=== sm_rle ===
Figure 1. Signal metal coverage by tile (sm_rle).
(4 px per µm) 15 x 15 tiles, from dark purple (low) to yellow (high), scaled to the fullest tile. Values are wire area over tile area, all layers added.
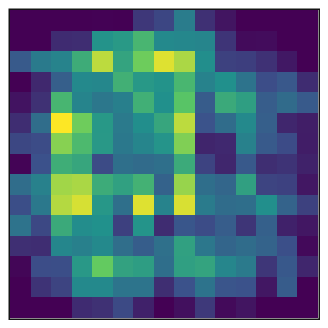
Figure 2. Cells by drive strength (sm_rle).
(4 px per µm)
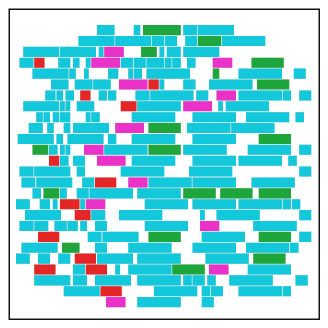
==> src/rtl/sm_rle.sv <==
// Run-length encoder: folds repeated input words into (value, count) runs and buffers them in a FWFT FIFO.
// Optional `SM_RLE_LEVEL_EN adds an o_level port reporting FIFO occupancy.
module sm_rle #(
   parameter int IW    = 8,
   parameter int CW    = 4,
   parameter int DEPTH = 4
) (
   input  logic                     clk,
   input  logic                     rst,
   input  logic                     i_dval,
   input  logic [IW-1:0]            i,
   input  logic                     i_flush,
   output logic                     o_val,
   input  logic                     o_rdy,
   output logic [IW-1:0]            o_dat,
   output logic [CW-1:0]            o_cnt,
`ifdef SM_RLE_LEVEL_EN
   output logic [$clog2(DEPTH):0]   o_level,
`endif
   output logic                     o_ovf
);

   localparam int AW = $clog2(DEPTH);
   localparam int PW = AW + 1;
   localparam logic [CW-1:0] MAX = '1;

   typedef enum logic {
      ST_IDLE = 1'b0,
      ST_RUN  = 1'b1
   } state_t;

   state_t          r_state;
   state_t          w_state_nxt;
   logic [IW-1:0]   r_cur;
   logic [IW-1:0]   w_cur_nxt;
   logic [CW-1:0]   r_cnt;
   logic [CW-1:0]   w_cnt_nxt;
   logic            r_pend;
   logic            w_pend_nxt;
   logic            w_push;

   logic [PW-1:0]   r_wptr;
   logic [PW-1:0]   r_rptr;
   logic            r_ovf;
   logic [IW-1:0]   r_mem_dat [DEPTH];
   logic [CW-1:0]   r_mem_cnt [DEPTH];
   logic            w_empty;
   logic            w_full;
   logic            w_pop;
   logic            w_wr;
   logic            w_drop;

   // Run tracker. A flush that coincides with a valid word is parked in r_pend
   // and executed on the next idle input cycle, so at most one push per cycle.
   always_comb begin
      w_state_nxt = r_state;
      w_cur_nxt   = r_cur;
      w_cnt_nxt   = r_cnt;
      w_pend_nxt  = r_pend;
      w_push      = 1'b0;
      if (i_dval) begin
         w_pend_nxt = r_pend | i_flush;
         if (r_state == ST_IDLE) begin
            w_state_nxt = ST_RUN;
            w_cur_nxt   = i;
            w_cnt_nxt   = CW'(1);
         end else if ((i == r_cur) && (r_cnt != MAX)) begin
            w_cnt_nxt = r_cnt + CW'(1);
         end else begin
            w_push    = 1'b1;
            w_cur_nxt = i;
            w_cnt_nxt = CW'(1);
         end
      end else if (i_flush || r_pend) begin
         w_pend_nxt = 1'b0;
         if (r_state == ST_RUN) begin
            w_push      = 1'b1;
            w_state_nxt = ST_IDLE;
         end
      end
   end

   always_ff @(posedge clk or negedge rst) begin
      if (!rst) begin
         r_state <= ST_IDLE;
         r_cur   <= '0;
         r_cnt   <= '0;
         r_pend  <= 1'b0;
      end else begin
         r_state <= w_state_nxt;
         r_cur   <= w_cur_nxt;
         r_cnt   <= w_cnt_nxt;
         r_pend  <= w_pend_nxt;
      end
   end

   // Output handshake: an entry transfers on every rising edge where o_val && o_rdy;
   // o_val never depends on o_rdy and head data holds while o_val && !o_rdy.
   assign w_empty = (r_wptr == r_rptr);
   assign w_full  = (r_wptr[AW] != r_rptr[AW]) && (r_wptr[AW-1:0] == r_rptr[AW-1:0]);
   assign w_pop   = !w_empty && o_rdy;
   assign w_wr    = w_push && (!w_full || w_pop);
   assign w_drop  = w_push && w_full && !w_pop;

   always_ff @(posedge clk or negedge rst) begin
      if (!rst) begin
         r_wptr <= '0;
         r_rptr <= '0;
         r_ovf  <= 1'b0;
      end else begin
         if (w_wr) begin
            r_wptr <= r_wptr + PW'(1);
         end
         if (w_pop) begin
            r_rptr <= r_rptr + PW'(1);
         end
         if (w_drop) begin
            r_ovf <= 1'b1;
         end
      end
   end

   always_ff @(posedge clk) begin
      if (w_wr) begin
         r_mem_dat[r_wptr[AW-1:0]] <= r_cur;
         r_mem_cnt[r_wptr[AW-1:0]] <= r_cnt;
      end
   end

   // Head fields are forced to zero when empty so reset clears them without resetting the array.
   assign o_val = !w_empty;
   assign o_dat = w_empty ? '0 : r_mem_dat[r_rptr[AW-1:0]];
   assign o_cnt = w_empty ? '0 : r_mem_cnt[r_rptr[AW-1:0]];
   assign o_ovf = r_ovf;
`ifdef SM_RLE_LEVEL_EN
   assign o_level = r_wptr - r_rptr;
`endif

endmodule
==> config.mk <==
export PLATFORM = sky130hd
export DESIGN_NAME = sm_rle
export DESIGN_NICKNAME = d
export VERILOG_FILES = /design/src/rtl/sm_rle.sv
export SDC_FILE = /design/constraint.sdc
export NUM_CORES = 1
export LEC_CHECK = 0
export ABC_CLOCK_PERIOD_IN_PS = 2600
export CAP_MARGIN = 25
export CORE_UTILIZATION = 52
export DETAILED_ROUTE_END_ITERATION = 8
export MAX_ROUTING_LAYER = met4
export PLACE_DENSITY = 0.73
export SLEW_MARGIN = 20
export SYNTH_ARGS = -nofsm -noshare
export SYNTH_HDL_FRONTEND = slang
export SYNTH_SLANG_ARGS = --single-unit
==> constraint.sdc <==
create_clock -name clk -period 2.6 [get_ports clk]
set_input_delay 0.52 -clock clk [delete_from_list [all_inputs] [get_ports clk]]
set_output_delay 0.52 -clock clk [all_outputs]
set_load 0.02 [all_outputs]
==> impl_metrics.tcl <==
# metrics dict for downstream scripts
set metrics [dict create \
    inverters 6 \
    wl_met2_um 2620 \
    post-place-ws_ps 106 \
    sh_seq_area_pct 55.8 \
    clk_latency_ps 340 \
    drc_errors 0 \
    top_area_share_pct 49.1 \
    synth.cellmix.compoundShare_pct 2.56 \
    ant_nets 0 \
    dpl.hpwl_um 3460 \
    outcome "completed" \
    avgSynthCellArea_um2 17.1 \
    cts_tree "yes" \
    dr_wl_met3_um 156 \
    num_rows 26 \
    pwr-share-comb_pct 41.2 \
    r2r_cells 5 \
    chipArea_um2 5950 \
    yosys_area_um2 2930 \
    synth.area.mux_share_pct 13.4 \
    drtPass1Iterations 4 \
    cts_resized 15 \
    cp-startpoint "r_wptr[0]" \
    whs_ps 488 \
    nClkBuffers 13 \
    crit_family "buffers and inverters" \
    grtUsageMet1_pct 23.5 \
    largest_area_cell "edfxtp_1" \
    post-cts-setup-buffers 0 \
]
## Picture notes: Figure 1
tiles over half the peak: 24%
fullest tile: 0.40
nearly empty tiles: 12%
mean over tiles: 0.13
WL per Instance: 17.6 µm
drt total wl: 5060 µm

## Picture notes: Figure 2
[red] x3 and x4 | cells: 13
[magenta] x6 and larger | cells: 14
[cyan] x1 and smaller | cells: 171
[green] x2 | cells: 19
worst setup margin: 100 ps
Area Overhead vs Synth: 20.2%
post-route cell area: 3530 µm²
Signal buffers: 35


=== cdc_fifo_read_port ===
Figure 3. The clock network (cdc_fifo_read_port).
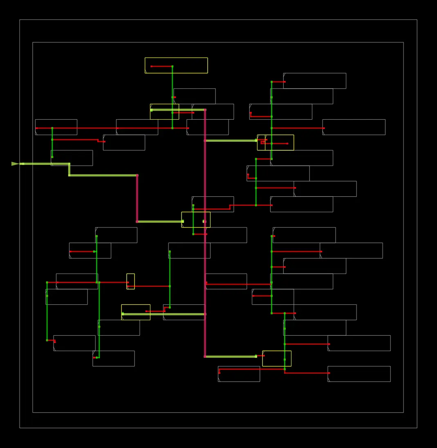
Figure 4. Cell classes on the final placement (cdc_fifo_read_port).
(6 px per µm)
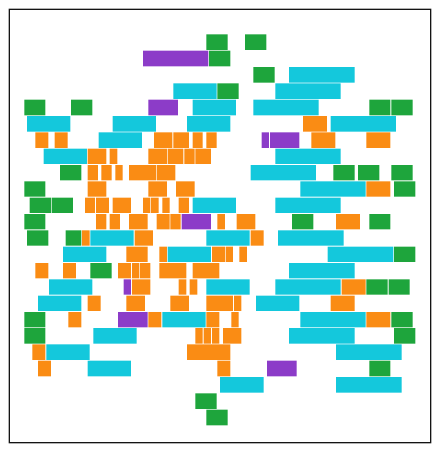
$ cat src/rtl/cdc_fifo_pkg.sv
// Shared constants for the CDC FIFO blocks: output buffer depth and the
// width of the counter that tracks how many words that buffer holds.
package cdc_fifo_pkg;

  localparam int OCCUPANCY_WIDTH     = 2;
  localparam int OUTPUT_BUFFER_DEPTH = 2;

endpackage

$ cat src/rtl/cdc_sync_bus.sv
// Plain multi-flop synchroniser for a Gray-coded bus crossing into this clock
// domain. Only the block reset touches the chain.
module cdc_sync_bus #(
  parameter int WIDTH  = 4,
  parameter int STAGES = 2
) (
  input  logic             clock,
  input  logic             reset,
  input  logic [WIDTH-1:0] source,
  output logic [WIDTH-1:0] synced
);

  (* ASYNC_REG = "TRUE" *) logic [WIDTH-1:0] sync_chain [STAGES];

  always_ff @(posedge clock) begin
    if (!reset) begin
      for (int i = 0; i < STAGES; i++) sync_chain[i] <= '0;
    end else begin
      sync_chain[0] <= source;
      for (int i = 1; i < STAGES; i++) sync_chain[i] <= sync_chain[i-1];
    end
  end

  assign synced = sync_chain[STAGES-1];

endmodule

$ cat src/rtl/cdc_fifo_read_port.sv
// Read-domain half of the CDC FIFO: write-pointer synchroniser, read pointer,
// empty flag, RAM read issue and a 2-entry output buffer for full throughput.
module cdc_fifo_read_port
  import cdc_fifo_pkg::*;
#(
  parameter int ADDRESS_WIDTH = 4,
  parameter int DATA_WIDTH    = 8,
  parameter int SYNC_STAGES   = 2
) (
  input  logic                     clock,
  input  logic                     reset,
  input  logic [ADDRESS_WIDTH-1:0] write_address_gray,
  output logic [ADDRESS_WIDTH-1:0] read_address_gray,
  output logic [ADDRESS_WIDTH-1:0] read_address,
  output logic                     memory_read_enable,
  input  logic [DATA_WIDTH-1:0]    memory_read_data,
  output logic [DATA_WIDTH-1:0]    read_data,
  output logic                     read_valid,
  input  logic                     read_ready,
  output logic                     empty
);

  // Handshake: a word transfers at a clock edge where read_valid and
  // read_ready are both high; read_valid never depends on read_ready.

  function automatic logic [ADDRESS_WIDTH-1:0] gray_to_binary(
    input logic [ADDRESS_WIDTH-1:0] gray
  );
    logic [ADDRESS_WIDTH-1:0] binary;
    binary[ADDRESS_WIDTH-1] = gray[ADDRESS_WIDTH-1];
    for (int i = ADDRESS_WIDTH - 2; i >= 0; i--) binary[i] = binary[i+1] ^ gray[i];
    return binary;
  endfunction

  function automatic logic [ADDRESS_WIDTH-1:0] binary_to_gray(
    input logic [ADDRESS_WIDTH-1:0] binary
  );
    return binary ^ (binary >> 1);
  endfunction

  logic [ADDRESS_WIDTH-1:0]   write_gray_sync;
  logic [ADDRESS_WIDTH-1:0]   write_address_sync;
  logic [ADDRESS_WIDTH-1:0]   read_address_next;
  logic [OCCUPANCY_WIDTH-1:0] occupancy;
  logic [OCCUPANCY_WIDTH:0]   pending;
  logic                       in_flight;
  logic                       pop;
  logic                       fetch;
  logic                       head;
  logic                       tail;
  logic [DATA_WIDTH-1:0]      buffer [OUTPUT_BUFFER_DEPTH];

  cdc_sync_bus #(
    .WIDTH  (ADDRESS_WIDTH),
    .STAGES (SYNC_STAGES)
  ) u_write_pointer_sync (
    .clock  (clock),
    .reset  (reset),
    .source (write_address_gray),
    .synced (write_gray_sync)
  );

  assign write_address_sync = gray_to_binary(write_gray_sync);
  assign empty              = (read_address == write_address_sync);
  assign read_valid         = (occupancy != '0);
  assign read_data          = buffer[head];
  assign pop                = read_valid & read_ready;
  assign read_address_next  = read_address + ADDRESS_WIDTH'(1);

  // Words buffered plus the word in the RAM pipe, less the one leaving now,
  // must stay below the buffer depth so a fetched word always finds a slot.
  assign pending = {1'b0, occupancy}
                 + {{OCCUPANCY_WIDTH{1'b0}}, in_flight}
                 - {{OCCUPANCY_WIDTH{1'b0}}, pop};
  assign fetch   = !empty && (pending < (OCCUPANCY_WIDTH+1)'(OUTPUT_BUFFER_DEPTH));
  assign memory_read_enable = fetch;

  always_ff @(posedge clock) begin
    if (!reset) begin
      read_address      <= '0;
      read_address_gray <= '0;
      in_flight         <= 1'b0;
      occupancy         <= '0;
      head              <= 1'b0;
      tail              <= 1'b0;
    end else begin
      in_flight <= fetch;
      if (fetch) begin
        read_address      <= read_address_next;
        read_address_gray <= binary_to_gray(read_address_next);
      end
      if (in_flight) tail <= ~tail;
      if (pop)       head <= ~head;
      occupancy <= occupancy + OCCUPANCY_WIDTH'(in_flight) - OCCUPANCY_WIDTH'(pop);
    end
  end

  // RAM data lands in the buffer the cycle it arrives; contents need no reset.
  always_ff @(posedge clock) begin
    if (in_flight) buffer[tail] <= memory_read_data;
  end

  a_no_overflow: assert property (@(posedge clock) disable iff (!reset)
    !(in_flight && !pop && occupancy == OCCUPANCY_WIDTH'(OUTPUT_BUFFER_DEPTH)));

  a_occupancy_range: assert property (@(posedge clock) disable iff (!reset)
    occupancy <= OCCUPANCY_WIDTH'(OUTPUT_BUFFER_DEPTH));

endmodule

$ cat config.mk
export PLATFORM = sky130hd
export DESIGN_NAME = cdc_fifo_read_port
export DESIGN_NICKNAME = d
export VERILOG_FILES = /design/src/rtl/cdc_fifo_pkg.sv /design/src/rtl/cdc_sync_bus.sv /design/src/rtl/cdc_fifo_read_port.sv
export SDC_FILE = /design/constraint.sdc
export NUM_CORES = 1
export LEC_CHECK = 0
export CAP_MARGIN = 10
export CORE_AREA = 2 2 68 70
export DETAILED_ROUTE_END_ITERATION = 16
export DIE_AREA = 0 0 70 72
export HOLD_SLACK_MARGIN = 0.1
export PLACE_DENSITY = 0.69
export REMOVE_ABC_BUFFERS = 1
export SETUP_SLACK_MARGIN = 0.02
export SLEW_MARGIN = 20
export SYNTH_ARGS = -nofsm -noshare
export SYNTH_HDL_FRONTEND = slang
export SYNTH_SLANG_ARGS = --single-unit
$ cat constraint.sdc
create_clock -name clock -period 5.67 [get_ports clock]
set_clock_uncertainty 0.2 [all_clocks]
set_input_delay 1.134 -clock clock [delete_from_list [all_inputs] [get_ports clock]]
set_output_delay 1.134 -clock clock [all_outputs]
set_load 0.1 [all_outputs]
==> impl_metrics.tcl <==
# metrics dict for downstream scripts
set metrics [dict create \
    final_cells 207 \
    holdPathEnd "u_write_pointer_sync.sync_chain[0][4]" \
    area_leaders "edfxtp_1, dfxtp_1, xnor2_1" \
    outcome "completed" \
    cts_resized 0 \
    drt_wl_total_um 2470 \
    cts_root_buf "clkbuf_8" \
    use_met2_pct 18.5 \
    final_cell_mix "clkdlybuf4s50_1, dfxtp_1, edfxtp_1" \
    ys_types 24 \
    wl_per_cell_um 11.9 \
    grtUsageMet3_pct 5.14 \
    busiest_layer "met2" \
    cts.clk_slew.worst_paths_ps 60 \
    logic_gates 70 \
    dr_wl_met3_um 174 \
    io_buffers 33 \
]
About Figure 3:
Clock Sinks: 37
clock buffers: 6
Late-Pin Clk Latency: 280 ps

About Figure 4:
[cyan] registers | cells: 37 | share of their area: 48%
[purple] clock drivers and dummy loads | cells: 8 | share of their area: 5.7%
[orange] remaining logic cells | cells: 77 | share of their area: 29%
[green] remaining buffers and delay cells | cells: 33 | share of their area: 17%
FP Rows: 24
flop share of the area: 46.3%


=== fsm_req_scheduler ===
Figure 5. The clock network (fsm_req_scheduler).
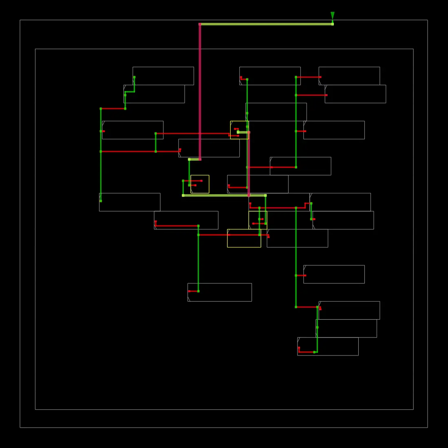
Figure 6. Met3 routing (fsm_req_scheduler).
(6 px per µm) Cells faint in the background.
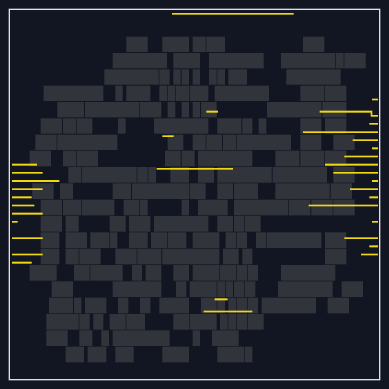
### src/rtl/fsm_ctl_pkg.sv
// Shared types and sizes for the fsm_exp request scheduler.
package fsm_ctl_pkg;

    localparam int NUM_REQ = 4;
    localparam int CODE_W  = 2;
    localparam int IDX_W   = 2;
    localparam int RSP_W   = 4;
    localparam int CNT_W   = 4;

    typedef enum logic [1:0] {
        IDLE   = 2'd0,
        DRIVE  = 2'd1,
        SAMPLE = 2'd2
    } sched_state_t;

    // Pull requester idx's code out of the packed per-requester code bus.
    function automatic logic [CODE_W-1:0] code_of(
        input logic [NUM_REQ*CODE_W-1:0] codes,
        input logic [IDX_W-1:0]          idx
    );
        return codes[idx*CODE_W +: CODE_W];
    endfunction

endpackage

### src/rtl/fsm_req_scheduler_rr_arb4.sv
// Combinational 4-way round-robin arbiter: the search starts one past the
// previous winner, so the previous winner is always lowest priority.
module rr_arb4
    import fsm_ctl_pkg::*;
(
    input  logic [NUM_REQ-1:0] i_req,
    input  logic [IDX_W-1:0]   i_last,
    output logic [NUM_REQ-1:0] o_gnt,
    output logic [IDX_W-1:0]   o_idx,
    output logic               o_any
);

    logic [IDX_W-1:0] w_cand;

    // Scan requesters in rotated order and keep the first one that is set.
    always_comb begin
        o_gnt  = '0;
        o_idx  = '0;
        o_any  = 1'b0;
        w_cand = '0;
        for (int k = 1; k <= NUM_REQ; k++) begin
            w_cand = IDX_W'(i_last + IDX_W'(k));
            if (!o_any && i_req[w_cand]) begin
                o_any         = 1'b1;
                o_idx         = w_cand;
                o_gnt[w_cand] = 1'b1;
            end
        end
    end

endmodule

### src/rtl/fsm_req_scheduler.sv
// Shares one fsm_exp among four requesters: grants one requester, holds its
// code on the FSM inputs for HOLD_CYCLES+1 cycles, then returns the FSM's
// combinational result to that requester. All outputs are registered.
module fsm_req_scheduler
    import fsm_ctl_pkg::*;
#(
    // Cycles the granted code sits on the FSM before sampling; legal 1..15.
    parameter int unsigned       HOLD_CYCLES = 2,
    parameter logic [CODE_W-1:0] IDLE_CODE   = 2'b00
) (
    input  logic                       clk,
    input  logic                       reset,
    input  logic [NUM_REQ-1:0]         req,
    input  logic [NUM_REQ*CODE_W-1:0]  req_code,
    output logic [NUM_REQ-1:0]         gnt,
    output logic                       busy,
    output logic [0:CODE_W-1]          fsm_state_inputs,
    input  logic [RSP_W-1:0]           fsm_comb_outputs,
    output logic                       rsp_valid,
    output logic [IDX_W-1:0]           rsp_id,
    output logic [RSP_W-1:0]           rsp_data
);

    sched_state_t         r_state;
    sched_state_t         w_state_nxt;

    logic [CNT_W-1:0]     r_cnt;
    logic [IDX_W-1:0]     r_last;
    logic [NUM_REQ-1:0]   r_gnt;
    logic                 r_busy;
    logic [CODE_W-1:0]    r_code;
    logic                 r_rsp_valid;
    logic [IDX_W-1:0]     r_rsp_id;
    logic [RSP_W-1:0]     r_rsp_data;

    logic [CNT_W-1:0]     w_cnt_nxt;
    logic [IDX_W-1:0]     w_last_nxt;
    logic [NUM_REQ-1:0]   w_gnt_nxt;
    logic                 w_busy_nxt;
    logic [CODE_W-1:0]    w_code_nxt;
    logic                 w_rsp_valid_nxt;
    logic [IDX_W-1:0]     w_rsp_id_nxt;
    logic [RSP_W-1:0]     w_rsp_data_nxt;

    logic [NUM_REQ-1:0]   w_arb_gnt;
    logic [IDX_W-1:0]     w_arb_idx;
    logic                 w_arb_any;

    rr_arb4 u_arb (
        .i_req  (req),
        .i_last (r_last),
        .o_gnt  (w_arb_gnt),
        .o_idx  (w_arb_idx),
        .o_any  (w_arb_any)
    );

    // State register; reset abandons any in-flight transaction.
    always_ff @(posedge clk or posedge reset) begin
        if (reset) begin
            r_state <= IDLE;
        end else begin
            r_state <= w_state_nxt;
        end
    end

    // Next-state: arbitrate in IDLE, count down in DRIVE, one SAMPLE cycle.
    always_comb begin
        w_state_nxt = r_state;
        case (r_state)
            IDLE:    if (w_arb_any) w_state_nxt = DRIVE;
            DRIVE:   if (r_cnt == '0) w_state_nxt = SAMPLE;
            SAMPLE:  w_state_nxt = IDLE;
            default: w_state_nxt = IDLE;
        endcase
    end

    // Next values for the registered outputs, counter and priority pointer.
    always_comb begin
        w_gnt_nxt       = '0;
        w_rsp_valid_nxt = 1'b0;
        w_busy_nxt      = r_busy;
        w_code_nxt      = r_code;
        w_cnt_nxt       = r_cnt;
        w_last_nxt      = r_last;
        w_rsp_id_nxt    = r_rsp_id;
        w_rsp_data_nxt  = r_rsp_data;
        case (r_state)
            IDLE: begin
                w_code_nxt = IDLE_CODE;
                if (w_arb_any) begin
                    // req_code is only looked at here; later changes are ignored.
                    w_gnt_nxt  = w_arb_gnt;
                    w_busy_nxt = 1'b1;
                    w_code_nxt = code_of(req_code, w_arb_idx);
                    w_last_nxt = w_arb_idx;
                    w_cnt_nxt  = CNT_W'(HOLD_CYCLES - 1);
                end
            end
            DRIVE: begin
                if (r_cnt != '0) w_cnt_nxt = r_cnt - 1'b1;
            end
            SAMPLE: begin
                w_rsp_data_nxt  = fsm_comb_outputs;
                w_rsp_id_nxt    = r_last;
                w_rsp_valid_nxt = 1'b1;
                w_code_nxt      = IDLE_CODE;
                w_busy_nxt      = 1'b0;
            end
            default: begin
                w_code_nxt = IDLE_CODE;
                w_busy_nxt = 1'b0;
            end
        endcase
    end

    // Output, counter and pointer registers; pointer resets to 3 so requester 0 leads.
    always_ff @(posedge clk or posedge reset) begin
        if (reset) begin
            r_cnt       <= '0;
            r_last      <= IDX_W'(NUM_REQ - 1);
            r_gnt       <= '0;
            r_busy      <= 1'b0;
            r_code      <= IDLE_CODE;
            r_rsp_valid <= 1'b0;
            r_rsp_id    <= '0;
            r_rsp_data  <= '0;
        end else begin
            r_cnt       <= w_cnt_nxt;
            r_last      <= w_last_nxt;
            r_gnt       <= w_gnt_nxt;
            r_busy      <= w_busy_nxt;
            r_code      <= w_code_nxt;
            r_rsp_valid <= w_rsp_valid_nxt;
            r_rsp_id    <= w_rsp_id_nxt;
            r_rsp_data  <= w_rsp_data_nxt;
        end
    end

    // The code's upper bit (req_code[2i+1]) lands on fsm_state_inputs[0].
    assign fsm_state_inputs = r_code;
    assign gnt              = r_gnt;
    assign busy             = r_busy;
    assign rsp_valid        = r_rsp_valid;
    assign rsp_id           = r_rsp_id;
    assign rsp_data         = r_rsp_data;

endmodule

### config.mk
export PLATFORM = sky130hd
export DESIGN_NAME = fsm_req_scheduler
export DESIGN_NICKNAME = d
export VERILOG_FILES = /design/src/rtl/fsm_ctl_pkg.sv /design/src/rtl/fsm_req_scheduler_rr_arb4.sv /design/src/rtl/fsm_req_scheduler.sv
export SDC_FILE = /design/constraint.sdc
export NUM_CORES = 1
export LEC_CHECK = 0
export CORE_MARGIN = 2
export CORE_UTILIZATION = 46
export DETAILED_ROUTE_END_ITERATION = 8
export GPL_TIMING_DRIVEN = 1
export PLACE_DENSITY = 0.74
export REMOVE_ABC_BUFFERS = 1
export SETUP_SLACK_MARGIN = 0.4
export SLEW_MARGIN = 20
export SYNTH_ARGS = -nofsm -noshare
export SYNTH_HDL_FRONTEND = slang
export SYNTH_SLANG_ARGS = --single-unit
### constraint.sdc
create_clock -name clk -period 2.5 [get_ports clk]
set_input_delay 0.5 -clock clk [delete_from_list [all_inputs] [get_ports clk]]
set_output_delay 0.5 -clock clk [all_outputs]
set_load 0.02 [all_outputs]
==> impl_metrics.tcl <==
# metrics dict for downstream scripts
set metrics [dict create \
    r2r-end "fsm_state_inputs[1]" \
    fillers 283 \
    dieHeight_um 61.5 \
    cts_buffers 3 \
    cts_hold_buf 0 \
    worstPathMaxFanout 7 \
    ys.flops 22 \
    nClkBuffers 4 \
    largest_area_cell "dfrtp_1" \
    dr_wl_met3_um 167 \
    p_int_mw 1.37 \
    setup_slack_ps 357 \
    ys_cells 148 \
    pwr-share-comb_pct 66.7 \
    log.warning_count 35 \
    slew_violations 0 \
    r2r_start "r_last[0]" \
    grt-ovfl-total 0 \
    seq-power_uw 602 \
    outcome "completed" \
    clk_share_pct 1.85 \
    simple_gate_share_pct 14.3 \
    drc_errors 0 \
]
Notes on Figure 5 above:
Late-Pin Clk Latency: 310 ps
final clock skew: 5.82 ps

Notes on Figure 6 above:
share of all routed wire: 5.3%
longest straight run: 20.0 µm
nets with wire on the layer: 32
drt total wl: 3150 µm
detailed-route via count: 1,235
GR met3 Demand/Resource: 3.99%


=== bram_search_engine ===
**src/rtl/bram_search_engine.sv**
```systemverilog
// Block RAM with a built-in linear search engine. The host reads and writes through a cs/oe/we port.
// A start/busy/done handshake scans every word for a key and reports the first match or the match count.
module bram_search_engine #(
  parameter int DATA_WIDTH    = 8,
  parameter int ADDRESS_WIDTH = 8,
  parameter int DEPTH         = 256
) (
  input  logic                     clk,
  input  logic                     rst,
  input  logic                     cs,
  input  logic                     we,
  input  logic                     oe,
  input  logic [ADDRESS_WIDTH-1:0] address,
  input  logic [DATA_WIDTH-1:0]    din,
  output logic [DATA_WIDTH-1:0]    dout,
  input  logic                     start,
  input  logic [DATA_WIDTH-1:0]    key,
  input  logic                     mode,
  output logic                     busy,
  output logic                     done,
  output logic                     found,
  output logic [ADDRESS_WIDTH-1:0] position,
  output logic [ADDRESS_WIDTH:0]   match_count
);

  localparam int IW = (DEPTH > 1) ? $clog2(DEPTH) : 1;
  localparam logic [ADDRESS_WIDTH:0]   DEPTH_W = (ADDRESS_WIDTH+1)'(DEPTH);
  localparam logic [ADDRESS_WIDTH-1:0] LAST    = ADDRESS_WIDTH'(DEPTH-1);

  typedef enum logic [1:0] {IDLE, SCAN, DRAIN, DONE} state_e;

  logic [DATA_WIDTH-1:0] mem [DEPTH];

  state_e                   state_q, state_d;
  logic [ADDRESS_WIDTH-1:0] cnt_q, cnt_d;
  logic [DATA_WIDTH-1:0]    key_q, key_d;
  logic                     mode_q, mode_d;
  logic                     cmp_vld_q, cmp_vld_d;
  logic [ADDRESS_WIDTH-1:0] cmp_idx_q, cmp_idx_d;
  logic [DATA_WIDTH-1:0]    rd_q, rd_d;
  logic [DATA_WIDTH-1:0]    dout_q, dout_d;
  logic                     found_q, found_d;
  logic [ADDRESS_WIDTH-1:0] pos_q, pos_d;
  logic [ADDRESS_WIDTH:0]   mcnt_q, mcnt_d;

  logic          host_in_range, mem_we, host_rd, hit;
  logic [IW-1:0] host_idx, rd_idx;
  logic [DATA_WIDTH-1:0] mem_rd;

  assign host_in_range = ({1'b0, address} < DEPTH_W);
  assign host_idx      = address[IW-1:0];
  // One shared read port: the scan counter owns it while scanning, the host otherwise.
  assign rd_idx        = (state_q == SCAN) ? cnt_q[IW-1:0] : host_idx;
  assign mem_rd        = mem[rd_idx];
  assign hit           = cmp_vld_q && (state_q == SCAN || state_q == DRAIN) && (rd_q == key_q);

  always_comb begin
    state_d   = state_q;
    cnt_d     = cnt_q;
    key_d     = key_q;
    mode_d    = mode_q;
    cmp_vld_d = 1'b0;
    cmp_idx_d = cnt_q;
    rd_d      = rd_q;
    dout_d    = dout_q;
    found_d   = found_q;
    pos_d     = pos_q;
    mcnt_d    = mcnt_q;
    mem_we    = 1'b0;
    host_rd   = 1'b0;

    case (state_q)
      IDLE: begin
        if (start) begin
          key_d   = key;
          mode_d  = mode;
          found_d = 1'b0;
          pos_d   = '0;
          mcnt_d  = '0;
          cnt_d   = '0;
          state_d = SCAN;
        end else begin
          mem_we  = cs && we && host_in_range;
          host_rd = cs && oe && !we;
        end
      end
      SCAN: begin
        rd_d      = mem_rd;
        cmp_vld_d = 1'b1;
        cnt_d     = cnt_q + 1'b1;
        if (cnt_q == LAST) state_d = DRAIN;
      end
      DRAIN:   state_d = DONE;
      default: state_d = IDLE;
    endcase

    if (host_rd) dout_d = host_in_range ? mem_rd : '0;

    // Compare stage trails issue by one cycle; a first-match hit overrides the scan's next state.
    if (hit) begin
      mcnt_d = mcnt_q + 1'b1;
      if (!found_q) begin
        found_d = 1'b1;
        pos_d   = cmp_idx_q;
      end
      if (!mode_q) state_d = DONE;
    end
  end

  always_ff @(posedge clk) begin
    if (mem_we) mem[host_idx] <= din;
  end

  always_ff @(posedge clk) begin
    if (rst) begin
      state_q   <= IDLE;
      cnt_q     <= '0;
      key_q     <= '0;
      mode_q    <= 1'b0;
      cmp_vld_q <= 1'b0;
      cmp_idx_q <= '0;
      rd_q      <= '0;
      dout_q    <= '0;
      found_q   <= 1'b0;
      pos_q     <= '0;
      mcnt_q    <= '0;
    end else begin
      state_q   <= state_d;
      cnt_q     <= cnt_d;
      key_q     <= key_d;
      mode_q    <= mode_d;
      cmp_vld_q <= cmp_vld_d;
      cmp_idx_q <= cmp_idx_d;
      rd_q      <= rd_d;
      dout_q    <= dout_d;
      found_q   <= found_d;
      pos_q     <= pos_d;
      mcnt_q    <= mcnt_d;
    end
  end

  assign busy        = (state_q != IDLE);
  assign done        = (state_q == DONE);
  assign dout        = dout_q;
  assign found       = found_q;
  assign position    = pos_q;
  assign match_count = mcnt_q;

endmodule

```
**config.mk**
```make
export PLATFORM = sky130hd
export DESIGN_NAME = bram_search_engine
export DESIGN_NICKNAME = d
export VERILOG_FILES = /design/src/rtl/bram_search_engine.sv
export SDC_FILE = /design/constraint.sdc
export NUM_CORES = 2
export LEC_CHECK = 0
export CORE_MARGIN = 3
export CORE_UTILIZATION = 50
export DETAILED_ROUTE_END_ITERATION = 7
export HOLD_SLACK_MARGIN = 0.02
export PLACE_DENSITY = 0.7
export RECOVER_POWER = 25
export REMOVE_ABC_BUFFERS = 1
export SLEW_MARGIN = 0
export SYNTH_ARGS = -nofsm -noshare
export SYNTH_HDL_FRONTEND = slang
export SYNTH_SLANG_ARGS = --single-unit
export TNS_END_PERCENT = 5
```
**constraint.sdc**
```tcl
create_clock -name clk -period 3 [get_ports clk]
set_input_delay 0.6 -clock clk [delete_from_list [all_inputs] [get_ports clk]]
set_output_delay 0.6 -clock clk [all_outputs]
set_load 0.01 [all_outputs]
```
Figure 7. Cell classes on the final placement (bram_search_engine).
(1 px per µm)
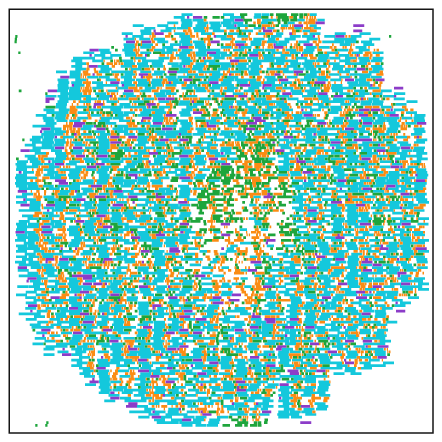
[purple] clock drivers and dummy loads | cells: 388 | share of their area: 6.5%
[cyan] registers | cells: 2,110 | share of their area: 59%
[green] remaining buffers and delay cells | cells: 1,518 | share of their area: 13%
[orange] remaining logic cells | cells: 3,740 | share of their area: 21%
post-route cell area: 110,000 µm²
FP Rows: 152

==> impl_metrics.tcl <==
# metrics dict for downstream scripts
set metrics [dict create \
    die_w_um 422 \
    setup_slack_ps -670 \
    seq-power_mw 32.4 \
    synth.cellmix.compoundShare_pct 15.3 \
    largest_register_ffs 2048 \
    cap_violations 9 \
    drtIter0Drc 10800 \
    fillers 12200 \
    drc_errors 1 \
    p_clk_mw 26.7 \
    cts_buffer_depth 3 \
    violations "design-rule violations, max-capacitance violations, max-slew violations, negative setup slack" \
    initial_core_util_pct 50.4 \
    crit_path_end_kind "flop" \
    grt-ovfl-total 0 \
    slew_violations 487 \
    synthArstFlopShare_pct 0 \
    area_growth_pct 26.6 \
    antenna_found_initial 18 \
    sh_comb_area_pct 20.6 \
    synth.area.mux_share_pct 0.234 \
    regMostFlops "mem" \
    setup_viol 199 \
    outcome "complete, but fails checks" \
    crit_buf_inv 5 \
]

=== slt_unit_flat ===
`src/rtl/slt_unit_pkg.sv`:
```
// Shared ALU definitions for the set-less-than result stage.
// Opcode encodings and default result width.
package alu_pkg;

   typedef logic [1:0] alu_op_t;

   localparam alu_op_t ALU_OP_SLT  = 2'b11;
   localparam alu_op_t ALU_OP_SLTU = 2'b10;

   localparam int unsigned SLT_WIDTH_DEF = 32;

endpackage

```
`src/rtl/slt_unit_if.sv`:
```
// Request/result bundle between the adder stage and slt_unit.
// Carries cout only when SLT_UNSIGNED_EN is defined.
interface slt_unit_if #(
   parameter int WIDTH = 32
);

   logic             in_valid;
   logic             a;
   logic             b;
   logic             alu0;
   logic             alu1;
   logic             sumN;
`ifdef SLT_UNSIGNED_EN
   logic             cout;
`endif
   logic [WIDTH-1:0] out;
   logic             out_valid;
   logic             ovf;

`ifdef SLT_UNSIGNED_EN
   modport master (
      output in_valid, a, b, alu0, alu1, sumN, cout,
      input  out, out_valid, ovf
   );
   modport slave (
      input  in_valid, a, b, alu0, alu1, sumN, cout,
      output out, out_valid, ovf
   );
`else
   modport master (
      output in_valid, a, b, alu0, alu1, sumN,
      input  out, out_valid, ovf
   );
   modport slave (
      input  in_valid, a, b, alu0, alu1, sumN,
      output out, out_valid, ovf
   );
`endif

endinterface

```
`src/rtl/slt_unit_less_logic.sv`:
```
// Combinational less-than / signed-overflow logic from sign bits.
// Unsigned compare output exists only with SLT_UNSIGNED_EN.
module slt_less_logic (
   input  logic a_i,
   input  logic b_i,
   input  logic sumn_i,
`ifdef SLT_UNSIGNED_EN
   input  logic cout_i,
   output logic less_u_o,
`endif
   output logic less_o,
   output logic ovf_o
);

   // Overflow: operand signs differ and result sign differs from A
   assign ovf_o  = (a_i ^ b_i) & (sumn_i ^ a_i);
   assign less_o = sumn_i ^ ovf_o;

`ifdef SLT_UNSIGNED_EN
   assign less_u_o = ~cout_i;
`endif

endmodule

```
`src/rtl/slt_unit.sv`:
```
// Registered SLT result stage: one-cycle latency, zero-extended word.
// SLT_UNSIGNED_EN turns op 2'b10 into SLTU using the adder carry-out.
module slt_unit
   import alu_pkg::*;
#(
   parameter int WIDTH = SLT_WIDTH_DEF
) (
   input logic       clk,
   input logic       rst,
   slt_unit_if.slave bus
);

   alu_op_t op;
   logic    less;
   logic    ovf_c;
   logic    less_d, less_q;
   logic    ovf_d, ovf_q;
   logic    valid_q;

`ifdef SLT_UNSIGNED_EN
   logic    less_u;
`endif

   assign op = {bus.alu1, bus.alu0};

   slt_less_logic u_less (
      .a_i      (bus.a),
      .b_i      (bus.b),
      .sumn_i   (bus.sumN),
`ifdef SLT_UNSIGNED_EN
      .cout_i   (bus.cout),
      .less_u_o (less_u),
`endif
      .less_o   (less),
      .ovf_o    (ovf_c)
   );

   always_comb begin
      less_d = less_q;
      ovf_d  = ovf_q;
      if (bus.in_valid) begin
         less_d = 1'b0;
         ovf_d  = 1'b0;
         unique case (1'b1)
            (op == ALU_OP_SLT): begin
               less_d = less;
               ovf_d  = ovf_c;
            end
`ifdef SLT_UNSIGNED_EN
            (op == ALU_OP_SLTU): begin
               less_d = less_u;
            end
`endif
            default: ;
         endcase
      end
   end

   always_ff @(posedge clk) begin
      if (rst) begin
         less_q  <= 1'b0;
         ovf_q   <= 1'b0;
         valid_q <= 1'b0;
      end else begin
         less_q  <= less_d;
         ovf_q   <= ovf_d;
         valid_q <= bus.in_valid;
      end
   end

   assign bus.out       = {{(WIDTH-1){1'b0}}, less_q};
   assign bus.ovf       = ovf_q;
   assign bus.out_valid = valid_q;

endmodule

```
`src/flat_wrapper.sv`:
```
// flat-port wrapper written by rule: the top's interface ports become plain ports
module slt_unit_flat import alu_pkg::*;
#(
   parameter int WIDTH = SLT_WIDTH_DEF
)
  (clk, rst, bus_in_valid, bus_a, bus_b, bus_alu0, bus_alu1, bus_sumN, bus_out, bus_out_valid, bus_ovf);
  slt_unit_if #(.WIDTH(WIDTH)) bus_i ();
  input logic clk;
  input logic rst;
  input wire logic [$bits(bus_i.in_valid)-1:0] bus_in_valid;
  input wire logic [$bits(bus_i.a)-1:0] bus_a;
  input wire logic [$bits(bus_i.b)-1:0] bus_b;
  input wire logic [$bits(bus_i.alu0)-1:0] bus_alu0;
  input wire logic [$bits(bus_i.alu1)-1:0] bus_alu1;
  input wire logic [$bits(bus_i.sumN)-1:0] bus_sumN;
  output wire logic [$bits(bus_i.out)-1:0] bus_out;
  output wire logic [$bits(bus_i.out_valid)-1:0] bus_out_valid;
  output wire logic [$bits(bus_i.ovf)-1:0] bus_ovf;
  assign bus_i.in_valid = bus_in_valid;
  assign bus_i.a = bus_a;
  assign bus_i.b = bus_b;
  assign bus_i.alu0 = bus_alu0;
  assign bus_i.alu1 = bus_alu1;
  assign bus_i.sumN = bus_sumN;
  assign bus_out = bus_i.out;
  assign bus_out_valid = bus_i.out_valid;
  assign bus_ovf = bus_i.ovf;
  slt_unit #(.WIDTH(WIDTH)) u_core (.clk(clk), .rst(rst), .bus(bus_i));
endmodule
```
`config.mk`:
```
export PLATFORM = sky130hd
export DESIGN_NAME = slt_unit_flat
export DESIGN_NICKNAME = d
export VERILOG_FILES = /design/src/rtl/slt_unit_pkg.sv /design/src/rtl/slt_unit_if.sv /design/src/rtl/slt_unit_less_logic.sv /design/src/rtl/slt_unit.sv /design/src/flat_wrapper.sv
export SDC_FILE = /design/constraint.sdc
export NUM_CORES = 1
export LEC_CHECK = 0
export CAP_MARGIN = 10
export CELL_PAD_IN_SITES_DETAIL_PLACEMENT = 0
export CELL_PAD_IN_SITES_GLOBAL_PLACEMENT = 1
export CORE_ASPECT_RATIO = 1.5
export CORE_UTILIZATION = 16
export CTS_CLUSTER_DIAMETER = 60
export DETAILED_ROUTE_END_ITERATION = 8
export PLACE_DENSITY = 0.81
export SYNTH_ARGS = -nofsm -noshare
export SYNTH_HDL_FRONTEND = slang
export SYNTH_HIERARCHICAL = 1
export SYNTH_SLANG_ARGS = --single-unit
```
`constraint.sdc`:
```
create_clock -name clk -period 0.8 [get_ports clk]
set_input_delay 0.12 -clock clk [delete_from_list [all_inputs] [get_ports clk]]
set_output_delay 0.12 -clock clk [all_outputs]
set_load 0.01 [all_outputs]
```
Figure 8. Cell classes on the final placement (slt_unit_flat).
(8 px per µm)
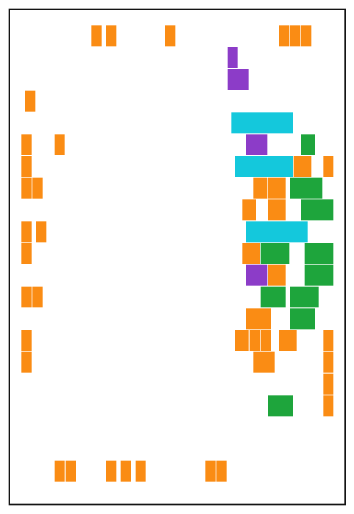
[green] remaining buffers and delay cells | cells: 10 | share of their area: 25%
[cyan] registers | cells: 3 | share of their area: 17%
[purple] clock drivers and dummy loads | cells: 4 | share of their area: 7.0%
[orange] remaining logic cells | cells: 44 | share of their area: 51%
Core Footprint: 2230 µm²
flop share of the area: 15.5%
final core occ: 18.1%
post-route cell area: 404 µm²

Figure 9. The clock network (slt_unit_flat).
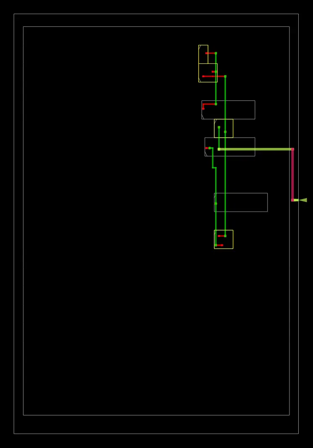
CTS Buf Count: 3
Clk power: 266 µW
Clock Sinks: 3
final clock skew: 0 ps
FFs & Latches: 3

Figure 10. Met3 routing (slt_unit_flat).
(6 px per µm) Cells faint in the background.
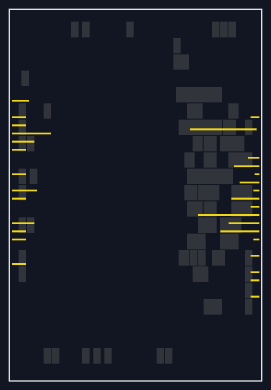
nets with wire on the layer: 29
longest straight run: 10.8 µm
detailed-route via count: 251
GR met3 Demand/Resource: 1.16%
drt total wl: 525 µm

==> impl_metrics.tcl <==
# metrics dict for downstream scripts
set metrics [dict create \
    outcome "completed" \
    cap_violations 0 \
    crit_family "flip-flops" \
    r2r-end "u_core/less_q" \
    comb_power_uw 133 \
    grt_max_degree 6 \
    finalClockPeriodUsage_pct 97.3 \
    synth_warnings 6 \
    logic_gates 44 \
    ys_sh_xor_pct 0 \
    fin_nets 70 \
    log.warning_count 26 \
    synth.area.mux_share_pct 0 \
    largest_area_cell "buf_4" \
    viasPerCell 2.99 \
    postSynthSeqShare_pct 15.8 \
    p_int_uw 384 \
    cts_buffer_depth 2 \
    mostFrequentLayoutCell "conb_1" \
    max_stage_delay_ps 320 \
    min_from "bus_b" \
    crit_buf_inv 1 \
    grt-ovfl-total 0 \
    flop_cell "dfxtp_1" \
    grt_pass1_vias 194 \
]

=== mem_access_ctrl ===
Figure 11. Cell classes on the final placement (mem_access_ctrl).
(3 px per µm)
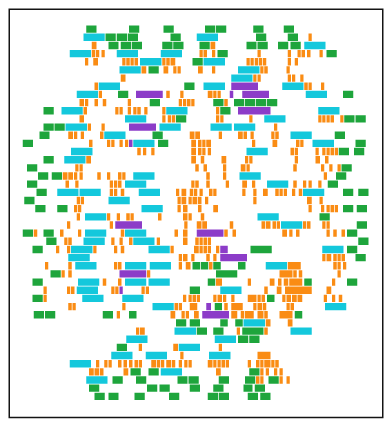
Figure 12. Cells by drive strength (mem_access_ctrl).
(2 px per µm)
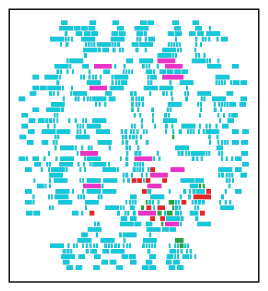
===== src/rtl/mem_access_ctrl.sv =====
`default_nettype none
// +----------------------------------------------------------------------------+
// | Module : mem_access_ctrl                                                   |
// | Brief  : Load/store front end decoding CPU addresses onto RAM port A or    |
// |          memory-mapped switches/LEDs, one request in flight at a time.     |
// | Rev    : 1.0                                                               |
// +----------------------------------------------------------------------------+
module mem_access_ctrl #(
   parameter int          DATA_WIDTH = 16,
   parameter int          ADDR_WIDTH = 10,
   parameter logic [15:0] IO_BASE    = 16'hFF00
) (
   input  logic                  clk,
   input  logic                  reset,
   input  logic                  req_valid,
   output logic                  req_ready,
   input  logic                  req_we,
   input  logic [15:0]           req_addr,
   input  logic [DATA_WIDTH-1:0] req_wdata,
   output logic                  rsp_valid,
   output logic [DATA_WIDTH-1:0] rsp_rdata,
   output logic                  rsp_err,
   output logic [ADDR_WIDTH-1:0] ram_addr,
   output logic [DATA_WIDTH-1:0] ram_data,
   output logic                  ram_we,
   input  logic [DATA_WIDTH-1:0] ram_q,
   input  logic [9:0]            io_sw,
   output logic [9:0]            io_led
);

   localparam int          C_IO_W      = 10;
   localparam logic [16:0] C_RAM_LIMIT = 17'(2 ** ADDR_WIDTH);
   localparam logic [15:0] C_SW_ADDR   = IO_BASE;
   localparam logic [15:0] C_LED_ADDR  = IO_BASE + 16'd1;

   localparam logic [1:0] S_IDLE  = 2'd0;
   localparam logic [1:0] S_ISSUE = 2'd1;
   localparam logic [1:0] S_WAIT  = 2'd2;
   localparam logic [1:0] S_RESP  = 2'd3;

   logic [1:0]            state_q,     state_d;
   logic [ADDR_WIDTH-1:0] ram_addr_q,  ram_addr_d;
   logic [DATA_WIDTH-1:0] ram_data_q,  ram_data_d;
   logic                  ram_we_q,    ram_we_d;
   logic                  is_store_q,  is_store_d;
   logic                  rsp_valid_q, rsp_valid_d;
   logic                  rsp_err_q,   rsp_err_d;
   logic [DATA_WIDTH-1:0] rsp_rdata_q, rsp_rdata_d;
   logic [C_IO_W-1:0]     io_led_q,    io_led_d;
   logic [C_IO_W-1:0]     sw_meta_q;
   logic [C_IO_W-1:0]     sw_sync_q;

   logic                  w_accept;
   logic                  w_is_ram;
   logic                  w_is_sw;
   logic                  w_is_led;
   logic [DATA_WIDTH-1:0] w_sw_ext;
   logic [DATA_WIDTH-1:0] w_led_ext;

   assign req_ready = (state_q == S_IDLE) && !reset;
   assign w_accept  = req_valid && req_ready;

   // RAM window is checked first and never aliases into the unmapped gap above it
   assign w_is_ram  = ({1'b0, req_addr} < C_RAM_LIMIT);
   assign w_is_sw   = (req_addr == C_SW_ADDR);
   assign w_is_led  = (req_addr == C_LED_ADDR);

   assign w_sw_ext  = {{(DATA_WIDTH-C_IO_W){1'b0}}, sw_sync_q};
   assign w_led_ext = {{(DATA_WIDTH-C_IO_W){1'b0}}, io_led_q};

   always_comb begin
      state_d     = state_q;
      ram_addr_d  = ram_addr_q;
      ram_data_d  = ram_data_q;
      ram_we_d    = ram_we_q;
      is_store_d  = is_store_q;
      rsp_valid_d = rsp_valid_q;
      rsp_err_d   = rsp_err_q;
      rsp_rdata_d = rsp_rdata_q;
      io_led_d    = io_led_q;

      case (state_q)
         S_IDLE: begin
            if (w_accept) begin
               if (w_is_ram) begin
                  ram_addr_d = req_addr[ADDR_WIDTH-1:0];
                  ram_data_d = req_wdata;
                  ram_we_d   = req_we;
                  is_store_d = req_we;
                  state_d    = S_ISSUE;
               end else begin
                  rsp_valid_d = 1'b1;
                  rsp_err_d   = !(w_is_sw || w_is_led);
                  rsp_rdata_d = '0;
                  if (!req_we) begin
                     if (w_is_sw) begin
                        rsp_rdata_d = w_sw_ext;
                     end else if (w_is_led) begin
                        rsp_rdata_d = w_led_ext;
                     end
                  end else if (w_is_led) begin
                     io_led_d = req_wdata[C_IO_W-1:0];
                  end
                  state_d = S_RESP;
               end
            end
         end
         S_ISSUE: begin
            ram_we_d = 1'b0;
            if (is_store_q) begin
               rsp_valid_d = 1'b1;
               rsp_rdata_d = '0;
               rsp_err_d   = 1'b0;
               state_d     = S_RESP;
            end else begin
               state_d = S_WAIT;
            end
         end
         S_WAIT: begin
            // RAM read data is valid one cycle after the address was presented
            rsp_rdata_d = ram_q;
            rsp_err_d   = 1'b0;
            rsp_valid_d = 1'b1;
            state_d     = S_RESP;
         end
         S_RESP: begin
            rsp_valid_d = 1'b0;
            rsp_err_d   = 1'b0;
            rsp_rdata_d = '0;
            state_d     = S_IDLE;
         end
         default: begin
            state_d = S_IDLE;
         end
      endcase
   end

   always_ff @(posedge clk) begin
      if (reset) begin
         state_q     <= S_IDLE;
         ram_addr_q  <= '0;
         ram_data_q  <= '0;
         ram_we_q    <= 1'b0;
         is_store_q  <= 1'b0;
         rsp_valid_q <= 1'b0;
         rsp_err_q   <= 1'b0;
         rsp_rdata_q <= '0;
         io_led_q    <= '0;
      end else begin
         state_q     <= state_d;
         ram_addr_q  <= ram_addr_d;
         ram_data_q  <= ram_data_d;
         ram_we_q    <= ram_we_d;
         is_store_q  <= is_store_d;
         rsp_valid_q <= rsp_valid_d;
         rsp_err_q   <= rsp_err_d;
         rsp_rdata_q <= rsp_rdata_d;
         io_led_q    <= io_led_d;
      end
   end

   // Two-flop synchronizer for the asynchronous switch inputs
   always_ff @(posedge clk) begin
      if (reset) begin
         sw_meta_q <= '0;
         sw_sync_q <= '0;
      end else begin
         sw_meta_q <= io_sw;
         sw_sync_q <= sw_meta_q;
      end
   end

   assign rsp_valid = rsp_valid_q;
   assign rsp_rdata = rsp_rdata_q;
   assign rsp_err   = rsp_err_q;
   assign ram_addr  = ram_addr_q;
   assign ram_data  = ram_data_q;
   assign ram_we    = ram_we_q;
   assign io_led    = io_led_q;

endmodule
`default_nettype wire


===== config.mk =====
export PLATFORM = sky130hd
export DESIGN_NAME = mem_access_ctrl
export DESIGN_NICKNAME = d
export VERILOG_FILES = /design/src/rtl/mem_access_ctrl.sv
export SDC_FILE = /design/constraint.sdc
export NUM_CORES = 1
export LEC_CHECK = 0
export ABC_AREA = 1
export CAP_MARGIN = 20
export CELL_PAD_IN_SITES_DETAIL_PLACEMENT = 0
export CELL_PAD_IN_SITES_GLOBAL_PLACEMENT = 2
export CORE_ASPECT_RATIO = 1.1
export CORE_MARGIN = 4
export CORE_UTILIZATION = 23
export CTS_BUF_LIST = sky130_fd_sc_hd__clkbuf_16
export DETAILED_ROUTE_END_ITERATION = 7
export PLACE_DENSITY = 0.76
export SLEW_MARGIN = 40
export SYNTH_ARGS = -nofsm -noshare
export SYNTH_HDL_FRONTEND = slang
export SYNTH_SLANG_ARGS = --single-unit

===== constraint.sdc =====
create_clock -name clk -period 1.8 [get_ports clk]
set_input_delay 0.18 -clock clk [delete_from_list [all_inputs] [get_ports clk]]
set_output_delay 0.18 -clock clk [all_outputs]
set_load 0.01 [all_outputs]

==> impl_metrics.tcl <==
# metrics dict for downstream scripts
set metrics [dict create \
    outcome "completed" \
    comb_power_mw 2.19 \
    crit_family "buffers and inverters" \
    inverters 76 \
    pwr-share-comb_pct 36.3 \
    p_leak_nw 2.37 \
    fin_worst_skew_ps 4.88 \
    simple_gate_share_pct 33.5 \
    largest_area_cell "dfxtp_1" \
    cts.clk_slew.worst_paths_ps 60 \
    top_area_cell_class "flip-flops and latches" \
    worstMarginPinSlew_ps 538 \
    post_dp_cell_area_um2 4850 \
    avgSynthCellArea_um2 6.56 \
    ys_sh_xor_pct 0 \
    grt_pass1_wl_um 16300 \
    io_buffers 117 \
    cts_max_level 3 \
    post-cts-setup-buffers 0 \
    grt_max_degree 57 \
    wl_met2_um 4740 \
    sh_comb_area_pct 28.3 \
    synth.area.mux_share_pct 0 \
    synth_warnings 0 \
    flops 78 \
    final_cells 833 \
    irDropWorstVdd_mv 0.451 \
    slew_headroom_pct 64.1 \
]
About Figure 11:
[cyan] registers | cells: 78 | share of their area: 32%
[purple] clock drivers and dummy loads | cells: 15 | share of their area: 5.7%
[orange] remaining logic cells | cells: 416 | share of their area: 36%
[green] remaining buffers and delay cells | cells: 132 | share of their area: 27%
post-route cell area: 5140 µm²
Core Footprint: 14,400 µm²
flop share of the area: 30.4%
FP Rows: 46

About Figure 12:
[cyan] x1 and smaller | cells: 601
[red] x3 and x4 | cells: 15
[green] x2 | cells: 12
[magenta] x6 and larger | cells: 13
worst setup margin: 138 ps
Area Overhead vs Synth: 51.1%


=== inst_fetch ===
<file path="src/rtl/inst_fetch_pkg.sv">
// Shared CPU definitions used by the instruction fetch stage: reset vector,
// NOP encoding, fetch FSM state encoding and an alignment helper.
package inst_fetch_pkg;

    localparam logic [31:0] RESET_VECTOR_DEFAULT = 32'hBFC0_0000;
    localparam logic [31:0] NOP_INST             = 32'h0000_0000;
    localparam logic [31:0] PC_STEP              = 32'd4;

    typedef enum logic [0:0] {
        ST_BOOT = 1'b0,
        ST_RUN  = 1'b1
    } fetch_state_e;

    function automatic logic is_word_aligned(input logic [1:0] addr_lsb);
        return (addr_lsb == 2'b00);
    endfunction

endpackage

</file>
<file path="src/rtl/inst_fetch_pc_next_sel.sv">
// Priority mux for the next fetch address: boot vector, flush redirect,
// branch redirect, sequential advance, or hold.
module inst_fetch_pc_next_sel
    import inst_fetch_pkg::*;
#(
    parameter logic [31:0] RESET_VECTOR = RESET_VECTOR_DEFAULT
) (
    input  logic        boot,
    input  logic        flush,
    input  logic [31:0] flush_pc,
    input  logic        stall,
    input  logic        branch_taken,
    input  logic [31:0] branch_target,
    input  logic [31:0] pc_f,
    output logic [31:0] next_pc
);

    // Flush outranks a branch; a branch only counts when the pipe advances.
    always_comb begin
        next_pc = pc_f;
        if (boot) begin
            next_pc = RESET_VECTOR;
        end else if (flush) begin
            next_pc = flush_pc;
        end else if (stall && branch_taken) begin
            next_pc = branch_target;
        end else if (stall) begin
            next_pc = pc_f + PC_STEP;
        end else begin
            next_pc = pc_f;
        end
    end

endmodule

</file>
<file path="src/rtl/inst_fetch.sv">
// MIPS instruction fetch stage: owns the PC, drives the synchronous
// instruction SRAM and presents the fetched word to the IF/ID latch.
module inst_fetch
    import inst_fetch_pkg::*;
#(
    parameter logic [31:0] RESET_VECTOR = RESET_VECTOR_DEFAULT
) (
    input  logic        clk,
    input  logic        rset,
    input  logic        stall,
    input  logic        branch_taken,
    input  logic [31:0] branch_target,
    input  logic        id_is_branch,
    input  logic        flush,
    input  logic [31:0] flush_pc,
    output logic        inst_sram_en,
    output logic [3:0]  inst_sram_wen,
    output logic [31:0] inst_sram_addr,
    output logic [31:0] inst_sram_wdata,
    input  logic [31:0] inst_sram_rdata,
    output logic [31:0] instruction_out,
    output logic [31:0] PC_out,
    output logic        illegal_pc_out,
    output logic        in_delayslot_out
);

    fetch_state_e state_r;
    logic [31:0]  pc_f_r;
    logic         valid_f_r;
    logic         ds_f_r;
    logic [31:0]  next_pc_s;
    logic         boot_s;
    logic         illegal_s;

    assign boot_s = (state_r == ST_BOOT);

    inst_fetch_pc_next_sel #(
        .RESET_VECTOR (RESET_VECTOR)
    ) u_pc_next_sel (
        .boot          (boot_s),
        .flush         (flush),
        .flush_pc      (flush_pc),
        .stall         (stall),
        .branch_taken  (branch_taken),
        .branch_target (branch_target),
        .pc_f          (pc_f_r),
        .next_pc       (next_pc_s)
    );

    // Fetch FSM plus the PC / valid / delay-slot registers of the IF stage.
    always_ff @(posedge clk or negedge rset) begin
        if (!rset) begin
            state_r   <= ST_BOOT;
            pc_f_r    <= RESET_VECTOR - PC_STEP;
            valid_f_r <= 1'b0;
            ds_f_r    <= 1'b0;
        end else begin
            case (state_r)
                ST_BOOT: state_r <= ST_RUN;
                ST_RUN:  state_r <= ST_RUN;
                default: state_r <= ST_BOOT;
            endcase
            pc_f_r    <= next_pc_s;
            valid_f_r <= 1'b1;
            if (flush) begin
                ds_f_r <= 1'b0;
            end else if (stall) begin
                ds_f_r <= id_is_branch;
            end else begin
                ds_f_r <= ds_f_r;
            end
        end
    end

    // A misaligned target is never read; its flag travels on for AdEL.
    assign inst_sram_en     = rset & is_word_aligned(next_pc_s[1:0]);
    assign inst_sram_wen    = 4'b0000;
    assign inst_sram_addr   = {next_pc_s[31:2], 2'b00};
    assign inst_sram_wdata  = 32'h0000_0000;

    assign illegal_s        = valid_f_r & ~is_word_aligned(pc_f_r[1:0]);
    assign illegal_pc_out   = illegal_s;
    assign PC_out           = pc_f_r;
    assign instruction_out  = (valid_f_r & ~illegal_s) ? inst_sram_rdata : NOP_INST;
    assign in_delayslot_out = valid_f_r & ds_f_r;

endmodule

</file>
<file path="config.mk">
export PLATFORM = sky130hd
export DESIGN_NAME = inst_fetch
export DESIGN_NICKNAME = d
export VERILOG_FILES = /design/src/rtl/inst_fetch_pkg.sv /design/src/rtl/inst_fetch_pc_next_sel.sv /design/src/rtl/inst_fetch.sv
export SDC_FILE = /design/constraint.sdc
export NUM_CORES = 1
export LEC_CHECK = 0
export CAP_MARGIN = 20
export CORE_AREA = 4 4 89 91
export DETAILED_ROUTE_END_ITERATION = 16
export DIE_AREA = 0 0 93 95
export DONT_BUFFER_PORTS = 1
export GPL_ROUTABILITY_DRIVEN = 1
export HOLD_SLACK_MARGIN = 0.02
export PLACE_DENSITY = 0.63
export SLEW_MARGIN = 20
export SYNTH_ARGS = -nofsm -noshare
export SYNTH_HDL_FRONTEND = slang
export SYNTH_SLANG_ARGS = --single-unit
</file>
<file path="constraint.sdc">
create_clock -name clk -period 3.47 [get_ports clk]
set_clock_uncertainty 0.2 [all_clocks]
set_input_delay 0.694 -clock clk [delete_from_list [all_inputs] [get_ports clk]]
set_output_delay 0.694 -clock clk [all_outputs]
set_load 0.02 [all_outputs]
</file>
Figure 13. The clock network (inst_fetch).
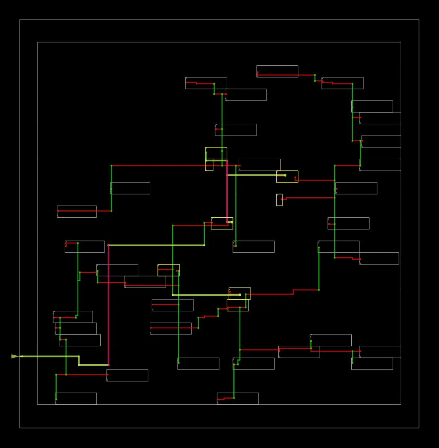
Late-Pin Clk Latency: 290 ps
clock buffers: 7

Figure 14. Cell classes on the final placement (inst_fetch).
(4 px per µm)
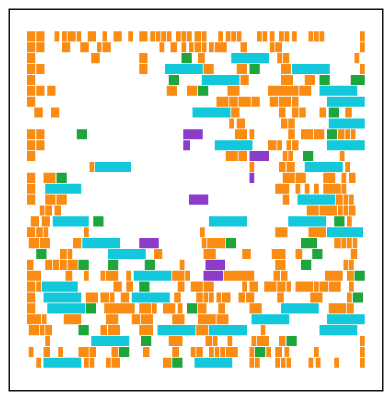
[green] remaining buffers and delay cells | cells: 32 | share of their area: 8.2%
[cyan] registers | cells: 34 | share of their area: 29%
[purple] clock drivers and dummy loads | cells: 8 | share of their area: 3.0%
[orange] remaining logic cells | cells: 308 | share of their area: 59%
post-route cell area: 3130 µm²
FP Rows: 31
Core Footprint: 7140 µm²
final core occ: 43.9%

==> impl_metrics.tcl <==
# metrics dict for downstream scripts
set metrics [dict create \
    outcome "completed" \
    io_buffers 0 \
    final_cell_mix "nor2_1, conb_1, and3_1" \
    yosys_area_um2 3110 \
    post_dp_cell_area_um2 2970 \
    postSynthSeqShare_pct 28.5 \
    simple_gate_share_pct 29.5 \
    vias 2667 \
    cp_cell_sequence "nand4_2, nor4_4, nand4_1, xor2_1, o211ai_1" \
    synthArstFlopShare_pct 100 \
    inverters 2 \
    ys_sh_adder_pct 0.402 \
    log.warning_count 26 \
    netlist_instances 398 \
    period_needed_ps 3370 \
    grt_pass1_wl_um 13600 \
    endpoint "inst_sram_addr[29]" \
    p_clk_share_pct 27.8 \
    ant_nets 0 \
    area_leaders "dfstp_2, buf_4, and3_1" \
    crit_buf_inv 0 \
    yosys-top-cells-count "buf_4, nor2_1, and3_1" \
]

=== snn_frame_ctrl_flat ===
Figure 15. The clock network (snn_frame_ctrl_flat).
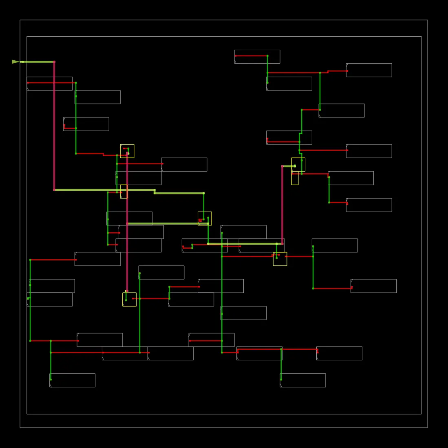
[src/rtl/snn_pkg.sv]
`default_nettype none
// ============================================================================
//  Module      : snn_pkg
//  Description : Shared constants and controller state type for the SNN
//                inference path (frame controller and snn_core).
//  Revision    : 1.0 - initial release
// ============================================================================
package snn_pkg;

    localparam int NUM_INPUTS   = 784;
    localparam int NUM_BYTES    = 98;
    localparam int INPUT_ADDR_W = 10;

    typedef enum logic [2:0] {
        LOAD   = 3'd0,
        UNPACK = 3'd1,
        KICK   = 3'd2,
        RUN    = 3'd3,
        SEND   = 3'd4,
        TXW    = 3'd5
    } ctrl_state_t;

endpackage
`default_nettype wire

[src/rtl/snn_frame_ctrl_if.sv]
`default_nettype none
// ============================================================================
//  Module      : snn_frame_ctrl_if
//  Description : Bundle of UART, input-RAM, snn_core and status signals seen
//                by the frame controller. master = controller side.
//  Revision    : 1.0 - initial release
// ============================================================================
interface snn_frame_ctrl_if;
    import snn_pkg::*;

    logic                    rx_rdy;
    logic [7:0]              rx_data;
    logic                    ram_we;
    logic                    ram_d;
    logic [INPUT_ADDR_W-1:0] ram_addr;
    logic [INPUT_ADDR_W-1:0] snn_addr;
    logic                    snn_start;
    logic                    snn_done;
    logic [3:0]              snn_digit;
    logic                    tx_start;
    logic [7:0]              tx_data;
    logic                    tx_done;
    logic [7:0]              led;
    logic                    busy;
    logic                    overrun;

    modport master (
        input  rx_rdy, rx_data, snn_addr, snn_done, snn_digit, tx_done,
        output ram_we, ram_d, ram_addr, snn_start, tx_start, tx_data, led,
               busy, overrun
    );

    modport slave (
        output rx_rdy, rx_data, snn_addr, snn_done, snn_digit, tx_done,
        input  ram_we, ram_d, ram_addr, snn_start, tx_start, tx_data, led,
               busy, overrun
    );

endinterface
`default_nettype wire

[src/rtl/snn_byte_unpack.sv]
`default_nettype none
// ============================================================================
//  Module      : snn_byte_unpack
//  Description : Byte-to-bit serialiser. Loads one byte, then presents it
//                LSB first, one bit per shift, flagging the eighth bit.
//  Revision    : 1.0 - initial release
// ============================================================================
module snn_byte_unpack (
    input  wire logic       clk,
    input  wire logic       rst,
    input  wire logic       i_load,
    input  wire logic [7:0] i_data,
    input  wire logic       i_shift,
    output logic            o_bit,
    output logic            o_last_bit
);

    logic [7:0] r_shift;
    logic [2:0] r_bit_cnt;

    // Load a fresh byte or shift the current one right by one bit
    always_ff @(posedge clk or posedge rst) begin
        if (rst) begin
            r_shift   <= 8'h00;
            r_bit_cnt <= 3'd0;
        end else if (i_load) begin
            r_shift   <= i_data;
            r_bit_cnt <= 3'd0;
        end else if (i_shift) begin
            r_shift   <= {1'b0, r_shift[7:1]};
            r_bit_cnt <= r_bit_cnt + 3'd1;
        end
    end

    assign o_bit      = r_shift[0];
    assign o_last_bit = (r_bit_cnt == 3'd7);

endmodule
`default_nettype wire

[src/rtl/snn_frame_ctrl.sv]
`default_nettype none
// ============================================================================
//  Module      : snn_frame_ctrl
//  Description : Sequencer for one SNN inference: unpacks a UART-delivered
//                bitmap into the input RAM, kicks snn_core, captures the
//                resulting digit and returns it over UART TX.
//  Revision    : 1.0 - initial release
// ============================================================================
module snn_frame_ctrl #(
    parameter int NUM_BYTES = snn_pkg::NUM_BYTES,
    parameter int ADDR_W    = snn_pkg::INPUT_ADDR_W
) (
    input  wire logic          clk,
    input  wire logic          rst,
    snn_frame_ctrl_if.master   if_bus
);
    import snn_pkg::*;

    localparam int                BYTE_W      = $clog2(NUM_BYTES + 1);
    localparam logic [ADDR_W-1:0] c_last_addr = ADDR_W'(NUM_BYTES * 8 - 1);
    localparam logic [BYTE_W-1:0] c_last_byte = BYTE_W'(NUM_BYTES - 1);

    ctrl_state_t       r_state;
    logic [BYTE_W-1:0] r_byte_cnt;
    logic [ADDR_W-1:0] r_wr_addr;
    logic [3:0]        r_digit;
    logic              r_overrun;

    logic w_load;
    logic w_shift;
    logic w_bit;
    logic w_last_bit;
    logic w_own_ram;

    assign w_load    = (r_state == LOAD) && if_bus.rx_rdy;
    assign w_shift   = (r_state == UNPACK);
    assign w_own_ram = (r_state == LOAD) || (r_state == UNPACK);

    snn_byte_unpack u_unpack (
        .clk        (clk),
        .rst        (rst),
        .i_load     (w_load),
        .i_data     (if_bus.rx_data),
        .i_shift    (w_shift),
        .o_bit      (w_bit),
        .o_last_bit (w_last_bit)
    );

    // Frame sequencing: byte intake, bit unpacking, core run and result send
    always_ff @(posedge clk or posedge rst) begin
        if (rst) begin
            r_state    <= LOAD;
            r_byte_cnt <= '0;
            r_wr_addr  <= '0;
        end else begin
            case (r_state)
                LOAD: begin
                    if (if_bus.rx_rdy) r_state <= UNPACK;
                end
                UNPACK: begin
                    // Address saturates at the final pixel so it never wraps
                    if (r_wr_addr != c_last_addr) r_wr_addr <= r_wr_addr + 1'b1;
                    if (w_last_bit) begin
                        r_byte_cnt <= r_byte_cnt + 1'b1;
                        r_state    <= (r_byte_cnt == c_last_byte) ? KICK : LOAD;
                    end
                end
                KICK: r_state <= RUN;
                RUN: begin
                    if (if_bus.snn_done) r_state <= SEND;
                end
                SEND: r_state <= TXW;
                TXW: begin
                    if (if_bus.tx_done) begin
                        r_byte_cnt <= '0;
                        r_wr_addr  <= '0;
                        r_state    <= LOAD;
                    end
                end
                default: r_state <= LOAD;
            endcase
        end
    end

    // Capture the classified digit; it persists until the next result
    always_ff @(posedge clk or posedge rst) begin
        if (rst)                                      r_digit <= 4'h0;
        else if ((r_state == RUN) && if_bus.snn_done) r_digit <= if_bus.snn_digit;
    end

    // Sticky flag for bytes that arrive while the controller cannot take them
    always_ff @(posedge clk or posedge rst) begin
        if (rst)                                         r_overrun <= 1'b0;
        else if (if_bus.rx_rdy && (r_state != LOAD))     r_overrun <= 1'b1;
    end

    assign if_bus.ram_we    = (r_state == UNPACK);
    assign if_bus.ram_d     = w_bit;
    assign if_bus.ram_addr  = w_own_ram ? r_wr_addr : if_bus.snn_addr;
    assign if_bus.snn_start = (r_state == KICK);
    assign if_bus.tx_start  = (r_state == SEND);
    assign if_bus.tx_data   = {4'h0, r_digit};
    assign if_bus.led       = {4'h0, r_digit};
    assign if_bus.busy      = !((r_state == LOAD) && (r_byte_cnt == '0));
    assign if_bus.overrun   = r_overrun;

endmodule
`default_nettype wire

[src/flat_wrapper.sv]
// flat-port wrapper written by rule: the top's interface ports become plain ports
module snn_frame_ctrl_flat import snn_pkg::*;
#(
    parameter int NUM_BYTES = snn_pkg::NUM_BYTES,
    parameter int ADDR_W    = snn_pkg::INPUT_ADDR_W
)
  (clk, rst, if_bus_rx_rdy, if_bus_rx_data, if_bus_snn_addr, if_bus_snn_done, if_bus_snn_digit, if_bus_tx_done, if_bus_ram_we, if_bus_ram_d, if_bus_ram_addr, if_bus_snn_start, if_bus_tx_start, if_bus_tx_data, if_bus_led, if_bus_busy, if_bus_overrun);
  snn_frame_ctrl_if if_bus_i ();
  input  wire logic clk;
  input  wire logic rst;
  input wire logic [$bits(if_bus_i.rx_rdy)-1:0] if_bus_rx_rdy;
  input wire logic [$bits(if_bus_i.rx_data)-1:0] if_bus_rx_data;
  input wire logic [$bits(if_bus_i.snn_addr)-1:0] if_bus_snn_addr;
  input wire logic [$bits(if_bus_i.snn_done)-1:0] if_bus_snn_done;
  input wire logic [$bits(if_bus_i.snn_digit)-1:0] if_bus_snn_digit;
  input wire logic [$bits(if_bus_i.tx_done)-1:0] if_bus_tx_done;
  output wire logic [$bits(if_bus_i.ram_we)-1:0] if_bus_ram_we;
  output wire logic [$bits(if_bus_i.ram_d)-1:0] if_bus_ram_d;
  output wire logic [$bits(if_bus_i.ram_addr)-1:0] if_bus_ram_addr;
  output wire logic [$bits(if_bus_i.snn_start)-1:0] if_bus_snn_start;
  output wire logic [$bits(if_bus_i.tx_start)-1:0] if_bus_tx_start;
  output wire logic [$bits(if_bus_i.tx_data)-1:0] if_bus_tx_data;
  output wire logic [$bits(if_bus_i.led)-1:0] if_bus_led;
  output wire logic [$bits(if_bus_i.busy)-1:0] if_bus_busy;
  output wire logic [$bits(if_bus_i.overrun)-1:0] if_bus_overrun;
  assign if_bus_i.rx_rdy = if_bus_rx_rdy;
  assign if_bus_i.rx_data = if_bus_rx_data;
  assign if_bus_i.snn_addr = if_bus_snn_addr;
  assign if_bus_i.snn_done = if_bus_snn_done;
  assign if_bus_i.snn_digit = if_bus_snn_digit;
  assign if_bus_i.tx_done = if_bus_tx_done;
  assign if_bus_ram_we = if_bus_i.ram_we;
  assign if_bus_ram_d = if_bus_i.ram_d;
  assign if_bus_ram_addr = if_bus_i.ram_addr;
  assign if_bus_snn_start = if_bus_i.snn_start;
  assign if_bus_tx_start = if_bus_i.tx_start;
  assign if_bus_tx_data = if_bus_i.tx_data;
  assign if_bus_led = if_bus_i.led;
  assign if_bus_busy = if_bus_i.busy;
  assign if_bus_overrun = if_bus_i.overrun;
  snn_frame_ctrl #(.NUM_BYTES(NUM_BYTES), .ADDR_W(ADDR_W)) u_core (.clk(clk), .rst(rst), .if_bus(if_bus_i));
endmodule
[config.mk]
export PLATFORM = sky130hd
export DESIGN_NAME = snn_frame_ctrl_flat
export DESIGN_NICKNAME = d
export VERILOG_FILES = /design/src/rtl/snn_pkg.sv /design/src/rtl/snn_frame_ctrl_if.sv /design/src/rtl/snn_byte_unpack.sv /design/src/rtl/snn_frame_ctrl.sv /design/src/flat_wrapper.sv
export SDC_FILE = /design/constraint.sdc
export NUM_CORES = 1
export LEC_CHECK = 0
export ABC_AREA = 1
export CAP_MARGIN = 15
export CORE_UTILIZATION = 35
export CTS_BUF_LIST = sky130_fd_sc_hd__clkbuf_4
export DETAILED_ROUTE_END_ITERATION = 7
export SETUP_SLACK_MARGIN = 0.05
export SKIP_LAST_GASP = 1
export SLEW_MARGIN = 5
export SYNTH_ARGS = -nofsm -noshare
export SYNTH_HDL_FRONTEND = slang
export SYNTH_SLANG_ARGS = --single-unit
[constraint.sdc]
create_clock -name clk -period 1.9 [get_ports clk]
set_clock_uncertainty 0.05 [all_clocks]
set_input_delay 0.38 -clock clk [delete_from_list [all_inputs] [get_ports clk]]
set_output_delay 0.38 -clock clk [all_outputs]
set_load 0.005 [all_outputs]
==> impl_metrics.tcl <==
# metrics dict for downstream scripts
set metrics [dict create \
    outcome "complete, but fails checks" \
    violations "negative setup slack" \
    crit_family "buffers and inverters" \
    cp_cell_sequence "inv_2, nand3_4, buf_12, nand2_4, buf_6, buf_6, a21oi_2, buf_2" \
    r2r-end "u_core.u_unpack.r_bit_cnt[1]" \
    viasPerCell 4.75 \
    drtIter0Drc 121 \
    setup_viol 11 \
    grt-ovfl-total 0 \
    logic_gates 207 \
    crit_path_end_kind "output pin" \
    regMostFlops "u_core.r_wr_addr" \
    mostFrequentLayoutCell "nand2_1" \
    p_leak_nw 1.56 \
    drt-met1-wl_um 2700 \
    cts_resized 73 \
    endpoint "if_bus_ram_addr[8]" \
    setup_slack_ps -163 \
    seq_power_share_pct 34.2 \
    final_cell_mix "nand2_1, clkdlybuf4s50_1, dfrtp_1" \
    grt_pass1_wl_um 9180 \
]
About Figure 15:
clock buffers: 5
Late-Pin Clk Latency: 350 ps
CTS Buf Count: 5
FFs & Latches: 36


=== uart_rx_param ===
Figure 16. Signal metal coverage by tile (uart_rx_param).
(6 px per µm) 14 x 14 tiles, from dark purple (low) to yellow (high), scaled to the fullest tile. Values are wire area over tile area, all layers added.
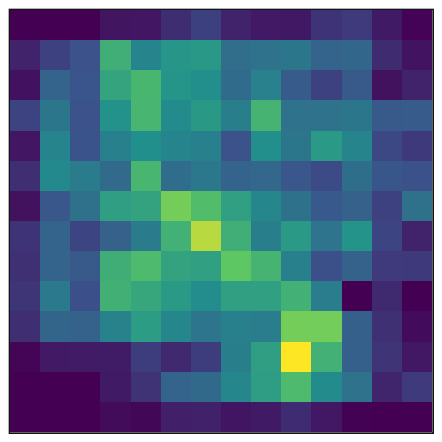
Figure 17. Met3 routing (uart_rx_param).
(6 px per µm) Cells faint in the background.
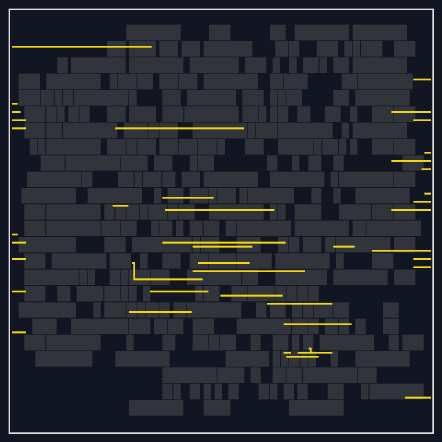
<file path="src/rtl/uart_pkg.sv">
// Shared UART definitions: rx state encoding, parity modes and the default bit period.
package uart_pkg;

   typedef enum logic [2:0] {
      IDLE   = 3'd0,
      START  = 3'd1,
      DATA   = 3'd2,
      PARITY = 3'd3,
      STOP   = 3'd4
   } rx_state_e;

   localparam logic [1:0] PAR_NONE = 2'b00;
   localparam logic [1:0] PAR_EVEN = 2'b01;
   localparam logic [1:0] PAR_ODD  = 2'b10;

   localparam int CLKS_PER_BIT_115200 = 434;

   // Out-of-range frame lengths fall back to the full word width.
   function automatic logic [3:0] uart_eff_nbits(input logic [3:0] n, input int max_w);
      if ((n < 4'd5) || (int'(n) > max_w))
         return 4'(max_w);
      else
         return n;
   endfunction

endpackage

</file>
<file path="src/rtl/uart_rx_sync.sv">
// Two-flop synchronizer for the Rx pin plus a registered falling-edge detector.
module uart_rx_sync (
   input  logic Clk,
   input  logic Rst_n,
   input  logic Rx,
   output logic Rxs,
   output logic StartEdge
);

   logic sync1_q, sync1_d;
   logic sync2_q, sync2_d;
   logic prev_q, prev_d;
   logic fall_q, fall_d;

   always_comb begin
      sync1_d = Rx;
      sync2_d = sync1_q;
      prev_d  = sync2_q;
      fall_d  = prev_q & ~sync2_q;
   end

   // Line idles high, so the chain resets to 1 to avoid a spurious edge.
   always_ff @(posedge Clk or negedge Rst_n) begin
      if (!Rst_n) begin
         sync1_q <= 1'b1;
         sync2_q <= 1'b1;
         prev_q  <= 1'b1;
         fall_q  <= 1'b0;
      end else begin
         sync1_q <= sync1_d;
         sync2_q <= sync2_d;
         prev_q  <= prev_d;
         fall_q  <= fall_d;
      end
   end

   assign Rxs       = sync2_q;
   assign StartEdge = fall_q;

endmodule

</file>
<file path="src/rtl/uart_rx_param.sv">
// UART receiver with runtime frame format, error flags and a one-entry valid/ready buffer.
module uart_rx_param
   import uart_pkg::*;
#(
   parameter int CLKS_PER_BIT = CLKS_PER_BIT_115200,
   parameter int DATA_W       = 8
) (
   input  logic              Clk,
   input  logic              Rst_n,
   input  logic              RxEn,
   input  logic              Rx,
   input  logic [3:0]        NBits,
   input  logic [1:0]        ParityMode,
   input  logic              StopBits,
   output logic [DATA_W-1:0] RxData,
   output logic              RxValid,
   input  logic              RxReady,
   output logic              RxDone,
   output logic              ParityErr,
   output logic              FrameErr,
   output logic              Overrun
);

   localparam int               CNT_W    = $clog2(CLKS_PER_BIT);
   localparam logic [CNT_W-1:0] CNT_HALF = CNT_W'(CLKS_PER_BIT / 2);
   localparam logic [CNT_W-1:0] CNT_LAST = CNT_W'(CLKS_PER_BIT - 1);
   localparam logic [3:0]       DW4      = 4'(DATA_W);

   logic rxs;
   logic start_edge;

   uart_rx_sync u_sync (
      .Clk       (Clk),
      .Rst_n     (Rst_n),
      .Rx        (Rx),
      .Rxs       (rxs),
      .StartEdge (start_edge)
   );

   rx_state_e         state_q, state_d;
   logic [CNT_W-1:0]  cnt_q, cnt_d;
   logic [3:0]        bit_cnt_q, bit_cnt_d;
   logic [3:0]        nbits_q, nbits_d;
   logic [1:0]        pmode_q, pmode_d;
   logic              stop2_q, stop2_d;
   logic              stop_idx_q, stop_idx_d;
   logic              par_acc_q, par_acc_d;
   logic              perr_q, perr_d;
   logic              ferr_q, ferr_d;
   logic [DATA_W-1:0] shift_q, shift_d;

   logic [DATA_W-1:0] data_q, data_d;
   logic              valid_q, valid_d;
   logic              done_q, done_d;
   logic              perr_buf_q, perr_buf_d;
   logic              ferr_buf_q, ferr_buf_d;
   logic              ovr_q, ovr_d;

   logic commit;
   logic frame_ferr;
   logic par_en;
   logic handshake;

   assign par_en = (pmode_q == PAR_EVEN) || (pmode_q == PAR_ODD);

   always_comb begin
      state_d    = state_q;
      cnt_d      = cnt_q;
      bit_cnt_d  = bit_cnt_q;
      nbits_d    = nbits_q;
      pmode_d    = pmode_q;
      stop2_d    = stop2_q;
      stop_idx_d = stop_idx_q;
      par_acc_d  = par_acc_q;
      perr_d     = perr_q;
      ferr_d     = ferr_q;
      shift_d    = shift_q;
      commit     = 1'b0;
      frame_ferr = ferr_q;

      case (state_q)
         IDLE: begin
            if (RxEn && start_edge) begin
               state_d = START;
               cnt_d   = '0;
               nbits_d = uart_eff_nbits(NBits, DATA_W);
               pmode_d = ParityMode;
               stop2_d = StopBits;
            end
         end
         START: begin
            if (cnt_q == CNT_HALF) begin
               if (rxs) begin
                  state_d = IDLE;
               end else begin
                  state_d    = DATA;
                  cnt_d      = '0;
                  bit_cnt_d  = '0;
                  shift_d    = '0;
                  par_acc_d  = 1'b0;
                  perr_d     = 1'b0;
                  ferr_d     = 1'b0;
                  stop_idx_d = 1'b0;
               end
            end else begin
               cnt_d = cnt_q + CNT_W'(1);
            end
         end
         DATA: begin
            if (cnt_q == CNT_LAST) begin
               cnt_d     = '0;
               // Bits enter at the MSB; the commit shifts them down to right-justify.
               shift_d   = {rxs, shift_q[DATA_W-1:1]};
               par_acc_d = par_acc_q ^ rxs;
               bit_cnt_d = bit_cnt_q + 4'd1;
               if (bit_cnt_q == (nbits_q - 4'd1))
                  state_d = par_en ? PARITY : STOP;
            end else begin
               cnt_d = cnt_q + CNT_W'(1);
            end
         end
         PARITY: begin
            if (cnt_q == CNT_LAST) begin
               cnt_d   = '0;
               perr_d  = par_acc_q ^ rxs ^ (pmode_q == PAR_ODD);
               state_d = STOP;
            end else begin
               cnt_d = cnt_q + CNT_W'(1);
            end
         end
         STOP: begin
            if (cnt_q == CNT_LAST) begin
               cnt_d      = '0;
               frame_ferr = ferr_q | ~rxs;
               ferr_d     = frame_ferr;
               if (stop2_q && !stop_idx_q) begin
                  stop_idx_d = 1'b1;
               end else begin
                  commit  = 1'b1;
                  state_d = IDLE;
               end
            end else begin
               cnt_d = cnt_q + CNT_W'(1);
            end
         end
         default: state_d = IDLE;
      endcase

      if ((state_q != IDLE) && !RxEn) begin
         state_d = IDLE;
         commit  = 1'b0;
      end
   end

   assign handshake = valid_q & RxReady;

   always_comb begin
      data_d     = data_q;
      valid_d    = valid_q;
      done_d     = 1'b0;
      perr_buf_d = perr_buf_q;
      ferr_buf_d = ferr_buf_q;
      ovr_d      = ovr_q;

      if (handshake) begin
         valid_d = 1'b0;
         ovr_d   = 1'b0;
      end
      // A frame read out in this same cycle frees the buffer for the new one.
      if (commit) begin
         if (!valid_q || handshake) begin
            data_d     = shift_q >> (DW4 - nbits_q);
            perr_buf_d = perr_q;
            ferr_buf_d = frame_ferr;
            valid_d    = 1'b1;
            done_d     = 1'b1;
         end else begin
            ovr_d = 1'b1;
         end
      end
   end

   always_ff @(posedge Clk or negedge Rst_n) begin
      if (!Rst_n) begin
         state_q    <= IDLE;
         cnt_q      <= '0;
         bit_cnt_q  <= '0;
         nbits_q    <= DW4;
         pmode_q    <= PAR_NONE;
         stop2_q    <= 1'b0;
         stop_idx_q <= 1'b0;
         par_acc_q  <= 1'b0;
         perr_q     <= 1'b0;
         ferr_q     <= 1'b0;
         shift_q    <= '0;
         data_q     <= '0;
         valid_q    <= 1'b0;
         done_q     <= 1'b0;
         perr_buf_q <= 1'b0;
         ferr_buf_q <= 1'b0;
         ovr_q      <= 1'b0;
      end else begin
         state_q    <= state_d;
         cnt_q      <= cnt_d;
         bit_cnt_q  <= bit_cnt_d;
         nbits_q    <= nbits_d;
         pmode_q    <= pmode_d;
         stop2_q    <= stop2_d;
         stop_idx_q <= stop_idx_d;
         par_acc_q  <= par_acc_d;
         perr_q     <= perr_d;
         ferr_q     <= ferr_d;
         shift_q    <= shift_d;
         data_q     <= data_d;
         valid_q    <= valid_d;
         done_q     <= done_d;
         perr_buf_q <= perr_buf_d;
         ferr_buf_q <= ferr_buf_d;
         ovr_q      <= ovr_d;
      end
   end

   assign RxData    = data_q;
   assign RxValid   = valid_q;
   assign RxDone    = done_q;
   assign ParityErr = perr_buf_q;
   assign FrameErr  = ferr_buf_q;
   assign Overrun   = ovr_q;

endmodule

</file>
<file path="config.mk">
export PLATFORM = sky130hd
export DESIGN_NAME = uart_rx_param
export DESIGN_NICKNAME = d
export VERILOG_FILES = /design/src/rtl/uart_pkg.sv /design/src/rtl/uart_rx_sync.sv /design/src/rtl/uart_rx_param.sv
export SDC_FILE = /design/constraint.sdc
export NUM_CORES = 1
export LEC_CHECK = 0
export CAP_MARGIN = 20
export CORE_UTILIZATION = 60
export CTS_BUF_LIST = sky130_fd_sc_hd__clkbuf_4
export DETAILED_ROUTE_END_ITERATION = 12
export PLACE_DENSITY = 0.83
export SYNTH_ARGS = -nofsm -noshare
export SYNTH_HDL_FRONTEND = slang
export SYNTH_SLANG_ARGS = --single-unit
</file>
<file path="constraint.sdc">
create_clock -name Clk -period 2.9 [get_ports Clk]
set_clock_uncertainty 0.15 [all_clocks]
set_input_delay 0.29 -clock Clk [delete_from_list [all_inputs] [get_ports Clk]]
set_output_delay 0.29 -clock Clk [all_outputs]
set_load 0.02 [all_outputs]
</file>
==> impl_metrics.tcl <==
# metrics dict for downstream scripts
set metrics [dict create \
    yosys-top-cells-count "dfrtp_1, nand2_1, o21ai_0" \
    min_from "Rx" \
    drive_above_1_share_pct 13.3 \
    postSynthSeqShare_pct 46.5 \
    sh_seq_area_pct 41.5 \
    synthArstFlopShare_pct 100 \
    crit_path_end_kind "flop" \
    clk_latency_ps 360 \
    cap_violations 0 \
    routed.top_layer "met4" \
    io_buffers 24 \
    cts_hold_buf 1 \
    final_util_pct 71.3 \
    cts_buffers 5 \
    die_w_um 70.4 \
    worst_setup_path_start_kind "flop" \
    post-cts-setup-buffers 0 \
    worst-endpoint-required_ps 3030 \
    outcome "completed" \
    log.warning_count 28 \
]
Notes on Figure 16 above:
mean over tiles: 0.17
tiles over half the peak: 21%
emptiest ninth of the die: bottom left
nearly empty tiles: 8.7%
densest ninth of the die: middle
fullest tile: 0.54
Tot GR Track Use: 24.2%
WL per Instance: 15.7 µm
detailed-route via count: 2,089
drt total wl: 5430 µm

Notes on Figure 17 above:
longest straight run: 23.0 µm
wire length on this layer: 273 µm
nets with wire on the layer: 37
main direction: horizontal
share of all routed wire: 5.0%
GR met3 Demand/Resource: 4.33%


=== spi_burst_ctrl ===
Figure 18. Signal metal coverage by tile (spi_burst_ctrl).
(3 px per µm) 18 x 30 tiles, from dark purple (low) to yellow (high), scaled to the fullest tile. Values are wire area over tile area, all layers added.
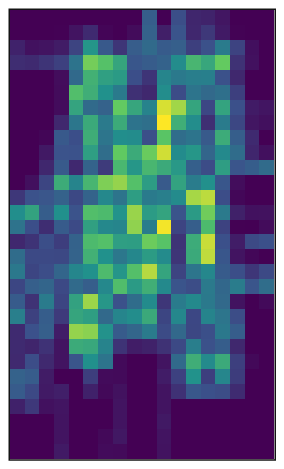
### config.mk
export PLATFORM = sky130hd
export DESIGN_NAME = spi_burst_ctrl
export DESIGN_NICKNAME = d
export VERILOG_FILES = /design/src/rtl/spi_burst_ctrl.sv
export SDC_FILE = /design/constraint.sdc
export NUM_CORES = 1
export LEC_CHECK = 0
export CAP_MARGIN = 5
export CORE_ASPECT_RATIO = 1.75
export CORE_MARGIN = 3
export CORE_UTILIZATION = 36
export DETAILED_ROUTE_END_ITERATION = 8
export PLACE_DENSITY = 0.63
export SLEW_MARGIN = 20
export SYNTH_ARGS = -nofsm -noshare
export SYNTH_HDL_FRONTEND = slang
export SYNTH_SLANG_ARGS = --single-unit
### constraint.sdc
create_clock -name sys_clk -period 4.18 [get_ports sys_clk]
set_input_delay 0.836 -clock sys_clk [delete_from_list [all_inputs] [get_ports sys_clk]]
set_output_delay 0.836 -clock sys_clk [all_outputs]
set_load 0.05 [all_outputs]
### src/rtl/spi_burst_ctrl.sv
// spi_burst_ctrl: sequences an N-byte burst through a mode-0 SPI byte transceiver.
// Ports: cmd_* burst request; tx_* byte stream in; rx_* byte stream out;
//   busy/done/err_* burst status; spi_start/spi_end/data_send drive the
//   transceiver; data_rec/send_done/rec_done/spi_cs come back from it.
module spi_burst_ctrl #(
   parameter int         LEN_W   = 8,
   parameter logic [7:0] FILL    = 8'hFF,
   parameter int         TIMEOUT = 1024
) (
   input  logic             sys_clk,
   input  logic             sys_rst_n,
   input  logic             cmd_valid,
   output logic             cmd_ready,
   input  logic [LEN_W-1:0] cmd_len,
   input  logic             tx_valid,
   output logic             tx_ready,
   input  logic [7:0]       tx_data,
   output logic             rx_valid,
   output logic [7:0]       rx_data,
   output logic             rx_last,
   output logic             busy,
   output logic             done,
   output logic             err_underflow,
   output logic             err_timeout,
   output logic             spi_start,
   output logic             spi_end,
   output logic [7:0]       data_send,
   input  logic [7:0]       data_rec,
   input  logic             send_done,
   input  logic             rec_done,
   input  logic             spi_cs
);

   localparam int TW = $clog2(TIMEOUT) + 1;

   typedef enum logic [2:0] {
      IDLE, FETCH, START, XFER, ENDP, WAIT_CS, DONE
   } state_t;

   state_t state, state_n;

   logic [LEN_W-1:0] len;
   logic [LEN_W-1:0] sent;
   logic [LEN_W-1:0] rcvd;
   logic [LEN_W-1:0] fetched;
   logic [7:0]       nxt;
   logic             nxt_full;
   logic [TW-1:0]    tcnt;

   logic tx_take;
   logic evt;
   logic counting;
   logic to_hit;
   logic last_send;
   logic mid_send;
   logic rec_ok;

   assign tx_take = tx_valid && tx_ready;

   // Any transceiver event restarts the watchdog, so a timeout
   // never fires in the same cycle as a real event.
   always_comb begin
      evt       = send_done || rec_done;
      counting  = (state == START) || (state == XFER) ||
                  (state == WAIT_CS);
      to_hit    = counting && !evt &&
                  (tcnt == TW'(TIMEOUT - 1));
      last_send = (state == XFER) && send_done &&
                  (sent == len - LEN_W'(1));
      mid_send  = (state == XFER) && send_done &&
                  (sent != len - LEN_W'(1));
      rec_ok    = (state != IDLE) && rec_done && (rcvd != len);
   end

   always_ff @(posedge sys_clk or negedge sys_rst_n) begin
      if (!sys_rst_n) state <= IDLE;
      else            state <= state_n;
   end

   always_comb begin
      state_n = state;
      unique case (state)
         IDLE:
            if (cmd_valid)
               state_n = (cmd_len == '0) ? DONE : FETCH;
         FETCH:
            if (tx_valid) state_n = START;
         START:
            state_n = to_hit ? DONE : XFER;
         XFER:
            if (to_hit)         state_n = DONE;
            else if (last_send) state_n = ENDP;
         ENDP:
            state_n = WAIT_CS;
         WAIT_CS:
            if (to_hit)                      state_n = DONE;
            else if (spi_cs && rcvd == len)  state_n = DONE;
         DONE:
            state_n = IDLE;
         default:
            state_n = IDLE;
      endcase
   end

   // In WAIT_CS the end pulse has already gone out, so a
   // timeout there only aborts.
   always_comb begin
      cmd_ready = (state == IDLE);
      busy      = (state != IDLE);
      done      = (state == DONE);
      spi_start = (state == START);
      spi_end   = (state == ENDP) ||
                  (to_hit && state != WAIT_CS);
      tx_ready  = (state == FETCH) ||
                  ((state == XFER) && !nxt_full && (fetched < len));
   end

   always_ff @(posedge sys_clk or negedge sys_rst_n) begin
      if (!sys_rst_n) begin
         len           <= '0;
         sent          <= '0;
         rcvd          <= '0;
         fetched       <= '0;
         nxt           <= '0;
         nxt_full      <= 1'b0;
         tcnt          <= '0;
         data_send     <= '0;
         rx_data       <= '0;
         rx_valid      <= 1'b0;
         rx_last       <= 1'b0;
         err_underflow <= 1'b0;
         err_timeout   <= 1'b0;
      end else begin
         rx_valid <= 1'b0;
         rx_last  <= 1'b0;

         if (state == IDLE && cmd_valid) begin
            len           <= cmd_len;
            sent          <= '0;
            rcvd          <= '0;
            fetched       <= '0;
            nxt_full      <= 1'b0;
            err_underflow <= 1'b0;
            err_timeout   <= 1'b0;
         end

         if (state == FETCH && tx_valid) begin
            data_send <= tx_data;
            fetched   <= LEN_W'(1);
         end

         if (state == XFER && tx_take)
            fetched <= fetched + LEN_W'(1);
         if (state == XFER && send_done)
            sent <= sent + LEN_W'(1);

         // A byte arriving on the very cycle it is needed goes
         // straight out instead of being replaced by FILL.
         if (mid_send) begin
            if (nxt_full) begin
               data_send <= nxt;
               nxt_full  <= 1'b0;
            end else if (tx_take) begin
               data_send <= tx_data;
            end else begin
               data_send     <= FILL;
               err_underflow <= 1'b1;
            end
         end else if (state == XFER && tx_take) begin
            nxt      <= tx_data;
            nxt_full <= 1'b1;
         end

         if (to_hit) begin
            err_timeout <= 1'b1;
            nxt_full    <= 1'b0;
         end

         if (rec_ok) begin
            rx_data  <= data_rec;
            rx_valid <= 1'b1;
            rx_last  <= (rcvd == len - LEN_W'(1));
            rcvd     <= rcvd + LEN_W'(1);
         end

         if (!counting || evt || state_n != state)
            tcnt <= '0;
         else
            tcnt <= tcnt + TW'(1);
      end
   end

endmodule

==> impl_metrics.tcl <==
# metrics dict for downstream scripts
set metrics [dict create \
    fin_nets 532 \
    area_leaders "dfrtp_1, mux2_2, xnor2_1" \
    drtIter0Drc 215 \
    mostFrequentLayoutCell "dfrtp_1" \
    netlist_instances 439 \
    wl_met2_um 5300 \
    p_sw_share_pct 41.3 \
    synth.area.mux_share_pct 5.00 \
    largest_register_ffs 11 \
    p_clk_share_pct 22.6 \
    top_area_cell_class "logic gates" \
    cts_hold_buf 0 \
    outcome "completed" \
    post-place-ws_ps 757 \
    ys_sh_xor_pct 7.12 \
]
## Picture notes: Figure 18
nearly empty tiles: 25%
densest ninth of the die: middle
tiles over half the peak: 18%
Tot GR Track Use: 16.6%
detailed-route via count: 3,531


=== led_blink_arbiter_flat ===
Figure 19. Cells by drive strength (led_blink_arbiter_flat).
(2 px per µm)
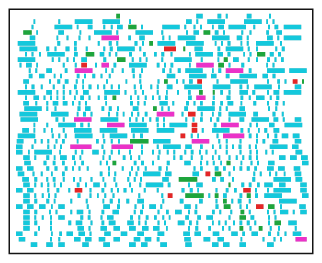
File: src/rtl/led_blink_arbiter_if.sv
// LED arbiter bus: requester side (req/half_period/blink_count) and
// LED side (led/grant/done/busy). master = requesters, slave = arbiter.
interface led_blink_arbiter_if #(
    parameter int N_REQ = 4
);
    logic [N_REQ-1:0]    req;
    logic [16*N_REQ-1:0] half_period;
    logic [8*N_REQ-1:0]  blink_count;
    logic                led;
    logic [N_REQ-1:0]    grant;
    logic [N_REQ-1:0]    done;
    logic                busy;

    modport master (
        output req, half_period, blink_count,
        input  led, grant, done, busy
    );

    modport slave (
        input  req, half_period, blink_count,
        output led, grant, done, busy
    );
endinterface

File: src/rtl/led_blink_arbiter.sv
// Round-robin sharing of one LED among N_REQ blink-burst requesters.
// Ports: clk, rst (async high), bus (slave: req/half_period/blink_count in; led/grant/done/busy out).
module led_blink_arbiter #(
    parameter int CLK_HZ  = 50_000_000,
    parameter int TICK_HZ = 1000,
    parameter int N_REQ   = 4
) (
    input  logic                 clk,
    input  logic                 rst,
    led_blink_arbiter_if.slave   bus
);
    localparam int TICK_DIV = CLK_HZ / TICK_HZ;
    localparam int PW = $clog2(TICK_DIV);
    localparam int RW = $clog2(N_REQ);

    typedef enum logic {IDLE, BLINK} state_t;

    state_t          state, state_n;
    logic [PW-1:0]   pre, pre_n;
    logic [15:0]     ms, ms_n;
    logic [15:0]     hp, hp_n;
    logic [8:0]      tl, tl_n;
    logic            led, led_n;
    logic [N_REQ-1:0] grant, grant_n;
    logic [N_REQ-1:0] done, done_n;
    logic [RW-1:0]   rr, rr_n;

    logic [RW-1:0]   win;
    logic            found;
    int              idx;
    logic [15:0]     hp_in;
    logic [7:0]      bc_in;
    logic            tick, expire, complete;

    // Scan starts just past the last owner, so it becomes lowest priority.
    always_comb begin
        win   = '0;
        found = 1'b0;
        idx   = 0;
        for (int i = 1; i <= N_REQ; i++) begin
            idx = int'(rr) + i;
            if (idx >= N_REQ) idx = idx - N_REQ;
            if (!found && bus.req[idx]) begin
                found = 1'b1;
                win   = RW'(idx);
            end
        end
    end

    assign hp_in = bus.half_period[16*win +: 16];
    assign bc_in = bus.blink_count[8*win +: 8];

    always_ff @(posedge clk or posedge rst) begin
        if (rst) begin
            state <= IDLE;
            pre   <= '0;
            ms    <= '0;
            hp    <= 16'd1;
            tl    <= '0;
            led   <= 1'b0;
            grant <= '0;
            done  <= '0;
            rr    <= RW'(N_REQ - 1);
        end else begin
            state <= state_n;
            pre   <= pre_n;
            ms    <= ms_n;
            hp    <= hp_n;
            tl    <= tl_n;
            led   <= led_n;
            grant <= grant_n;
            done  <= done_n;
            rr    <= rr_n;
        end
    end

    always_comb begin
        state_n  = state;
        pre_n    = pre;
        ms_n     = ms;
        hp_n     = hp;
        tl_n     = tl;
        led_n    = led;
        grant_n  = grant;
        done_n   = '0;
        rr_n     = rr;
        tick     = 1'b0;
        expire   = 1'b0;
        complete = 1'b0;
        unique case (state)
            IDLE: begin
                pre_n = '0;
                if (found) begin
                    state_n = BLINK;
                    grant_n = '0;
                    grant_n[win] = 1'b1;
                    rr_n    = win;
                    hp_n    = (hp_in == 16'd0) ? 16'd1 : hp_in;
                    tl_n    = {bc_in, 1'b0};
                    ms_n    = '0;
                    led_n   = (bc_in != 8'd0);
                end
            end
            BLINK: begin
                tick   = (pre == PW'(TICK_DIV - 1));
                pre_n  = tick ? '0 : pre + 1'b1;
                expire = tick && (ms == hp - 16'd1);
                // rr holds the current owner while in BLINK.
                if (tl == 9'd0) begin
                    complete = 1'b1;
                end else if (expire) begin
                    ms_n  = '0;
                    led_n = ~led;
                    tl_n  = tl - 9'd1;
                    if (tl == 9'd1) complete = 1'b1;
                end else if (tick) begin
                    ms_n = ms + 16'd1;
                end
                if (complete || !bus.req[rr]) begin
                    state_n = IDLE;
                    pre_n   = '0;
                    led_n   = 1'b0;
                    grant_n = '0;
                    if (complete) done_n[rr] = 1'b1;
                end
            end
            default: state_n = IDLE;
        endcase
    end

    assign bus.led   = led;
    assign bus.grant = grant;
    assign bus.done  = done;
    assign bus.busy  = (state == BLINK);
endmodule

File: src/flat_wrapper.sv
// flat-port wrapper written by rule: the top's interface ports become plain ports
module led_blink_arbiter_flat 
#(
    parameter int CLK_HZ  = 50_000_000,
    parameter int TICK_HZ = 1000,
    parameter int N_REQ   = 4
)
  (clk, rst, bus_req, bus_half_period, bus_blink_count, bus_led, bus_grant, bus_done, bus_busy);
  led_blink_arbiter_if #(.N_REQ(N_REQ)) bus_i ();
  input  logic clk;
  input  logic rst;
  input wire logic [$bits(bus_i.req)-1:0] bus_req;
  input wire logic [$bits(bus_i.half_period)-1:0] bus_half_period;
  input wire logic [$bits(bus_i.blink_count)-1:0] bus_blink_count;
  output wire logic [$bits(bus_i.led)-1:0] bus_led;
  output wire logic [$bits(bus_i.grant)-1:0] bus_grant;
  output wire logic [$bits(bus_i.done)-1:0] bus_done;
  output wire logic [$bits(bus_i.busy)-1:0] bus_busy;
  assign bus_i.req = bus_req;
  assign bus_i.half_period = bus_half_period;
  assign bus_i.blink_count = bus_blink_count;
  assign bus_led = bus_i.led;
  assign bus_grant = bus_i.grant;
  assign bus_done = bus_i.done;
  assign bus_busy = bus_i.busy;
  led_blink_arbiter #(.CLK_HZ(CLK_HZ), .TICK_HZ(TICK_HZ), .N_REQ(N_REQ)) u_core (.clk(clk), .rst(rst), .bus(bus_i));
endmodule
File: config.mk
export PLATFORM = sky130hd
export DESIGN_NAME = led_blink_arbiter_flat
export DESIGN_NICKNAME = d
export VERILOG_FILES = /design/src/rtl/led_blink_arbiter_if.sv /design/src/rtl/led_blink_arbiter.sv /design/src/flat_wrapper.sv
export SDC_FILE = /design/constraint.sdc
export NUM_CORES = 1
export LEC_CHECK = 0
export ABC_AREA = 1
export CAP_MARGIN = 20
export CELL_PAD_IN_SITES_DETAIL_PLACEMENT = 2
export CELL_PAD_IN_SITES_GLOBAL_PLACEMENT = 2
export CORE_ASPECT_RATIO = 0.8
export CORE_MARGIN = 1.5
export CORE_UTILIZATION = 30
export CTS_CLUSTER_DIAMETER = 100
export CTS_CLUSTER_SIZE = 28
export DETAILED_ROUTE_END_ITERATION = 16
export PLACE_DENSITY_LB_ADDON = 0.1
export SETUP_SLACK_MARGIN = 0.3
export SLEW_MARGIN = 20
export SYNTH_ARGS = -nofsm -noshare
export SYNTH_HDL_FRONTEND = slang
export SYNTH_SLANG_ARGS = --single-unit
File: constraint.sdc
create_clock -name clk -period 6.4 [get_ports clk]
set_input_delay 1.6 -clock clk [delete_from_list [all_inputs] [get_ports clk]]
set_output_delay 1.6 -clock clk [all_outputs]
set_load 0.01 [all_outputs]
==> impl_metrics.tcl <==
# metrics dict for downstream scripts
set metrics [dict create \
    initial_core_util_pct 30.4 \
    logic_area_um2 3100 \
    r2r_start "u_core.rr[0]" \
    outcome "completed" \
    place_inst 1111 \
    routed.top_layer "met4" \
    logic_gates 636 \
    pwr-share-comb_pct 65.1 \
    fin_nets 1008 \
    num_tap_cells 225 \
    flop_cell "dfrtp_1" \
    top_area_share_pct 31.4 \
    fin_setup_tns_ps 0 \
    crit_family "simple AND/OR/NAND/NOR gates" \
    flops 69 \
    max_stage_delay_ps 600 \
    seq_power_share_pct 18.8 \
    grt_pass1_vias 6326 \
    synth.logic.top_family "simple AND/OR/NAND/NOR gates" \
    avgSynthCellArea_um2 6.59 \
    inverters 65 \
]
## Picture notes: Figure 19
[cyan] x1 and smaller | cells: 840
[red] x3 and x4 | cells: 13
[magenta] x6 and larger | cells: 15
[green] x2 | cells: 34
Area Overhead vs Synth: 30.7%
post-route cell area: 6870 µm²
worst setup margin: 1740 ps
Signal buffers: 116


=== main_control_fsm ===
[config.mk]
export PLATFORM = sky130hd
export DESIGN_NAME = main_control_fsm
export DESIGN_NICKNAME = d
export VERILOG_FILES = /design/src/rtl/ctrl_pkg.sv /design/src/rtl/ctrl_output_decode.sv /design/src/rtl/main_control_fsm.sv
export SDC_FILE = /design/constraint.sdc
export NUM_CORES = 1
export LEC_CHECK = 0
export CAP_MARGIN = 5
export CORE_UTILIZATION = 35
export DETAILED_ROUTE_END_ITERATION = 6
export GPL_ROUTABILITY_DRIVEN = 0
export HOLD_SLACK_MARGIN = 0.12
export SETUP_SLACK_MARGIN = 0.15
export SLEW_MARGIN = 20
export SYNTH_ARGS = -nofsm -noshare
export SYNTH_HDL_FRONTEND = slang
export SYNTH_HIERARCHICAL = 1
export SYNTH_SLANG_ARGS = --single-unit
[constraint.sdc]
create_clock -name clk -period 3.9 [get_ports clk]
set_input_delay 0.585 -clock clk [delete_from_list [all_inputs] [get_ports clk]]
set_output_delay 0.585 -clock clk [all_outputs]
set_load 0.02 [all_outputs]
[src/rtl/ctrl_pkg.sv]
// Shared encodings for the main control FSM and the downstream ALU-control decoder.
// The control word carries a trap bit only when CTRL_TRAP_EN is defined.
package ctrl_pkg;

  typedef enum logic [3:0] {
    StFetch,
    StDecode,
    StMemAddr,
    StMemRead,
    StMemWb,
    StMemWrite,
    StRExec,
    StRWb,
    StAddiExec,
    StAddiWb,
    StBranch,
    StJump,
    StTrap
  } ctrl_state_e;

  localparam logic [5:0] OP_RTYPE = 6'b000000;
  localparam logic [5:0] OP_LW    = 6'b100011;
  localparam logic [5:0] OP_SW    = 6'b101011;
  localparam logic [5:0] OP_BEQ   = 6'b000100;
  localparam logic [5:0] OP_J     = 6'b000010;
  localparam logic [5:0] OP_ADDI  = 6'b001000;

  localparam logic [1:0] ALUOP_ADD   = 2'b00;
  localparam logic [1:0] ALUOP_SUB   = 2'b01;
  localparam logic [1:0] ALUOP_FUNCT = 2'b10;

  localparam logic [1:0] PCSRC_ALU    = 2'b00;
  localparam logic [1:0] PCSRC_ALUOUT = 2'b01;
  localparam logic [1:0] PCSRC_JUMP   = 2'b10;

  localparam logic [1:0] SRCB_RT   = 2'b00;
  localparam logic [1:0] SRCB_ONE  = 2'b01;
  localparam logic [1:0] SRCB_IMM  = 2'b10;
  localparam logic [1:0] SRCB_BOFF = 2'b11;

  typedef struct packed {
    logic       mem_req;
    logic       mem_write;
    logic       i_or_d;
    logic       ir_write;
    logic       pc_write;
    logic       pc_write_cond;
    logic [1:0] pc_source;
    logic       alu_src_a;
    logic [1:0] alu_src_b;
    logic [1:0] alu_op;
    logic       reg_write;
    logic       reg_dst;
    logic       mem_to_reg;
    logic       retire;
`ifdef CTRL_TRAP_EN
    logic       trap;
`endif
  } ctrl_word_t;

endpackage

[src/rtl/ctrl_output_decode.sv]
// Combinational state -> control word decode. Only ir_write/pc_write in FETCH and
// retire in MEM_WRITE look at mem_ready; reset forces the whole word to zero.
module ctrl_output_decode
  import ctrl_pkg::*;
(
  input  ctrl_state_e state,
  input  logic        mem_ready,
  input  logic        reset,
  output ctrl_word_t  ctrl
);

  always_comb begin
    ctrl = '0;
    if (!reset) begin
      unique case (state)
        StFetch: begin
          ctrl.mem_req   = 1'b1;
          ctrl.ir_write  = mem_ready;
          ctrl.pc_write  = mem_ready;
          ctrl.alu_src_b = SRCB_ONE;
          ctrl.alu_op    = ALUOP_ADD;
          ctrl.pc_source = PCSRC_ALU;
        end
        StDecode: begin
          ctrl.alu_src_b = SRCB_BOFF;
          ctrl.alu_op    = ALUOP_ADD;
        end
        StMemAddr, StAddiExec: begin
          ctrl.alu_src_a = 1'b1;
          ctrl.alu_src_b = SRCB_IMM;
          ctrl.alu_op    = ALUOP_ADD;
        end
        StMemRead: begin
          ctrl.mem_req = 1'b1;
          ctrl.i_or_d  = 1'b1;
        end
        StMemWb: begin
          ctrl.reg_write  = 1'b1;
          ctrl.mem_to_reg = 1'b1;
          ctrl.retire     = 1'b1;
        end
        StMemWrite: begin
          ctrl.mem_req   = 1'b1;
          ctrl.mem_write = 1'b1;
          ctrl.i_or_d    = 1'b1;
          ctrl.retire    = mem_ready;
        end
        StRExec: begin
          ctrl.alu_src_a = 1'b1;
          ctrl.alu_src_b = SRCB_RT;
          ctrl.alu_op    = ALUOP_FUNCT;
        end
        StRWb: begin
          ctrl.reg_write = 1'b1;
          ctrl.reg_dst   = 1'b1;
          ctrl.retire    = 1'b1;
        end
        StAddiWb: begin
          ctrl.reg_write = 1'b1;
          ctrl.retire    = 1'b1;
        end
        StBranch: begin
          ctrl.alu_src_a     = 1'b1;
          ctrl.alu_src_b     = SRCB_RT;
          ctrl.alu_op        = ALUOP_SUB;
          ctrl.pc_write_cond = 1'b1;
          ctrl.pc_source     = PCSRC_ALUOUT;
          ctrl.retire        = 1'b1;
        end
        StJump: begin
          ctrl.pc_write  = 1'b1;
          ctrl.pc_source = PCSRC_JUMP;
          ctrl.retire    = 1'b1;
        end
`ifdef CTRL_TRAP_EN
        StTrap: ctrl.trap = 1'b1;
`endif
        default: ;
      endcase
    end
  end

endmodule

[src/rtl/main_control_fsm.sv]
// Multicycle main control: FETCH/DECODE/EXEC/MEM/WB sequencing plus retired-instruction counter.
// Define CTRL_TRAP_EN to trap on unknown opcodes (adds the trap port); otherwise they are NOPs.
module main_control_fsm
  import ctrl_pkg::*;
#(
  parameter int unsigned OPCODE_W = 6,
  parameter int unsigned CNT_W    = 32
) (
  input  logic                clk,
  input  logic                reset,
  input  logic [OPCODE_W-1:0] opcode,
  input  logic                mem_ready,
  output logic                mem_req,
  output logic                mem_write,
  output logic                i_or_d,
  output logic                ir_write,
  output logic                pc_write,
  output logic                pc_write_cond,
  output logic [1:0]          pc_source,
  output logic                alu_src_a,
  output logic [1:0]          alu_src_b,
  output logic [1:0]          alu_op,
  output logic                reg_write,
  output logic                reg_dst,
  output logic                mem_to_reg,
  output logic                retire,
`ifdef CTRL_TRAP_EN
  output logic                trap,
`endif
  output logic [CNT_W-1:0]    instr_count
);

  ctrl_state_e state;
  ctrl_word_t  ctrl;

  ctrl_output_decode u_decode (
    .state     (state),
    .mem_ready (mem_ready),
    .reset     (reset),
    .ctrl      (ctrl)
  );

  always_ff @(posedge clk) begin
    if (reset) begin
      state       <= StFetch;
      instr_count <= '0;
    end else begin
      if (ctrl.retire) instr_count <= instr_count + CNT_W'(1);
      unique case (state)
        StFetch:    if (mem_ready) state <= StDecode;
        StDecode: begin
          unique case (opcode)
            OPCODE_W'(OP_LW), OPCODE_W'(OP_SW): state <= StMemAddr;
            OPCODE_W'(OP_RTYPE):                state <= StRExec;
            OPCODE_W'(OP_BEQ):                  state <= StBranch;
            OPCODE_W'(OP_J):                    state <= StJump;
            OPCODE_W'(OP_ADDI):                 state <= StAddiExec;
`ifdef CTRL_TRAP_EN
            default:                            state <= StTrap;
`else
            default:                            state <= StFetch;
`endif
          endcase
        end
        StMemAddr:  state <= (opcode == OPCODE_W'(OP_LW)) ? StMemRead : StMemWrite;
        StMemRead:  if (mem_ready) state <= StMemWb;
        StMemWrite: if (mem_ready) state <= StFetch;
        StRExec:    state <= StRWb;
        StAddiExec: state <= StAddiWb;
        // Only reset leaves the trap state.
        StTrap:     state <= StTrap;
        default:    state <= StFetch;
      endcase
    end
  end

  assign mem_req       = ctrl.mem_req;
  assign mem_write     = ctrl.mem_write;
  assign i_or_d        = ctrl.i_or_d;
  assign ir_write      = ctrl.ir_write;
  assign pc_write      = ctrl.pc_write;
  assign pc_write_cond = ctrl.pc_write_cond;
  assign pc_source     = ctrl.pc_source;
  assign alu_src_a     = ctrl.alu_src_a;
  assign alu_src_b     = ctrl.alu_src_b;
  assign alu_op        = ctrl.alu_op;
  assign reg_write     = ctrl.reg_write;
  assign reg_dst       = ctrl.reg_dst;
  assign mem_to_reg    = ctrl.mem_to_reg;
  assign retire        = ctrl.retire;
`ifdef CTRL_TRAP_EN
  assign trap          = ctrl.trap;
`endif

endmodule

Figure 20. The clock network (main_control_fsm).
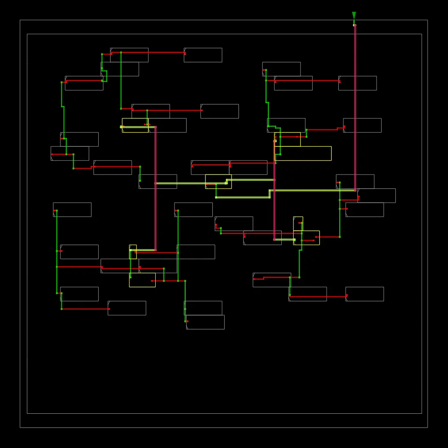
CTS Buf Count: 5
Clk power: 322 µW
Late-Pin Clk Latency: 290 ps

==> impl_metrics.tcl <==
# metrics dict for downstream scripts
set metrics [dict create \
    outcome "completed" \
    setup_viol 0 \
    crit_slowest_cell "dfxtp_1" \
    fillers 567 \
    irDropWorstVdd_mv 0.132 \
    edf_count 0 \
    synth.area.mux_share_pct 0.968 \
    grt_max_degree 35 \
    mostFrequentLayoutCell "clkdlybuf4s50_1" \
    grt-ovfl-total 0 \
    drt_wl_total_um 5030 \
    postSynthSeqShare_pct 34.8 \
    cts_resized 0 \
    post-cts-setup-buffers 0 \
    cts_tree "yes" \
    pwr-share-comb_pct 6.5 \
    cts_hold_buf 0 \
    inverters 3 \
    ys_cells 262 \
    flop_cell "dfxtp_1" \
    buf_share_pct 21.3 \
    hold_viol_final 0 \
    rsz0062_at_grt "no" \
    final-seq-area_um2 721 \
    place_inst 373 \
    sh_comb_area_pct 45.0 \
    clkSinkCount 36 \
    initial_core_util_pct 36.9 \
    drt-met1-wl_um 2590 \
]
Figure 21. Cells by drive strength (main_control_fsm).
(4 px per µm)
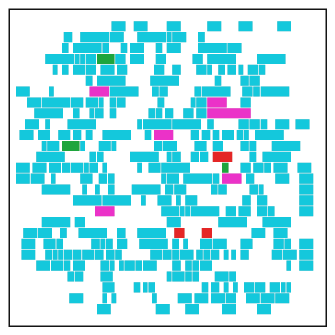
[magenta] x6 and larger | cells: 6
[green] x2 | cells: 3
[cyan] x1 and smaller | cells: 297
[red] x3 and x4 | cells: 3
Signal buffers: 59
worst setup margin: 855 ps


=== alu_mdu ===
Figure 22. Signal metal coverage by tile (alu_mdu).
(1.5 px per µm) 22 x 22 tiles, from dark purple (low) to yellow (high), scaled to the fullest tile. Values are wire area over tile area, all layers added.
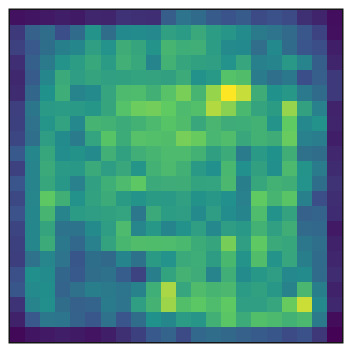
Figure 23. Cell classes on the final placement (alu_mdu).
(2 px per µm)
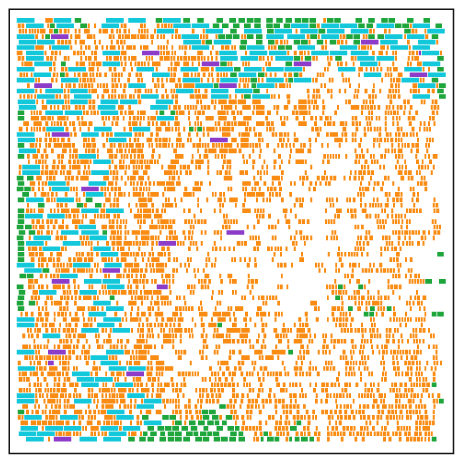
File: config.mk
export PLATFORM = sky130hd
export DESIGN_NAME = alu_mdu
export DESIGN_NICKNAME = d
export VERILOG_FILES = /design/src/rtl/alu_pkg.sv /design/src/rtl/muldiv_iter.sv /design/src/rtl/alu_mdu.sv
export SDC_FILE = /design/constraint.sdc
export NUM_CORES = 1
export LEC_CHECK = 0
export ABC_AREA = 1
export ABC_CLOCK_PERIOD_IN_PS = 21600
export CAP_MARGIN = 10
export CORE_MARGIN = 3
export CORE_UTILIZATION = 50
export CTS_CLUSTER_DIAMETER = 100
export CTS_CLUSTER_SIZE = 14
export DETAILED_ROUTE_END_ITERATION = 7
export PLACE_DENSITY = 0.73
export SYNTH_ARGS = -nofsm -noshare
export SYNTH_HDL_FRONTEND = slang
export SYNTH_SLANG_ARGS = --single-unit
File: constraint.sdc
create_clock -name clk -period 21.6 [get_ports clk]
set_input_delay 4.32 -clock clk [delete_from_list [all_inputs] [get_ports clk]]
set_output_delay 4.32 -clock clk [all_outputs]
set_load 0.01 [all_outputs]
File: src/rtl/alu_pkg.sv
// Shared types and constants for the ALU / multiply-divide unit.
// Op encoding, default width and the iterative unit's state type.
package alu_pkg;

    localparam int ALU_WIDTH_DEFAULT = 32;

    typedef enum logic [3:0] {
        OP_AND   = 4'd0,
        OP_OR    = 4'd1,
        OP_ADD   = 4'd2,
        OP_SLL   = 4'd3,
        OP_SRL   = 4'd4,
        OP_SRA   = 4'd5,
        OP_SUB   = 4'd6,
        OP_SLTU  = 4'd7,
        OP_MULT  = 4'd8,
        OP_MULTU = 4'd9,
        OP_DIV   = 4'd10,
        OP_DIVU  = 4'd11,
        OP_NOR   = 4'd12,
        OP_MFHI  = 4'd13,
        OP_MFLO  = 4'd14,
        OP_RSVD  = 4'd15
    } alu_op_t;

    typedef enum logic [1:0] {
        MD_IDLE,
        MD_BUSY,
        MD_DONE
    } md_state_t;

    function automatic logic is_signed_op(alu_op_t op);
        return (op == OP_MULT) || (op == OP_DIV);
    endfunction

    function automatic logic is_div_op(alu_op_t op);
        return (op == OP_DIV) || (op == OP_DIVU);
    endfunction

endpackage

File: src/rtl/muldiv_iter.sv
// Iterative multiplier/divider, one bit per cycle on magnitudes.
// Divider datapath present only when ALU_MDU_DIV_EN is defined.
module muldiv_iter
    import alu_pkg::*;
#(
    parameter int WIDTH = ALU_WIDTH_DEFAULT
) (
    input  logic             clk,
    input  logic             reset,
    input  logic             start,
    input  logic             is_div,
    input  logic             is_signed,
    input  logic [WIDTH-1:0] a,
    input  logic [WIDTH-1:0] b,
    output logic             busy,
    output logic             done,
    output logic [WIDTH-1:0] res_hi,
    output logic [WIDTH-1:0] res_lo,
    output logic             div_by_zero
);

    localparam int CW = $clog2(WIDTH);

    md_state_t        state;
    md_state_t        state_nx;
    logic [CW-1:0]    cnt;
    logic             last;
    logic [WIDTH-1:0] hi_r;
    logic [WIDTH-1:0] lo_r;
    logic [WIDTH-1:0] md;
    logic             neg_q;
    logic [WIDTH-1:0] a_mag;
    logic [WIDTH-1:0] b_mag;
    logic [WIDTH:0]   mul_sum;
    logic [2*WIDTH-1:0] prod;

`ifdef ALU_MDU_DIV_EN
    logic             div_r;
    logic             neg_r;
    logic             dz_r;
    logic [WIDTH:0]   rem_sh;
    logic [WIDTH:0]   diff;
    logic             ge;
    logic             unused_diff_msb;
`else
    logic             unused_is_div;
    assign unused_is_div = is_div;
`endif

    assign last  = (cnt == CW'(WIDTH - 1));
    assign a_mag = (is_signed && a[WIDTH-1]) ? -a : a;
    assign b_mag = (is_signed && b[WIDTH-1]) ? -b : b;

    // State register
    always_ff @(posedge clk or posedge reset) begin
        if (reset) state <= MD_IDLE;
        else       state <= state_nx;
    end

    // Next-state: IDLE -> BUSY for WIDTH steps -> DONE for one cycle
    always_comb begin
        state_nx = state;
        unique case (state)
            MD_IDLE: if (start) state_nx = MD_BUSY;
            MD_BUSY: if (last)  state_nx = MD_DONE;
            MD_DONE:            state_nx = MD_IDLE;
            default:            state_nx = MD_IDLE;
        endcase
    end

    // Handshake outputs decoded from state
    always_comb begin
        busy = (state != MD_IDLE);
        done = (state == MD_DONE);
    end

    // One step of shift-add multiply / restoring divide
    always_comb begin
        mul_sum = {1'b0, hi_r} + (lo_r[0] ? {1'b0, md} : '0);
`ifdef ALU_MDU_DIV_EN
        rem_sh  = {hi_r, lo_r[WIDTH-1]};
        ge      = (rem_sh >= {1'b0, md});
        diff    = rem_sh - {1'b0, md};
`endif
    end

`ifdef ALU_MDU_DIV_EN
    assign unused_diff_msb = diff[WIDTH];
`endif

    // Operand load on start, then iterate while busy
    always_ff @(posedge clk or posedge reset) begin
        if (reset) begin
            cnt   <= '0;
            hi_r  <= '0;
            lo_r  <= '0;
            md    <= '0;
            neg_q <= 1'b0;
`ifdef ALU_MDU_DIV_EN
            div_r <= 1'b0;
            neg_r <= 1'b0;
            dz_r  <= 1'b0;
`endif
        end else if (state == MD_IDLE && start) begin
            cnt   <= '0;
            hi_r  <= '0;
            lo_r  <= a_mag;
            md    <= b_mag;
            // b == 0 keeps the quotient all-ones regardless of sign
            neg_q <= is_signed && (a[WIDTH-1] ^ b[WIDTH-1]) && (b != '0);
`ifdef ALU_MDU_DIV_EN
            div_r <= is_div;
            neg_r <= is_signed && a[WIDTH-1];
            dz_r  <= is_div && (b == '0);
`endif
        end else if (state == MD_BUSY) begin
            cnt <= cnt + CW'(1);
`ifdef ALU_MDU_DIV_EN
            if (div_r) begin
                hi_r <= ge ? diff[WIDTH-1:0] : rem_sh[WIDTH-1:0];
                lo_r <= {lo_r[WIDTH-2:0], ge};
            end else begin
                hi_r <= mul_sum[WIDTH:1];
                lo_r <= {mul_sum[0], lo_r[WIDTH-1:1]};
            end
`else
            hi_r <= mul_sum[WIDTH:1];
            lo_r <= {mul_sum[0], lo_r[WIDTH-1:1]};
`endif
        end
    end

    // Sign correction of the magnitude result
    always_comb begin
        prod   = neg_q ? -{hi_r, lo_r} : {hi_r, lo_r};
        res_hi = prod[2*WIDTH-1:WIDTH];
        res_lo = prod[WIDTH-1:0];
        div_by_zero = 1'b0;
`ifdef ALU_MDU_DIV_EN
        if (div_r) begin
            res_lo      = neg_q ? -lo_r : lo_r;
            res_hi      = neg_r ? -hi_r : hi_r;
            div_by_zero = dz_r;
        end
`endif
    end

endmodule

File: src/rtl/alu_mdu.sv
// ALU with HI/LO registers and an iterative multiply/divide unit.
// Define ALU_MDU_DIV_EN to build the divider; otherwise DIV/DIVU return 0.
module alu_mdu
    import alu_pkg::*;
#(
    parameter int WIDTH = ALU_WIDTH_DEFAULT
) (
    input  logic             clk,
    input  logic             reset,
    input  logic             in_valid,
    output logic             in_ready,
    input  alu_op_t          op,
    input  logic [WIDTH-1:0] a,
    input  logic [WIDTH-1:0] b,
    output logic             out_valid,
    output logic [WIDTH-1:0] result,
    output logic             zero,
    output logic             div_by_zero,
    output logic [WIDTH-1:0] hi,
    output logic [WIDTH-1:0] lo
);

    localparam int SW = $clog2(WIDTH);

    logic             accept;
    logic             iter_op;
    logic             md_start;
    logic             md_busy;
    logic             md_done;
    logic             md_dbz;
    logic [WIDTH-1:0] md_hi;
    logic [WIDTH-1:0] md_lo;
    logic [WIDTH-1:0] alu_res;
    logic [SW-1:0]    shamt;

    assign shamt    = b[SW-1:0];
    assign in_ready = !md_busy;
    assign accept   = in_valid && in_ready;
    assign md_start = accept && iter_op;

    // Which ops go to the iterative unit
    always_comb begin
        iter_op = (op == OP_MULT) || (op == OP_MULTU);
`ifdef ALU_MDU_DIV_EN
        iter_op = iter_op || is_div_op(op);
`endif
    end

    // Single-cycle result; iterative and reserved ops yield 0 here
    always_comb begin
        alu_res = '0;
        unique case (op)
            OP_AND:  alu_res = a & b;
            OP_OR:   alu_res = a | b;
            OP_ADD:  alu_res = a + b;
            OP_SLL:  alu_res = a << shamt;
            OP_SRL:  alu_res = a >> shamt;
            OP_SRA:  alu_res = $unsigned($signed(a) >>> shamt);
            OP_SUB:  alu_res = a - b;
            OP_SLTU: alu_res = {{(WIDTH-1){1'b0}}, (a < b)};
            OP_NOR:  alu_res = ~(a | b);
            OP_MFHI: alu_res = hi;
            OP_MFLO: alu_res = lo;
            default: alu_res = '0;
        endcase
    end

    muldiv_iter #(
        .WIDTH(WIDTH)
    ) u_muldiv (
        .clk        (clk),
        .reset      (reset),
        .start      (md_start),
        .is_div     (is_div_op(op)),
        .is_signed  (is_signed_op(op)),
        .a          (a),
        .b          (b),
        .busy       (md_busy),
        .done       (md_done),
        .res_hi     (md_hi),
        .res_lo     (md_lo),
        .div_by_zero(md_dbz)
    );

    // Result, flags and HI/LO; the unit's DONE cycle and a new
    // accept never coincide since in_ready is low in DONE
    always_ff @(posedge clk or posedge reset) begin
        if (reset) begin
            out_valid   <= 1'b0;
            result      <= '0;
            zero        <= 1'b0;
            div_by_zero <= 1'b0;
            hi          <= '0;
            lo          <= '0;
        end else begin
            out_valid   <= 1'b0;
            zero        <= 1'b0;
            div_by_zero <= 1'b0;
            if (md_done) begin
                out_valid   <= 1'b1;
                result      <= md_lo;
                zero        <= (md_lo == '0);
                div_by_zero <= md_dbz;
                hi          <= md_hi;
                lo          <= md_lo;
            end else if (accept && !iter_op) begin
                out_valid <= 1'b1;
                result    <= alu_res;
                zero      <= (alu_res == '0);
            end
        end
    end

endmodule
==> impl_metrics.tcl <==
# metrics dict for downstream scripts
set metrics [dict create \
    grtUsageMet1_pct 63.3 \
    fin_worst_skew_ps 30.3 \
    min_from "u_muldiv.cnt[3]" \
    max_freq_mhz 122 \
    holdPathEnd "u_muldiv.cnt[3]" \
    area_growth_pct 11.3 \
    area_leaders "dfrtp_1, nand2_1, nand3_1" \
    r2r_cells 13 \
    clkSinkCount 202 \
    clk_latency_ps 540 \
    final-seq-area_um2 5050 \
    final_cell_mix "nand2_1, nand3_1, inv_1" \
    max_stage_delay_ps 670 \
    post-place-ws_ps 13140 \
    synth.cellmix.compoundShare_pct 13.4 \
    setup_viol 0 \
    ios 171 \
    outcome "completed" \
    logic_gates 3181 \
    top_area_cell_class "logic gates" \
    worstPathMaxFanout 38 \
    postSynthSeqShare_pct 21.8 \
    simple_gate_share_pct 42.3 \
]
Notes on Figure 22 above:
mean over tiles: 0.47
tiles over half the peak: 51%
fullest tile: 0.99
nearly empty tiles: 0.20%
emptiest ninth of the die: bottom left
Tot GR Track Use: 48.7%
detailed-route via count: 29.4k
drt total wl: 124,000 µm

Notes on Figure 23 above:
[purple] clock drivers and dummy loads | cells: 21 | share of their area: 1.9%
[orange] remaining logic cells | cells: 3,628 | share of their area: 70%
[cyan] registers | cells: 202 | share of their area: 20%
[green] remaining buffers and delay cells | cells: 212 | share of their area: 8.0%
FP Rows: 78
final core occ: 56.7%
flop share of the area: 19.6%
Core Footprint: 45,600 µm²
post-route cell area: 25,800 µm²


=== wbit_reg_file ===
[config.mk]
export PLATFORM = sky130hd
export DESIGN_NAME = wbit_reg_file
export DESIGN_NICKNAME = d
export VERILOG_FILES = /design/src/rtl/wbit_reg_file_pkg.sv /design/src/rtl/wbit_reg_file_reg_cell.sv /design/src/rtl/wbit_reg_file.sv
export SDC_FILE = /design/constraint.sdc
export NUM_CORES = 1
export LEC_CHECK = 0
export ABC_AREA = 0
export CAP_MARGIN = 20
export CORE_MARGIN = 1
export CORE_UTILIZATION = 43
export DETAILED_ROUTE_END_ITERATION = 8
export GPL_ROUTABILITY_DRIVEN = 0
export GPL_TIMING_DRIVEN = 0
export PLACE_DENSITY = 0.86
export SYNTH_ARGS = -nofsm -noshare
export SYNTH_HDL_FRONTEND = slang
export SYNTH_HIERARCHICAL = 1
export SYNTH_SLANG_ARGS = --single-unit
[constraint.sdc]
create_clock -name CLK -period 0.8 [get_ports CLK]
set_input_delay 0.08 -clock CLK [delete_from_list [all_inputs] [get_ports CLK]]
set_output_delay 0.08 -clock CLK [all_outputs]
set_load 0.005 [all_outputs]
[src/rtl/wbit_reg_file_pkg.sv]
// Shared sizing constants for the four-entry CPU register bank.
package wbit_reg_file_pkg;

  localparam int NUM_REGS = 4;
  localparam int ADDR_W   = 2;
  localparam int DEF_W    = 4;

endpackage : wbit_reg_file_pkg

[src/rtl/wbit_reg_file_reg_cell.sv]
// One W-bit storage register with synchronous active-low clear and load enable.
module wbit_reg_cell
  import wbit_reg_file_pkg::*;
#(
  parameter int W = DEF_W
) (
  input  logic         clk,
  input  logic         res_n,
  input  logic         en,
  input  logic [W-1:0] d,
  output logic [W-1:0] q
);

  logic [W-1:0] value_d;
  logic [W-1:0] value_q;

  always_comb begin
    value_d = value_q;
    if (en) begin
      value_d = d;
    end
  end

  // Clear wins over a pending load on the same edge.
  always_ff @(posedge clk) begin
    if (!res_n) begin
      value_q <= '0;
    end else begin
      value_q <= value_d;
    end
  end

  assign q = value_q;

endmodule : wbit_reg_cell

[src/rtl/wbit_reg_file.sv]
// Four-entry general-purpose register bank: one synchronous write port,
// two combinational read ports with no write-to-read bypass.
module wbit_reg_file
  import wbit_reg_file_pkg::*;
#(
  parameter int W = DEF_W
) (
  input  logic              CLK,
  input  logic              RES,
  input  logic [W-1:0]      InA,
  input  logic              WEN,
  input  logic [ADDR_W-1:0] Add0,
  input  logic [ADDR_W-1:0] Add1,
  input  logic [ADDR_W-1:0] Add2,
  output logic [W-1:0]      Out0,
  output logic [W-1:0]      Out1
);

  logic [NUM_REGS-1:0] wr_en;
  logic [W-1:0]        regs [NUM_REGS];

  always_comb begin
    wr_en = '0;
    if (WEN) begin
      wr_en[Add2] = 1'b1;
    end
  end

  generate
    for (genvar gi = 0; gi < NUM_REGS; gi++) begin : g_reg
      wbit_reg_cell #(.W(W)) u_cell (
        .clk   (CLK),
        .res_n (RES),
        .en    (wr_en[gi]),
        .d     (InA),
        .q     (regs[gi])
      );
    end
  endgenerate

  // Reads see stored state only, so a same-cycle write shows up after the edge.
  assign Out0 = regs[Add0];
  assign Out1 = regs[Add1];

endmodule : wbit_reg_file

Figure 24. Met3 routing (wbit_reg_file).
(8 px per µm) Cells faint in the background.
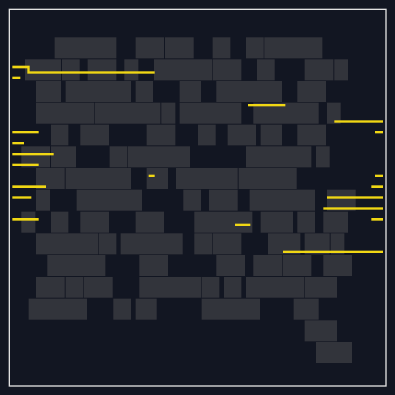
share of all routed wire: 4.7%
longest straight run: 15.6 µm
main direction: horizontal
wire length on this layer: 81.4 µm
drt total wl: 1740 µm
detailed-route via count: 590

==> impl_metrics.tcl <==
# metrics dict for downstream scripts
set metrics [dict create \
    outcome "complete, but fails checks" \
    violations "negative setup slack" \
    seq-power_uw 845 \
    whs_ps 286 \
    ys_sh_adder_pct 0 \
    ant_nets 0 \
    hold_depth 2 \
    grt_max_degree 17 \
    postSynthSeqShare_pct 36.9 \
    min_path_type "in -> reg" \
    dpl.hpwl_um 1250 \
    avgSynthCellArea_um2 13.5 \
    drtIter0Drc 6 \
    power_leader "sequential cells" \
    crit_path_end_kind "output pin" \
    flops 16 \
    sh_seq_area_pct 30.7 \
    clkSinkCount 16 \
    setup_slack_ps -496 \
    setup_viol 8 \
    flop_cell "dfxtp_1" \
    log.warning_count 29 \
    grt-ovfl-total 0 \
]

=== mem_port_arbiter_flat ===
`src/rtl/mem_port_arbiter_if.sv`:
```
// Bus bundle for mem_port_arbiter: CPU and loader req/ack ports plus the
// shared memory port. The arbiter uses the slave view; requesters/memory the master view.
interface mem_port_arbiter_if #(
    parameter int AW = 32,
    parameter int DW = 32
);
    logic          cpu_req;
    logic          cpu_we;
    logic [AW-1:0] cpu_addr;
    logic [DW-1:0] cpu_wdata;
    logic [DW-1:0] cpu_rdata;
    logic          cpu_ack;

    logic          ldr_req;
    logic          ldr_we;
    logic [AW-1:0] ldr_addr;
    logic [DW-1:0] ldr_wdata;
    logic [DW-1:0] ldr_rdata;
    logic          ldr_ack;

    logic          mem_en;
    logic          mem_we;
    logic [AW-1:0] mem_addr;
    logic [DW-1:0] mem_wdata;
    logic [DW-1:0] mem_rdata;

    logic          grant;
    logic          busy;

    modport slave (
        input  cpu_req, cpu_we, cpu_addr, cpu_wdata,
        input  ldr_req, ldr_we, ldr_addr, ldr_wdata,
        input  mem_rdata,
        output cpu_rdata, cpu_ack, ldr_rdata, ldr_ack,
        output mem_en, mem_we, mem_addr, mem_wdata,
        output grant, busy
    );

    modport master (
        output cpu_req, cpu_we, cpu_addr, cpu_wdata,
        output ldr_req, ldr_we, ldr_addr, ldr_wdata,
        output mem_rdata,
        input  cpu_rdata, cpu_ack, ldr_rdata, ldr_ack,
        input  mem_en, mem_we, mem_addr, mem_wdata,
        input  grant, busy
    );
endinterface

```
`src/rtl/mem_port_arbiter.sv`:
```
// Two-requester arbiter for the single memory port of the multi-cycle MIPS32.
// One transaction at a time: IDLE -> ISSUE -> (WAIT x MEM_LAT for reads) -> RESP.
// All outputs are registered; read data is held per requester until its next read.
module mem_port_arbiter #(
    parameter int AW       = 32,
    parameter int DW       = 32,
    parameter int MEM_LAT  = 1,
    parameter int PRIO_CPU = 0
) (
    input  logic              clk,
    input  logic              rst,
    mem_port_arbiter_if.slave bus
);

    typedef enum logic [1:0] {
        S_IDLE,
        S_ISSUE,
        S_WAIT,
        S_RESP
    } state_t;

    state_t        r_state;
    logic          r_last;
    logic          r_grant;
    logic          r_we;
    logic [AW-1:0] r_addr;
    logic [DW-1:0] r_wdata;
    logic [DW-1:0] r_cpu_rdata;
    logic [DW-1:0] r_ldr_rdata;
    logic          r_cpu_ack;
    logic          r_ldr_ack;
    logic          r_mem_en;
    logic          r_mem_we;
    logic          r_busy;
    logic [2:0]    r_cnt;

    logic          w_any_req;
    logic          w_pick_ldr;

    // Arbitration decision: single requester wins outright; conflicts go by priority mode
    always_comb begin
        w_any_req  = bus.cpu_req | bus.ldr_req;
        w_pick_ldr = 1'b0;
        if (bus.cpu_req && bus.ldr_req) begin
            w_pick_ldr = (PRIO_CPU != 0) ? 1'b0 : ~r_last;
        end else begin
            w_pick_ldr = bus.ldr_req;
        end
    end

    // Transaction sequencer with registered memory-port, ack and read-data outputs
    always_ff @(posedge clk) begin
        if (rst) begin
            r_state     <= S_IDLE;
            r_last      <= 1'b1;
            r_grant     <= 1'b0;
            r_we        <= 1'b0;
            r_addr      <= '0;
            r_wdata     <= '0;
            r_cpu_rdata <= '0;
            r_ldr_rdata <= '0;
            r_cpu_ack   <= 1'b0;
            r_ldr_ack   <= 1'b0;
            r_mem_en    <= 1'b0;
            r_mem_we    <= 1'b0;
            r_busy      <= 1'b0;
            r_cnt       <= '0;
        end else begin
            r_cpu_ack <= 1'b0;
            r_ldr_ack <= 1'b0;
            case (r_state)
                S_IDLE: begin
                    if (w_any_req) begin
                        r_grant  <= w_pick_ldr;
                        r_last   <= w_pick_ldr;
                        r_we     <= w_pick_ldr ? bus.ldr_we    : bus.cpu_we;
                        r_addr   <= w_pick_ldr ? bus.ldr_addr  : bus.cpu_addr;
                        r_wdata  <= w_pick_ldr ? bus.ldr_wdata : bus.cpu_wdata;
                        r_mem_en <= 1'b1;
                        r_mem_we <= w_pick_ldr ? bus.ldr_we    : bus.cpu_we;
                        r_busy   <= 1'b1;
                        r_state  <= S_ISSUE;
                    end
                end
                S_ISSUE: begin
                    r_mem_en <= 1'b0;
                    r_mem_we <= 1'b0;
                    if (r_we) begin
                        // Ack is registered, so it is raised on the edge entering RESP
                        r_cpu_ack <= ~r_grant;
                        r_ldr_ack <= r_grant;
                        r_state   <= S_RESP;
                    end else begin
                        r_cnt   <= 3'(MEM_LAT);
                        r_state <= S_WAIT;
                    end
                end
                S_WAIT: begin
                    r_cnt <= r_cnt - 3'd1;
                    if (r_cnt == 3'd1) begin
                        if (r_grant) begin
                            r_ldr_rdata <= bus.mem_rdata;
                        end else begin
                            r_cpu_rdata <= bus.mem_rdata;
                        end
                        r_cpu_ack <= ~r_grant;
                        r_ldr_ack <= r_grant;
                        r_state   <= S_RESP;
                    end
                end
                S_RESP: begin
                    r_busy  <= 1'b0;
                    r_state <= S_IDLE;
                end
                default: begin
                    r_busy  <= 1'b0;
                    r_state <= S_IDLE;
                end
            endcase
        end
    end

    assign bus.mem_en    = r_mem_en;
    assign bus.mem_we    = r_mem_we;
    assign bus.mem_addr  = r_addr;
    assign bus.mem_wdata = r_wdata;
    assign bus.cpu_rdata = r_cpu_rdata;
    assign bus.ldr_rdata = r_ldr_rdata;
    assign bus.cpu_ack   = r_cpu_ack;
    assign bus.ldr_ack   = r_ldr_ack;
    assign bus.grant     = r_grant;
    assign bus.busy      = r_busy;

endmodule

```
`src/flat_wrapper.sv`:
```
// flat-port wrapper written by rule: the top's interface ports become plain ports
module mem_port_arbiter_flat 
#(
    parameter int AW       = 32,
    parameter int DW       = 32,
    parameter int MEM_LAT  = 1,
    parameter int PRIO_CPU = 0
)
  (clk, rst, bus_cpu_req, bus_cpu_we, bus_cpu_addr, bus_cpu_wdata, bus_ldr_req, bus_ldr_we, bus_ldr_addr, bus_ldr_wdata, bus_mem_rdata, bus_cpu_rdata, bus_cpu_ack, bus_ldr_rdata, bus_ldr_ack, bus_mem_en, bus_mem_we, bus_mem_addr, bus_mem_wdata, bus_grant, bus_busy);
  mem_port_arbiter_if #(.AW(AW), .DW(DW)) bus_i ();
  input  logic clk;
  input  logic rst;
  input wire logic [$bits(bus_i.cpu_req)-1:0] bus_cpu_req;
  input wire logic [$bits(bus_i.cpu_we)-1:0] bus_cpu_we;
  input wire logic [$bits(bus_i.cpu_addr)-1:0] bus_cpu_addr;
  input wire logic [$bits(bus_i.cpu_wdata)-1:0] bus_cpu_wdata;
  input wire logic [$bits(bus_i.ldr_req)-1:0] bus_ldr_req;
  input wire logic [$bits(bus_i.ldr_we)-1:0] bus_ldr_we;
  input wire logic [$bits(bus_i.ldr_addr)-1:0] bus_ldr_addr;
  input wire logic [$bits(bus_i.ldr_wdata)-1:0] bus_ldr_wdata;
  input wire logic [$bits(bus_i.mem_rdata)-1:0] bus_mem_rdata;
  output wire logic [$bits(bus_i.cpu_rdata)-1:0] bus_cpu_rdata;
  output wire logic [$bits(bus_i.cpu_ack)-1:0] bus_cpu_ack;
  output wire logic [$bits(bus_i.ldr_rdata)-1:0] bus_ldr_rdata;
  output wire logic [$bits(bus_i.ldr_ack)-1:0] bus_ldr_ack;
  output wire logic [$bits(bus_i.mem_en)-1:0] bus_mem_en;
  output wire logic [$bits(bus_i.mem_we)-1:0] bus_mem_we;
  output wire logic [$bits(bus_i.mem_addr)-1:0] bus_mem_addr;
  output wire logic [$bits(bus_i.mem_wdata)-1:0] bus_mem_wdata;
  output wire logic [$bits(bus_i.grant)-1:0] bus_grant;
  output wire logic [$bits(bus_i.busy)-1:0] bus_busy;
  assign bus_i.cpu_req = bus_cpu_req;
  assign bus_i.cpu_we = bus_cpu_we;
  assign bus_i.cpu_addr = bus_cpu_addr;
  assign bus_i.cpu_wdata = bus_cpu_wdata;
  assign bus_i.ldr_req = bus_ldr_req;
  assign bus_i.ldr_we = bus_ldr_we;
  assign bus_i.ldr_addr = bus_ldr_addr;
  assign bus_i.ldr_wdata = bus_ldr_wdata;
  assign bus_i.mem_rdata = bus_mem_rdata;
  assign bus_cpu_rdata = bus_i.cpu_rdata;
  assign bus_cpu_ack = bus_i.cpu_ack;
  assign bus_ldr_rdata = bus_i.ldr_rdata;
  assign bus_ldr_ack = bus_i.ldr_ack;
  assign bus_mem_en = bus_i.mem_en;
  assign bus_mem_we = bus_i.mem_we;
  assign bus_mem_addr = bus_i.mem_addr;
  assign bus_mem_wdata = bus_i.mem_wdata;
  assign bus_grant = bus_i.grant;
  assign bus_busy = bus_i.busy;
  mem_port_arbiter #(.AW(AW), .DW(DW), .MEM_LAT(MEM_LAT), .PRIO_CPU(PRIO_CPU)) u_core (.clk(clk), .rst(rst), .bus(bus_i));
endmodule
```
`config.mk`:
```
export PLATFORM = sky130hd
export DESIGN_NAME = mem_port_arbiter_flat
export DESIGN_NICKNAME = d
export VERILOG_FILES = /design/src/rtl/mem_port_arbiter_if.sv /design/src/rtl/mem_port_arbiter.sv /design/src/flat_wrapper.sv
export SDC_FILE = /design/constraint.sdc
export NUM_CORES = 1
export LEC_CHECK = 0
export ABC_AREA = 1
export ABC_CLOCK_PERIOD_IN_PS = 2000
export CORE_ASPECT_RATIO = 1.75
export CORE_MARGIN = 1
export CORE_UTILIZATION = 30
export CTS_CLUSTER_DIAMETER = 60
export DETAILED_ROUTE_END_ITERATION = 10
export SETUP_SLACK_MARGIN = 0.1
export SLEW_MARGIN = 25
export SYNTH_ARGS = -nofsm -noshare
export SYNTH_HDL_FRONTEND = slang
export SYNTH_SLANG_ARGS = --single-unit
```
`constraint.sdc`:
```
create_clock -name clk -period 2 [get_ports clk]
set_clock_uncertainty 0.05 [all_clocks]
set_input_delay 0.4 -clock clk [delete_from_list [all_inputs] [get_ports clk]]
set_output_delay 0.4 -clock clk [all_outputs]
set_load 0.02 [all_outputs]
```
Figure 25. Cell classes on the final placement (mem_port_arbiter_flat).
(3 px per µm)
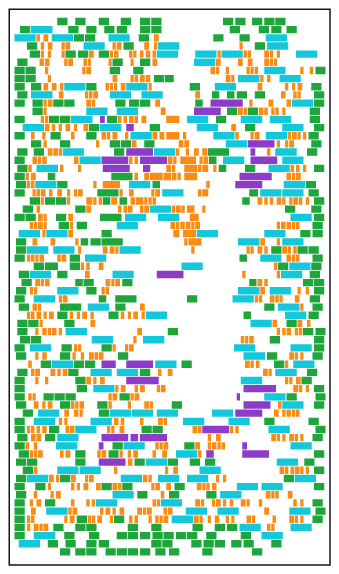
[cyan] registers | cells: 141 | share of their area: 30%
[orange] remaining logic cells | cells: 585 | share of their area: 28%
[green] remaining buffers and delay cells | cells: 322 | share of their area: 35%
[purple] clock drivers and dummy loads | cells: 31 | share of their area: 6.6%
post-route cell area: 9570 µm²
FP Rows: 66
final core occ: 51.3%
Core Footprint: 18,700 µm²
flop share of the area: 29.5%

==> impl_metrics.tcl <==
# metrics dict for downstream scripts
set metrics [dict create \
    yosys-top-cells-count "nor2_1, nand2_1, dfxtp_1" \
    p_clk_share_pct 28.3 \
    seq-power_mw 3.79 \
    top_area_cell_class "non-clock buffers" \
    edf_count 0 \
    arrival_ps 1410 \
    drt-met1-wl_um 7260 \
    final_cell_mix "clkdlybuf4s50_1, nor2_1, nand2_1" \
    place_inst 1286 \
    hold_viol_final 0 \
    num_antenna_cells 0 \
    inverters 12 \
    grtUsageMet3_pct 6.44 \
    ys_cells 780 \
    nClkBuffers 19 \
    min_from "u_core.r_cnt[1]" \
    criticalPathCategory "reg -> out" \
    post-place-ws_ps 18.7 \
    cts_hold_buf 0 \
    ys_types 24 \
    outcome "completed" \
    r2r_start "u_core.r_state[1]" \
    most_common_cell "nor2_1" \
    whs_ps 421 \
    globalRouteTotalUtil_pct 19.7 \
    max_freq_mhz 536 \
]
Figure 26. Cells by drive strength (mem_port_arbiter_flat).
(2 px per µm)
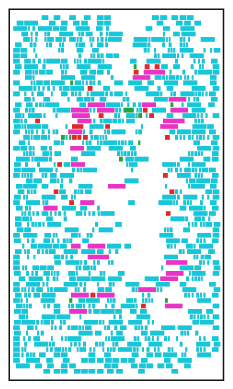
[magenta] x6 and larger | cells: 29
[red] x3 and x4 | cells: 22
[green] x2 | cells: 11
[cyan] x1 and smaller | cells: 1,017
worst setup margin: 136 ps
Area Overhead vs Synth: 67.2%


=== pipe_hazard_ctrl ===
Figure 27. Cell classes on the final placement (pipe_hazard_ctrl).
(8 px per µm)
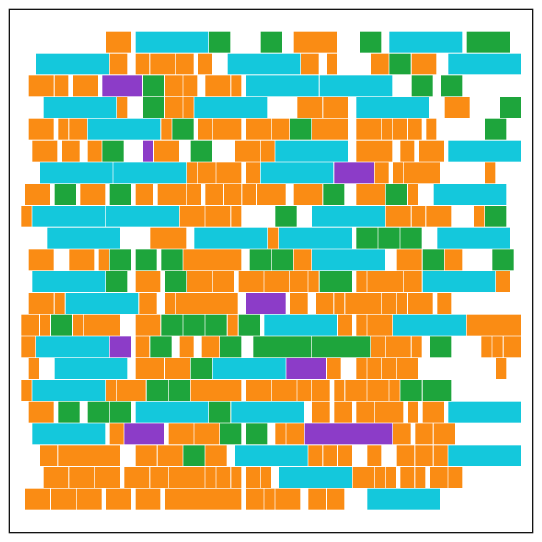
$ cat src/rtl/pipe_hazard_ctrl.sv
// ============================================================================
// Module   : pipe_hazard_ctrl
// Purpose  : Pipeline hazard controller. Resolves data-memory waits,
//            control redirects and load-use hazards into per-stage load
//            enables and NOP-flush controls, counts stalled cycles and
//            flags over-long memory waits.
// Revision : 1.0 - initial release
// ============================================================================
`default_nettype none

module pipe_hazard_ctrl #(
    parameter int CntWidth      = 32,
    parameter int TimeoutCycles = 255
) (
    input  logic                clk,
    input  logic                rst,
    input  logic [4:0]          id_rs1,
    input  logic [4:0]          id_rs2,
    input  logic                id_use_rs1,
    input  logic                id_use_rs2,
    input  logic                ex_is_load,
    input  logic [4:0]          ex_rd,
    input  logic                ex_redirect,
    input  logic                mem_req,
    input  logic                mem_ready,
    output logic                pc_en,
    output logic                if_id_en,
    output logic                id_ex_en,
    output logic                ex_mem_en,
    output logic                if_id_flush,
    output logic                id_ex_flush,
    output logic                mem_wb_bubble,
    output logic [CntWidth-1:0] stall_cnt,
    output logic                mem_timeout
);

    // Wait counter is just wide enough to hold TimeoutCycles; it saturates there.
    localparam int WaitW = (TimeoutCycles < 1) ? 1 : $clog2(TimeoutCycles + 1);
    localparam logic [WaitW:0]      WaitLimit = (WaitW + 1)'(TimeoutCycles);
    localparam logic [WaitW:0]      WaitOne   = (WaitW + 1)'(1);
    localparam logic [CntWidth-1:0] CntOne    = CntWidth'(1);

    typedef enum logic [0:0] {
        RUN      = 1'b0,
        MEM_WAIT = 1'b1
    } state_t;

    state_t           state;
    state_t           next_state;
    logic             load_use;
    logic             freeze;
    logic [WaitW-1:0] wait_cnt;
    logic [WaitW:0]   wait_inc;

    assign load_use = ex_is_load && (ex_rd != 5'd0) &&
                      ((id_use_rs1 && (id_rs1 == ex_rd)) ||
                       (id_use_rs2 && (id_rs2 == ex_rd)));

    // In MEM_WAIT only the ready handshake releases the pipeline.
    assign freeze   = (state == MEM_WAIT) ? !mem_ready : (mem_req && !mem_ready);

    assign wait_inc = {1'b0, wait_cnt} + WaitOne;

    // State register.
    always_ff @(posedge clk or negedge rst) begin
        if (!rst) begin
            state <= RUN;
        end else begin
            state <= next_state;
        end
    end

    // Next-state and stage controls, by priority: freeze, redirect, load-use.
    always_comb begin
        next_state    = state;
        pc_en         = 1'b1;
        if_id_en      = 1'b1;
        id_ex_en      = 1'b1;
        ex_mem_en     = 1'b1;
        if_id_flush   = 1'b0;
        id_ex_flush   = 1'b0;
        mem_wb_bubble = 1'b0;
        if (!rst) begin
            // Hold the whole pipe in NOPs while reset is asserted.
            next_state    = RUN;
            pc_en         = 1'b0;
            if_id_en      = 1'b0;
            id_ex_en      = 1'b0;
            ex_mem_en     = 1'b0;
            if_id_flush   = 1'b1;
            id_ex_flush   = 1'b1;
            mem_wb_bubble = 1'b1;
        end else if (freeze) begin
            next_state    = MEM_WAIT;
            pc_en         = 1'b0;
            if_id_en      = 1'b0;
            id_ex_en      = 1'b0;
            ex_mem_en     = 1'b0;
            mem_wb_bubble = 1'b1;
        end else begin
            next_state = RUN;
            if (ex_redirect) begin
                // Redirect squashes the younger instructions, hazard or not.
                if_id_flush = 1'b1;
                id_ex_flush = 1'b1;
            end else if (load_use) begin
                pc_en       = 1'b0;
                if_id_en    = 1'b0;
                id_ex_flush = 1'b1;
            end
        end
    end

    // Wait counter and sticky timeout flag.
    always_ff @(posedge clk or negedge rst) begin
        if (!rst) begin
            wait_cnt    <= '0;
            mem_timeout <= 1'b0;
        end else if ((state == RUN) && freeze) begin
            wait_cnt <= '0;
        end else if ((state == MEM_WAIT) && !mem_ready) begin
            if (wait_inc <= WaitLimit) begin
                wait_cnt <= wait_inc[WaitW-1:0];
            end
            if (wait_inc >= WaitLimit) begin
                mem_timeout <= 1'b1;
            end
        end
    end

    // Saturating count of cycles in which the PC did not advance.
    always_ff @(posedge clk or negedge rst) begin
        if (!rst) begin
            stall_cnt <= '0;
        end else if (!pc_en && (stall_cnt != {CntWidth{1'b1}})) begin
            stall_cnt <= stall_cnt + CntOne;
        end
    end

endmodule

`default_nettype wire

$ cat config.mk
export PLATFORM = sky130hd
export DESIGN_NAME = pipe_hazard_ctrl
export DESIGN_NICKNAME = d
export VERILOG_FILES = /design/src/rtl/pipe_hazard_ctrl.sv
export SDC_FILE = /design/constraint.sdc
export NUM_CORES = 1
export LEC_CHECK = 0
export CORE_MARGIN = 1
export CORE_UTILIZATION = 63
export CTS_CLUSTER_DIAMETER = 120
export DETAILED_ROUTE_END_ITERATION = 8
export DONT_BUFFER_PORTS = 1
export PLACE_DENSITY = 0.79
export SLEW_MARGIN = 15
export SYNTH_ARGS = -nofsm -noshare
export SYNTH_HDL_FRONTEND = slang
export SYNTH_SLANG_ARGS = --single-unit
export TNS_END_PERCENT = 100
$ cat constraint.sdc
create_clock -name clk -period 2.2 [get_ports clk]
set_clock_uncertainty 0.05 [all_clocks]
set_input_delay 0.22 -clock clk [delete_from_list [all_inputs] [get_ports clk]]
set_output_delay 0.22 -clock clk [all_outputs]
set_load 0.02 [all_outputs]
==> impl_metrics.tcl <==
# metrics dict for downstream scripts
set metrics [dict create \
    area_leaders "dfrtp_1, xor2_1, xnor2_1" \
    dieHeight_um 65.2 \
    rrSetupSlack_ps 100 \
    largest_area_cell "dfrtp_1" \
    regMostFlops "stall_cnt" \
    worstMarginPinSlew_ps 770 \
    irDropWorstVdd_mv 0.930 \
    cts_tree "yes" \
    worst-endpoint-required_ps 1930 \
    comb_power_uw 714 \
    p_clk_share_pct 28.0 \
    hold_depth 3 \
    min_from "mem_req" \
    ys_sh_adder_pct 1.49 \
    yosys_area_um2 2520 \
    drt-met1-wl_um 2640 \
    globalRouteTotalUtil_pct 30.9 \
    dpl.hpwl_um 4280 \
    io_buffers 0 \
    outcome "completed" \
    criticalPathCategory "reg -> out" \
    fin_setup_tns_ps 0 \
]
About Figure 27:
[cyan] registers | cells: 42 | share of their area: 34%
[green] remaining buffers and delay cells | cells: 56 | share of their area: 15%
[purple] clock drivers and dummy loads | cells: 8 | share of their area: 3.6%
[orange] remaining logic cells | cells: 205 | share of their area: 47%
final core occ: 83.3%
flop share of the area: 33.7%


=== seq_multiplier ===
Figure 28. Cells by drive strength (seq_multiplier).
(4 px per µm)
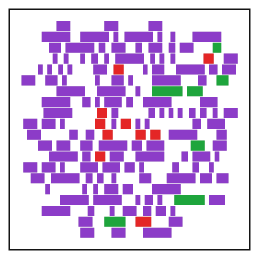
==> src/rtl/seq_multiplier.sv <==
// ============================================================================
//  Module   : seq_multiplier
//  Purpose  : Sequential unsigned shift-and-add multiplier. One partial
//             product is accumulated per clock; the product is complete
//             WIDTH cycles after a start request is accepted. Uses the same
//             go/done/busy handshake as the restoring divider so one
//             controller can drive either unit.
//  Ports    : clk  - rising-edge clock
//             rst  - synchronous reset, active-low
//             go   - start request, sampled only while idle
//             a    - multiplicand (WIDTH bits), captured when go accepted
//             b    - multiplier   (WIDTH bits), captured when go accepted
//             p    - product register (2*WIDTH bits), holds last result
//             done - one-cycle pulse, product valid on p
//             busy - high while a multiplication is in progress or done
//  Options  : `define SEQ_MULT_ZERO_SKIP_EN to finish in a single cycle
//             when either operand is zero.
//  Revision : 1.0 - initial release
// ============================================================================
`default_nettype none

module seq_multiplier #(
  parameter int WIDTH = 4
) (
  input  logic               clk,
  input  logic               rst,
  input  logic               go,
  input  logic [WIDTH-1:0]   a,
  input  logic [WIDTH-1:0]   b,
  output logic [2*WIDTH-1:0] p,
  output logic               done,
  output logic               busy
);

  localparam int CW = $clog2(WIDTH + 1);

  typedef enum logic [1:0] {
    S_IDLE = 2'd0,
    S_CALC = 2'd1,
    S_DONE = 2'd2
  } state_t;

  state_t               state_q, state_d;
  logic [WIDTH-1:0]     mcand_q, mcand_d;
  // {hi, lo}: hi accumulates partial sums, lo starts as the multiplier and
  // is shifted out LSB-first while the product bits shift in from hi.
  logic [2*WIDTH-1:0]   acc_q,   acc_d;
  logic [CW-1:0]        count_q, count_d;
  logic [2*WIDTH-1:0]   p_q,     p_d;

  // hi + mcand, one bit wider so the carry is kept before the shift.
  logic [WIDTH:0]       sum;
  logic                 zero_hit;

`ifdef SEQ_MULT_ZERO_SKIP_EN
  assign zero_hit = (a == '0) || (b == '0);
`else
  assign zero_hit = 1'b0;
`endif

  always_ff @(posedge clk) begin
    if (!rst) begin
      state_q <= S_IDLE;
      mcand_q <= '0;
      acc_q   <= '0;
      count_q <= '0;
      p_q     <= '0;
    end else begin
      state_q <= state_d;
      mcand_q <= mcand_d;
      acc_q   <= acc_d;
      count_q <= count_d;
      p_q     <= p_d;
    end
  end

  always_comb begin
    state_d = state_q;
    mcand_d = mcand_q;
    acc_d   = acc_q;
    count_d = count_q;
    p_d     = p_q;
    sum     = '0;

    unique case (state_q)
      S_IDLE: begin
        if (go) begin
          if (zero_hit) begin
            p_d     = '0;
            state_d = S_DONE;
          end else begin
            mcand_d = a;
            acc_d   = {{WIDTH{1'b0}}, b};
            count_d = CW'(WIDTH);
            state_d = S_CALC;
          end
        end
      end

      S_CALC: begin
        sum     = {1'b0, acc_q[2*WIDTH-1:WIDTH]}
                + ({(WIDTH+1){acc_q[0]}} & {1'b0, mcand_q});
        // Shift {carry, hi, lo} right by one: carry becomes the new hi MSB,
        // old hi LSB becomes the new lo MSB, old lo LSB is discarded.
        acc_d   = {sum, acc_q[WIDTH-1:1]};
        count_d = count_q - 1'b1;
        if (count_q == CW'(1)) begin
          p_d     = {sum, acc_q[WIDTH-1:1]};
          state_d = S_DONE;
        end
      end

      S_DONE: begin
        state_d = S_IDLE;
      end

      default: begin
        state_d = S_IDLE;
      end
    endcase
  end

  assign p    = p_q;
  assign done = (state_q == S_DONE);
  assign busy = (state_q != S_IDLE);

endmodule

`default_nettype wire
==> config.mk <==
export PLATFORM = sky130hd
export DESIGN_NAME = seq_multiplier
export DESIGN_NICKNAME = d
export VERILOG_FILES = /design/src/rtl/seq_multiplier.sv
export SDC_FILE = /design/constraint.sdc
export NUM_CORES = 1
export LEC_CHECK = 0
export CELL_PAD_IN_SITES_DETAIL_PLACEMENT = 1
export CELL_PAD_IN_SITES_GLOBAL_PLACEMENT = 1
export CORE_MARGIN = 2
export CORE_UTILIZATION = 38
export DETAILED_ROUTE_END_ITERATION = 8
export GPL_TIMING_DRIVEN = 1
export PLACE_DENSITY = 0.8
export SYNTH_ARGS = -nofsm -noshare
export SYNTH_HDL_FRONTEND = slang
export SYNTH_SLANG_ARGS = --single-unit
==> constraint.sdc <==
create_clock -name clk -period 1.9 [get_ports clk]
set_input_delay 0.38 -clock clk [delete_from_list [all_inputs] [get_ports clk]]
set_output_delay 0.38 -clock clk [all_outputs]
set_load 0.005 [all_outputs]
==> impl_metrics.tcl <==
# metrics dict for downstream scripts
set metrics [dict create \
    core-area_um2 3000 \
    dr_wl_met3_um 50 \
    power_leader "sequential cells" \
    outcome "completed" \
    drt-met1-wl_um 1230 \
    routed.top_layer "met4" \
    top_area_share_pct 42.4 \
    cp-startpoint "state_q[0]" \
    globalRouteTotalUtil_pct 17.0 \
    crit_slowest_cell "clkdlybuf4s50_1" \
    crit_buf_inv 1 \
    worst-endpoint-required_ps 1520 \
    sh_seq_area_pct 34.6 \
    criticalPathCategory "reg -> out" \
    num_antenna_cells 0 \
    cts_max_level 1 \
    ys_types 36 \
    slew_headroom_pct 69.1 \
    wl_per_cell_um 14.6 \
    floorplan.nets 150 \
    drtPass1Iterations 4 \
    ios 21 \
]
## Picture notes: Figure 28
[green] x2 | cells: 7
[red] x3 and x4 | cells: 10
[purple] x1 and smaller | cells: 136
Area Overhead vs Synth: 23.0%
post-route cell area: 1450 µm²
Signal buffers: 25
worst setup margin: 93.9 ps


=== move_cmd_gen ===
Figure 29. Met3 routing (move_cmd_gen).
(3 px per µm) Cells faint in the background.
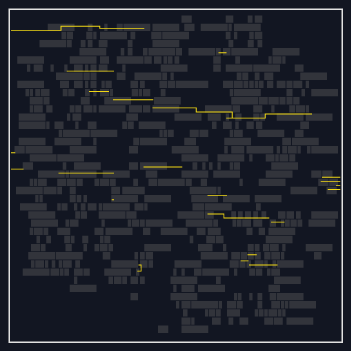
## config.mk

```make
export PLATFORM = sky130hd
export DESIGN_NAME = move_cmd_gen
export DESIGN_NICKNAME = d
export VERILOG_FILES = /design/src/rtl/reversi_pkg.sv /design/src/rtl/btn_debounce.sv /design/src/rtl/move_cmd_gen.sv
export SDC_FILE = /design/constraint.sdc
export NUM_CORES = 1
export LEC_CHECK = 0
export CAP_MARGIN = 20
export CORE_UTILIZATION = 40
export DETAILED_ROUTE_END_ITERATION = 6
export PLACE_DENSITY_LB_ADDON = 0.08
export SLEW_MARGIN = 20
export SYNTH_ARGS = -nofsm -noshare
export SYNTH_HDL_FRONTEND = slang
export SYNTH_SLANG_ARGS = --single-unit
```

## constraint.sdc

```tcl
create_clock -name clk -period 4.73 [get_ports clk]
set_input_delay 1.419 -clock clk [delete_from_list [all_inputs] [get_ports clk]]
set_output_delay 1.419 -clock clk [all_outputs]
set_load 0.05 [all_outputs]
```

## src/rtl/reversi_pkg.sv

```systemverilog
// Shared types for the reversi board front end: move directions, board
// geometry, and the priority encoder used to pick one direction out of
// several simultaneous buttons (right > left > up > down).
package reversi_pkg;

  localparam int BOARD_DIM = 8;
  localparam int COORD_W   = 3;

  typedef enum logic [2:0] {
    DIR_NONE,
    DIR_RIGHT,
    DIR_LEFT,
    DIR_UP,
    DIR_DOWN
  } dir_t;

  typedef enum logic [1:0] {
    RPT_IDLE,
    RPT_DELAY,
    RPT_REPEAT
  } rptState_t;

  // Button vector bit order: [0]=right [1]=left [2]=up [3]=down.
  function automatic dir_t prioDir(input logic [3:0] btnVec);
    if (btnVec[0]) return DIR_RIGHT;
    if (btnVec[1]) return DIR_LEFT;
    if (btnVec[2]) return DIR_UP;
    if (btnVec[3]) return DIR_DOWN;
    return DIR_NONE;
  endfunction

endpackage

```

## src/rtl/btn_debounce.sv

```systemverilog
// One pushbutton: two-flop synchronizer followed by a debounce counter.
// The stable level flips only after the synchronized input has disagreed
// with it for DEBOUNCE_CYCLES consecutive cycles. rise is a one-cycle
// pulse coincident with the first cycle stable reads 1.
module btn_debounce #(
  parameter int DEBOUNCE_CYCLES = 1000000
) (
  input  logic clk,
  input  logic reset,
  input  logic btnRaw,
  output logic stable,
  output logic rise
);

  localparam int CNT_W = $clog2(DEBOUNCE_CYCLES + 1);
  localparam logic [CNT_W-1:0] CNT_LAST = CNT_W'(DEBOUNCE_CYCLES - 1);

  logic syncP0;
  logic syncP1;
  logic [CNT_W-1:0] cnt;

  // Bring the asynchronous button into the clk domain.
  always_ff @(posedge clk or posedge reset) begin
    if (reset) begin
      syncP0 <= 1'b0;
      syncP1 <= 1'b0;
    end else begin
      syncP0 <= btnRaw;
      syncP1 <= syncP0;
    end
  end

  // Count disagreement cycles; flip the stable level at the terminal count.
  always_ff @(posedge clk or posedge reset) begin
    if (reset) begin
      stable <= 1'b0;
      rise   <= 1'b0;
      cnt    <= '0;
    end else begin
      rise <= 1'b0;
      if (syncP1 != stable) begin
        if (cnt == CNT_LAST) begin
          stable <= ~stable;
          rise   <= ~stable;
          cnt    <= '0;
        end else begin
          cnt <= cnt + 1'b1;
        end
      end else begin
        cnt <= '0;
      end
    end
  end

endmodule

```

## src/rtl/move_cmd_gen.sv

```systemverilog
// Turns four raw pushbuttons into one-cycle move commands with a one-hot
// direction, priority right > left > up > down. Simultaneous presses keep
// only the winner. Define REPEAT_EN to add keyboard-style auto-repeat on the
// highest-priority held button; without it only press events emit pulses.
module move_cmd_gen
  import reversi_pkg::*;
#(
  parameter int DEBOUNCE_CYCLES = 1000000,
  parameter int REPEAT_DELAY    = 25000000,
  parameter int REPEAT_PERIOD   = 7500000
) (
  input  logic clk,
  input  logic reset,
  input  logic btn_right,
  input  logic btn_left,
  input  logic btn_up,
  input  logic btn_down,
  output logic move_en,
  output logic move_right_en,
  output logic move_left_en,
  output logic move_up_en,
  output logic move_down_en
);

  // Zero-length timing parameters make no sense; this empty block just pins
  // that assumption next to the parameter list.
  if (DEBOUNCE_CYCLES < 1 || REPEAT_DELAY < 1 || REPEAT_PERIOD < 1) begin : gBadCfg
  end

  logic [3:0] rawVec;
  logic [3:0] stableVec;
  logic [3:0] riseVec;
  logic [3:0] pressVec;
  dir_t       pressDir;
  dir_t       cmdDir;

  assign rawVec = {btn_down, btn_up, btn_left, btn_right};

  for (genvar i = 0; i < 4; i++) begin : gBtn
    btn_debounce #(
      .DEBOUNCE_CYCLES(DEBOUNCE_CYCLES)
    ) uDeb (
      .clk   (clk),
      .reset (reset),
      .btnRaw(rawVec[i]),
      .stable(stableVec[i]),
      .rise  (riseVec[i])
    );
  end

  // A rise is only honoured while the button still reads as held.
  assign pressVec = riseVec & stableVec;
  assign pressDir = prioDir(pressVec);

`ifdef REPEAT_EN
  localparam int RPT_MAX = (REPEAT_DELAY > REPEAT_PERIOD) ? REPEAT_DELAY : REPEAT_PERIOD;
  localparam int RPT_W   = $clog2(RPT_MAX + 1);
  localparam logic [RPT_W-1:0] DELAY_LAST  = RPT_W'(REPEAT_DELAY - 1);
  localparam logic [RPT_W-1:0] PERIOD_LAST = RPT_W'(REPEAT_PERIOD - 1);

  rptState_t        rptState;
  dir_t             rptDir;
  logic [RPT_W-1:0] rptCnt;
  dir_t             heldTop;
  logic             rptFire;

  assign heldTop = prioDir(stableVec);

  // Auto-repeat timer tracking the highest-priority held button.
  always_ff @(posedge clk or posedge reset) begin
    if (reset) begin
      rptState <= RPT_IDLE;
      rptDir   <= DIR_NONE;
      rptCnt   <= '0;
    end else if (heldTop == DIR_NONE) begin
      rptState <= RPT_IDLE;
      rptDir   <= DIR_NONE;
      rptCnt   <= '0;
    end else if (heldTop != rptDir) begin
      // New top button: its press pulse comes from the press path.
      rptState <= RPT_DELAY;
      rptDir   <= heldTop;
      rptCnt   <= '0;
    end else begin
      case (rptState)
        RPT_DELAY: begin
          if (rptCnt == DELAY_LAST) begin
            rptState <= RPT_REPEAT;
            rptCnt   <= '0;
          end else begin
            rptCnt <= rptCnt + 1'b1;
          end
        end
        RPT_REPEAT: begin
          if (rptCnt == PERIOD_LAST) rptCnt <= '0;
          else                       rptCnt <= rptCnt + 1'b1;
        end
        default: rptCnt <= '0;
      endcase
    end
  end

  assign rptFire = (heldTop != DIR_NONE) && (heldTop == rptDir) &&
                   (((rptState == RPT_DELAY)  && (rptCnt == DELAY_LAST)) ||
                    ((rptState == RPT_REPEAT) && (rptCnt == PERIOD_LAST)));

  // Press pulses take precedence; a repeat slot that collides is skipped.
  assign cmdDir = (pressDir != DIR_NONE) ? pressDir :
                  (rptFire ? rptDir : DIR_NONE);
`else
  assign cmdDir = pressDir;
`endif

  // Registered command outputs: one-hot direction only alongside move_en.
  always_ff @(posedge clk or posedge reset) begin
    if (reset) begin
      move_en       <= 1'b0;
      move_right_en <= 1'b0;
      move_left_en  <= 1'b0;
      move_up_en    <= 1'b0;
      move_down_en  <= 1'b0;
    end else begin
      move_en       <= (cmdDir != DIR_NONE);
      move_right_en <= (cmdDir == DIR_RIGHT);
      move_left_en  <= (cmdDir == DIR_LEFT);
      move_up_en    <= (cmdDir == DIR_UP);
      move_down_en  <= (cmdDir == DIR_DOWN);
    end
  end

endmodule

```

==> impl_metrics.tcl <==
# metrics dict for downstream scripts
set metrics [dict create \
    num_rows 39 \
    flops 101 \
    postSynthSeqShare_pct 53.7 \
    seq-power_uw 886 \
    floorplan.nets 474 \
    ys_sh_xor_pct 10.2 \
    cts_hold_buf 0 \
    avgSynthCellArea_um2 10.1 \
    clk_latency_ps 350 \
    fin_worst_skew_ps 8.33 \
    place.gp.congestion 0.767 \
    sh_seq_area_pct 47.7 \
    power_leader "sequential cells" \
    p_int_mw 1.33 \
    synthArstFlopShare_pct 100 \
    outcome "completed" \
    worst_setup_path_start_kind "flop" \
    grtUsageMet1_pct 21.1 \
]
About Figure 29:
nets with wire on the layer: 14
share of all routed wire: 2.8%
longest straight run: 18.2 µm
drt total wl: 8740 µm
GR met3 Demand/Resource: 4.45%
detailed-route via count: 3,332


=== ahb_lite_rif_bridge ===
**src/rtl/ahb_lite_rif_bridge.sv**
```systemverilog
// ---------------------------------------------------------------------------
// ahb_lite_rif_bridge
//
// Purpose:
//   AHB-Lite subordinate that converts bus transfers into single accesses on
//   a simple register interface (RIF). Each accepted transfer is checked up
//   front for size, alignment and security. A failing transfer receives a
//   two-cycle AHB ERROR response and is never forwarded to the RIF.
//   A passing transfer drives rif_req until the register file answers with
//   rif_ready, optionally with rif_err. A watchdog aborts the access with an
//   ERROR response if the register file never answers.
//   HREADYOUT, HRESP and rif_req are decoded from the state register alone,
//   so they never depend combinationally on bus inputs.
//
// Parameters:
//   ADDR_WIDTH      HADDR / rif_addr width
//   DATA_WIDTH      data width, a power of two from 8 to 1024
//   SEC_TRANS       1: transfers with HNONSEC=1 are rejected with ERROR
//   TIMEOUT_CYCLES  ACCESS cycles allowed before the watchdog fires (0 = off)
//   BYTE_COUNT      byte lanes, derived from DATA_WIDTH
//
// Ports:
//   HCLK, HRESET          clock, synchronous active-high reset
//   HSEL .. HREADY        AHB-Lite address/control/write-data inputs
//   HREADYOUT, HRESP      AHB-Lite response (state decoded)
//   HRDATA                registered read data
//   rif_req .. rif_wdata  RIF request, address, lane strobes, masked data
//   rif_ready, rif_err    RIF completion and error (error qualified by ready)
//   rif_rdata             RIF read data, valid with rif_ready
// ---------------------------------------------------------------------------
module ahb_lite_rif_bridge #(
    parameter int ADDR_WIDTH     = 12,
    parameter int DATA_WIDTH     = 32,
    parameter int SEC_TRANS      = 0,
    parameter int TIMEOUT_CYCLES = 16,
    parameter int BYTE_COUNT     = DATA_WIDTH / 8
) (
    input  logic                  HCLK,
    input  logic                  HRESET,
    input  logic                  HSEL,
    input  logic [ADDR_WIDTH-1:0] HADDR,
    input  logic [1:0]            HTRANS,
    input  logic                  HWRITE,
    input  logic [2:0]            HSIZE,
    input  logic                  HNONSEC,
    input  logic [DATA_WIDTH-1:0] HWDATA,
    input  logic                  HREADY,
    output logic                  HREADYOUT,
    output logic                  HRESP,
    output logic [DATA_WIDTH-1:0] HRDATA,
    output logic                  rif_req,
    output logic                  rif_write,
    output logic [ADDR_WIDTH-1:0] rif_addr,
    output logic [BYTE_COUNT-1:0] rif_wstrb,
    output logic [DATA_WIDTH-1:0] rif_wdata,
    input  logic                  rif_ready,
    input  logic                  rif_err,
    input  logic [DATA_WIDTH-1:0] rif_rdata
);

    if (!(DATA_WIDTH == 8   || DATA_WIDTH == 16  || DATA_WIDTH == 32  ||
          DATA_WIDTH == 64  || DATA_WIDTH == 128 || DATA_WIDTH == 256 ||
          DATA_WIDTH == 512 || DATA_WIDTH == 1024)) begin : g_bad_width
        $fatal(1, "ahb_lite_rif_bridge: illegal DATA_WIDTH %0d", DATA_WIDTH);
    end

    if (BYTE_COUNT != DATA_WIDTH / 8) begin : g_bad_bytes
        $fatal(1, "ahb_lite_rif_bridge: BYTE_COUNT must equal DATA_WIDTH/8");
    end

    localparam int         LOG2_BC  = $clog2(BYTE_COUNT);
    localparam logic [2:0] MAX_SIZE = 3'(LOG2_BC);

    // Counter only has to reach TIMEOUT_CYCLES-1.
    localparam int CNT_W = (TIMEOUT_CYCLES > 2) ? $clog2(TIMEOUT_CYCLES) : 1;
    localparam logic [CNT_W-1:0] CNT_LAST =
        (TIMEOUT_CYCLES > 0) ? CNT_W'(TIMEOUT_CYCLES - 1) : '0;

    typedef enum logic [2:0] {
        S_IDLE,
        S_ACCESS,
        S_DONE,
        S_ERR1,
        S_ERR2
    } state_t;

    // Byte lanes covered by an aligned transfer of 2^size bytes at addr.
    function automatic logic [BYTE_COUNT-1:0] lane_strobe(
        input logic [ADDR_WIDTH-1:0] addr,
        input logic [2:0]            size
    );
        logic [BYTE_COUNT-1:0] strb;
        int                    off;
        int                    nbytes;
        strb   = '0;
        off    = 0;
        nbytes = 1 << size;
        for (int k = 0; k < LOG2_BC; k++) begin
            if (addr[k]) begin
                off = off + (1 << k);
            end
        end
        for (int i = 0; i < BYTE_COUNT; i++) begin
            strb[i] = (i >= off) && (i < off + nbytes);
        end
        return strb;
    endfunction

    // Expand one strobe bit per lane into a full byte mask.
    function automatic logic [DATA_WIDTH-1:0] lane_mask(
        input logic [BYTE_COUNT-1:0] strb
    );
        logic [DATA_WIDTH-1:0] m;
        m = '0;
        for (int i = 0; i < BYTE_COUNT; i++) begin
            m[8*i +: 8] = {8{strb[i]}};
        end
        return m;
    endfunction

    state_t                state_q,  state_d;
    logic [ADDR_WIDTH-1:0] addr_q,   addr_d;
    logic [2:0]            size_q,   size_d;
    logic                  write_q,  write_d;
    logic                  nonsec_q, nonsec_d;
    logic [CNT_W-1:0]      cnt_q,    cnt_d;
    logic [DATA_WIDTH-1:0] hrdata_q, hrdata_d;

    logic                  accept;
    logic                  size_bad;
    logic                  misalign;
    logic                  sec_bad;
    logic                  precheck_ok;
    logic [ADDR_WIDTH-1:0] align_mask;
    logic [BYTE_COUNT-1:0] strb;
    logic [DATA_WIDTH-1:0] dmask;

    // Only NONSEQ/SEQ (HTRANS[1]=1) start an access; the latched attribute
    // is kept for debug visibility but the check uses the live HNONSEC.
    logic unused_bits;
    assign unused_bits = ^{HTRANS[0], nonsec_q};

    assign accept      = HSEL & HREADY & HTRANS[1];
    assign size_bad    = (HSIZE > MAX_SIZE);
    assign align_mask  = (ADDR_WIDTH'(1) << HSIZE) - ADDR_WIDTH'(1);
    assign misalign    = |(HADDR & align_mask);
    assign sec_bad     = (SEC_TRANS != 0) && HNONSEC;
    assign precheck_ok = !(size_bad || misalign || sec_bad);

    assign strb  = lane_strobe(addr_q, size_q);
    assign dmask = lane_mask(strb);

    always_comb begin
        state_d  = state_q;
        addr_d   = addr_q;
        size_d   = size_q;
        write_d  = write_q;
        nonsec_d = nonsec_q;
        cnt_d    = cnt_q;
        hrdata_d = hrdata_q;
        case (state_q)
            S_ACCESS: begin
                cnt_d = cnt_q + 1'b1;
                if (rif_ready) begin
                    if (rif_err) begin
                        state_d = S_ERR1;
                    end else begin
                        state_d = S_DONE;
                        if (!write_q) begin
                            hrdata_d = rif_rdata & dmask;
                        end
                    end
                end else if ((TIMEOUT_CYCLES != 0) && (cnt_q == CNT_LAST)) begin
                    state_d = S_ERR1;
                end
            end
            S_ERR1: begin
                state_d = S_ERR2;
            end
            default: begin
                // IDLE, DONE and ERR2 all present HREADYOUT=1, so a new
                // address phase can be taken here without a gap.
                if (accept) begin
                    addr_d   = HADDR;
                    size_d   = HSIZE;
                    write_d  = HWRITE;
                    nonsec_d = HNONSEC;
                    if (precheck_ok) begin
                        state_d = S_ACCESS;
                        cnt_d   = '0;
                    end else begin
                        state_d = S_ERR1;
                    end
                end else begin
                    state_d = S_IDLE;
                end
            end
        endcase
    end

    always_ff @(posedge HCLK) begin
        if (HRESET) begin
            state_q  <= S_IDLE;
            addr_q   <= '0;
            size_q   <= '0;
            write_q  <= 1'b0;
            nonsec_q <= 1'b0;
            cnt_q    <= '0;
            hrdata_q <= '0;
        end else begin
            state_q  <= state_d;
            addr_q   <= addr_d;
            size_q   <= size_d;
            write_q  <= write_d;
            nonsec_q <= nonsec_d;
            cnt_q    <= cnt_d;
            hrdata_q <= hrdata_d;
        end
    end

    assign HREADYOUT = (state_q != S_ACCESS) && (state_q != S_ERR1);
    assign HRESP     = (state_q == S_ERR1) || (state_q == S_ERR2);
    assign HRDATA    = hrdata_q;

    assign rif_req   = (state_q == S_ACCESS);
    assign rif_write = write_q;
    assign rif_addr  = addr_q;
    assign rif_wstrb = strb;
    // HWDATA is stable for the whole data phase because HREADYOUT is low.
    assign rif_wdata = HWDATA & dmask;

endmodule

```
**config.mk**
```make
export PLATFORM = sky130hd
export DESIGN_NAME = ahb_lite_rif_bridge
export DESIGN_NICKNAME = d
export VERILOG_FILES = /design/src/rtl/ahb_lite_rif_bridge.sv
export SDC_FILE = /design/constraint.sdc
export NUM_CORES = 1
export LEC_CHECK = 0
export CORE_UTILIZATION = 32
export CTS_BUF_LIST = sky130_fd_sc_hd__clkbuf_16
export CTS_CLUSTER_DIAMETER = 40
export DETAILED_ROUTE_END_ITERATION = 10
export PLACE_DENSITY = 0.8
export REMOVE_ABC_BUFFERS = 1
export SYNTH_ARGS = -nofsm -noshare
export SYNTH_HDL_FRONTEND = slang
export SYNTH_SLANG_ARGS = --single-unit
```
**constraint.sdc**
```tcl
create_clock -name HCLK -period 2.3 [get_ports HCLK]
set_input_delay 0.46 -clock HCLK [delete_from_list [all_inputs] [get_ports HCLK]]
set_output_delay 0.46 -clock HCLK [all_outputs]
set_load 0.02 [all_outputs]
```
Figure 30. The clock network (ahb_lite_rif_bridge).
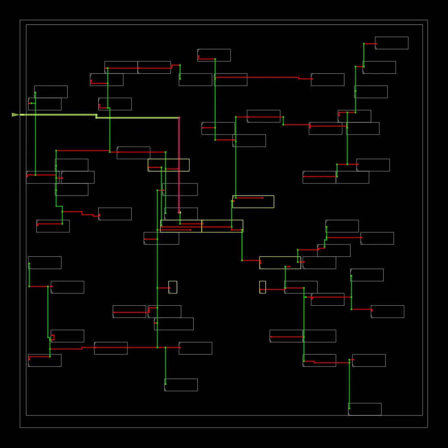
Clk power: 710 µW
CTS Buf Count: 5
clock buffers: 5
final clock skew: 6.02 ps
Clock Sinks: 55

Figure 31. Cell classes on the final placement (ahb_lite_rif_bridge).
(4 px per µm)
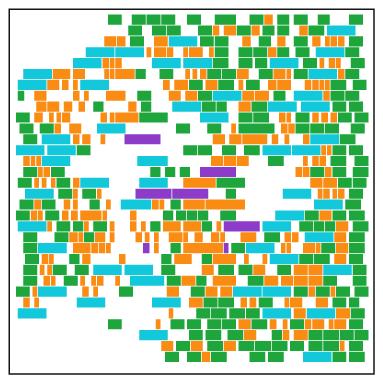
[green] remaining buffers and delay cells | cells: 211 | share of their area: 43%
[purple] clock drivers and dummy loads | cells: 7 | share of their area: 2.7%
[cyan] registers | cells: 55 | share of their area: 23%
[orange] remaining logic cells | cells: 236 | share of their area: 32%
post-route cell area: 5030 µm²
FP Rows: 32

==> impl_metrics.tcl <==
# metrics dict for downstream scripts
set metrics [dict create \
    outcome "complete, but fails checks" \
    violations "negative setup slack" \
    cts_max_level 2 \
    io_buffers 170 \
    p_sw_uw 609 \
    ys_types 33 \
    mostFrequentLayoutCell "clkdlybuf4s50_1" \
    die_w_um 90.8 \
    yosys-top-cells-count "nand2_1, dfxtp_1, a21oi_1" \
    ys_cells 311 \
    busiest_layer "met2" \
    setup_slack_ps -449 \
    endpoint "rif_wdata[21]" \
    synth.cellmix.compoundShare_pct 15.4 \
    setup_viol 34 \
    postSynthSeqShare_pct 43.6 \
    cts_root_buf "clkbuf_16" \
    hold_depth 2 \
    hold_viol_final 0 \
    vias 2888 \
    r2r_start "size_q[2]" \
    final-seq-area_um2 1110 \
    use_met2_pct 36.2 \
    viasPerCell 4.73 \
    dpl.hpwl_um 5980 \
]

=== shift_deser ===
Figure 32. Cells by drive strength (shift_deser).
(6 px per µm)
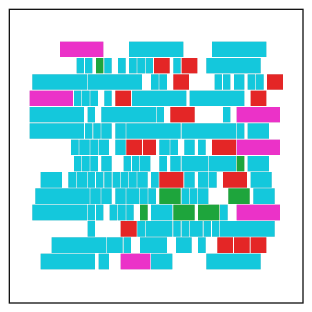
Figure 33. Cell classes on the final placement (shift_deser).
(10 px per µm)
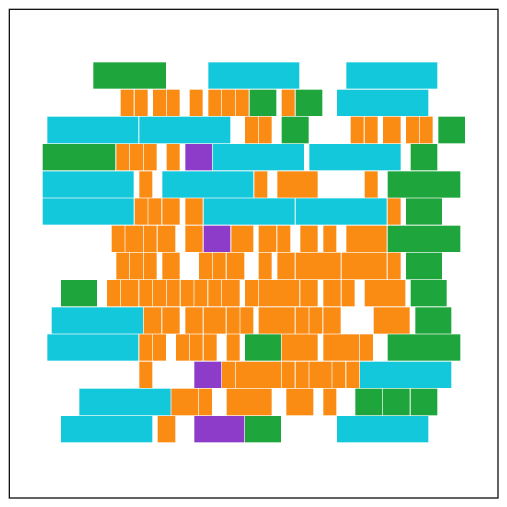
[config.mk]
export PLATFORM = sky130hd
export DESIGN_NAME = shift_deser
export DESIGN_NICKNAME = d
export VERILOG_FILES = /design/src/rtl/shift_deser.sv
export SDC_FILE = /design/constraint.sdc
export NUM_CORES = 1
export LEC_CHECK = 0
export ABC_AREA = 1
export CAP_MARGIN = 20
export CORE_MARGIN = 3
export CORE_UTILIZATION = 53
export DETAILED_ROUTE_END_ITERATION = 10
export PLACE_DENSITY = 0.86
export SYNTH_ARGS = -nofsm -noshare
export SYNTH_HDL_FRONTEND = slang
export SYNTH_SLANG_ARGS = --single-unit
export TNS_END_PERCENT = 1
[constraint.sdc]
create_clock -name clock -period 1.9 [get_ports clock]
set_input_delay 0.38 -clock clock [delete_from_list [all_inputs] [get_ports clock]]
set_output_delay 0.38 -clock clock [all_outputs]
set_load 0.1 [all_outputs]
[src/rtl/shift_deser.sv]
// ----------------------------------------------------------------------------
// shift_deser
//
// Serial-to-parallel deserializer. Bits arrive on sin, qualified by sin_en,
// and are assembled into a WIDTH-bit word either MSB-first or LSB-first. The
// bit order is chosen by sel on the first bit of a frame and held for the
// rest of that frame. A completed word is handed to a single-entry output
// buffer with a valid/ready handshake; a word that completes while the
// buffer is still full and not being drained is dropped and flagged.
//
// Parameters
//   WIDTH       word length in bits, 2..16
//
// Ports
//   clock       single clock, rising edge
//   reset       asynchronous active-low reset
//   sin         serial data bit
//   sin_en      bit strobe; sin is sampled only when 1
//   sel         bit order: 01 MSB-first, 10 LSB-first, 00/11 no frame start
//   clear       synchronous abort of the partial frame, also clears overrun
//   dout        assembled word (changes only on a completion load or reset)
//   dout_valid  dout holds a word not yet consumed
//   dout_ready  consumer accept; transfer when dout_valid & dout_ready
//   busy        a partial frame is in progress
//   bit_cnt     bits received in the current frame
//   overrun     sticky: a completed word was dropped
// ----------------------------------------------------------------------------
module shift_deser #(
    parameter int WIDTH = 5
) (
    input  logic                         clock,
    input  logic                         reset,
    input  logic                         sin,
    input  logic                         sin_en,
    input  logic [1:0]                   sel,
    input  logic                         clear,
    output logic [WIDTH-1:0]             dout,
    output logic                         dout_valid,
    input  logic                         dout_ready,
    output logic                         busy,
    output logic [$clog2(WIDTH+1)-1:0]   bit_cnt,
    output logic                         overrun
);

    localparam int CNT_W = $clog2(WIDTH + 1);

    localparam logic [CNT_W-1:0] CNT_ZERO = CNT_W'(0);
    localparam logic [CNT_W-1:0] CNT_ONE  = CNT_W'(1);
    localparam logic [CNT_W-1:0] CNT_LAST = CNT_W'(WIDTH - 1);

    localparam logic [1:0] SEL_MSB = 2'b01;
    localparam logic [1:0] SEL_LSB = 2'b10;

    typedef enum logic [0:0] {
        ST_IDLE  = 1'b0,
        ST_SHIFT = 1'b1
    } state_t;

    // Shift one bit into the current partial word in the requested order.
    // MSB-first pushes toward the top so the first bit ends at WIDTH-1;
    // LSB-first pushes toward the bottom so the first bit ends at bit 0.
    function automatic logic [WIDTH-1:0] shift_in(
        input logic [WIDTH-1:0] cur,
        input logic             bit_in,
        input logic             msb_first
    );
        logic [WIDTH-1:0] res;
        if (msb_first) begin
            res = {cur[WIDTH-2:0], bit_in};
        end else begin
            res = {bit_in, cur[WIDTH-1:1]};
        end
        return res;
    endfunction

    state_t              state_r;
    logic                dir_msb_r;
    logic [WIDTH-1:0]    shift_r;
    logic [CNT_W-1:0]    bit_cnt_r;
    logic                busy_r;
    logic [WIDTH-1:0]    dout_r;
    logic                dout_valid_r;
    logic                overrun_r;

    logic                sel_legal_s;
    logic                start_s;
    logic                advance_s;
    logic                complete_s;
    logic                dir_use_s;
    logic [WIDTH-1:0]    word_next_s;

    // Decode frame start / advance / completion and the next shifter value.
    // clear masks every shift so an abort always wins over a strobe.
    always_comb begin
        sel_legal_s = 1'b0;
        start_s     = 1'b0;
        advance_s   = 1'b0;
        complete_s  = 1'b0;
        dir_use_s   = dir_msb_r;

        case (sel)
            SEL_MSB: sel_legal_s = 1'b1;
            SEL_LSB: sel_legal_s = 1'b1;
            default: sel_legal_s = 1'b0;
        endcase

        // The first bit of a frame uses sel directly; later bits use the
        // direction latched at frame start.
        if (state_r == ST_IDLE) begin
            dir_use_s = (sel == SEL_MSB);
            start_s   = sin_en && sel_legal_s && !clear;
        end else begin
            dir_use_s  = dir_msb_r;
            advance_s  = sin_en && !clear;
            complete_s = sin_en && !clear && (bit_cnt_r == CNT_LAST);
        end

        word_next_s = shift_in(shift_r, sin, dir_use_s);
    end

    // Frame FSM, shifter, counter, busy and sticky overrun flag.
    always_ff @(posedge clock or negedge reset) begin
        if (!reset) begin
            state_r   <= ST_IDLE;
            dir_msb_r <= 1'b0;
            shift_r   <= {WIDTH{1'b0}};
            bit_cnt_r <= CNT_ZERO;
            busy_r    <= 1'b0;
            overrun_r <= 1'b0;
        end else if (clear) begin
            state_r   <= ST_IDLE;
            shift_r   <= {WIDTH{1'b0}};
            bit_cnt_r <= CNT_ZERO;
            busy_r    <= 1'b0;
            overrun_r <= 1'b0;
        end else begin
            case (state_r)
                ST_IDLE: begin
                    if (start_s) begin
                        dir_msb_r <= (sel == SEL_MSB);
                        shift_r   <= word_next_s;
                        bit_cnt_r <= CNT_ONE;
                        busy_r    <= 1'b1;
                        state_r   <= ST_SHIFT;
                    end
                end
                ST_SHIFT: begin
                    if (complete_s) begin
                        // The finished word leaves through the output buffer
                        // (or is dropped); the shifter starts clean.
                        shift_r   <= {WIDTH{1'b0}};
                        bit_cnt_r <= CNT_ZERO;
                        busy_r    <= 1'b0;
                        state_r   <= ST_IDLE;
                        if (dout_valid_r && !dout_ready) begin
                            overrun_r <= 1'b1;
                        end
                    end else if (advance_s) begin
                        shift_r   <= word_next_s;
                        bit_cnt_r <= bit_cnt_r + CNT_ONE;
                    end
                end
                default: begin
                    state_r   <= ST_IDLE;
                    shift_r   <= {WIDTH{1'b0}};
                    bit_cnt_r <= CNT_ZERO;
                    busy_r    <= 1'b0;
                end
            endcase
        end
    end

    // Single-entry output buffer. A completing word loads only when the
    // buffer is empty or being drained on this same edge; a drain with no
    // new word just drops valid and leaves dout as it was. clear does not
    // touch this buffer.
    always_ff @(posedge clock or negedge reset) begin
        if (!reset) begin
            dout_r       <= {WIDTH{1'b0}};
            dout_valid_r <= 1'b0;
        end else if (complete_s && (!dout_valid_r || dout_ready)) begin
            dout_r       <= word_next_s;
            dout_valid_r <= 1'b1;
        end else if (dout_valid_r && dout_ready) begin
            dout_valid_r <= 1'b0;
        end
    end

    assign dout       = dout_r;
    assign dout_valid = dout_valid_r;
    assign busy       = busy_r;
    assign bit_cnt    = bit_cnt_r;
    assign overrun    = overrun_r;

endmodule

==> impl_metrics.tcl <==
# metrics dict for downstream scripts
set metrics [dict create \
    drc_errors 0 \
    place_inst 163 \
    post_dp_cell_area_um2 1220 \
    simple_gate_share_pct 37.3 \
    vias 855 \
    chipArea_um2 2370 \
    cts_resized 0 \
    fin_nets 156 \
    p_sw_share_pct 31.9 \
    grtUsageMet1_pct 24.3 \
    routed.top_layer "met4" \
    max_stage_delay_ps 450 \
    clk_share_pct 2.89 \
    criticalPathCategory "in -> reg" \
    worst_setup_path_start_kind "input port" \
    outcome "completed" \
    use_met2_pct 30.5 \
    largest_area_cell "dfrtp_1" \
    p_leak_nw 0.672 \
    p_clk_share_pct 27.7 \
    comb_power_uw 201 \
    power_leader "sequential cells" \
    crit_family "buffers and inverters" \
]
## Picture notes: Figure 32
[green] x2 | cells: 7
[magenta] x6 and larger | cells: 6
[cyan] x1 and smaller | cells: 114
[red] x3 and x4 | cells: 16
Area Overhead vs Synth: 29.9%
post-route cell area: 1260 µm²
Signal buffers: 20

## Picture notes: Figure 33
[purple] clock drivers and dummy loads | cells: 4 | share of their area: 3.0%
[green] remaining buffers and delay cells | cells: 20 | share of their area: 19%
[orange] remaining logic cells | cells: 101 | share of their area: 42%
[cyan] registers | cells: 18 | share of their area: 37%
Core Footprint: 1610 µm²
FP Rows: 14
flop share of the area: 35.9%
final core occ: 78.0%


=== pemstat_rdctl ===
**src/rtl/pemstat_pkg.sv**
```systemverilog
// Shared types and widths for the statistics-counter read/load controller.
package pemstat_pkg;

    localparam int CNT_W   = 31;
    localparam int RDATA_W = 32;

    typedef enum logic [1:0] {
        IDLE   = 2'd0,
        ACCESS = 2'd1,
        ACK    = 2'd2
    } state_t;

endpackage

```
**src/rtl/pemstat_rdmux.sv**
```systemverilog
// Registered NUM_CNT:1 selection of counter value and overflow flag.
// OVF_EN (set by the top from PEMSTAT_RDCTL_OVF_EN) gates the overflow bit.
module pemstat_rdmux
    import pemstat_pkg::*;
#(
    parameter int NUM_CNT = 32,
    parameter int AW      = 5,
    parameter bit OVF_EN  = 1'b0
) (
    input  logic                     clk,
    input  logic                     reset_n,
    input  logic                     cap_en,
    input  logic                     force_zero,
    input  logic [AW-1:0]            sel,
    input  logic [NUM_CNT*CNT_W-1:0] cnt_val,
    input  logic [NUM_CNT-1:0]       cnt_ovf,
    output logic [CNT_W-1:0]         val_q,
    output logic                     ovf_q
);

    logic [CNT_W-1:0] val_sel;
    logic             ovf_sel;

    // Select the addressed counter; an index beyond NUM_CNT matches nothing and yields 0.
    always_comb begin
        val_sel = '0;
        ovf_sel = 1'b0;
        for (int unsigned i = 0; i < NUM_CNT; i++) begin
            if (sel == AW'(i)) begin
                val_sel = cnt_val[i*CNT_W +: CNT_W];
                ovf_sel = cnt_ovf[i];
            end
        end
    end

    // Capture on the edge that ends ACCESS, the same edge at which the counter clears.
    always_ff @(posedge clk) begin
        if (!reset_n) begin
            val_q <= '0;
            ovf_q <= 1'b0;
        end else if (cap_en) begin
            if (force_zero) begin
                val_q <= '0;
                ovf_q <= 1'b0;
            end else begin
                val_q <= val_sel;
                ovf_q <= OVF_EN & ovf_sel;
            end
        end
    end

endmodule

```
**src/rtl/pemstat_rdctl.sv**
```systemverilog
// Host read/load controller for a bank of statistics counters.
// Optional feature macro: PEMSTAT_RDCTL_OVF_EN (overflow flag in rdata[31] plus ovf_clr strobes).
module pemstat_rdctl
    import pemstat_pkg::*;
#(
    parameter int NUM_CNT = 32,
    parameter int AW      = 5
) (
    input  logic                     clk,
    input  logic                     reset_n,
    input  logic                     req,
    input  logic                     wr,
    input  logic [AW-1:0]            addr,
    input  logic [CNT_W-1:0]         wdata,
    input  logic                     clr_on_rd,
    input  logic [NUM_CNT*CNT_W-1:0] cnt_val,
    input  logic [NUM_CNT-1:0]       cnt_ovf,
    output logic                     ack,
    output logic [RDATA_W-1:0]       rdata,
    output logic [NUM_CNT-1:0]       cnt_clr,
    output logic [NUM_CNT-1:0]       ovf_clr,
    output logic [NUM_CNT-1:0]       cnt_ld,
    output logic [CNT_W-1:0]         ld_data
);

`ifdef PEMSTAT_RDCTL_OVF_EN
    localparam bit OVF_EN = 1'b1;
`else
    localparam bit OVF_EN = 1'b0;
`endif

    state_t             state_q;
    state_t             state_d;
    logic [AW-1:0]      addr_q;
    logic               wr_q;
    logic [CNT_W-1:0]   wdata_q;
    logic               clr_q;
    logic [NUM_CNT-1:0] sel_hot;
    logic [CNT_W-1:0]   val_q;
    logic               ovf_q;

    // State register.
    always_ff @(posedge clk) begin
        if (!reset_n) begin
            state_q <= IDLE;
        end else begin
            state_q <= state_d;
        end
    end

    // Request fields are sampled only on the accepting edge out of IDLE.
    always_ff @(posedge clk) begin
        if (!reset_n) begin
            addr_q  <= '0;
            wr_q    <= 1'b0;
            wdata_q <= '0;
            clr_q   <= 1'b0;
        end else if (state_q == IDLE && req) begin
            addr_q  <= addr;
            wr_q    <= wr;
            wdata_q <= wdata;
            clr_q   <= clr_on_rd;
        end
    end

    // One-hot decode of the registered address; out-of-range addresses decode to zero.
    always_comb begin
        sel_hot = '0;
        for (int unsigned i = 0; i < NUM_CNT; i++) begin
            if (addr_q == AW'(i)) begin
                sel_hot[i] = 1'b1;
            end
        end
    end

    // Next state and strobes; strobes derive from state so reset drops them at once.
    always_comb begin
        state_d = state_q;
        ack     = 1'b0;
        cnt_clr = '0;
        ovf_clr = '0;
        cnt_ld  = '0;
        case (state_q)
            IDLE: begin
                if (req) begin
                    state_d = ACCESS;
                end
            end
            ACCESS: begin
                state_d = ACK;
                if (wr_q) begin
                    cnt_ld = sel_hot;
                end else begin
                    if (clr_q) begin
                        cnt_clr = sel_hot;
                    end
                    if (OVF_EN) begin
                        ovf_clr = sel_hot;
                    end
                end
            end
            ACK: begin
                ack     = 1'b1;
                state_d = IDLE;
            end
            default: begin
                state_d = IDLE;
            end
        endcase
    end

    assign ld_data = wdata_q;
    assign rdata   = {ovf_q, val_q};

    pemstat_rdmux #(
        .NUM_CNT (NUM_CNT),
        .AW      (AW),
        .OVF_EN  (OVF_EN)
    ) u_rdmux (
        .clk        (clk),
        .reset_n    (reset_n),
        .cap_en     (state_q == ACCESS),
        .force_zero (wr_q),
        .sel        (addr_q),
        .cnt_val    (cnt_val),
        .cnt_ovf    (cnt_ovf),
        .val_q      (val_q),
        .ovf_q      (ovf_q)
    );

endmodule

```
**config.mk**
```make
export PLATFORM = sky130hd
export DESIGN_NAME = pemstat_rdctl
export DESIGN_NICKNAME = d
export VERILOG_FILES = /design/src/rtl/pemstat_pkg.sv /design/src/rtl/pemstat_rdmux.sv /design/src/rtl/pemstat_rdctl.sv
export SDC_FILE = /design/constraint.sdc
export NUM_CORES = 1
export LEC_CHECK = 0
export CORE_AREA = 2 2 480 482
export CTS_CLUSTER_SIZE = 16
export DETAILED_ROUTE_END_ITERATION = 10
export DIE_AREA = 0 0 482 484
export GPL_ROUTABILITY_DRIVEN = 0
export GPL_TIMING_DRIVEN = 0
export HOLD_SLACK_MARGIN = 0.08
export PLACE_DENSITY = 0.3
export SYNTH_ARGS = -nofsm -noshare
export SYNTH_HDL_FRONTEND = slang
export SYNTH_SLANG_ARGS = --single-unit
```
**constraint.sdc**
```tcl
create_clock -name clk -period 2.1 [get_ports clk]
set_input_delay 0.21 -clock clk [delete_from_list [all_inputs] [get_ports clk]]
set_output_delay 0.21 -clock clk [all_outputs]
set_load 0.005 [all_outputs]
```
Figure 34. The clock network (pemstat_rdctl).
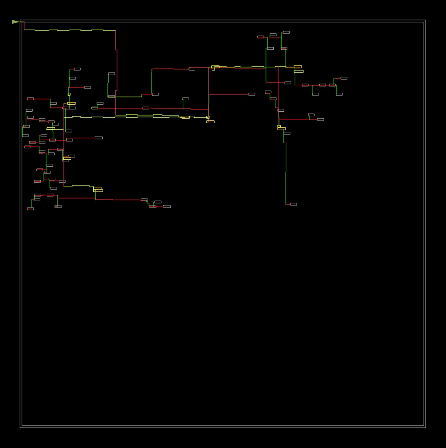
Clock Sinks: 71
FFs & Latches: 71
Late-Pin Clk Latency: 440 ps
CTS Buf Count: 9

==> impl_metrics.tcl <==
# metrics dict for downstream scripts
set metrics [dict create \
    violations "negative setup slack" \
    ant_nets 0 \
    r2r-end "u_rdmux.val_q[18]" \
    slew_violations 0 \
    chipArea_um2 233000 \
    core-area_um2 229000 \
    mostFrequentLayoutCell "clkdlybuf4s50_1" \
    post-place-ws_ps -3820 \
    setup_slack_ps -1010 \
    top_area_share_pct 12.6 \
    criticalPathCategory "reg -> reg" \
    postSynthSeqShare_pct 12.6 \
    grtUsageMet1_pct 28.0 \
    drt_wl_total_um 299000 \
    most_common_cell "nand2_1" \
    outcome "complete, but fails checks" \
    setup_viol 98 \
    fin_nets 4312 \
    synth.logic.top_family "AND-OR/OR-AND gates" \
    grt_pass1_vias 22900 \
]

=== regfile_multiport ===
Figure 35. Signal metal coverage by tile (regfile_multiport).
27 x 19 tiles, from dark purple (low) to yellow (high), scaled to the fullest tile. Values are wire area over tile area, all layers added.
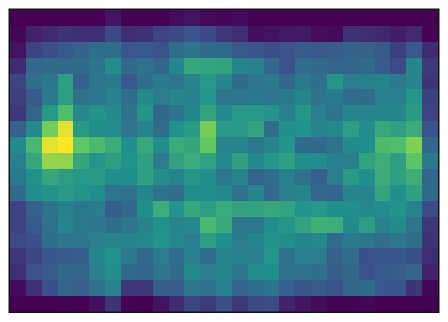
Figure 36. Met3 routing (regfile_multiport).
(1 px per µm) Cells faint in the background.
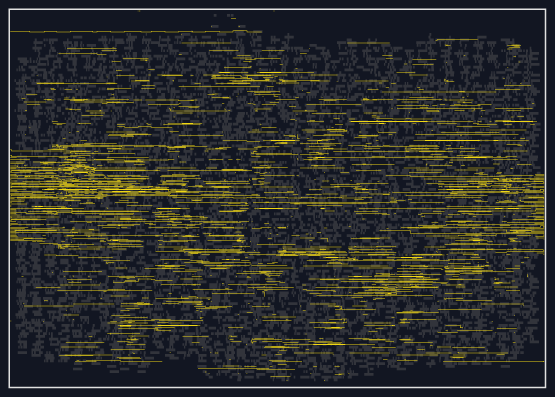
`config.mk`:
```
export PLATFORM = sky130hd
export DESIGN_NAME = regfile_multiport
export DESIGN_NICKNAME = d
export VERILOG_FILES = /design/src/rtl/regfile_multiport.sv
export SDC_FILE = /design/constraint.sdc
export NUM_CORES = 2
export LEC_CHECK = 0
export CAP_MARGIN = 40
export CELL_PAD_IN_SITES_DETAIL_PLACEMENT = 1
export CELL_PAD_IN_SITES_GLOBAL_PLACEMENT = 1
export CORE_ASPECT_RATIO = 0.7
export CORE_MARGIN = 4
export CORE_UTILIZATION = 35
export CTS_CLUSTER_SIZE = 25
export DETAILED_ROUTE_END_ITERATION = 6
export DONT_BUFFER_PORTS = 1
export PLACE_DENSITY_LB_ADDON = 0.1
export SETUP_SLACK_MARGIN = 0.4
export SKIP_CTS_REPAIR_TIMING = 1
export SYNTH_ARGS = -nofsm -noshare
export SYNTH_HDL_FRONTEND = slang
export SYNTH_SLANG_ARGS = --single-unit
```
`constraint.sdc`:
```
create_clock -name clk -period 3.3 [get_ports clk]
set_clock_uncertainty 0.15 [all_clocks]
set_input_delay 0.66 -clock clk [delete_from_list [all_inputs] [get_ports clk]]
set_output_delay 0.66 -clock clk [all_outputs]
set_load 0.01 [all_outputs]
```
`src/rtl/regfile_multiport.sv`:
```
// Multi-port register file with optional write-to-read bypass, optional
// registered read, and a per-register busy scoreboard for issue stalls.
module regfile_multiport #(
  parameter int unsigned XLEN      = 32,
  parameter int unsigned NREGS     = 32,
  parameter int unsigned NRD       = 2,
  parameter int unsigned NWR       = 2,
  parameter int unsigned SYNC_READ = 0,
  parameter int unsigned BYPASS    = 1,
  parameter int unsigned ZERO_REG  = 1,
  localparam int unsigned AW       = $clog2(NREGS)
) (
  input  logic                clk,
  input  logic                reset_n,
  input  logic [NRD-1:0]      rd_en,
  input  logic [NRD*AW-1:0]   rd_addr,
  output logic [NRD*XLEN-1:0] rd_data,
  output logic [NRD-1:0]      rd_ready,
  input  logic [NWR-1:0]      wr_en,
  input  logic [NWR*AW-1:0]   wr_addr,
  input  logic [NWR*XLEN-1:0] wr_data,
  input  logic                busy_set,
  input  logic [AW-1:0]       busy_addr,
  output logic [NREGS-1:0]    busy_vec
);

  logic [XLEN-1:0]     r_regs [NREGS];
  logic [NREGS-1:0]    r_busy;
  logic [NWR-1:0]      w_wr_ok;
  logic [NRD-1:0]      w_hit;
  logic [NRD*XLEN-1:0] w_fwd;
  logic [NRD*XLEN-1:0] w_sel;
  logic [NREGS-1:0]    w_busy_nxt;

  always_comb begin
    for (int unsigned j = 0; j < NWR; j++) begin
      w_wr_ok[j] = wr_en[j] &&
                   !((ZERO_REG != 0) && (wr_addr[j*AW +: AW] == '0));
    end
  end

  // Ascending scan so the highest-index matching write port ends up selected.
  always_comb begin
    w_hit = '0;
    w_fwd = '0;
    w_sel = '0;
    rd_ready = '0;
    for (int unsigned i = 0; i < NRD; i++) begin
      for (int unsigned j = 0; j < NWR; j++) begin
        if (w_wr_ok[j] && (wr_addr[j*AW +: AW] == rd_addr[i*AW +: AW])) begin
          w_hit[i] = 1'b1;
          w_fwd[i*XLEN +: XLEN] = wr_data[j*XLEN +: XLEN];
        end
      end
      if ((ZERO_REG != 0) && (rd_addr[i*AW +: AW] == '0)) begin
        w_sel[i*XLEN +: XLEN] = '0;
        rd_ready[i] = 1'b1;
      end else begin
        if ((BYPASS != 0) && w_hit[i]) begin
          w_sel[i*XLEN +: XLEN] = w_fwd[i*XLEN +: XLEN];
        end else begin
          w_sel[i*XLEN +: XLEN] = r_regs[rd_addr[i*AW +: AW]];
        end
        rd_ready[i] = !r_busy[rd_addr[i*AW +: AW]] || ((BYPASS != 0) && w_hit[i]);
      end
    end
  end

  always_ff @(posedge clk or negedge reset_n) begin
    if (!reset_n) begin
      for (int unsigned r = 0; r < NREGS; r++) begin
        r_regs[r] <= '0;
      end
    end else begin
      for (int unsigned j = 0; j < NWR; j++) begin
        if (w_wr_ok[j]) begin
          r_regs[wr_addr[j*AW +: AW]] <= wr_data[j*XLEN +: XLEN];
        end
      end
    end
  end

  // Clears applied before the set so a newly issued producer keeps the bit.
  always_comb begin
    w_busy_nxt = r_busy;
    for (int unsigned j = 0; j < NWR; j++) begin
      if (wr_en[j]) begin
        w_busy_nxt[wr_addr[j*AW +: AW]] = 1'b0;
      end
    end
    if (busy_set && !((ZERO_REG != 0) && (busy_addr == '0))) begin
      w_busy_nxt[busy_addr] = 1'b1;
    end
  end

  always_ff @(posedge clk or negedge reset_n) begin
    if (!reset_n) begin
      r_busy <= '0;
    end else begin
      r_busy <= w_busy_nxt;
    end
  end

  assign busy_vec = r_busy;

  generate
    if (SYNC_READ != 0) begin : g_sync
      logic [NRD*XLEN-1:0] r_rd_q;
      always_ff @(posedge clk or negedge reset_n) begin
        if (!reset_n) begin
          r_rd_q <= '0;
        end else begin
          for (int unsigned i = 0; i < NRD; i++) begin
            if (rd_en[i]) begin
              r_rd_q[i*XLEN +: XLEN] <= w_sel[i*XLEN +: XLEN];
            end
          end
        end
      end
      assign rd_data = r_rd_q;
    end else begin : g_comb
      logic w_unused_rd_en;
      assign w_unused_rd_en = ^rd_en;
      assign rd_data = w_sel;
    end
  endgenerate

endmodule

```
==> impl_metrics.tcl <==
# metrics dict for downstream scripts
set metrics [dict create \
    outcome "complete, but fails checks" \
    violations "negative hold slack, max-slew violations, negative setup slack" \
    hold_viol_final 61 \
    slew_headroom_pct -47.8 \
    setup_viol 66 \
    cts_max_level 3 \
    area_growth_pct 19.4 \
    setup_slack_ps -1390 \
    pwr-share-comb_pct 27.3 \
    crit_buf_inv 3 \
    crit_slowest_cell "mux2_2" \
    slew_violations 211 \
    avgSynthCellArea_um2 9.16 \
    use_met2_pct 48.4 \
    rsz0062_at_grt "yes" \
    die_w_um 535 \
    post_dp_cell_area_um2 74100 \
    whs_ps -86.9 \
    cp_cell_sequence "mux2_2, o22ai_1, nor3_1, buf_4, nor4_4, a221oi_4, buf_4, buf_6" \
    grt-ovfl-total 0 \
]
## Picture notes: Figure 35
fullest tile: 0.80
mean over tiles: 0.29
tiles over half the peak: 20%
detailed-route via count: 63.0k
Tot GR Track Use: 32.5%

## Picture notes: Figure 36
share of all routed wire: 8.2%
wire length on this layer: 28.9 mm
longest straight run: 191 µm
nets with wire on the layer: 760
main direction: horizontal
drt total wl: 353,000 µm
GR met3 Demand/Resource: 6.03%


=== tdm_demux_flat ===
<file path="src/rtl/tdm_demux_if.sv">
// Link bundle for the TDM receive end: serial sample side in, rebuilt frame and
// alignment status out.
interface tdm_demux_if #(
  parameter int CHANNELS = 4,
  parameter int SEL_W    = 2,
  parameter int DATA_W   = 1
);
  logic [DATA_W-1:0]          din;
  logic                       din_valid;
  logic                       frame_sync;
  logic [CHANNELS*DATA_W-1:0] y;
  logic                       frame_valid;
  logic [SEL_W-1:0]           s;
  logic                       locked;
  logic                       sync_err;

  modport master (
    output din, din_valid, frame_sync,
    input  y, frame_valid, s, locked, sync_err
  );

  modport slave (
    input  din, din_valid, frame_sync,
    output y, frame_valid, s, locked, sync_err
  );
endinterface

</file>
<file path="src/rtl/tdm_demux.sv">
// Time-division demultiplexer: aligns to frame_sync, collects one sample per slot
// into a shadow word and publishes each complete in-order frame with a strobe.
module tdm_demux #(
  parameter int CHANNELS = 4,
  parameter int SEL_W    = 2,
  parameter int DATA_W   = 1
) (
  input  logic       clk,
  input  logic       rst_n,
  tdm_demux_if.slave link
);

  typedef enum logic {HUNT, LOCK} state_t;

  localparam logic [SEL_W-1:0] LAST_SLOT = SEL_W'(CHANNELS - 1);

  state_t                     state;
  logic [CHANNELS*DATA_W-1:0] shadow;
  logic [CHANNELS*DATA_W-1:0] frame_word;

  // Final slot bypasses the shadow so y loads on the same edge it is sampled.
  always_comb begin
    frame_word = shadow;
    frame_word[(CHANNELS-1)*DATA_W +: DATA_W] = link.din;
  end

  always_ff @(posedge clk or negedge rst_n) begin
    if (!rst_n) begin
      state            <= HUNT;
      shadow           <= '0;
      link.y           <= '0;
      link.frame_valid <= 1'b0;
      link.s           <= '0;
      link.locked      <= 1'b0;
      link.sync_err    <= 1'b0;
    end else begin
      link.frame_valid <= 1'b0;
      link.sync_err    <= 1'b0;
      if (link.din_valid) begin
        unique case (state)
          HUNT: begin
            if (link.frame_sync) begin
              shadow[0 +: DATA_W] <= link.din;
              link.s              <= SEL_W'(1);
              link.locked         <= 1'b1;
              state               <= LOCK;
            end
          end
          LOCK: begin
            if (link.frame_sync) begin
              // Sync away from slot 0 restarts the frame; the partial one is dropped.
              link.sync_err       <= (link.s != '0);
              shadow[0 +: DATA_W] <= link.din;
              link.s              <= SEL_W'(1);
            end else if (link.s == '0) begin
              link.sync_err <= 1'b1;
              link.locked   <= 1'b0;
              state         <= HUNT;
            end else begin
              shadow[int'(link.s)*DATA_W +: DATA_W] <= link.din;
              if (link.s == LAST_SLOT) begin
                link.s           <= '0;
                link.y           <= frame_word;
                link.frame_valid <= 1'b1;
              end else begin
                link.s <= link.s + SEL_W'(1);
              end
            end
          end
        endcase
      end
    end
  end

endmodule

</file>
<file path="src/flat_wrapper.sv">
// flat-port wrapper written by rule: the top's interface ports become plain ports
module tdm_demux_flat 
#(
  parameter int CHANNELS = 4,
  parameter int SEL_W    = 2,
  parameter int DATA_W   = 1
)
  (clk, rst_n, link_din, link_din_valid, link_frame_sync, link_y, link_frame_valid, link_s, link_locked, link_sync_err);
  tdm_demux_if #(.CHANNELS(CHANNELS), .SEL_W(SEL_W), .DATA_W(DATA_W)) link_i ();
  input  logic clk;
  input  logic rst_n;
  input wire logic [$bits(link_i.din)-1:0] link_din;
  input wire logic [$bits(link_i.din_valid)-1:0] link_din_valid;
  input wire logic [$bits(link_i.frame_sync)-1:0] link_frame_sync;
  output wire logic [$bits(link_i.y)-1:0] link_y;
  output wire logic [$bits(link_i.frame_valid)-1:0] link_frame_valid;
  output wire logic [$bits(link_i.s)-1:0] link_s;
  output wire logic [$bits(link_i.locked)-1:0] link_locked;
  output wire logic [$bits(link_i.sync_err)-1:0] link_sync_err;
  assign link_i.din = link_din;
  assign link_i.din_valid = link_din_valid;
  assign link_i.frame_sync = link_frame_sync;
  assign link_y = link_i.y;
  assign link_frame_valid = link_i.frame_valid;
  assign link_s = link_i.s;
  assign link_locked = link_i.locked;
  assign link_sync_err = link_i.sync_err;
  tdm_demux #(.CHANNELS(CHANNELS), .SEL_W(SEL_W), .DATA_W(DATA_W)) u_core (.clk(clk), .rst_n(rst_n), .link(link_i));
endmodule
</file>
<file path="config.mk">
export PLATFORM = sky130hd
export DESIGN_NAME = tdm_demux_flat
export DESIGN_NICKNAME = d
export VERILOG_FILES = /design/src/rtl/tdm_demux_if.sv /design/src/rtl/tdm_demux.sv /design/src/flat_wrapper.sv
export SDC_FILE = /design/constraint.sdc
export NUM_CORES = 1
export LEC_CHECK = 0
export ABC_CLOCK_PERIOD_IN_PS = 2000
export CAP_MARGIN = 30
export CORE_UTILIZATION = 42
export CTS_CLUSTER_SIZE = 10
export DETAILED_ROUTE_END_ITERATION = 12
export PLACE_DENSITY_LB_ADDON = 0.05
export RECOVER_POWER = 50
export SYNTH_ARGS = -nofsm -noshare
export SYNTH_HDL_FRONTEND = slang
export SYNTH_SLANG_ARGS = --single-unit
</file>
<file path="constraint.sdc">
create_clock -name clk -period 2 [get_ports clk]
set_input_delay 0.4 -clock clk [delete_from_list [all_inputs] [get_ports clk]]
set_output_delay 0.4 -clock clk [all_outputs]
set_load 0.01 [all_outputs]
</file>
Figure 37. Met3 routing (tdm_demux_flat).
(10 px per µm) Cells faint in the background.
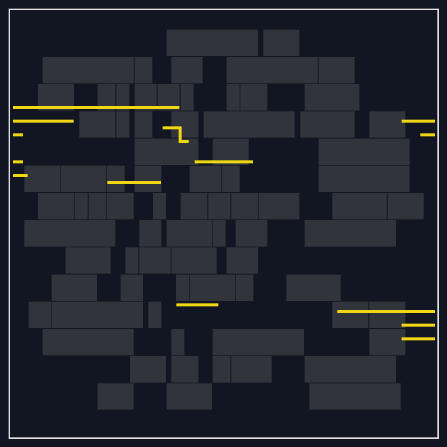
main direction: horizontal
longest straight run: 16.3 µm
wire length on this layer: 62.4 µm
drt total wl: 1310 µm
detailed-route via count: 517
GR met3 Demand/Resource: 4.26%

==> impl_metrics.tcl <==
# metrics dict for downstream scripts
set metrics [dict create \
    sh_seq_area_pct 36.6 \
    yosys-top-cells-count "dfrtp_1, ha_1, inv_1" \
    slew_headroom_pct 61.1 \
    synth.cellmix.compoundShare_pct 11.7 \
    die_w_um 42.7 \
    cp_cell_sequence "inv_1, ha_1, inv_1, ha_1, nand3_1, mux2_2" \
    period_needed_ps 1760 \
    final_cells 94 \
    outcome "completed" \
    cp-startpoint "u_core.link.s[1]" \
    grt-ovfl-total 0 \
    netlist_instances 58 \
    power.density_nw_per_um2 1270 \
    dieHeight_um 42.7 \
    ys_cells 58 \
    ys_sh_xor_pct 0 \
    drtPass1Iterations 4 \
    seq-power_uw 413 \
    final-seq-area_um2 325 \
    cts_buffers 3 \
    initial_core_util_pct 45.7 \
    use_met2_pct 25.5 \
    viasPerCell 5.50 \
    p_clk_uw 161 \
    cts_root_buf "clkbuf_4" \
    io_buffers 13 \
    grtUsageMet1_pct 24.0 \
    drtIter0Drc 9 \
    ios 14 \
    worst-endpoint-required_ps 2170 \
]
Figure 38. Cells by drive strength (tdm_demux_flat).
(6 px per µm)
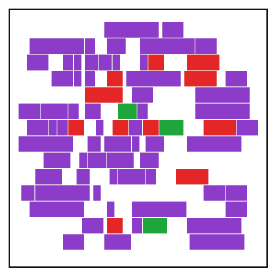
[purple] x1 and smaller | cells: 64
[red] x3 and x4 | cells: 11
[green] x2 | cells: 3
post-route cell area: 888 µm²
Signal buffers: 17
worst setup margin: 238 ps
Area Overhead vs Synth: 27.5%


=== lcd_seq_ctrl_flat ===
Figure 39. Cell classes on the final placement (lcd_seq_ctrl_flat).
(3 px per µm)
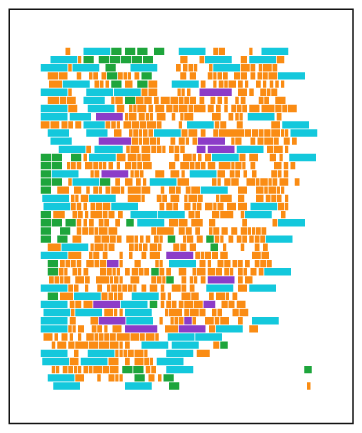
Figure 40. The clock network (lcd_seq_ctrl_flat).
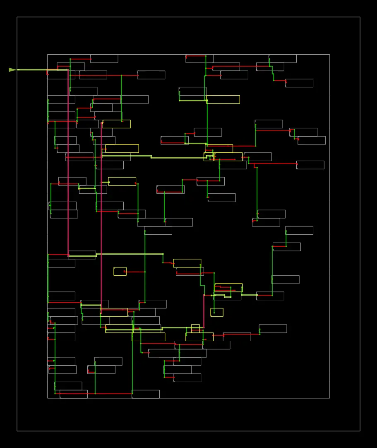
===== config.mk =====
export PLATFORM = sky130hd
export DESIGN_NAME = lcd_seq_ctrl_flat
export DESIGN_NICKNAME = d
export VERILOG_FILES = /design/src/rtl/lcd_seq_pkg.sv /design/src/rtl/lcd_seq_ctrl_if.sv /design/src/rtl/lcd_init_rom.sv /design/src/rtl/lcd_seq_ctrl.sv /design/src/flat_wrapper.sv
export SDC_FILE = /design/constraint.sdc
export NUM_CORES = 1
export LEC_CHECK = 0
export ABC_CLOCK_PERIOD_IN_PS = 7550
export CORE_ASPECT_RATIO = 1.25
export CORE_MARGIN = 10
export CORE_UTILIZATION = 55
export CTS_CLUSTER_SIZE = 30
export DETAILED_ROUTE_END_ITERATION = 12
export PLACE_DENSITY = 0.82
export SYNTH_ARGS = -nofsm -noshare
export SYNTH_HDL_FRONTEND = slang
export SYNTH_HIERARCHICAL = 1
export SYNTH_SLANG_ARGS = --single-unit

===== constraint.sdc =====
create_clock -name iCLK -period 7.55 [get_ports iCLK]
set_input_delay 1.51 -clock iCLK [delete_from_list [all_inputs] [get_ports iCLK]]
set_output_delay 1.51 -clock iCLK [all_outputs]
set_load 0.03 [all_outputs]

===== src/rtl/lcd_seq_pkg.sv =====
// lcd_seq_pkg: shared state encoding, init ROM entry codes, panel commands and colour-bar palette
package lcd_seq_pkg;
  typedef enum logic [2:0] {RST_LOW, RST_WAIT, INIT_FETCH, INIT_WR, INIT_DLY, IDLE, WIN_WR, STREAM} state_e;
  localparam int ROM_AW = 4;
  localparam logic [1:0] ET_CMD = 2'd0, ET_DATA = 2'd1, ET_DELAY = 2'd2, ET_END = 2'd3;
  localparam logic [15:0] CMD_CASET = 16'h002A, CMD_PASET = 16'h002B, CMD_RAMWR = 16'h002C;
  localparam logic [15:0] C_WHITE = 16'hFFFF, C_YELLOW = 16'hFFE0, C_CYAN = 16'h07FF, C_GREEN = 16'h07E0;
  localparam logic [15:0] C_MAGENTA = 16'hF81F, C_RED = 16'hF800, C_BLUE = 16'h001F, C_BLACK = 16'h0000;
  function automatic logic [15:0] bar_colour(input logic [2:0] i);
    return i == 3'd0 ? C_WHITE : i == 3'd1 ? C_YELLOW : i == 3'd2 ? C_CYAN : i == 3'd3 ? C_GREEN :
           i == 3'd4 ? C_MAGENTA : i == 3'd5 ? C_RED : i == 3'd6 ? C_BLUE : C_BLACK;
  endfunction
endpackage


===== src/rtl/lcd_seq_ctrl_if.sv =====
// lcd_seq_ctrl_if: host frame/pixel handshake plus the 8080-style LCD write bus
// master: the sequencer (drives oPIX_READY/oINIT_DONE/oFRAME_DONE/oBUSY and all lcd_* pins)
// slave : the host/panel side (drives iFRAME_START, iPIX_VALID, iPIX_DATA)
interface lcd_seq_ctrl_if;
  logic iFRAME_START, iPIX_VALID, oPIX_READY, oINIT_DONE, oFRAME_DONE, oBUSY;
  logic [15:0] iPIX_DATA, lcd_data;
  logic lcd_cs, lcd_wr, lcd_rs, lcd_rd, lcd_reset;
  modport master (input iFRAME_START, iPIX_VALID, iPIX_DATA,
                  output oPIX_READY, oINIT_DONE, oFRAME_DONE, oBUSY, lcd_cs, lcd_wr, lcd_rs, lcd_rd, lcd_reset, lcd_data);
  modport slave (output iFRAME_START, iPIX_VALID, iPIX_DATA,
                 input oPIX_READY, oINIT_DONE, oFRAME_DONE, oBUSY, lcd_cs, lcd_wr, lcd_rs, lcd_rd, lcd_reset, lcd_data);
endinterface


===== src/rtl/lcd_init_rom.sv =====
// lcd_init_rom: panel init table, synchronous read with 1-cycle latency
// ports: iCLK clock; addr entry index; data {type[1:0], value[15:0]} of the entry addressed last cycle
module lcd_init_rom import lcd_seq_pkg::*; (
  input  logic              iCLK,
  input  logic [ROM_AW-1:0] addr,
  output logic [17:0]       data
);
  logic [17:0] data_q, data_d;
  always_comb
    data_d = addr == 4'd0 ? {ET_CMD, 16'h0011} :
             addr == 4'd1 ? {ET_DELAY, 16'd2} :
             addr == 4'd2 ? {ET_CMD, 16'h0029} : {ET_END, 16'h0000};
  always_ff @(posedge iCLK) data_q <= data_d;
  assign data = data_q;
endmodule


===== src/rtl/lcd_seq_ctrl.sv =====
// lcd_seq_ctrl: LCD power-up reset, ROM-driven init, window setup and RGB565 pixel streaming
// ports: iCLK clock; iRST async active-low reset; bus (lcd_seq_ctrl_if.master) host handshake + LCD bus
// LCD_TEST_PATTERN_EN adds iPAT_SEL: when set at STREAM entry the frame is 8 vertical colour bars
module lcd_seq_ctrl import lcd_seq_pkg::*; #(
  parameter int RST_CYC   = 1000,
  parameter int RECOV_CYC = 5000,
  parameter int H_PIX     = 320,
  parameter int V_PIX     = 240,
  parameter int DLY_UNIT  = 1024
) (
  input  logic iCLK,
  input  logic iRST,
`ifdef LCD_TEST_PATTERN_EN
  input  logic iPAT_SEL,
`endif
  lcd_seq_ctrl_if.master bus
);
  localparam int NPIX = H_PIX * V_PIX;
  localparam int PW = $clog2(NPIX + 1);
  localparam int CW = 32;
  localparam logic [15:0] H_END = 16'(H_PIX - 1), V_END = 16'(V_PIX - 1);
  state_e state_q, state_d;
  logic [CW-1:0] cnt_q, cnt_d;
  logic [ROM_AW-1:0] addr_q, addr_d;
  logic [3:0] win_q, win_d;
  logic [PW-1:0] pix_q, pix_d;
  logic [1:0] wph_q, wph_d;
  logic [15:0] data_q, data_d, pix_w;
  logic rs_q, rs_d, pat, free, take, last;
  logic [17:0] rom_q;
  logic [16:0] win_w;
  function automatic logic [16:0] win_word(input logic [3:0] i);
    return i == 4'd0 ? {1'b0, CMD_CASET} : i == 4'd3 ? {9'h100, H_END[15:8]} : i == 4'd4 ? {9'h100, H_END[7:0]} :
           i == 4'd5 ? {1'b0, CMD_PASET} : i == 4'd8 ? {9'h100, V_END[15:8]} : i == 4'd9 ? {9'h100, V_END[7:0]} :
           i == 4'd10 ? {1'b0, CMD_RAMWR} : {1'b1, 16'h0000};
  endfunction
  // ROM is addressed with the next address so rom_q always holds the entry at addr_q
  lcd_init_rom u_rom (.iCLK(iCLK), .addr(addr_d), .data(rom_q));
`ifdef LCD_TEST_PATTERN_EN
  localparam int BAR_W = H_PIX >= 8 ? H_PIX / 8 : 1;
  localparam int XW = H_PIX > 1 ? $clog2(H_PIX) : 1;
  logic pat_q, pat_d;
  logic [XW-1:0] x_q, x_d;
  logic [XW+2:0] bar;
  assign pat = pat_q;
  assign bar = (XW+3)'(x_q) / (XW+3)'(BAR_W);
  assign pix_w = pat_q ? bar_colour(bar > 7 ? 3'd7 : bar[2:0]) : bus.iPIX_DATA;
`else
  assign pat = 1'b0;
  assign pix_w = bus.iPIX_DATA;
`endif
  // a new write may be committed while the previous one is in its wr-high cycle
  assign free = state_q == STREAM && wph_q != 2'd1 && pix_q != PW'(NPIX);
  assign take = free && (pat || bus.iPIX_VALID);
  assign last = state_q == STREAM && wph_q == 2'd2 && pix_q == PW'(NPIX);
  assign win_w = win_word(state_q == IDLE ? 4'd0 : win_q + 4'd1);
  always_ff @(posedge iCLK or negedge iRST)
    if (!iRST) begin
      state_q <= RST_LOW;
      cnt_q <= '0;
      addr_q <= '0;
      win_q <= '0;
      pix_q <= '0;
      wph_q <= '0;
      data_q <= '0;
      rs_q <= 1'b1;
`ifdef LCD_TEST_PATTERN_EN
      pat_q <= 1'b0;
      x_q <= '0;
`endif
    end else begin
      state_q <= state_d;
      cnt_q <= cnt_d;
      addr_q <= addr_d;
      win_q <= win_d;
      pix_q <= pix_d;
      wph_q <= wph_d;
      data_q <= data_d;
      rs_q <= rs_d;
`ifdef LCD_TEST_PATTERN_EN
      pat_q <= pat_d;
      x_q <= x_d;
`endif
    end
  always_comb begin
    state_d = state_q;
    cnt_d = cnt_q;
    addr_d = addr_q;
    win_d = win_q;
    pix_d = pix_q;
    wph_d = wph_q == 2'd1 ? 2'd2 : 2'd0;
    data_d = data_q;
    rs_d = rs_q;
`ifdef LCD_TEST_PATTERN_EN
    pat_d = pat_q;
    x_d = x_q;
`endif
    case (state_q)
      RST_LOW: begin
        cnt_d = cnt_q == CW'(RST_CYC - 1) ? '0 : cnt_q + 1'b1;
        state_d = cnt_q == CW'(RST_CYC - 1) ? RST_WAIT : RST_LOW;
      end
      RST_WAIT: begin
        cnt_d = cnt_q == CW'(RECOV_CYC - 1) ? '0 : cnt_q + 1'b1;
        state_d = cnt_q == CW'(RECOV_CYC - 1) ? INIT_FETCH : RST_WAIT;
      end
      INIT_FETCH:
        if (rom_q[17:16] == ET_END) state_d = IDLE;
        else if (rom_q[17:16] == ET_DELAY) begin
          addr_d = addr_q + 1'b1;
          cnt_d = CW'(rom_q[15:0]) * CW'(DLY_UNIT) - CW'(1);
          state_d = rom_q[15:0] == 16'd0 ? INIT_FETCH : INIT_DLY;
        end else begin
          addr_d = addr_q + 1'b1;
          wph_d = 2'd1;
          data_d = rom_q[15:0];
          rs_d = rom_q[17:16] == ET_DATA;
          state_d = INIT_WR;
        end
      INIT_WR: state_d = wph_q == 2'd2 ? INIT_FETCH : INIT_WR;
      INIT_DLY: begin
        cnt_d = cnt_q - 1'b1;
        state_d = cnt_q == '0 ? INIT_FETCH : INIT_DLY;
      end
      IDLE:
        if (bus.iFRAME_START) begin
          state_d = WIN_WR;
          win_d = '0;
          wph_d = 2'd1;
          {rs_d, data_d} = win_w;
        end
      WIN_WR:
        if (wph_q == 2'd2 && win_q == 4'd10) begin
          state_d = STREAM;
          pix_d = '0;
`ifdef LCD_TEST_PATTERN_EN
          pat_d = iPAT_SEL;
          x_d = '0;
`endif
        end else if (wph_q == 2'd2) begin
          win_d = win_q + 1'b1;
          wph_d = 2'd1;
          {rs_d, data_d} = win_w;
        end
      STREAM: begin
        if (take) begin
          wph_d = 2'd1;
          data_d = pix_w;
          rs_d = 1'b1;
          pix_d = pix_q + 1'b1;
`ifdef LCD_TEST_PATTERN_EN
          x_d = x_q == XW'(H_PIX - 1) ? '0 : x_q + 1'b1;
`endif
        end
        state_d = last ? IDLE : STREAM;
      end
      default: state_d = RST_LOW;
    endcase
  end
  always_comb begin
    bus.lcd_reset = state_q != RST_LOW;
    bus.lcd_cs = state_q inside {RST_LOW, RST_WAIT};
    bus.lcd_wr = wph_q != 2'd1;
    bus.lcd_rs = rs_q;
    bus.lcd_rd = 1'b1;
    bus.lcd_data = data_q;
    bus.oPIX_READY = free && !pat;
    bus.oINIT_DONE = state_q inside {IDLE, WIN_WR, STREAM};
    bus.oFRAME_DONE = last;
    bus.oBUSY = state_q != IDLE;
  end
endmodule


===== src/flat_wrapper.sv =====
// flat-port wrapper written by rule: the top's interface ports become plain ports
module lcd_seq_ctrl_flat import lcd_seq_pkg::*;
#(
  parameter int RST_CYC   = 1000,
  parameter int RECOV_CYC = 5000,
  parameter int H_PIX     = 320,
  parameter int V_PIX     = 240,
  parameter int DLY_UNIT  = 1024
)
  (iCLK, iRST, bus_iFRAME_START, bus_iPIX_VALID, bus_iPIX_DATA, bus_oPIX_READY, bus_oINIT_DONE, bus_oFRAME_DONE, bus_oBUSY, bus_lcd_cs, bus_lcd_wr, bus_lcd_rs, bus_lcd_rd, bus_lcd_reset, bus_lcd_data);
  lcd_seq_ctrl_if bus_i ();
  input  logic iCLK;
  input  logic iRST;
  input wire logic [$bits(bus_i.iFRAME_START)-1:0] bus_iFRAME_START;
  input wire logic [$bits(bus_i.iPIX_VALID)-1:0] bus_iPIX_VALID;
  input wire logic [$bits(bus_i.iPIX_DATA)-1:0] bus_iPIX_DATA;
  output wire logic [$bits(bus_i.oPIX_READY)-1:0] bus_oPIX_READY;
  output wire logic [$bits(bus_i.oINIT_DONE)-1:0] bus_oINIT_DONE;
  output wire logic [$bits(bus_i.oFRAME_DONE)-1:0] bus_oFRAME_DONE;
  output wire logic [$bits(bus_i.oBUSY)-1:0] bus_oBUSY;
  output wire logic [$bits(bus_i.lcd_cs)-1:0] bus_lcd_cs;
  output wire logic [$bits(bus_i.lcd_wr)-1:0] bus_lcd_wr;
  output wire logic [$bits(bus_i.lcd_rs)-1:0] bus_lcd_rs;
  output wire logic [$bits(bus_i.lcd_rd)-1:0] bus_lcd_rd;
  output wire logic [$bits(bus_i.lcd_reset)-1:0] bus_lcd_reset;
  output wire logic [$bits(bus_i.lcd_data)-1:0] bus_lcd_data;
  assign bus_i.iFRAME_START = bus_iFRAME_START;
  assign bus_i.iPIX_VALID = bus_iPIX_VALID;
  assign bus_i.iPIX_DATA = bus_iPIX_DATA;
  assign bus_oPIX_READY = bus_i.oPIX_READY;
  assign bus_oINIT_DONE = bus_i.oINIT_DONE;
  assign bus_oFRAME_DONE = bus_i.oFRAME_DONE;
  assign bus_oBUSY = bus_i.oBUSY;
  assign bus_lcd_cs = bus_i.lcd_cs;
  assign bus_lcd_wr = bus_i.lcd_wr;
  assign bus_lcd_rs = bus_i.lcd_rs;
  assign bus_lcd_rd = bus_i.lcd_rd;
  assign bus_lcd_reset = bus_i.lcd_reset;
  assign bus_lcd_data = bus_i.lcd_data;
  lcd_seq_ctrl #(.RST_CYC(RST_CYC), .RECOV_CYC(RECOV_CYC), .H_PIX(H_PIX), .V_PIX(V_PIX), .DLY_UNIT(DLY_UNIT)) u_core (.iCLK(iCLK), .iRST(iRST), .bus(bus_i));
endmodule

==> impl_metrics.tcl <==
# metrics dict for downstream scripts
set metrics [dict create \
    num_antenna_cells 0 \
    fillers 881 \
    holdPathEnd "u_core/bus.lcd_data[5]" \
    p_leak_nw 2.56 \
    hold_depth 1 \
    drc_errors 0 \
    edf_count 0 \
    final_cells 917 \
    fin_setup_tns_ps 0 \
    inverters 19 \
    dr_wl_met3_um 1390 \
    ys_types 70 \
    worstPathMaxFanout 30 \
    place.gp.congestion 0.903 \
    outcome "completed" \
    comb_power_uw 261 \
    worst-path-stages 3 \
    p_clk_share_pct 39.3 \
    ant_nets 0 \
]
About Figure 39:
[green] remaining buffers and delay cells | cells: 51 | share of their area: 7.3%
[cyan] registers | cells: 85 | share of their area: 32%
[orange] remaining logic cells | cells: 633 | share of their area: 56%
[purple] clock drivers and dummy loads | cells: 16 | share of their area: 5.3%
post-route cell area: 6820 µm²
Core Footprint: 10,700 µm²
flop share of the area: 30.8%
FP Rows: 42

About Figure 40:
Clock Sinks: 85
final clock skew: 14.8 ps
FFs & Latches: 85
clock buffers: 9


=== gate_pipe ===
$ cat config.mk
export PLATFORM = sky130hd
export DESIGN_NAME = gate_pipe
export DESIGN_NICKNAME = d
export VERILOG_FILES = /design/src/rtl/gate_pipe.sv
export SDC_FILE = /design/constraint.sdc
export NUM_CORES = 1
export LEC_CHECK = 0
export ABC_CLOCK_PERIOD_IN_PS = 2600
export CORE_MARGIN = 5
export CORE_UTILIZATION = 55
export CTS_CLUSTER_DIAMETER = 30
export DETAILED_ROUTE_END_ITERATION = 10
export HOLD_SLACK_MARGIN = 0.06
export PLACE_DENSITY = 0.91
export SETUP_SLACK_MARGIN = 0.2
export SLEW_MARGIN = 30
export SYNTH_ARGS = -nofsm -noshare
export SYNTH_HDL_FRONTEND = slang
export SYNTH_SLANG_ARGS = --single-unit
$ cat constraint.sdc
create_clock -name clk -period 2.6 [get_ports clk]
set_input_delay 0.39 -clock clk [delete_from_list [all_inputs] [get_ports clk]]
set_output_delay 0.39 -clock clk [all_outputs]
set_load 0.005 [all_outputs]
$ cat src/rtl/gate_pipe.sv
// gate_pipe: bitwise two-operand gate feeding a DEPTH-entry result FIFO with valid/ready on both sides.
// Optional accept/zero-result statistics are compiled in with GATE_PIPE_STATS_EN.
module gate_pipe #(
  parameter int WIDTH = 8,
  parameter int DEPTH = 4
) (
  input  logic                     clk,
  input  logic                     rst,
  input  logic                     in_valid,
  output logic                     in_ready,
  input  logic [WIDTH-1:0]         a,
  input  logic [WIDTH-1:0]         b,
  input  logic [2:0]               op,
  output logic                     out_valid,
  input  logic                     out_ready,
  output logic [WIDTH-1:0]         z,
  output logic [$clog2(DEPTH):0]   level
`ifdef GATE_PIPE_STATS_EN
  ,
  output logic [15:0]              acc_count,
  output logic [15:0]              zero_count
`endif
);

  localparam int AW = $clog2(DEPTH);
  localparam logic [AW:0] FULL = (AW+1)'(DEPTH);

  logic [WIDTH-1:0] mem [DEPTH];
  logic [AW-1:0]    wr_ptr;
  logic [AW-1:0]    rd_ptr;
  logic             accept;
  logic             pop;
  logic [WIDTH-1:0] result;

  function automatic logic [WIDTH-1:0] gate_fn(input logic [2:0] sel,
                                               input logic [WIDTH-1:0] x,
                                               input logic [WIDTH-1:0] y);
    case (sel)
      3'd0:    gate_fn = x & ~y;
      3'd1:    gate_fn = x & y;
      3'd2:    gate_fn = x | y;
      3'd3:    gate_fn = x ^ y;
      3'd4:    gate_fn = ~(x & y);
      3'd5:    gate_fn = ~(x | y);
      3'd6:    gate_fn = ~(x ^ y);
      default: gate_fn = ~x;
    endcase
  endfunction

  // Handshake qualifiers come from registered level only, so a pop never frees a slot in the same cycle.
  assign in_ready  = (level != FULL);
  assign out_valid = (level != '0);
  assign accept    = in_valid && in_ready;
  assign pop       = out_valid && out_ready;
  assign result    = gate_fn(op, a, b);
  assign z         = out_valid ? mem[rd_ptr] : '0;

  always_ff @(posedge clk) begin
    if (rst) begin
      wr_ptr <= '0;
      rd_ptr <= '0;
      level  <= '0;
    end else begin
      if (accept) begin
        mem[wr_ptr] <= result;
        wr_ptr      <= wr_ptr + AW'(1);
      end
      if (pop) begin
        rd_ptr <= rd_ptr + AW'(1);
      end
      case ({accept, pop})
        2'b10:   level <= level + (AW+1)'(1);
        2'b01:   level <= level - (AW+1)'(1);
        default: level <= level;
      endcase
    end
  end

`ifdef GATE_PIPE_STATS_EN
  always_ff @(posedge clk) begin
    if (rst) begin
      acc_count  <= '0;
      zero_count <= '0;
    end else if (accept) begin
      if (acc_count != 16'hFFFF) begin
        acc_count <= acc_count + 16'd1;
      end
      if ((result == '0) && (zero_count != 16'hFFFF)) begin
        zero_count <= zero_count + 16'd1;
      end
    end
  end
`endif

endmodule

==> impl_metrics.tcl <==
# metrics dict for downstream scripts
set metrics [dict create \
    outcome "completed" \
    synth_warnings 0 \
    irDropWorstVdd_mv 0.289 \
    p_clk_uw 549 \
    sh_seq_area_pct 36.0 \
    dpl.hpwl_um 3750 \
    area_growth_pct 19.4 \
    ys_cells 230 \
    avgSynthCellArea_um2 11.5 \
    setup_viol 0 \
    cts_tree "yes" \
    setup_slack_ps 298 \
    crit_family "buffers and inverters" \
    ys_sh_adder_pct 14.4 \
    period_needed_ps 2300 \
    rrSetupSlack_ps 350 \
    viasPerCell 5.72 \
    yosys-top-cells-count "edfxtp_1, ha_1, inv_1" \
    drtIter0Drc 124 \
    finalClockPeriodUsage_pct 88.5 \
    cp_cell_sequence "buf_6, mux4_2, and2_2, clkdlybuf4s50_1" \
    drt-met1-wl_um 2040 \
    comb_power_uw 883 \
    buf_share_pct 13.1 \
    place_inst 315 \
    logic_gates 154 \
    final_util_pct 67.5 \
    worstMarginPinSlew_ps 521 \
    seq-power_uw 857 \
    criticalPathCategory "reg -> out" \
]
Figure 41. Cell classes on the final placement (gate_pipe).
(6 px per µm)
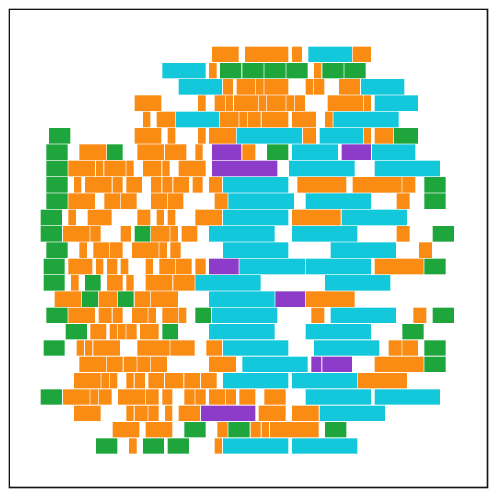
[orange] remaining logic cells | cells: 177 | share of their area: 46%
[cyan] registers | cells: 41 | share of their area: 37%
[green] remaining buffers and delay cells | cells: 43 | share of their area: 13%
[purple] clock drivers and dummy loads | cells: 8 | share of their area: 4.2%
FP Rows: 25
Core Footprint: 4690 µm²
post-route cell area: 3170 µm²


=== alu_operand_collector ===
Figure 42. Signal metal coverage by tile (alu_operand_collector).
(6 px per µm) 10 x 18 tiles, from dark purple (low) to yellow (high), scaled to the fullest tile. Values are wire area over tile area, all layers added.
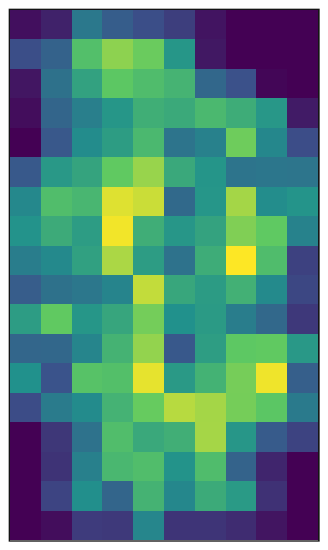
Figure 43. Cells by drive strength (alu_operand_collector).
(4 px per µm)
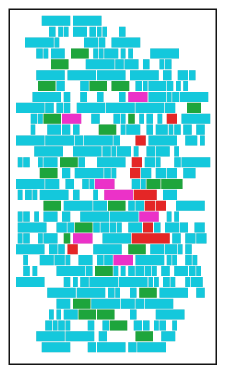
`src/rtl/alu_pkg.sv`:
```
// alu_pkg: command codes, timeout length and state/operand-need encodings for the ALU operand collector
package alu_pkg;
    localparam logic [3:0] ARITH_ADD     = 4'd0;
    localparam logic [3:0] ARITH_SUB     = 4'd1;
    localparam logic [3:0] ARITH_ADD_CIN = 4'd2;
    localparam logic [3:0] ARITH_SUB_CIN = 4'd3;
    localparam logic [3:0] ARITH_INC_A   = 4'd4;
    localparam logic [3:0] ARITH_DEC_A   = 4'd5;
    localparam logic [3:0] ARITH_INC_B   = 4'd6;
    localparam logic [3:0] ARITH_DEC_B   = 4'd7;
    localparam logic [3:0] ARITH_CMP     = 4'd8;
    localparam logic [3:0] ARITH_MUL_INC = 4'd9;
    localparam logic [3:0] ARITH_MUL_SHL = 4'd10;
    localparam logic [3:0] LOGIC_AND     = 4'd0;
    localparam logic [3:0] LOGIC_NAND    = 4'd1;
    localparam logic [3:0] LOGIC_OR      = 4'd2;
    localparam logic [3:0] LOGIC_NOR     = 4'd3;
    localparam logic [3:0] LOGIC_XOR     = 4'd4;
    localparam logic [3:0] LOGIC_XNOR    = 4'd5;
    localparam logic [3:0] LOGIC_NOT_A   = 4'd6;
    localparam logic [3:0] LOGIC_NOT_B   = 4'd7;
    localparam logic [3:0] LOGIC_SHR1_A  = 4'd8;
    localparam logic [3:0] LOGIC_SHL1_A  = 4'd9;
    localparam logic [3:0] LOGIC_SHR1_B  = 4'd10;
    localparam logic [3:0] LOGIC_SHL1_B  = 4'd11;
    localparam logic [3:0] LOGIC_ROL     = 4'd12;
    localparam logic [3:0] LOGIC_ROR     = 4'd13;
    localparam int ALU_WAIT_CYCLES = 16;
    typedef enum logic [1:0] {IDLE, WAIT_A, WAIT_B} opc_state_t;
    typedef enum logic [1:0] {NONE_ILLEGAL, A, B, AB} opnd_need_t;
endpackage

```
`src/rtl/alu_cmd_decode.sv`:
```
// alu_cmd_decode: maps mode/cmd to the operands the command consumes
module alu_cmd_decode
    import alu_pkg::*;
(
    input  logic       mode,
    input  logic [3:0] cmd,
    output opnd_need_t need
);
    // arithmetic codes above MUL_SHL and logical codes above ROR are illegal
    always_comb
        need = mode ? ((cmd inside {ARITH_INC_A, ARITH_DEC_A}) ? A :
                       (cmd inside {ARITH_INC_B, ARITH_DEC_B}) ? B :
                       (cmd <= ARITH_MUL_SHL) ? AB : NONE_ILLEGAL)
                    : ((cmd inside {LOGIC_NOT_A, LOGIC_SHR1_A, LOGIC_SHL1_A}) ? A :
                       (cmd inside {LOGIC_NOT_B, LOGIC_SHR1_B, LOGIC_SHL1_B}) ? B :
                       (cmd <= LOGIC_ROR) ? AB : NONE_ILLEGAL);
endmodule

```
`src/rtl/alu_operand_collector.sv`:
```
// alu_operand_collector: aligns split opa/opb arrivals into one registered command beat; ALU_OPC_ROTATE_CHK_EN enables the rotate range check
module alu_operand_collector
    import alu_pkg::*;
#(
    parameter int W = 8
) (
    input  logic         clk,
    input  logic         rst,
    input  logic         ce,
    input  logic [W-1:0] opa,
    input  logic [W-1:0] opb,
    input  logic         cin,
    input  logic         mode,
    input  logic [3:0]   cmd,
    input  logic [1:0]   inp_valid,
    output logic         op_valid,
    output logic [W-1:0] op_a,
    output logic [W-1:0] op_b,
    output logic [3:0]   op_cmd,
    output logic         op_mode,
    output logic         op_cin,
    output logic         err
);
    opc_state_t   state;
    opnd_need_t   need;
    logic [3:0]   cnt;
    logic [W-1:0] h_a, h_b;
    logic [3:0]   h_cmd;
    logic         h_mode, h_cin;
    logic [W-1:0] a_sel, b_sel;
    logic [3:0]   cmd_sel;
    logic         mode_sel, cin_sel;
    logic         fire, illegal, timeout, rot_bad;

    alu_cmd_decode u_dec (
        .mode(mode),
        .cmd (cmd),
        .need(need)
    );

    // pick live inputs or held partial values, and decide issue/error for this cycle
    always_comb begin
        a_sel    = (state == WAIT_B) ? h_a : opa;
        b_sel    = (state == WAIT_A) ? h_b : opb;
        cmd_sel  = (state == IDLE) ? cmd : h_cmd;
        mode_sel = (state == IDLE) ? mode : h_mode;
        cin_sel  = (state == IDLE) ? cin : h_cin;
        fire     = (state == IDLE) ? ((need == AB) ? &inp_valid :
                                      (need == A) ? inp_valid[0] :
                                      (need == B) ? inp_valid[1] : 1'b0)
                 : (state == WAIT_B) ? inp_valid[1] : inp_valid[0];
        illegal  = (state == IDLE) && (need == NONE_ILLEGAL) && (|inp_valid);
        timeout  = (state != IDLE) && !fire && (cnt == 4'(ALU_WAIT_CYCLES - 2));
`ifdef ALU_OPC_ROTATE_CHK_EN
        rot_bad  = !mode_sel && (cmd_sel inside {LOGIC_ROL, LOGIC_ROR}) && (|b_sel[W-1:$clog2(W)]);
`else
        rot_bad  = 1'b0;
`endif
    end

    // collector FSM: capture partials, count wait cycles, register the issue beat
    always_ff @(posedge clk)
        if (rst) begin
            state    <= IDLE;
            cnt      <= '0;
            op_valid <= 1'b0;
            err      <= 1'b0;
            op_a     <= '0;
            op_b     <= '0;
            op_cmd   <= '0;
            op_mode  <= 1'b0;
            op_cin   <= 1'b0;
            h_a      <= '0;
            h_b      <= '0;
            h_cmd    <= '0;
            h_mode   <= 1'b0;
            h_cin    <= 1'b0;
        end else if (ce) begin
            op_valid <= fire && !rot_bad;
            err      <= illegal || timeout || (fire && rot_bad);
            if (fire && !rot_bad) begin
                op_a    <= a_sel;
                op_b    <= b_sel;
                op_cmd  <= cmd_sel;
                op_mode <= mode_sel;
                op_cin  <= cin_sel;
            end
            if (state == IDLE) begin
                cnt    <= '0;
                h_a    <= opa;
                h_b    <= opb;
                h_cmd  <= cmd;
                h_mode <= mode;
                h_cin  <= cin;
                state  <= (need == AB && inp_valid == 2'b01) ? WAIT_B :
                          (need == AB && inp_valid == 2'b10) ? WAIT_A : IDLE;
            end else begin
                cnt   <= cnt + 4'd1;
                state <= (fire || timeout) ? IDLE : state;
            end
        end
endmodule

```
`config.mk`:
```
export PLATFORM = sky130hd
export DESIGN_NAME = alu_operand_collector
export DESIGN_NICKNAME = d
export VERILOG_FILES = /design/src/rtl/alu_pkg.sv /design/src/rtl/alu_cmd_decode.sv /design/src/rtl/alu_operand_collector.sv
export SDC_FILE = /design/constraint.sdc
export NUM_CORES = 1
export LEC_CHECK = 0
export CAP_MARGIN = 40
export CORE_ASPECT_RATIO = 1.75
export CORE_UTILIZATION = 63
export CTS_CLUSTER_DIAMETER = 80
export DETAILED_ROUTE_END_ITERATION = 8
export DONT_BUFFER_PORTS = 1
export PLACE_DENSITY = 0.87
export SYNTH_ARGS = -nofsm -noshare
export SYNTH_HDL_FRONTEND = slang
export SYNTH_SLANG_ARGS = --single-unit
```
`constraint.sdc`:
```
create_clock -name clk -period 1.9 [get_ports clk]
set_input_delay 0.285 -clock clk [delete_from_list [all_inputs] [get_ports clk]]
set_output_delay 0.285 -clock clk [all_outputs]
set_load 0.01 [all_outputs]
```
==> impl_metrics.tcl <==
# metrics dict for downstream scripts
set metrics [dict create \
    max_freq_mhz 647 \
    core-area_um2 4110 \
    yosys_area_um2 2690 \
    cts_buffer_depth 2 \
    fin_worst_skew_ps 6.92 \
    ys_cells 302 \
    crit_family "AND-OR/OR-AND gates" \
    post_dp_cell_area_um2 2640 \
    cts_max_level 2 \
    top_area_cell_class "logic gates" \
    r2r-end "op_b[4]" \
    cts_resized 0 \
    die_w_um 51.4 \
    cap_violations 0 \
    final_cells 340 \
    sh_comb_area_pct 52.5 \
    post-place-ws_ps 89.5 \
    worstPathMaxFanout 18 \
    rrSetupSlack_ps 350 \
    seq_power_share_pct 55.5 \
    outcome "completed" \
]
About Figure 42:
mean over tiles: 0.19
nearly empty tiles: 8.9%
fullest tile: 0.42
tiles over half the peak: 48%
Tot GR Track Use: 25.4%
detailed-route via count: 2,070
WL per Instance: 16.3 µm

About Figure 43:
[green] x2 | cells: 25
[cyan] x1 and smaller | cells: 249
[magenta] x6 and larger | cells: 7
[red] x3 and x4 | cells: 10
Area Overhead vs Synth: 1.72%
Signal buffers: 9
post-route cell area: 2730 µm²
worst setup margin: 354 ps


=== main_control_unit ===
File: src/rtl/cpu_pkg.sv
// Shared encodings for the CSC142 16-bit pipelined CPU: opcodes, function codes
// and the datapath control field values produced by the ID-stage decoder.
package cpu_pkg;

  localparam logic [3:0] OP_ATYPE = 4'b0000;
  localparam logic [3:0] OP_ANDI  = 4'b0001;
  localparam logic [3:0] OP_ORI   = 4'b0010;
  localparam logic [3:0] OP_BLT   = 4'b0100;
  localparam logic [3:0] OP_BGT   = 4'b0101;
  localparam logic [3:0] OP_BEQ   = 4'b0110;
  localparam logic [3:0] OP_JMP   = 4'b0111;
  localparam logic [3:0] OP_LBU   = 4'b1010;
  localparam logic [3:0] OP_SB    = 4'b1011;
  localparam logic [3:0] OP_LW    = 4'b1100;
  localparam logic [3:0] OP_SW    = 4'b1101;
  localparam logic [3:0] OP_HALT  = 4'b1111;

  localparam logic [3:0] FN_ADD = 4'b0000;
  localparam logic [3:0] FN_SUB = 4'b0001;
  localparam logic [3:0] FN_MUL = 4'b0100;
  localparam logic [3:0] FN_DIV = 4'b0101;

  typedef enum logic [1:0] {ALU_ADD, ALU_FUNC, ALU_AND, ALU_OR} alu_op_e;
  // Shared by the Comparison request and the ComparatorInput result.
  typedef enum logic [1:0] {CMP_NONE, CMP_LT, CMP_GT, CMP_EQ} cmp_e;
  typedef enum logic [1:0] {RW_NONE, RW_RD, RW_RD_R0, RW_RSVD} reg_write_e;
  typedef enum logic [1:0] {EXT_NONE, EXT_SE4, EXT_ZE8, EXT_SE8} sign_ext_e;

  typedef struct packed {
    logic       alu_src1;
    logic       alu_src2;
    logic       mem_read;
    logic       mem_write;
    logic       mem_to_reg;
    logic       upper_zero;
    logic       jump;
    logic       str_byte;
    logic       exception;
    alu_op_e    alu_op;
    cmp_e       cmp;
    reg_write_e reg_write;
    sign_ext_e  sign_ext;
  } ctl_t;

endpackage

File: src/rtl/branch_resolve.sv
// Conditional branch resolution: taken when the requested comparison matches the
// comparator result. Purely combinational, no backpressure.
module branch_resolve
  import cpu_pkg::*;
(
  input  cmp_e cmp_i,
  input  cmp_e cmp_result_i,
  output logic taken_o
);

  // A "none" request never matches, so non-branch opcodes cannot take.
  assign taken_o = (cmp_i != CMP_NONE) && (cmp_i == cmp_result_i);

endmodule

File: src/rtl/main_control_unit.sv
// ID-stage decode/control for the CSC142 CPU: combinational outputs, single
// `halted` state bit that silences every output after HALT or an illegal instruction.
module main_control_unit
  import cpu_pkg::*;
(
  input  logic       clk,
  input  logic       rst,
  input  logic [3:0] OPCode,
  input  logic [3:0] functionCode,
  input  logic [1:0] ComparatorInput,
  output logic       ALUSrc1,
  output logic       ALUSrc2,
  output logic       MemRead,
  output logic       MemWrite,
  output logic       MemtoReg,
  output logic       UpperByteToZero,
  output logic       TargetAddress,
  output logic       IFIDFlush,
  output logic       str_Byte,
  output logic       branch,
  output logic       Exception,
  output logic [1:0] ALUOp,
  output logic [1:0] Comparison,
  output logic [1:0] RegWrite,
  output logic [1:0] SignExtend
);

  ctl_t dec;
  logic taken;
  logic quiet;
  logic halted_q, halted_d;

  always_comb begin
    dec = '0;
    unique case (OPCode)
      OP_ATYPE: begin
        dec.alu_op = ALU_FUNC;
        if (functionCode == FN_ADD || functionCode == FN_SUB) begin
          dec.reg_write = RW_RD;
        end else if (functionCode == FN_MUL || functionCode == FN_DIV) begin
          dec.reg_write = RW_RD_R0;
        end else begin
          dec = '0;
          dec.exception = 1'b1;
        end
      end
      OP_ANDI, OP_ORI: begin
        dec.alu_src2  = 1'b1;
        dec.sign_ext  = EXT_ZE8;
        dec.alu_op    = (OPCode == OP_ANDI) ? ALU_AND : ALU_OR;
        dec.reg_write = RW_RD;
      end
      OP_BLT: begin dec.sign_ext = EXT_SE8; dec.cmp = CMP_LT; end
      OP_BGT: begin dec.sign_ext = EXT_SE8; dec.cmp = CMP_GT; end
      OP_BEQ: begin dec.sign_ext = EXT_SE8; dec.cmp = CMP_EQ; end
      OP_JMP: dec.jump = 1'b1;
      OP_LBU, OP_LW: begin
        dec.alu_src1   = 1'b1;
        dec.alu_src2   = 1'b1;
        dec.sign_ext   = EXT_SE4;
        dec.mem_read   = 1'b1;
        dec.mem_to_reg = 1'b1;
        dec.upper_zero = (OPCode == OP_LBU);
        dec.reg_write  = RW_RD;
      end
      OP_SB, OP_SW: begin
        dec.alu_src1  = 1'b1;
        dec.alu_src2  = 1'b1;
        dec.sign_ext  = EXT_SE4;
        dec.mem_write = 1'b1;
        dec.str_byte  = (OPCode == OP_SB);
      end
      OP_HALT: dec = '0;
      default: dec.exception = 1'b1;
    endcase
  end

  branch_resolve u_branch_resolve (
    .cmp_i        (dec.cmp),
    .cmp_result_i (cmp_e'(ComparatorInput)),
    .taken_o      (taken)
  );

  assign halted_d = halted_q | (OPCode == OP_HALT) | dec.exception;

  always_ff @(posedge clk) begin
    if (rst) halted_q <= 1'b0;
    else     halted_q <= halted_d;
  end

  // Reset and the halted state both force a NOP on every output.
  assign quiet = rst | halted_q;

  assign ALUSrc1         = ~quiet & dec.alu_src1;
  assign ALUSrc2         = ~quiet & dec.alu_src2;
  assign MemRead         = ~quiet & dec.mem_read;
  assign MemWrite        = ~quiet & dec.mem_write;
  assign MemtoReg        = ~quiet & dec.mem_to_reg;
  assign UpperByteToZero = ~quiet & dec.upper_zero;
  assign TargetAddress   = ~quiet & dec.jump;
  assign IFIDFlush       = ~quiet & (taken | dec.jump);
  assign str_Byte        = ~quiet & dec.str_byte;
  assign branch          = ~quiet & taken;
  assign Exception       = ~quiet & dec.exception;
  assign ALUOp           = quiet ? 2'b00 : dec.alu_op;
  assign Comparison      = quiet ? 2'b00 : dec.cmp;
  assign RegWrite        = quiet ? 2'b00 : dec.reg_write;
  assign SignExtend      = quiet ? 2'b00 : dec.sign_ext;

endmodule

File: config.mk
export PLATFORM = sky130hd
export DESIGN_NAME = main_control_unit
export DESIGN_NICKNAME = d
export VERILOG_FILES = /design/src/rtl/cpu_pkg.sv /design/src/rtl/branch_resolve.sv /design/src/rtl/main_control_unit.sv
export SDC_FILE = /design/constraint.sdc
export NUM_CORES = 1
export LEC_CHECK = 0
export CORE_AREA = 10 10 47 49
export DETAILED_ROUTE_END_ITERATION = 12
export DIE_AREA = 0 0 57 59
export DONT_BUFFER_PORTS = 1
export MAX_ROUTING_LAYER = met4
export SLEW_MARGIN = 10
export SYNTH_ARGS = -nofsm -noshare
export SYNTH_HDL_FRONTEND = slang
export SYNTH_SLANG_ARGS = --single-unit
File: constraint.sdc
create_clock -name clk -period 3.1 [get_ports clk]
set_input_delay 0.465 -clock clk [delete_from_list [all_inputs] [get_ports clk]]
set_output_delay 0.465 -clock clk [all_outputs]
set_load 0.005 [all_outputs]
Figure 44. Signal metal coverage by tile (main_control_unit).
(6 px per µm) 11 x 12 tiles, from dark purple (low) to yellow (high), scaled to the fullest tile. Values are wire area over tile area, all layers added.
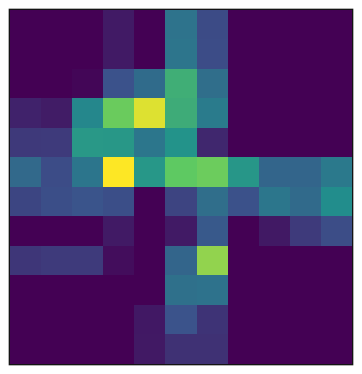
tiles over half the peak: 9.8%
mean over tiles: 0.057
fullest tile: 0.35
nearly empty tiles: 51%
detailed-route via count: 435
WL per Instance: 15.9 µm

Figure 45. Met3 routing (main_control_unit).
(6 px per µm) Cells faint in the background.
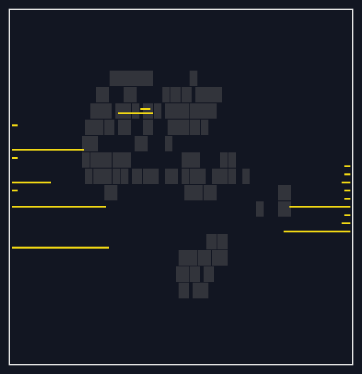
main direction: horizontal
longest straight run: 15.9 µm
share of all routed wire: 7.1%
wire length on this layer: 84.6 µm
nets with wire on the layer: 17
drt total wl: 1200 µm
GR met3 Demand/Resource: 1.50%

==> impl_metrics.tcl <==
# metrics dict for downstream scripts
set metrics [dict create \
    ios 31 \
    ys.flops 1 \
    synthArstFlopShare_pct 0 \
    synth_warnings 0 \
    r2r-end "halted_q" \
    final_cells 75 \
    fin_nets 73 \
    crit_slowest_cell "o32a_1" \
    fin_worst_skew_ps 0 \
    clk_latency_ps 0 \
    synth.logic.top_family "simple AND/OR/NAND/NOR gates" \
    area_leaders "nor2_1, xnor2_1, buf_4" \
    max_stage_delay_ps 290 \
    outcome "completed" \
    p_sw_share_pct 36.4 \
    place_inst 75 \
    ys_sh_xor_pct 8.16 \
    yosys_area_um2 429 \
    cp_cell_sequence "nor2_1, a21oi_1, o32a_1, nor2_1" \
    synth.cellmix.compoundShare_pct 20.7 \
]

=== joypad_port ===
Figure 46. Signal metal coverage by tile (joypad_port).
(4 px per µm) 11 x 15 tiles, from dark purple (low) to yellow (high), scaled to the fullest tile. Values are wire area over tile area, all layers added.
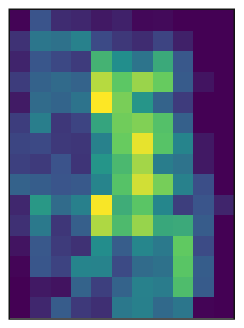
Figure 47. Cell classes on the final placement (joypad_port).
(6 px per µm)
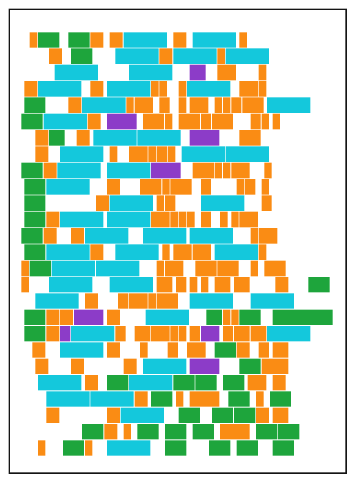
$ cat src/rtl/joypad_port.sv
// NES controller ports at $4016/$4017: strobe register, per-pad button
// synchronizers and 8-bit serial shift registers read one bit per CPU read.
module joypad_port #(
   parameter logic [15:0] PORT1_ADDR  = 16'h4016,
   parameter logic [15:0] PORT2_ADDR  = 16'h4017,
   parameter logic [2:0]  OPEN_BUS_HI = 3'b010
) (
   input  logic        clk_ph1,
   input  logic        rst,
   input  logic [15:0] addr,
   input  logic [7:0]  cpu_dout,
   input  logic        R_nW,
   input  logic [7:0]  pad1_btn,
   input  logic [7:0]  pad2_btn,
   output logic [7:0]  rd_data,
   output logic        rd_sel,
   output logic        strobe
);

   logic [7:0] sync1_a, sync1_b;
   logic [7:0] sync2_a, sync2_b;
   logic [7:0] sr1, sr2;
   logic       rd1, rd2, wr1;

   assign rd1 = R_nW & (addr == PORT1_ADDR);
   assign rd2 = R_nW & (addr == PORT2_ADDR);
   assign wr1 = ~R_nW & (addr == PORT1_ADDR);

   always_comb begin
      rd_data = 8'h00;
      if (rd1)
         rd_data = {OPEN_BUS_HI, 4'b0000, sr1[0]};
      else if (rd2)
         rd_data = {OPEN_BUS_HI, 4'b0000, sr2[0]};
   end

   assign rd_sel = rd1 | rd2;

   // Two-flop synchronizers for the asynchronous pad buttons
   always_ff @(posedge clk_ph1) begin
      if (!rst) begin
         sync1_a <= 8'h00;
         sync1_b <= 8'h00;
         sync2_a <= 8'h00;
         sync2_b <= 8'h00;
      end else begin
         sync1_a <= pad1_btn;
         sync1_b <= sync1_a;
         sync2_a <= pad2_btn;
         sync2_b <= sync2_a;
      end
   end

   // Load uses the pre-edge strobe, so the write that clears it still latches once
   always_ff @(posedge clk_ph1) begin
      if (!rst) begin
         strobe <= 1'b0;
         sr1    <= 8'hFF;
         sr2    <= 8'hFF;
      end else begin
         if (wr1)
            strobe <= cpu_dout[0];
         if (strobe) begin
            sr1 <= sync1_b;
            sr2 <= sync2_b;
         end else if (rd1) begin
            sr1 <= {1'b1, sr1[7:1]};
         end else if (rd2) begin
            sr2 <= {1'b1, sr2[7:1]};
         end
      end
   end

endmodule

$ cat config.mk
export PLATFORM = sky130hd
export DESIGN_NAME = joypad_port
export DESIGN_NICKNAME = d
export VERILOG_FILES = /design/src/rtl/joypad_port.sv
export SDC_FILE = /design/constraint.sdc
export NUM_CORES = 1
export LEC_CHECK = 0
export CAP_MARGIN = 20
export CORE_ASPECT_RATIO = 1.4
export CORE_MARGIN = 1.5
export CORE_UTILIZATION = 50
export CTS_CLUSTER_SIZE = 14
export DETAILED_ROUTE_END_ITERATION = 12
export MAX_ROUTING_LAYER = met4
export PLACE_DENSITY = 0.82
export SYNTH_ARGS = -nofsm -noshare
export SYNTH_HDL_FRONTEND = slang
export SYNTH_SLANG_ARGS = --single-unit
$ cat constraint.sdc
create_clock -name clk_ph1 -period 6.3 [get_ports clk_ph1]
set_input_delay 1.26 -clock clk_ph1 [delete_from_list [all_inputs] [get_ports clk_ph1]]
set_output_delay 1.26 -clock clk_ph1 [all_outputs]
set_load 0.02 [all_outputs]
==> impl_metrics.tcl <==
# metrics dict for downstream scripts
set metrics [dict create \
    dieHeight_um 77.1 \
    outcome "completed" \
    p_int_uw 423 \
    mostFrequentLayoutCell "dfxtp_1" \
    power.density_nw_per_um2 225 \
    crit_path_end_kind "output pin" \
    area_leaders "dfxtp_1, and2_1, a311oi_1" \
    clk_latency_ps 300 \
    max_freq_mhz 192 \
    busiest_layer "met2" \
    num_antenna_cells 0 \
    clk_share_pct 3.71 \
    fillers 312 \
    inverters 12 \
    pwr-share-comb_pct 7.9 \
    fin_worst_skew_ps 4.42 \
    crit_family "simple AND/OR/NAND/NOR gates" \
]
About Figure 46:
densest ninth of the die: middle
fullest tile: 0.38
nearly empty tiles: 15%
emptiest ninth of the die: top right
mean over tiles: 0.12
detailed-route via count: 1,486
WL per Instance: 11.9 µm
Tot GR Track Use: 17.5%

About Figure 47:
[orange] remaining logic cells | cells: 144 | share of their area: 37%
[cyan] registers | cells: 49 | share of their area: 41%
[purple] clock drivers and dummy loads | cells: 8 | share of their area: 3.8%
[green] remaining buffers and delay cells | cells: 42 | share of their area: 18%
FP Rows: 26
final core occ: 65.5%
Core Footprint: 3710 µm²
flop share of the area: 40.4%
post-route cell area: 2430 µm²



==> screenshots <==
Signal metal coverage by tile.
picture 1
(6 px per µm) 13 x 13 tiles, from dark purple (low) to yellow (high), scaled to the fullest tile. Values are wire area over tile area, all layers added.
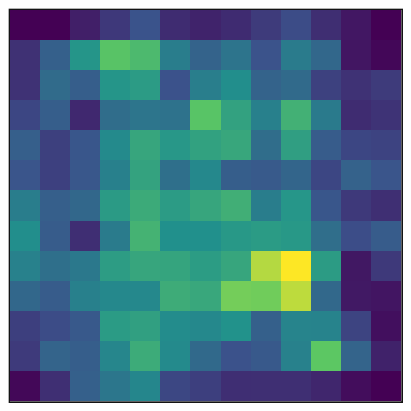
picture 2
(8 px per µm) 9 x 9 tiles, from dark purple (low) to yellow (high), scaled to the fullest tile. Values are wire area over tile area, all layers added.
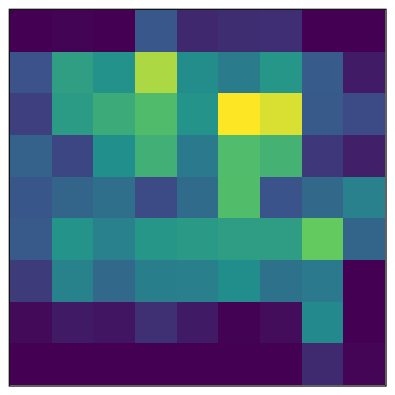
picture 3
(4 px per µm) 14 x 14 tiles, from dark purple (low) to yellow (high), scaled to the fullest tile. Values are wire area over tile area, all layers added.
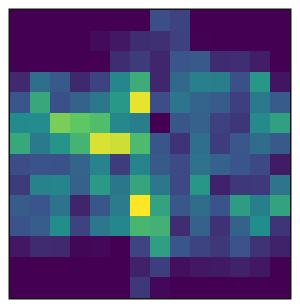
picture 4
(4 px per µm) 16 x 16 tiles, from dark purple (low) to yellow (high), scaled to the fullest tile. Values are wire area over tile area, all layers added.
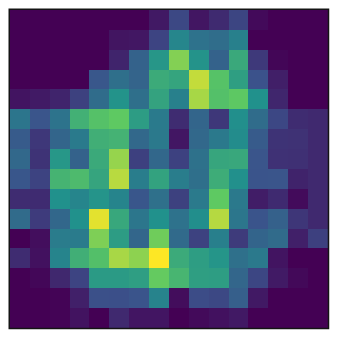
picture 5
(3 px per µm) 21 x 37 tiles, from dark purple (low) to yellow (high), scaled to the fullest tile. Values are wire area over tile area, all layers added.
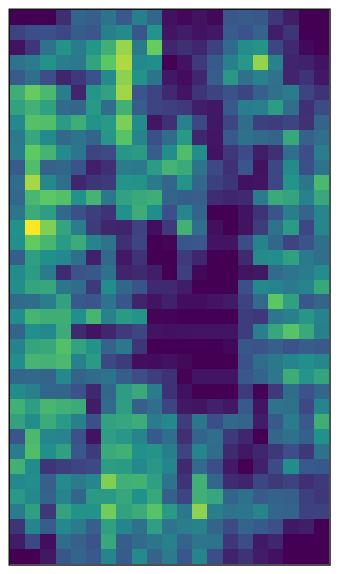
picture 6
(4 px per µm) 19 x 19 tiles, from dark purple (low) to yellow (high), scaled to the fullest tile. Values are wire area over tile area, all layers added.
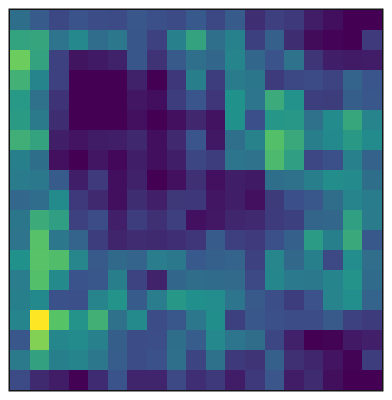
gate_pipe -> picture 4
wbit_reg_file -> picture 2
pipe_hazard_ctrl -> picture 1
mem_port_arbiter_flat -> picture 5
inst_fetch -> picture 6
cdc_fifo_read_port -> picture 3
The one with the smallest die is picture 2.
The one with the largest die is picture 5.

Key to picture 4:
mean over tiles: 0.12
tiles over half the peak: 22%
emptiest ninth of the die: top left
fullest tile: 0.43
nearly empty tiles: 22%


==> gallery <==
Signal metal coverage by tile.
image #1
(6 px per µm) 12 x 12 tiles, from dark purple (low) to yellow (high), scaled to the fullest tile. Values are wire area over tile area, all layers added.
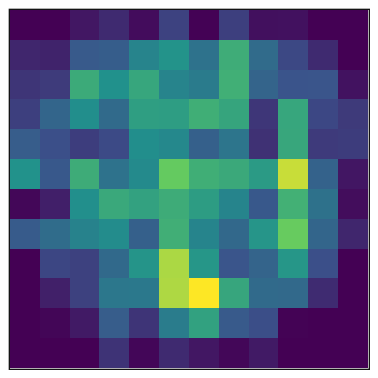
image #2
(4 px per µm) 16 x 16 tiles, from dark purple (low) to yellow (high), scaled to the fullest tile. Values are wire area over tile area, all layers added.
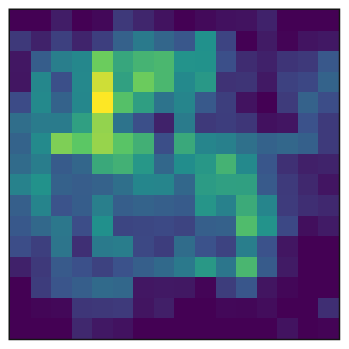
image #3
(2 px per µm) 30 x 24 tiles, from dark purple (low) to yellow (high), scaled to the fullest tile. Values are wire area over tile area, all layers added.
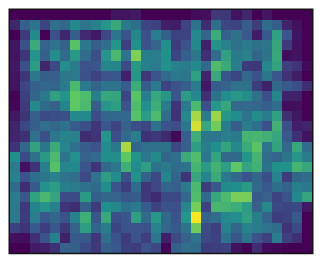
image #4
(3 px per µm) 22 x 22 tiles, from dark purple (low) to yellow (high), scaled to the fullest tile. Values are wire area over tile area, all layers added.
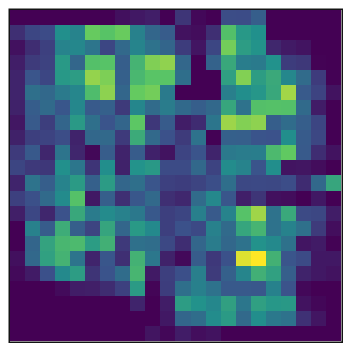
image #5
(4 px per µm) 16 x 16 tiles, from dark purple (low) to yellow (high), scaled to the fullest tile. Values are wire area over tile area, all layers added.
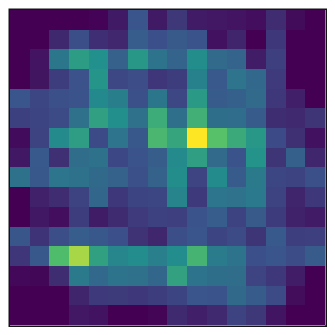
image #6
24 x 24 tiles, from dark purple (low) to yellow (high), scaled to the fullest tile. Values are wire area over tile area, all layers added.
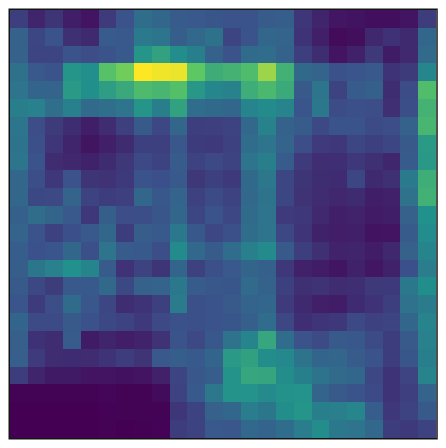
For pemstat_rdctl, see image #6.
For move_cmd_gen, see image #4.
For led_blink_arbiter_flat, see image #3.
For seq_multiplier, see image #1.
For snn_frame_ctrl_flat, see image #2.
For main_control_fsm, see image #5.
- smallest die: image #1
- largest die: image #6

Key to image #5:
nearly empty tiles: 13%
fullest tile: 0.53
densest ninth of the die: middle
mean over tiles: 0.13

Power is estimated from default activity; no workload was simulated.
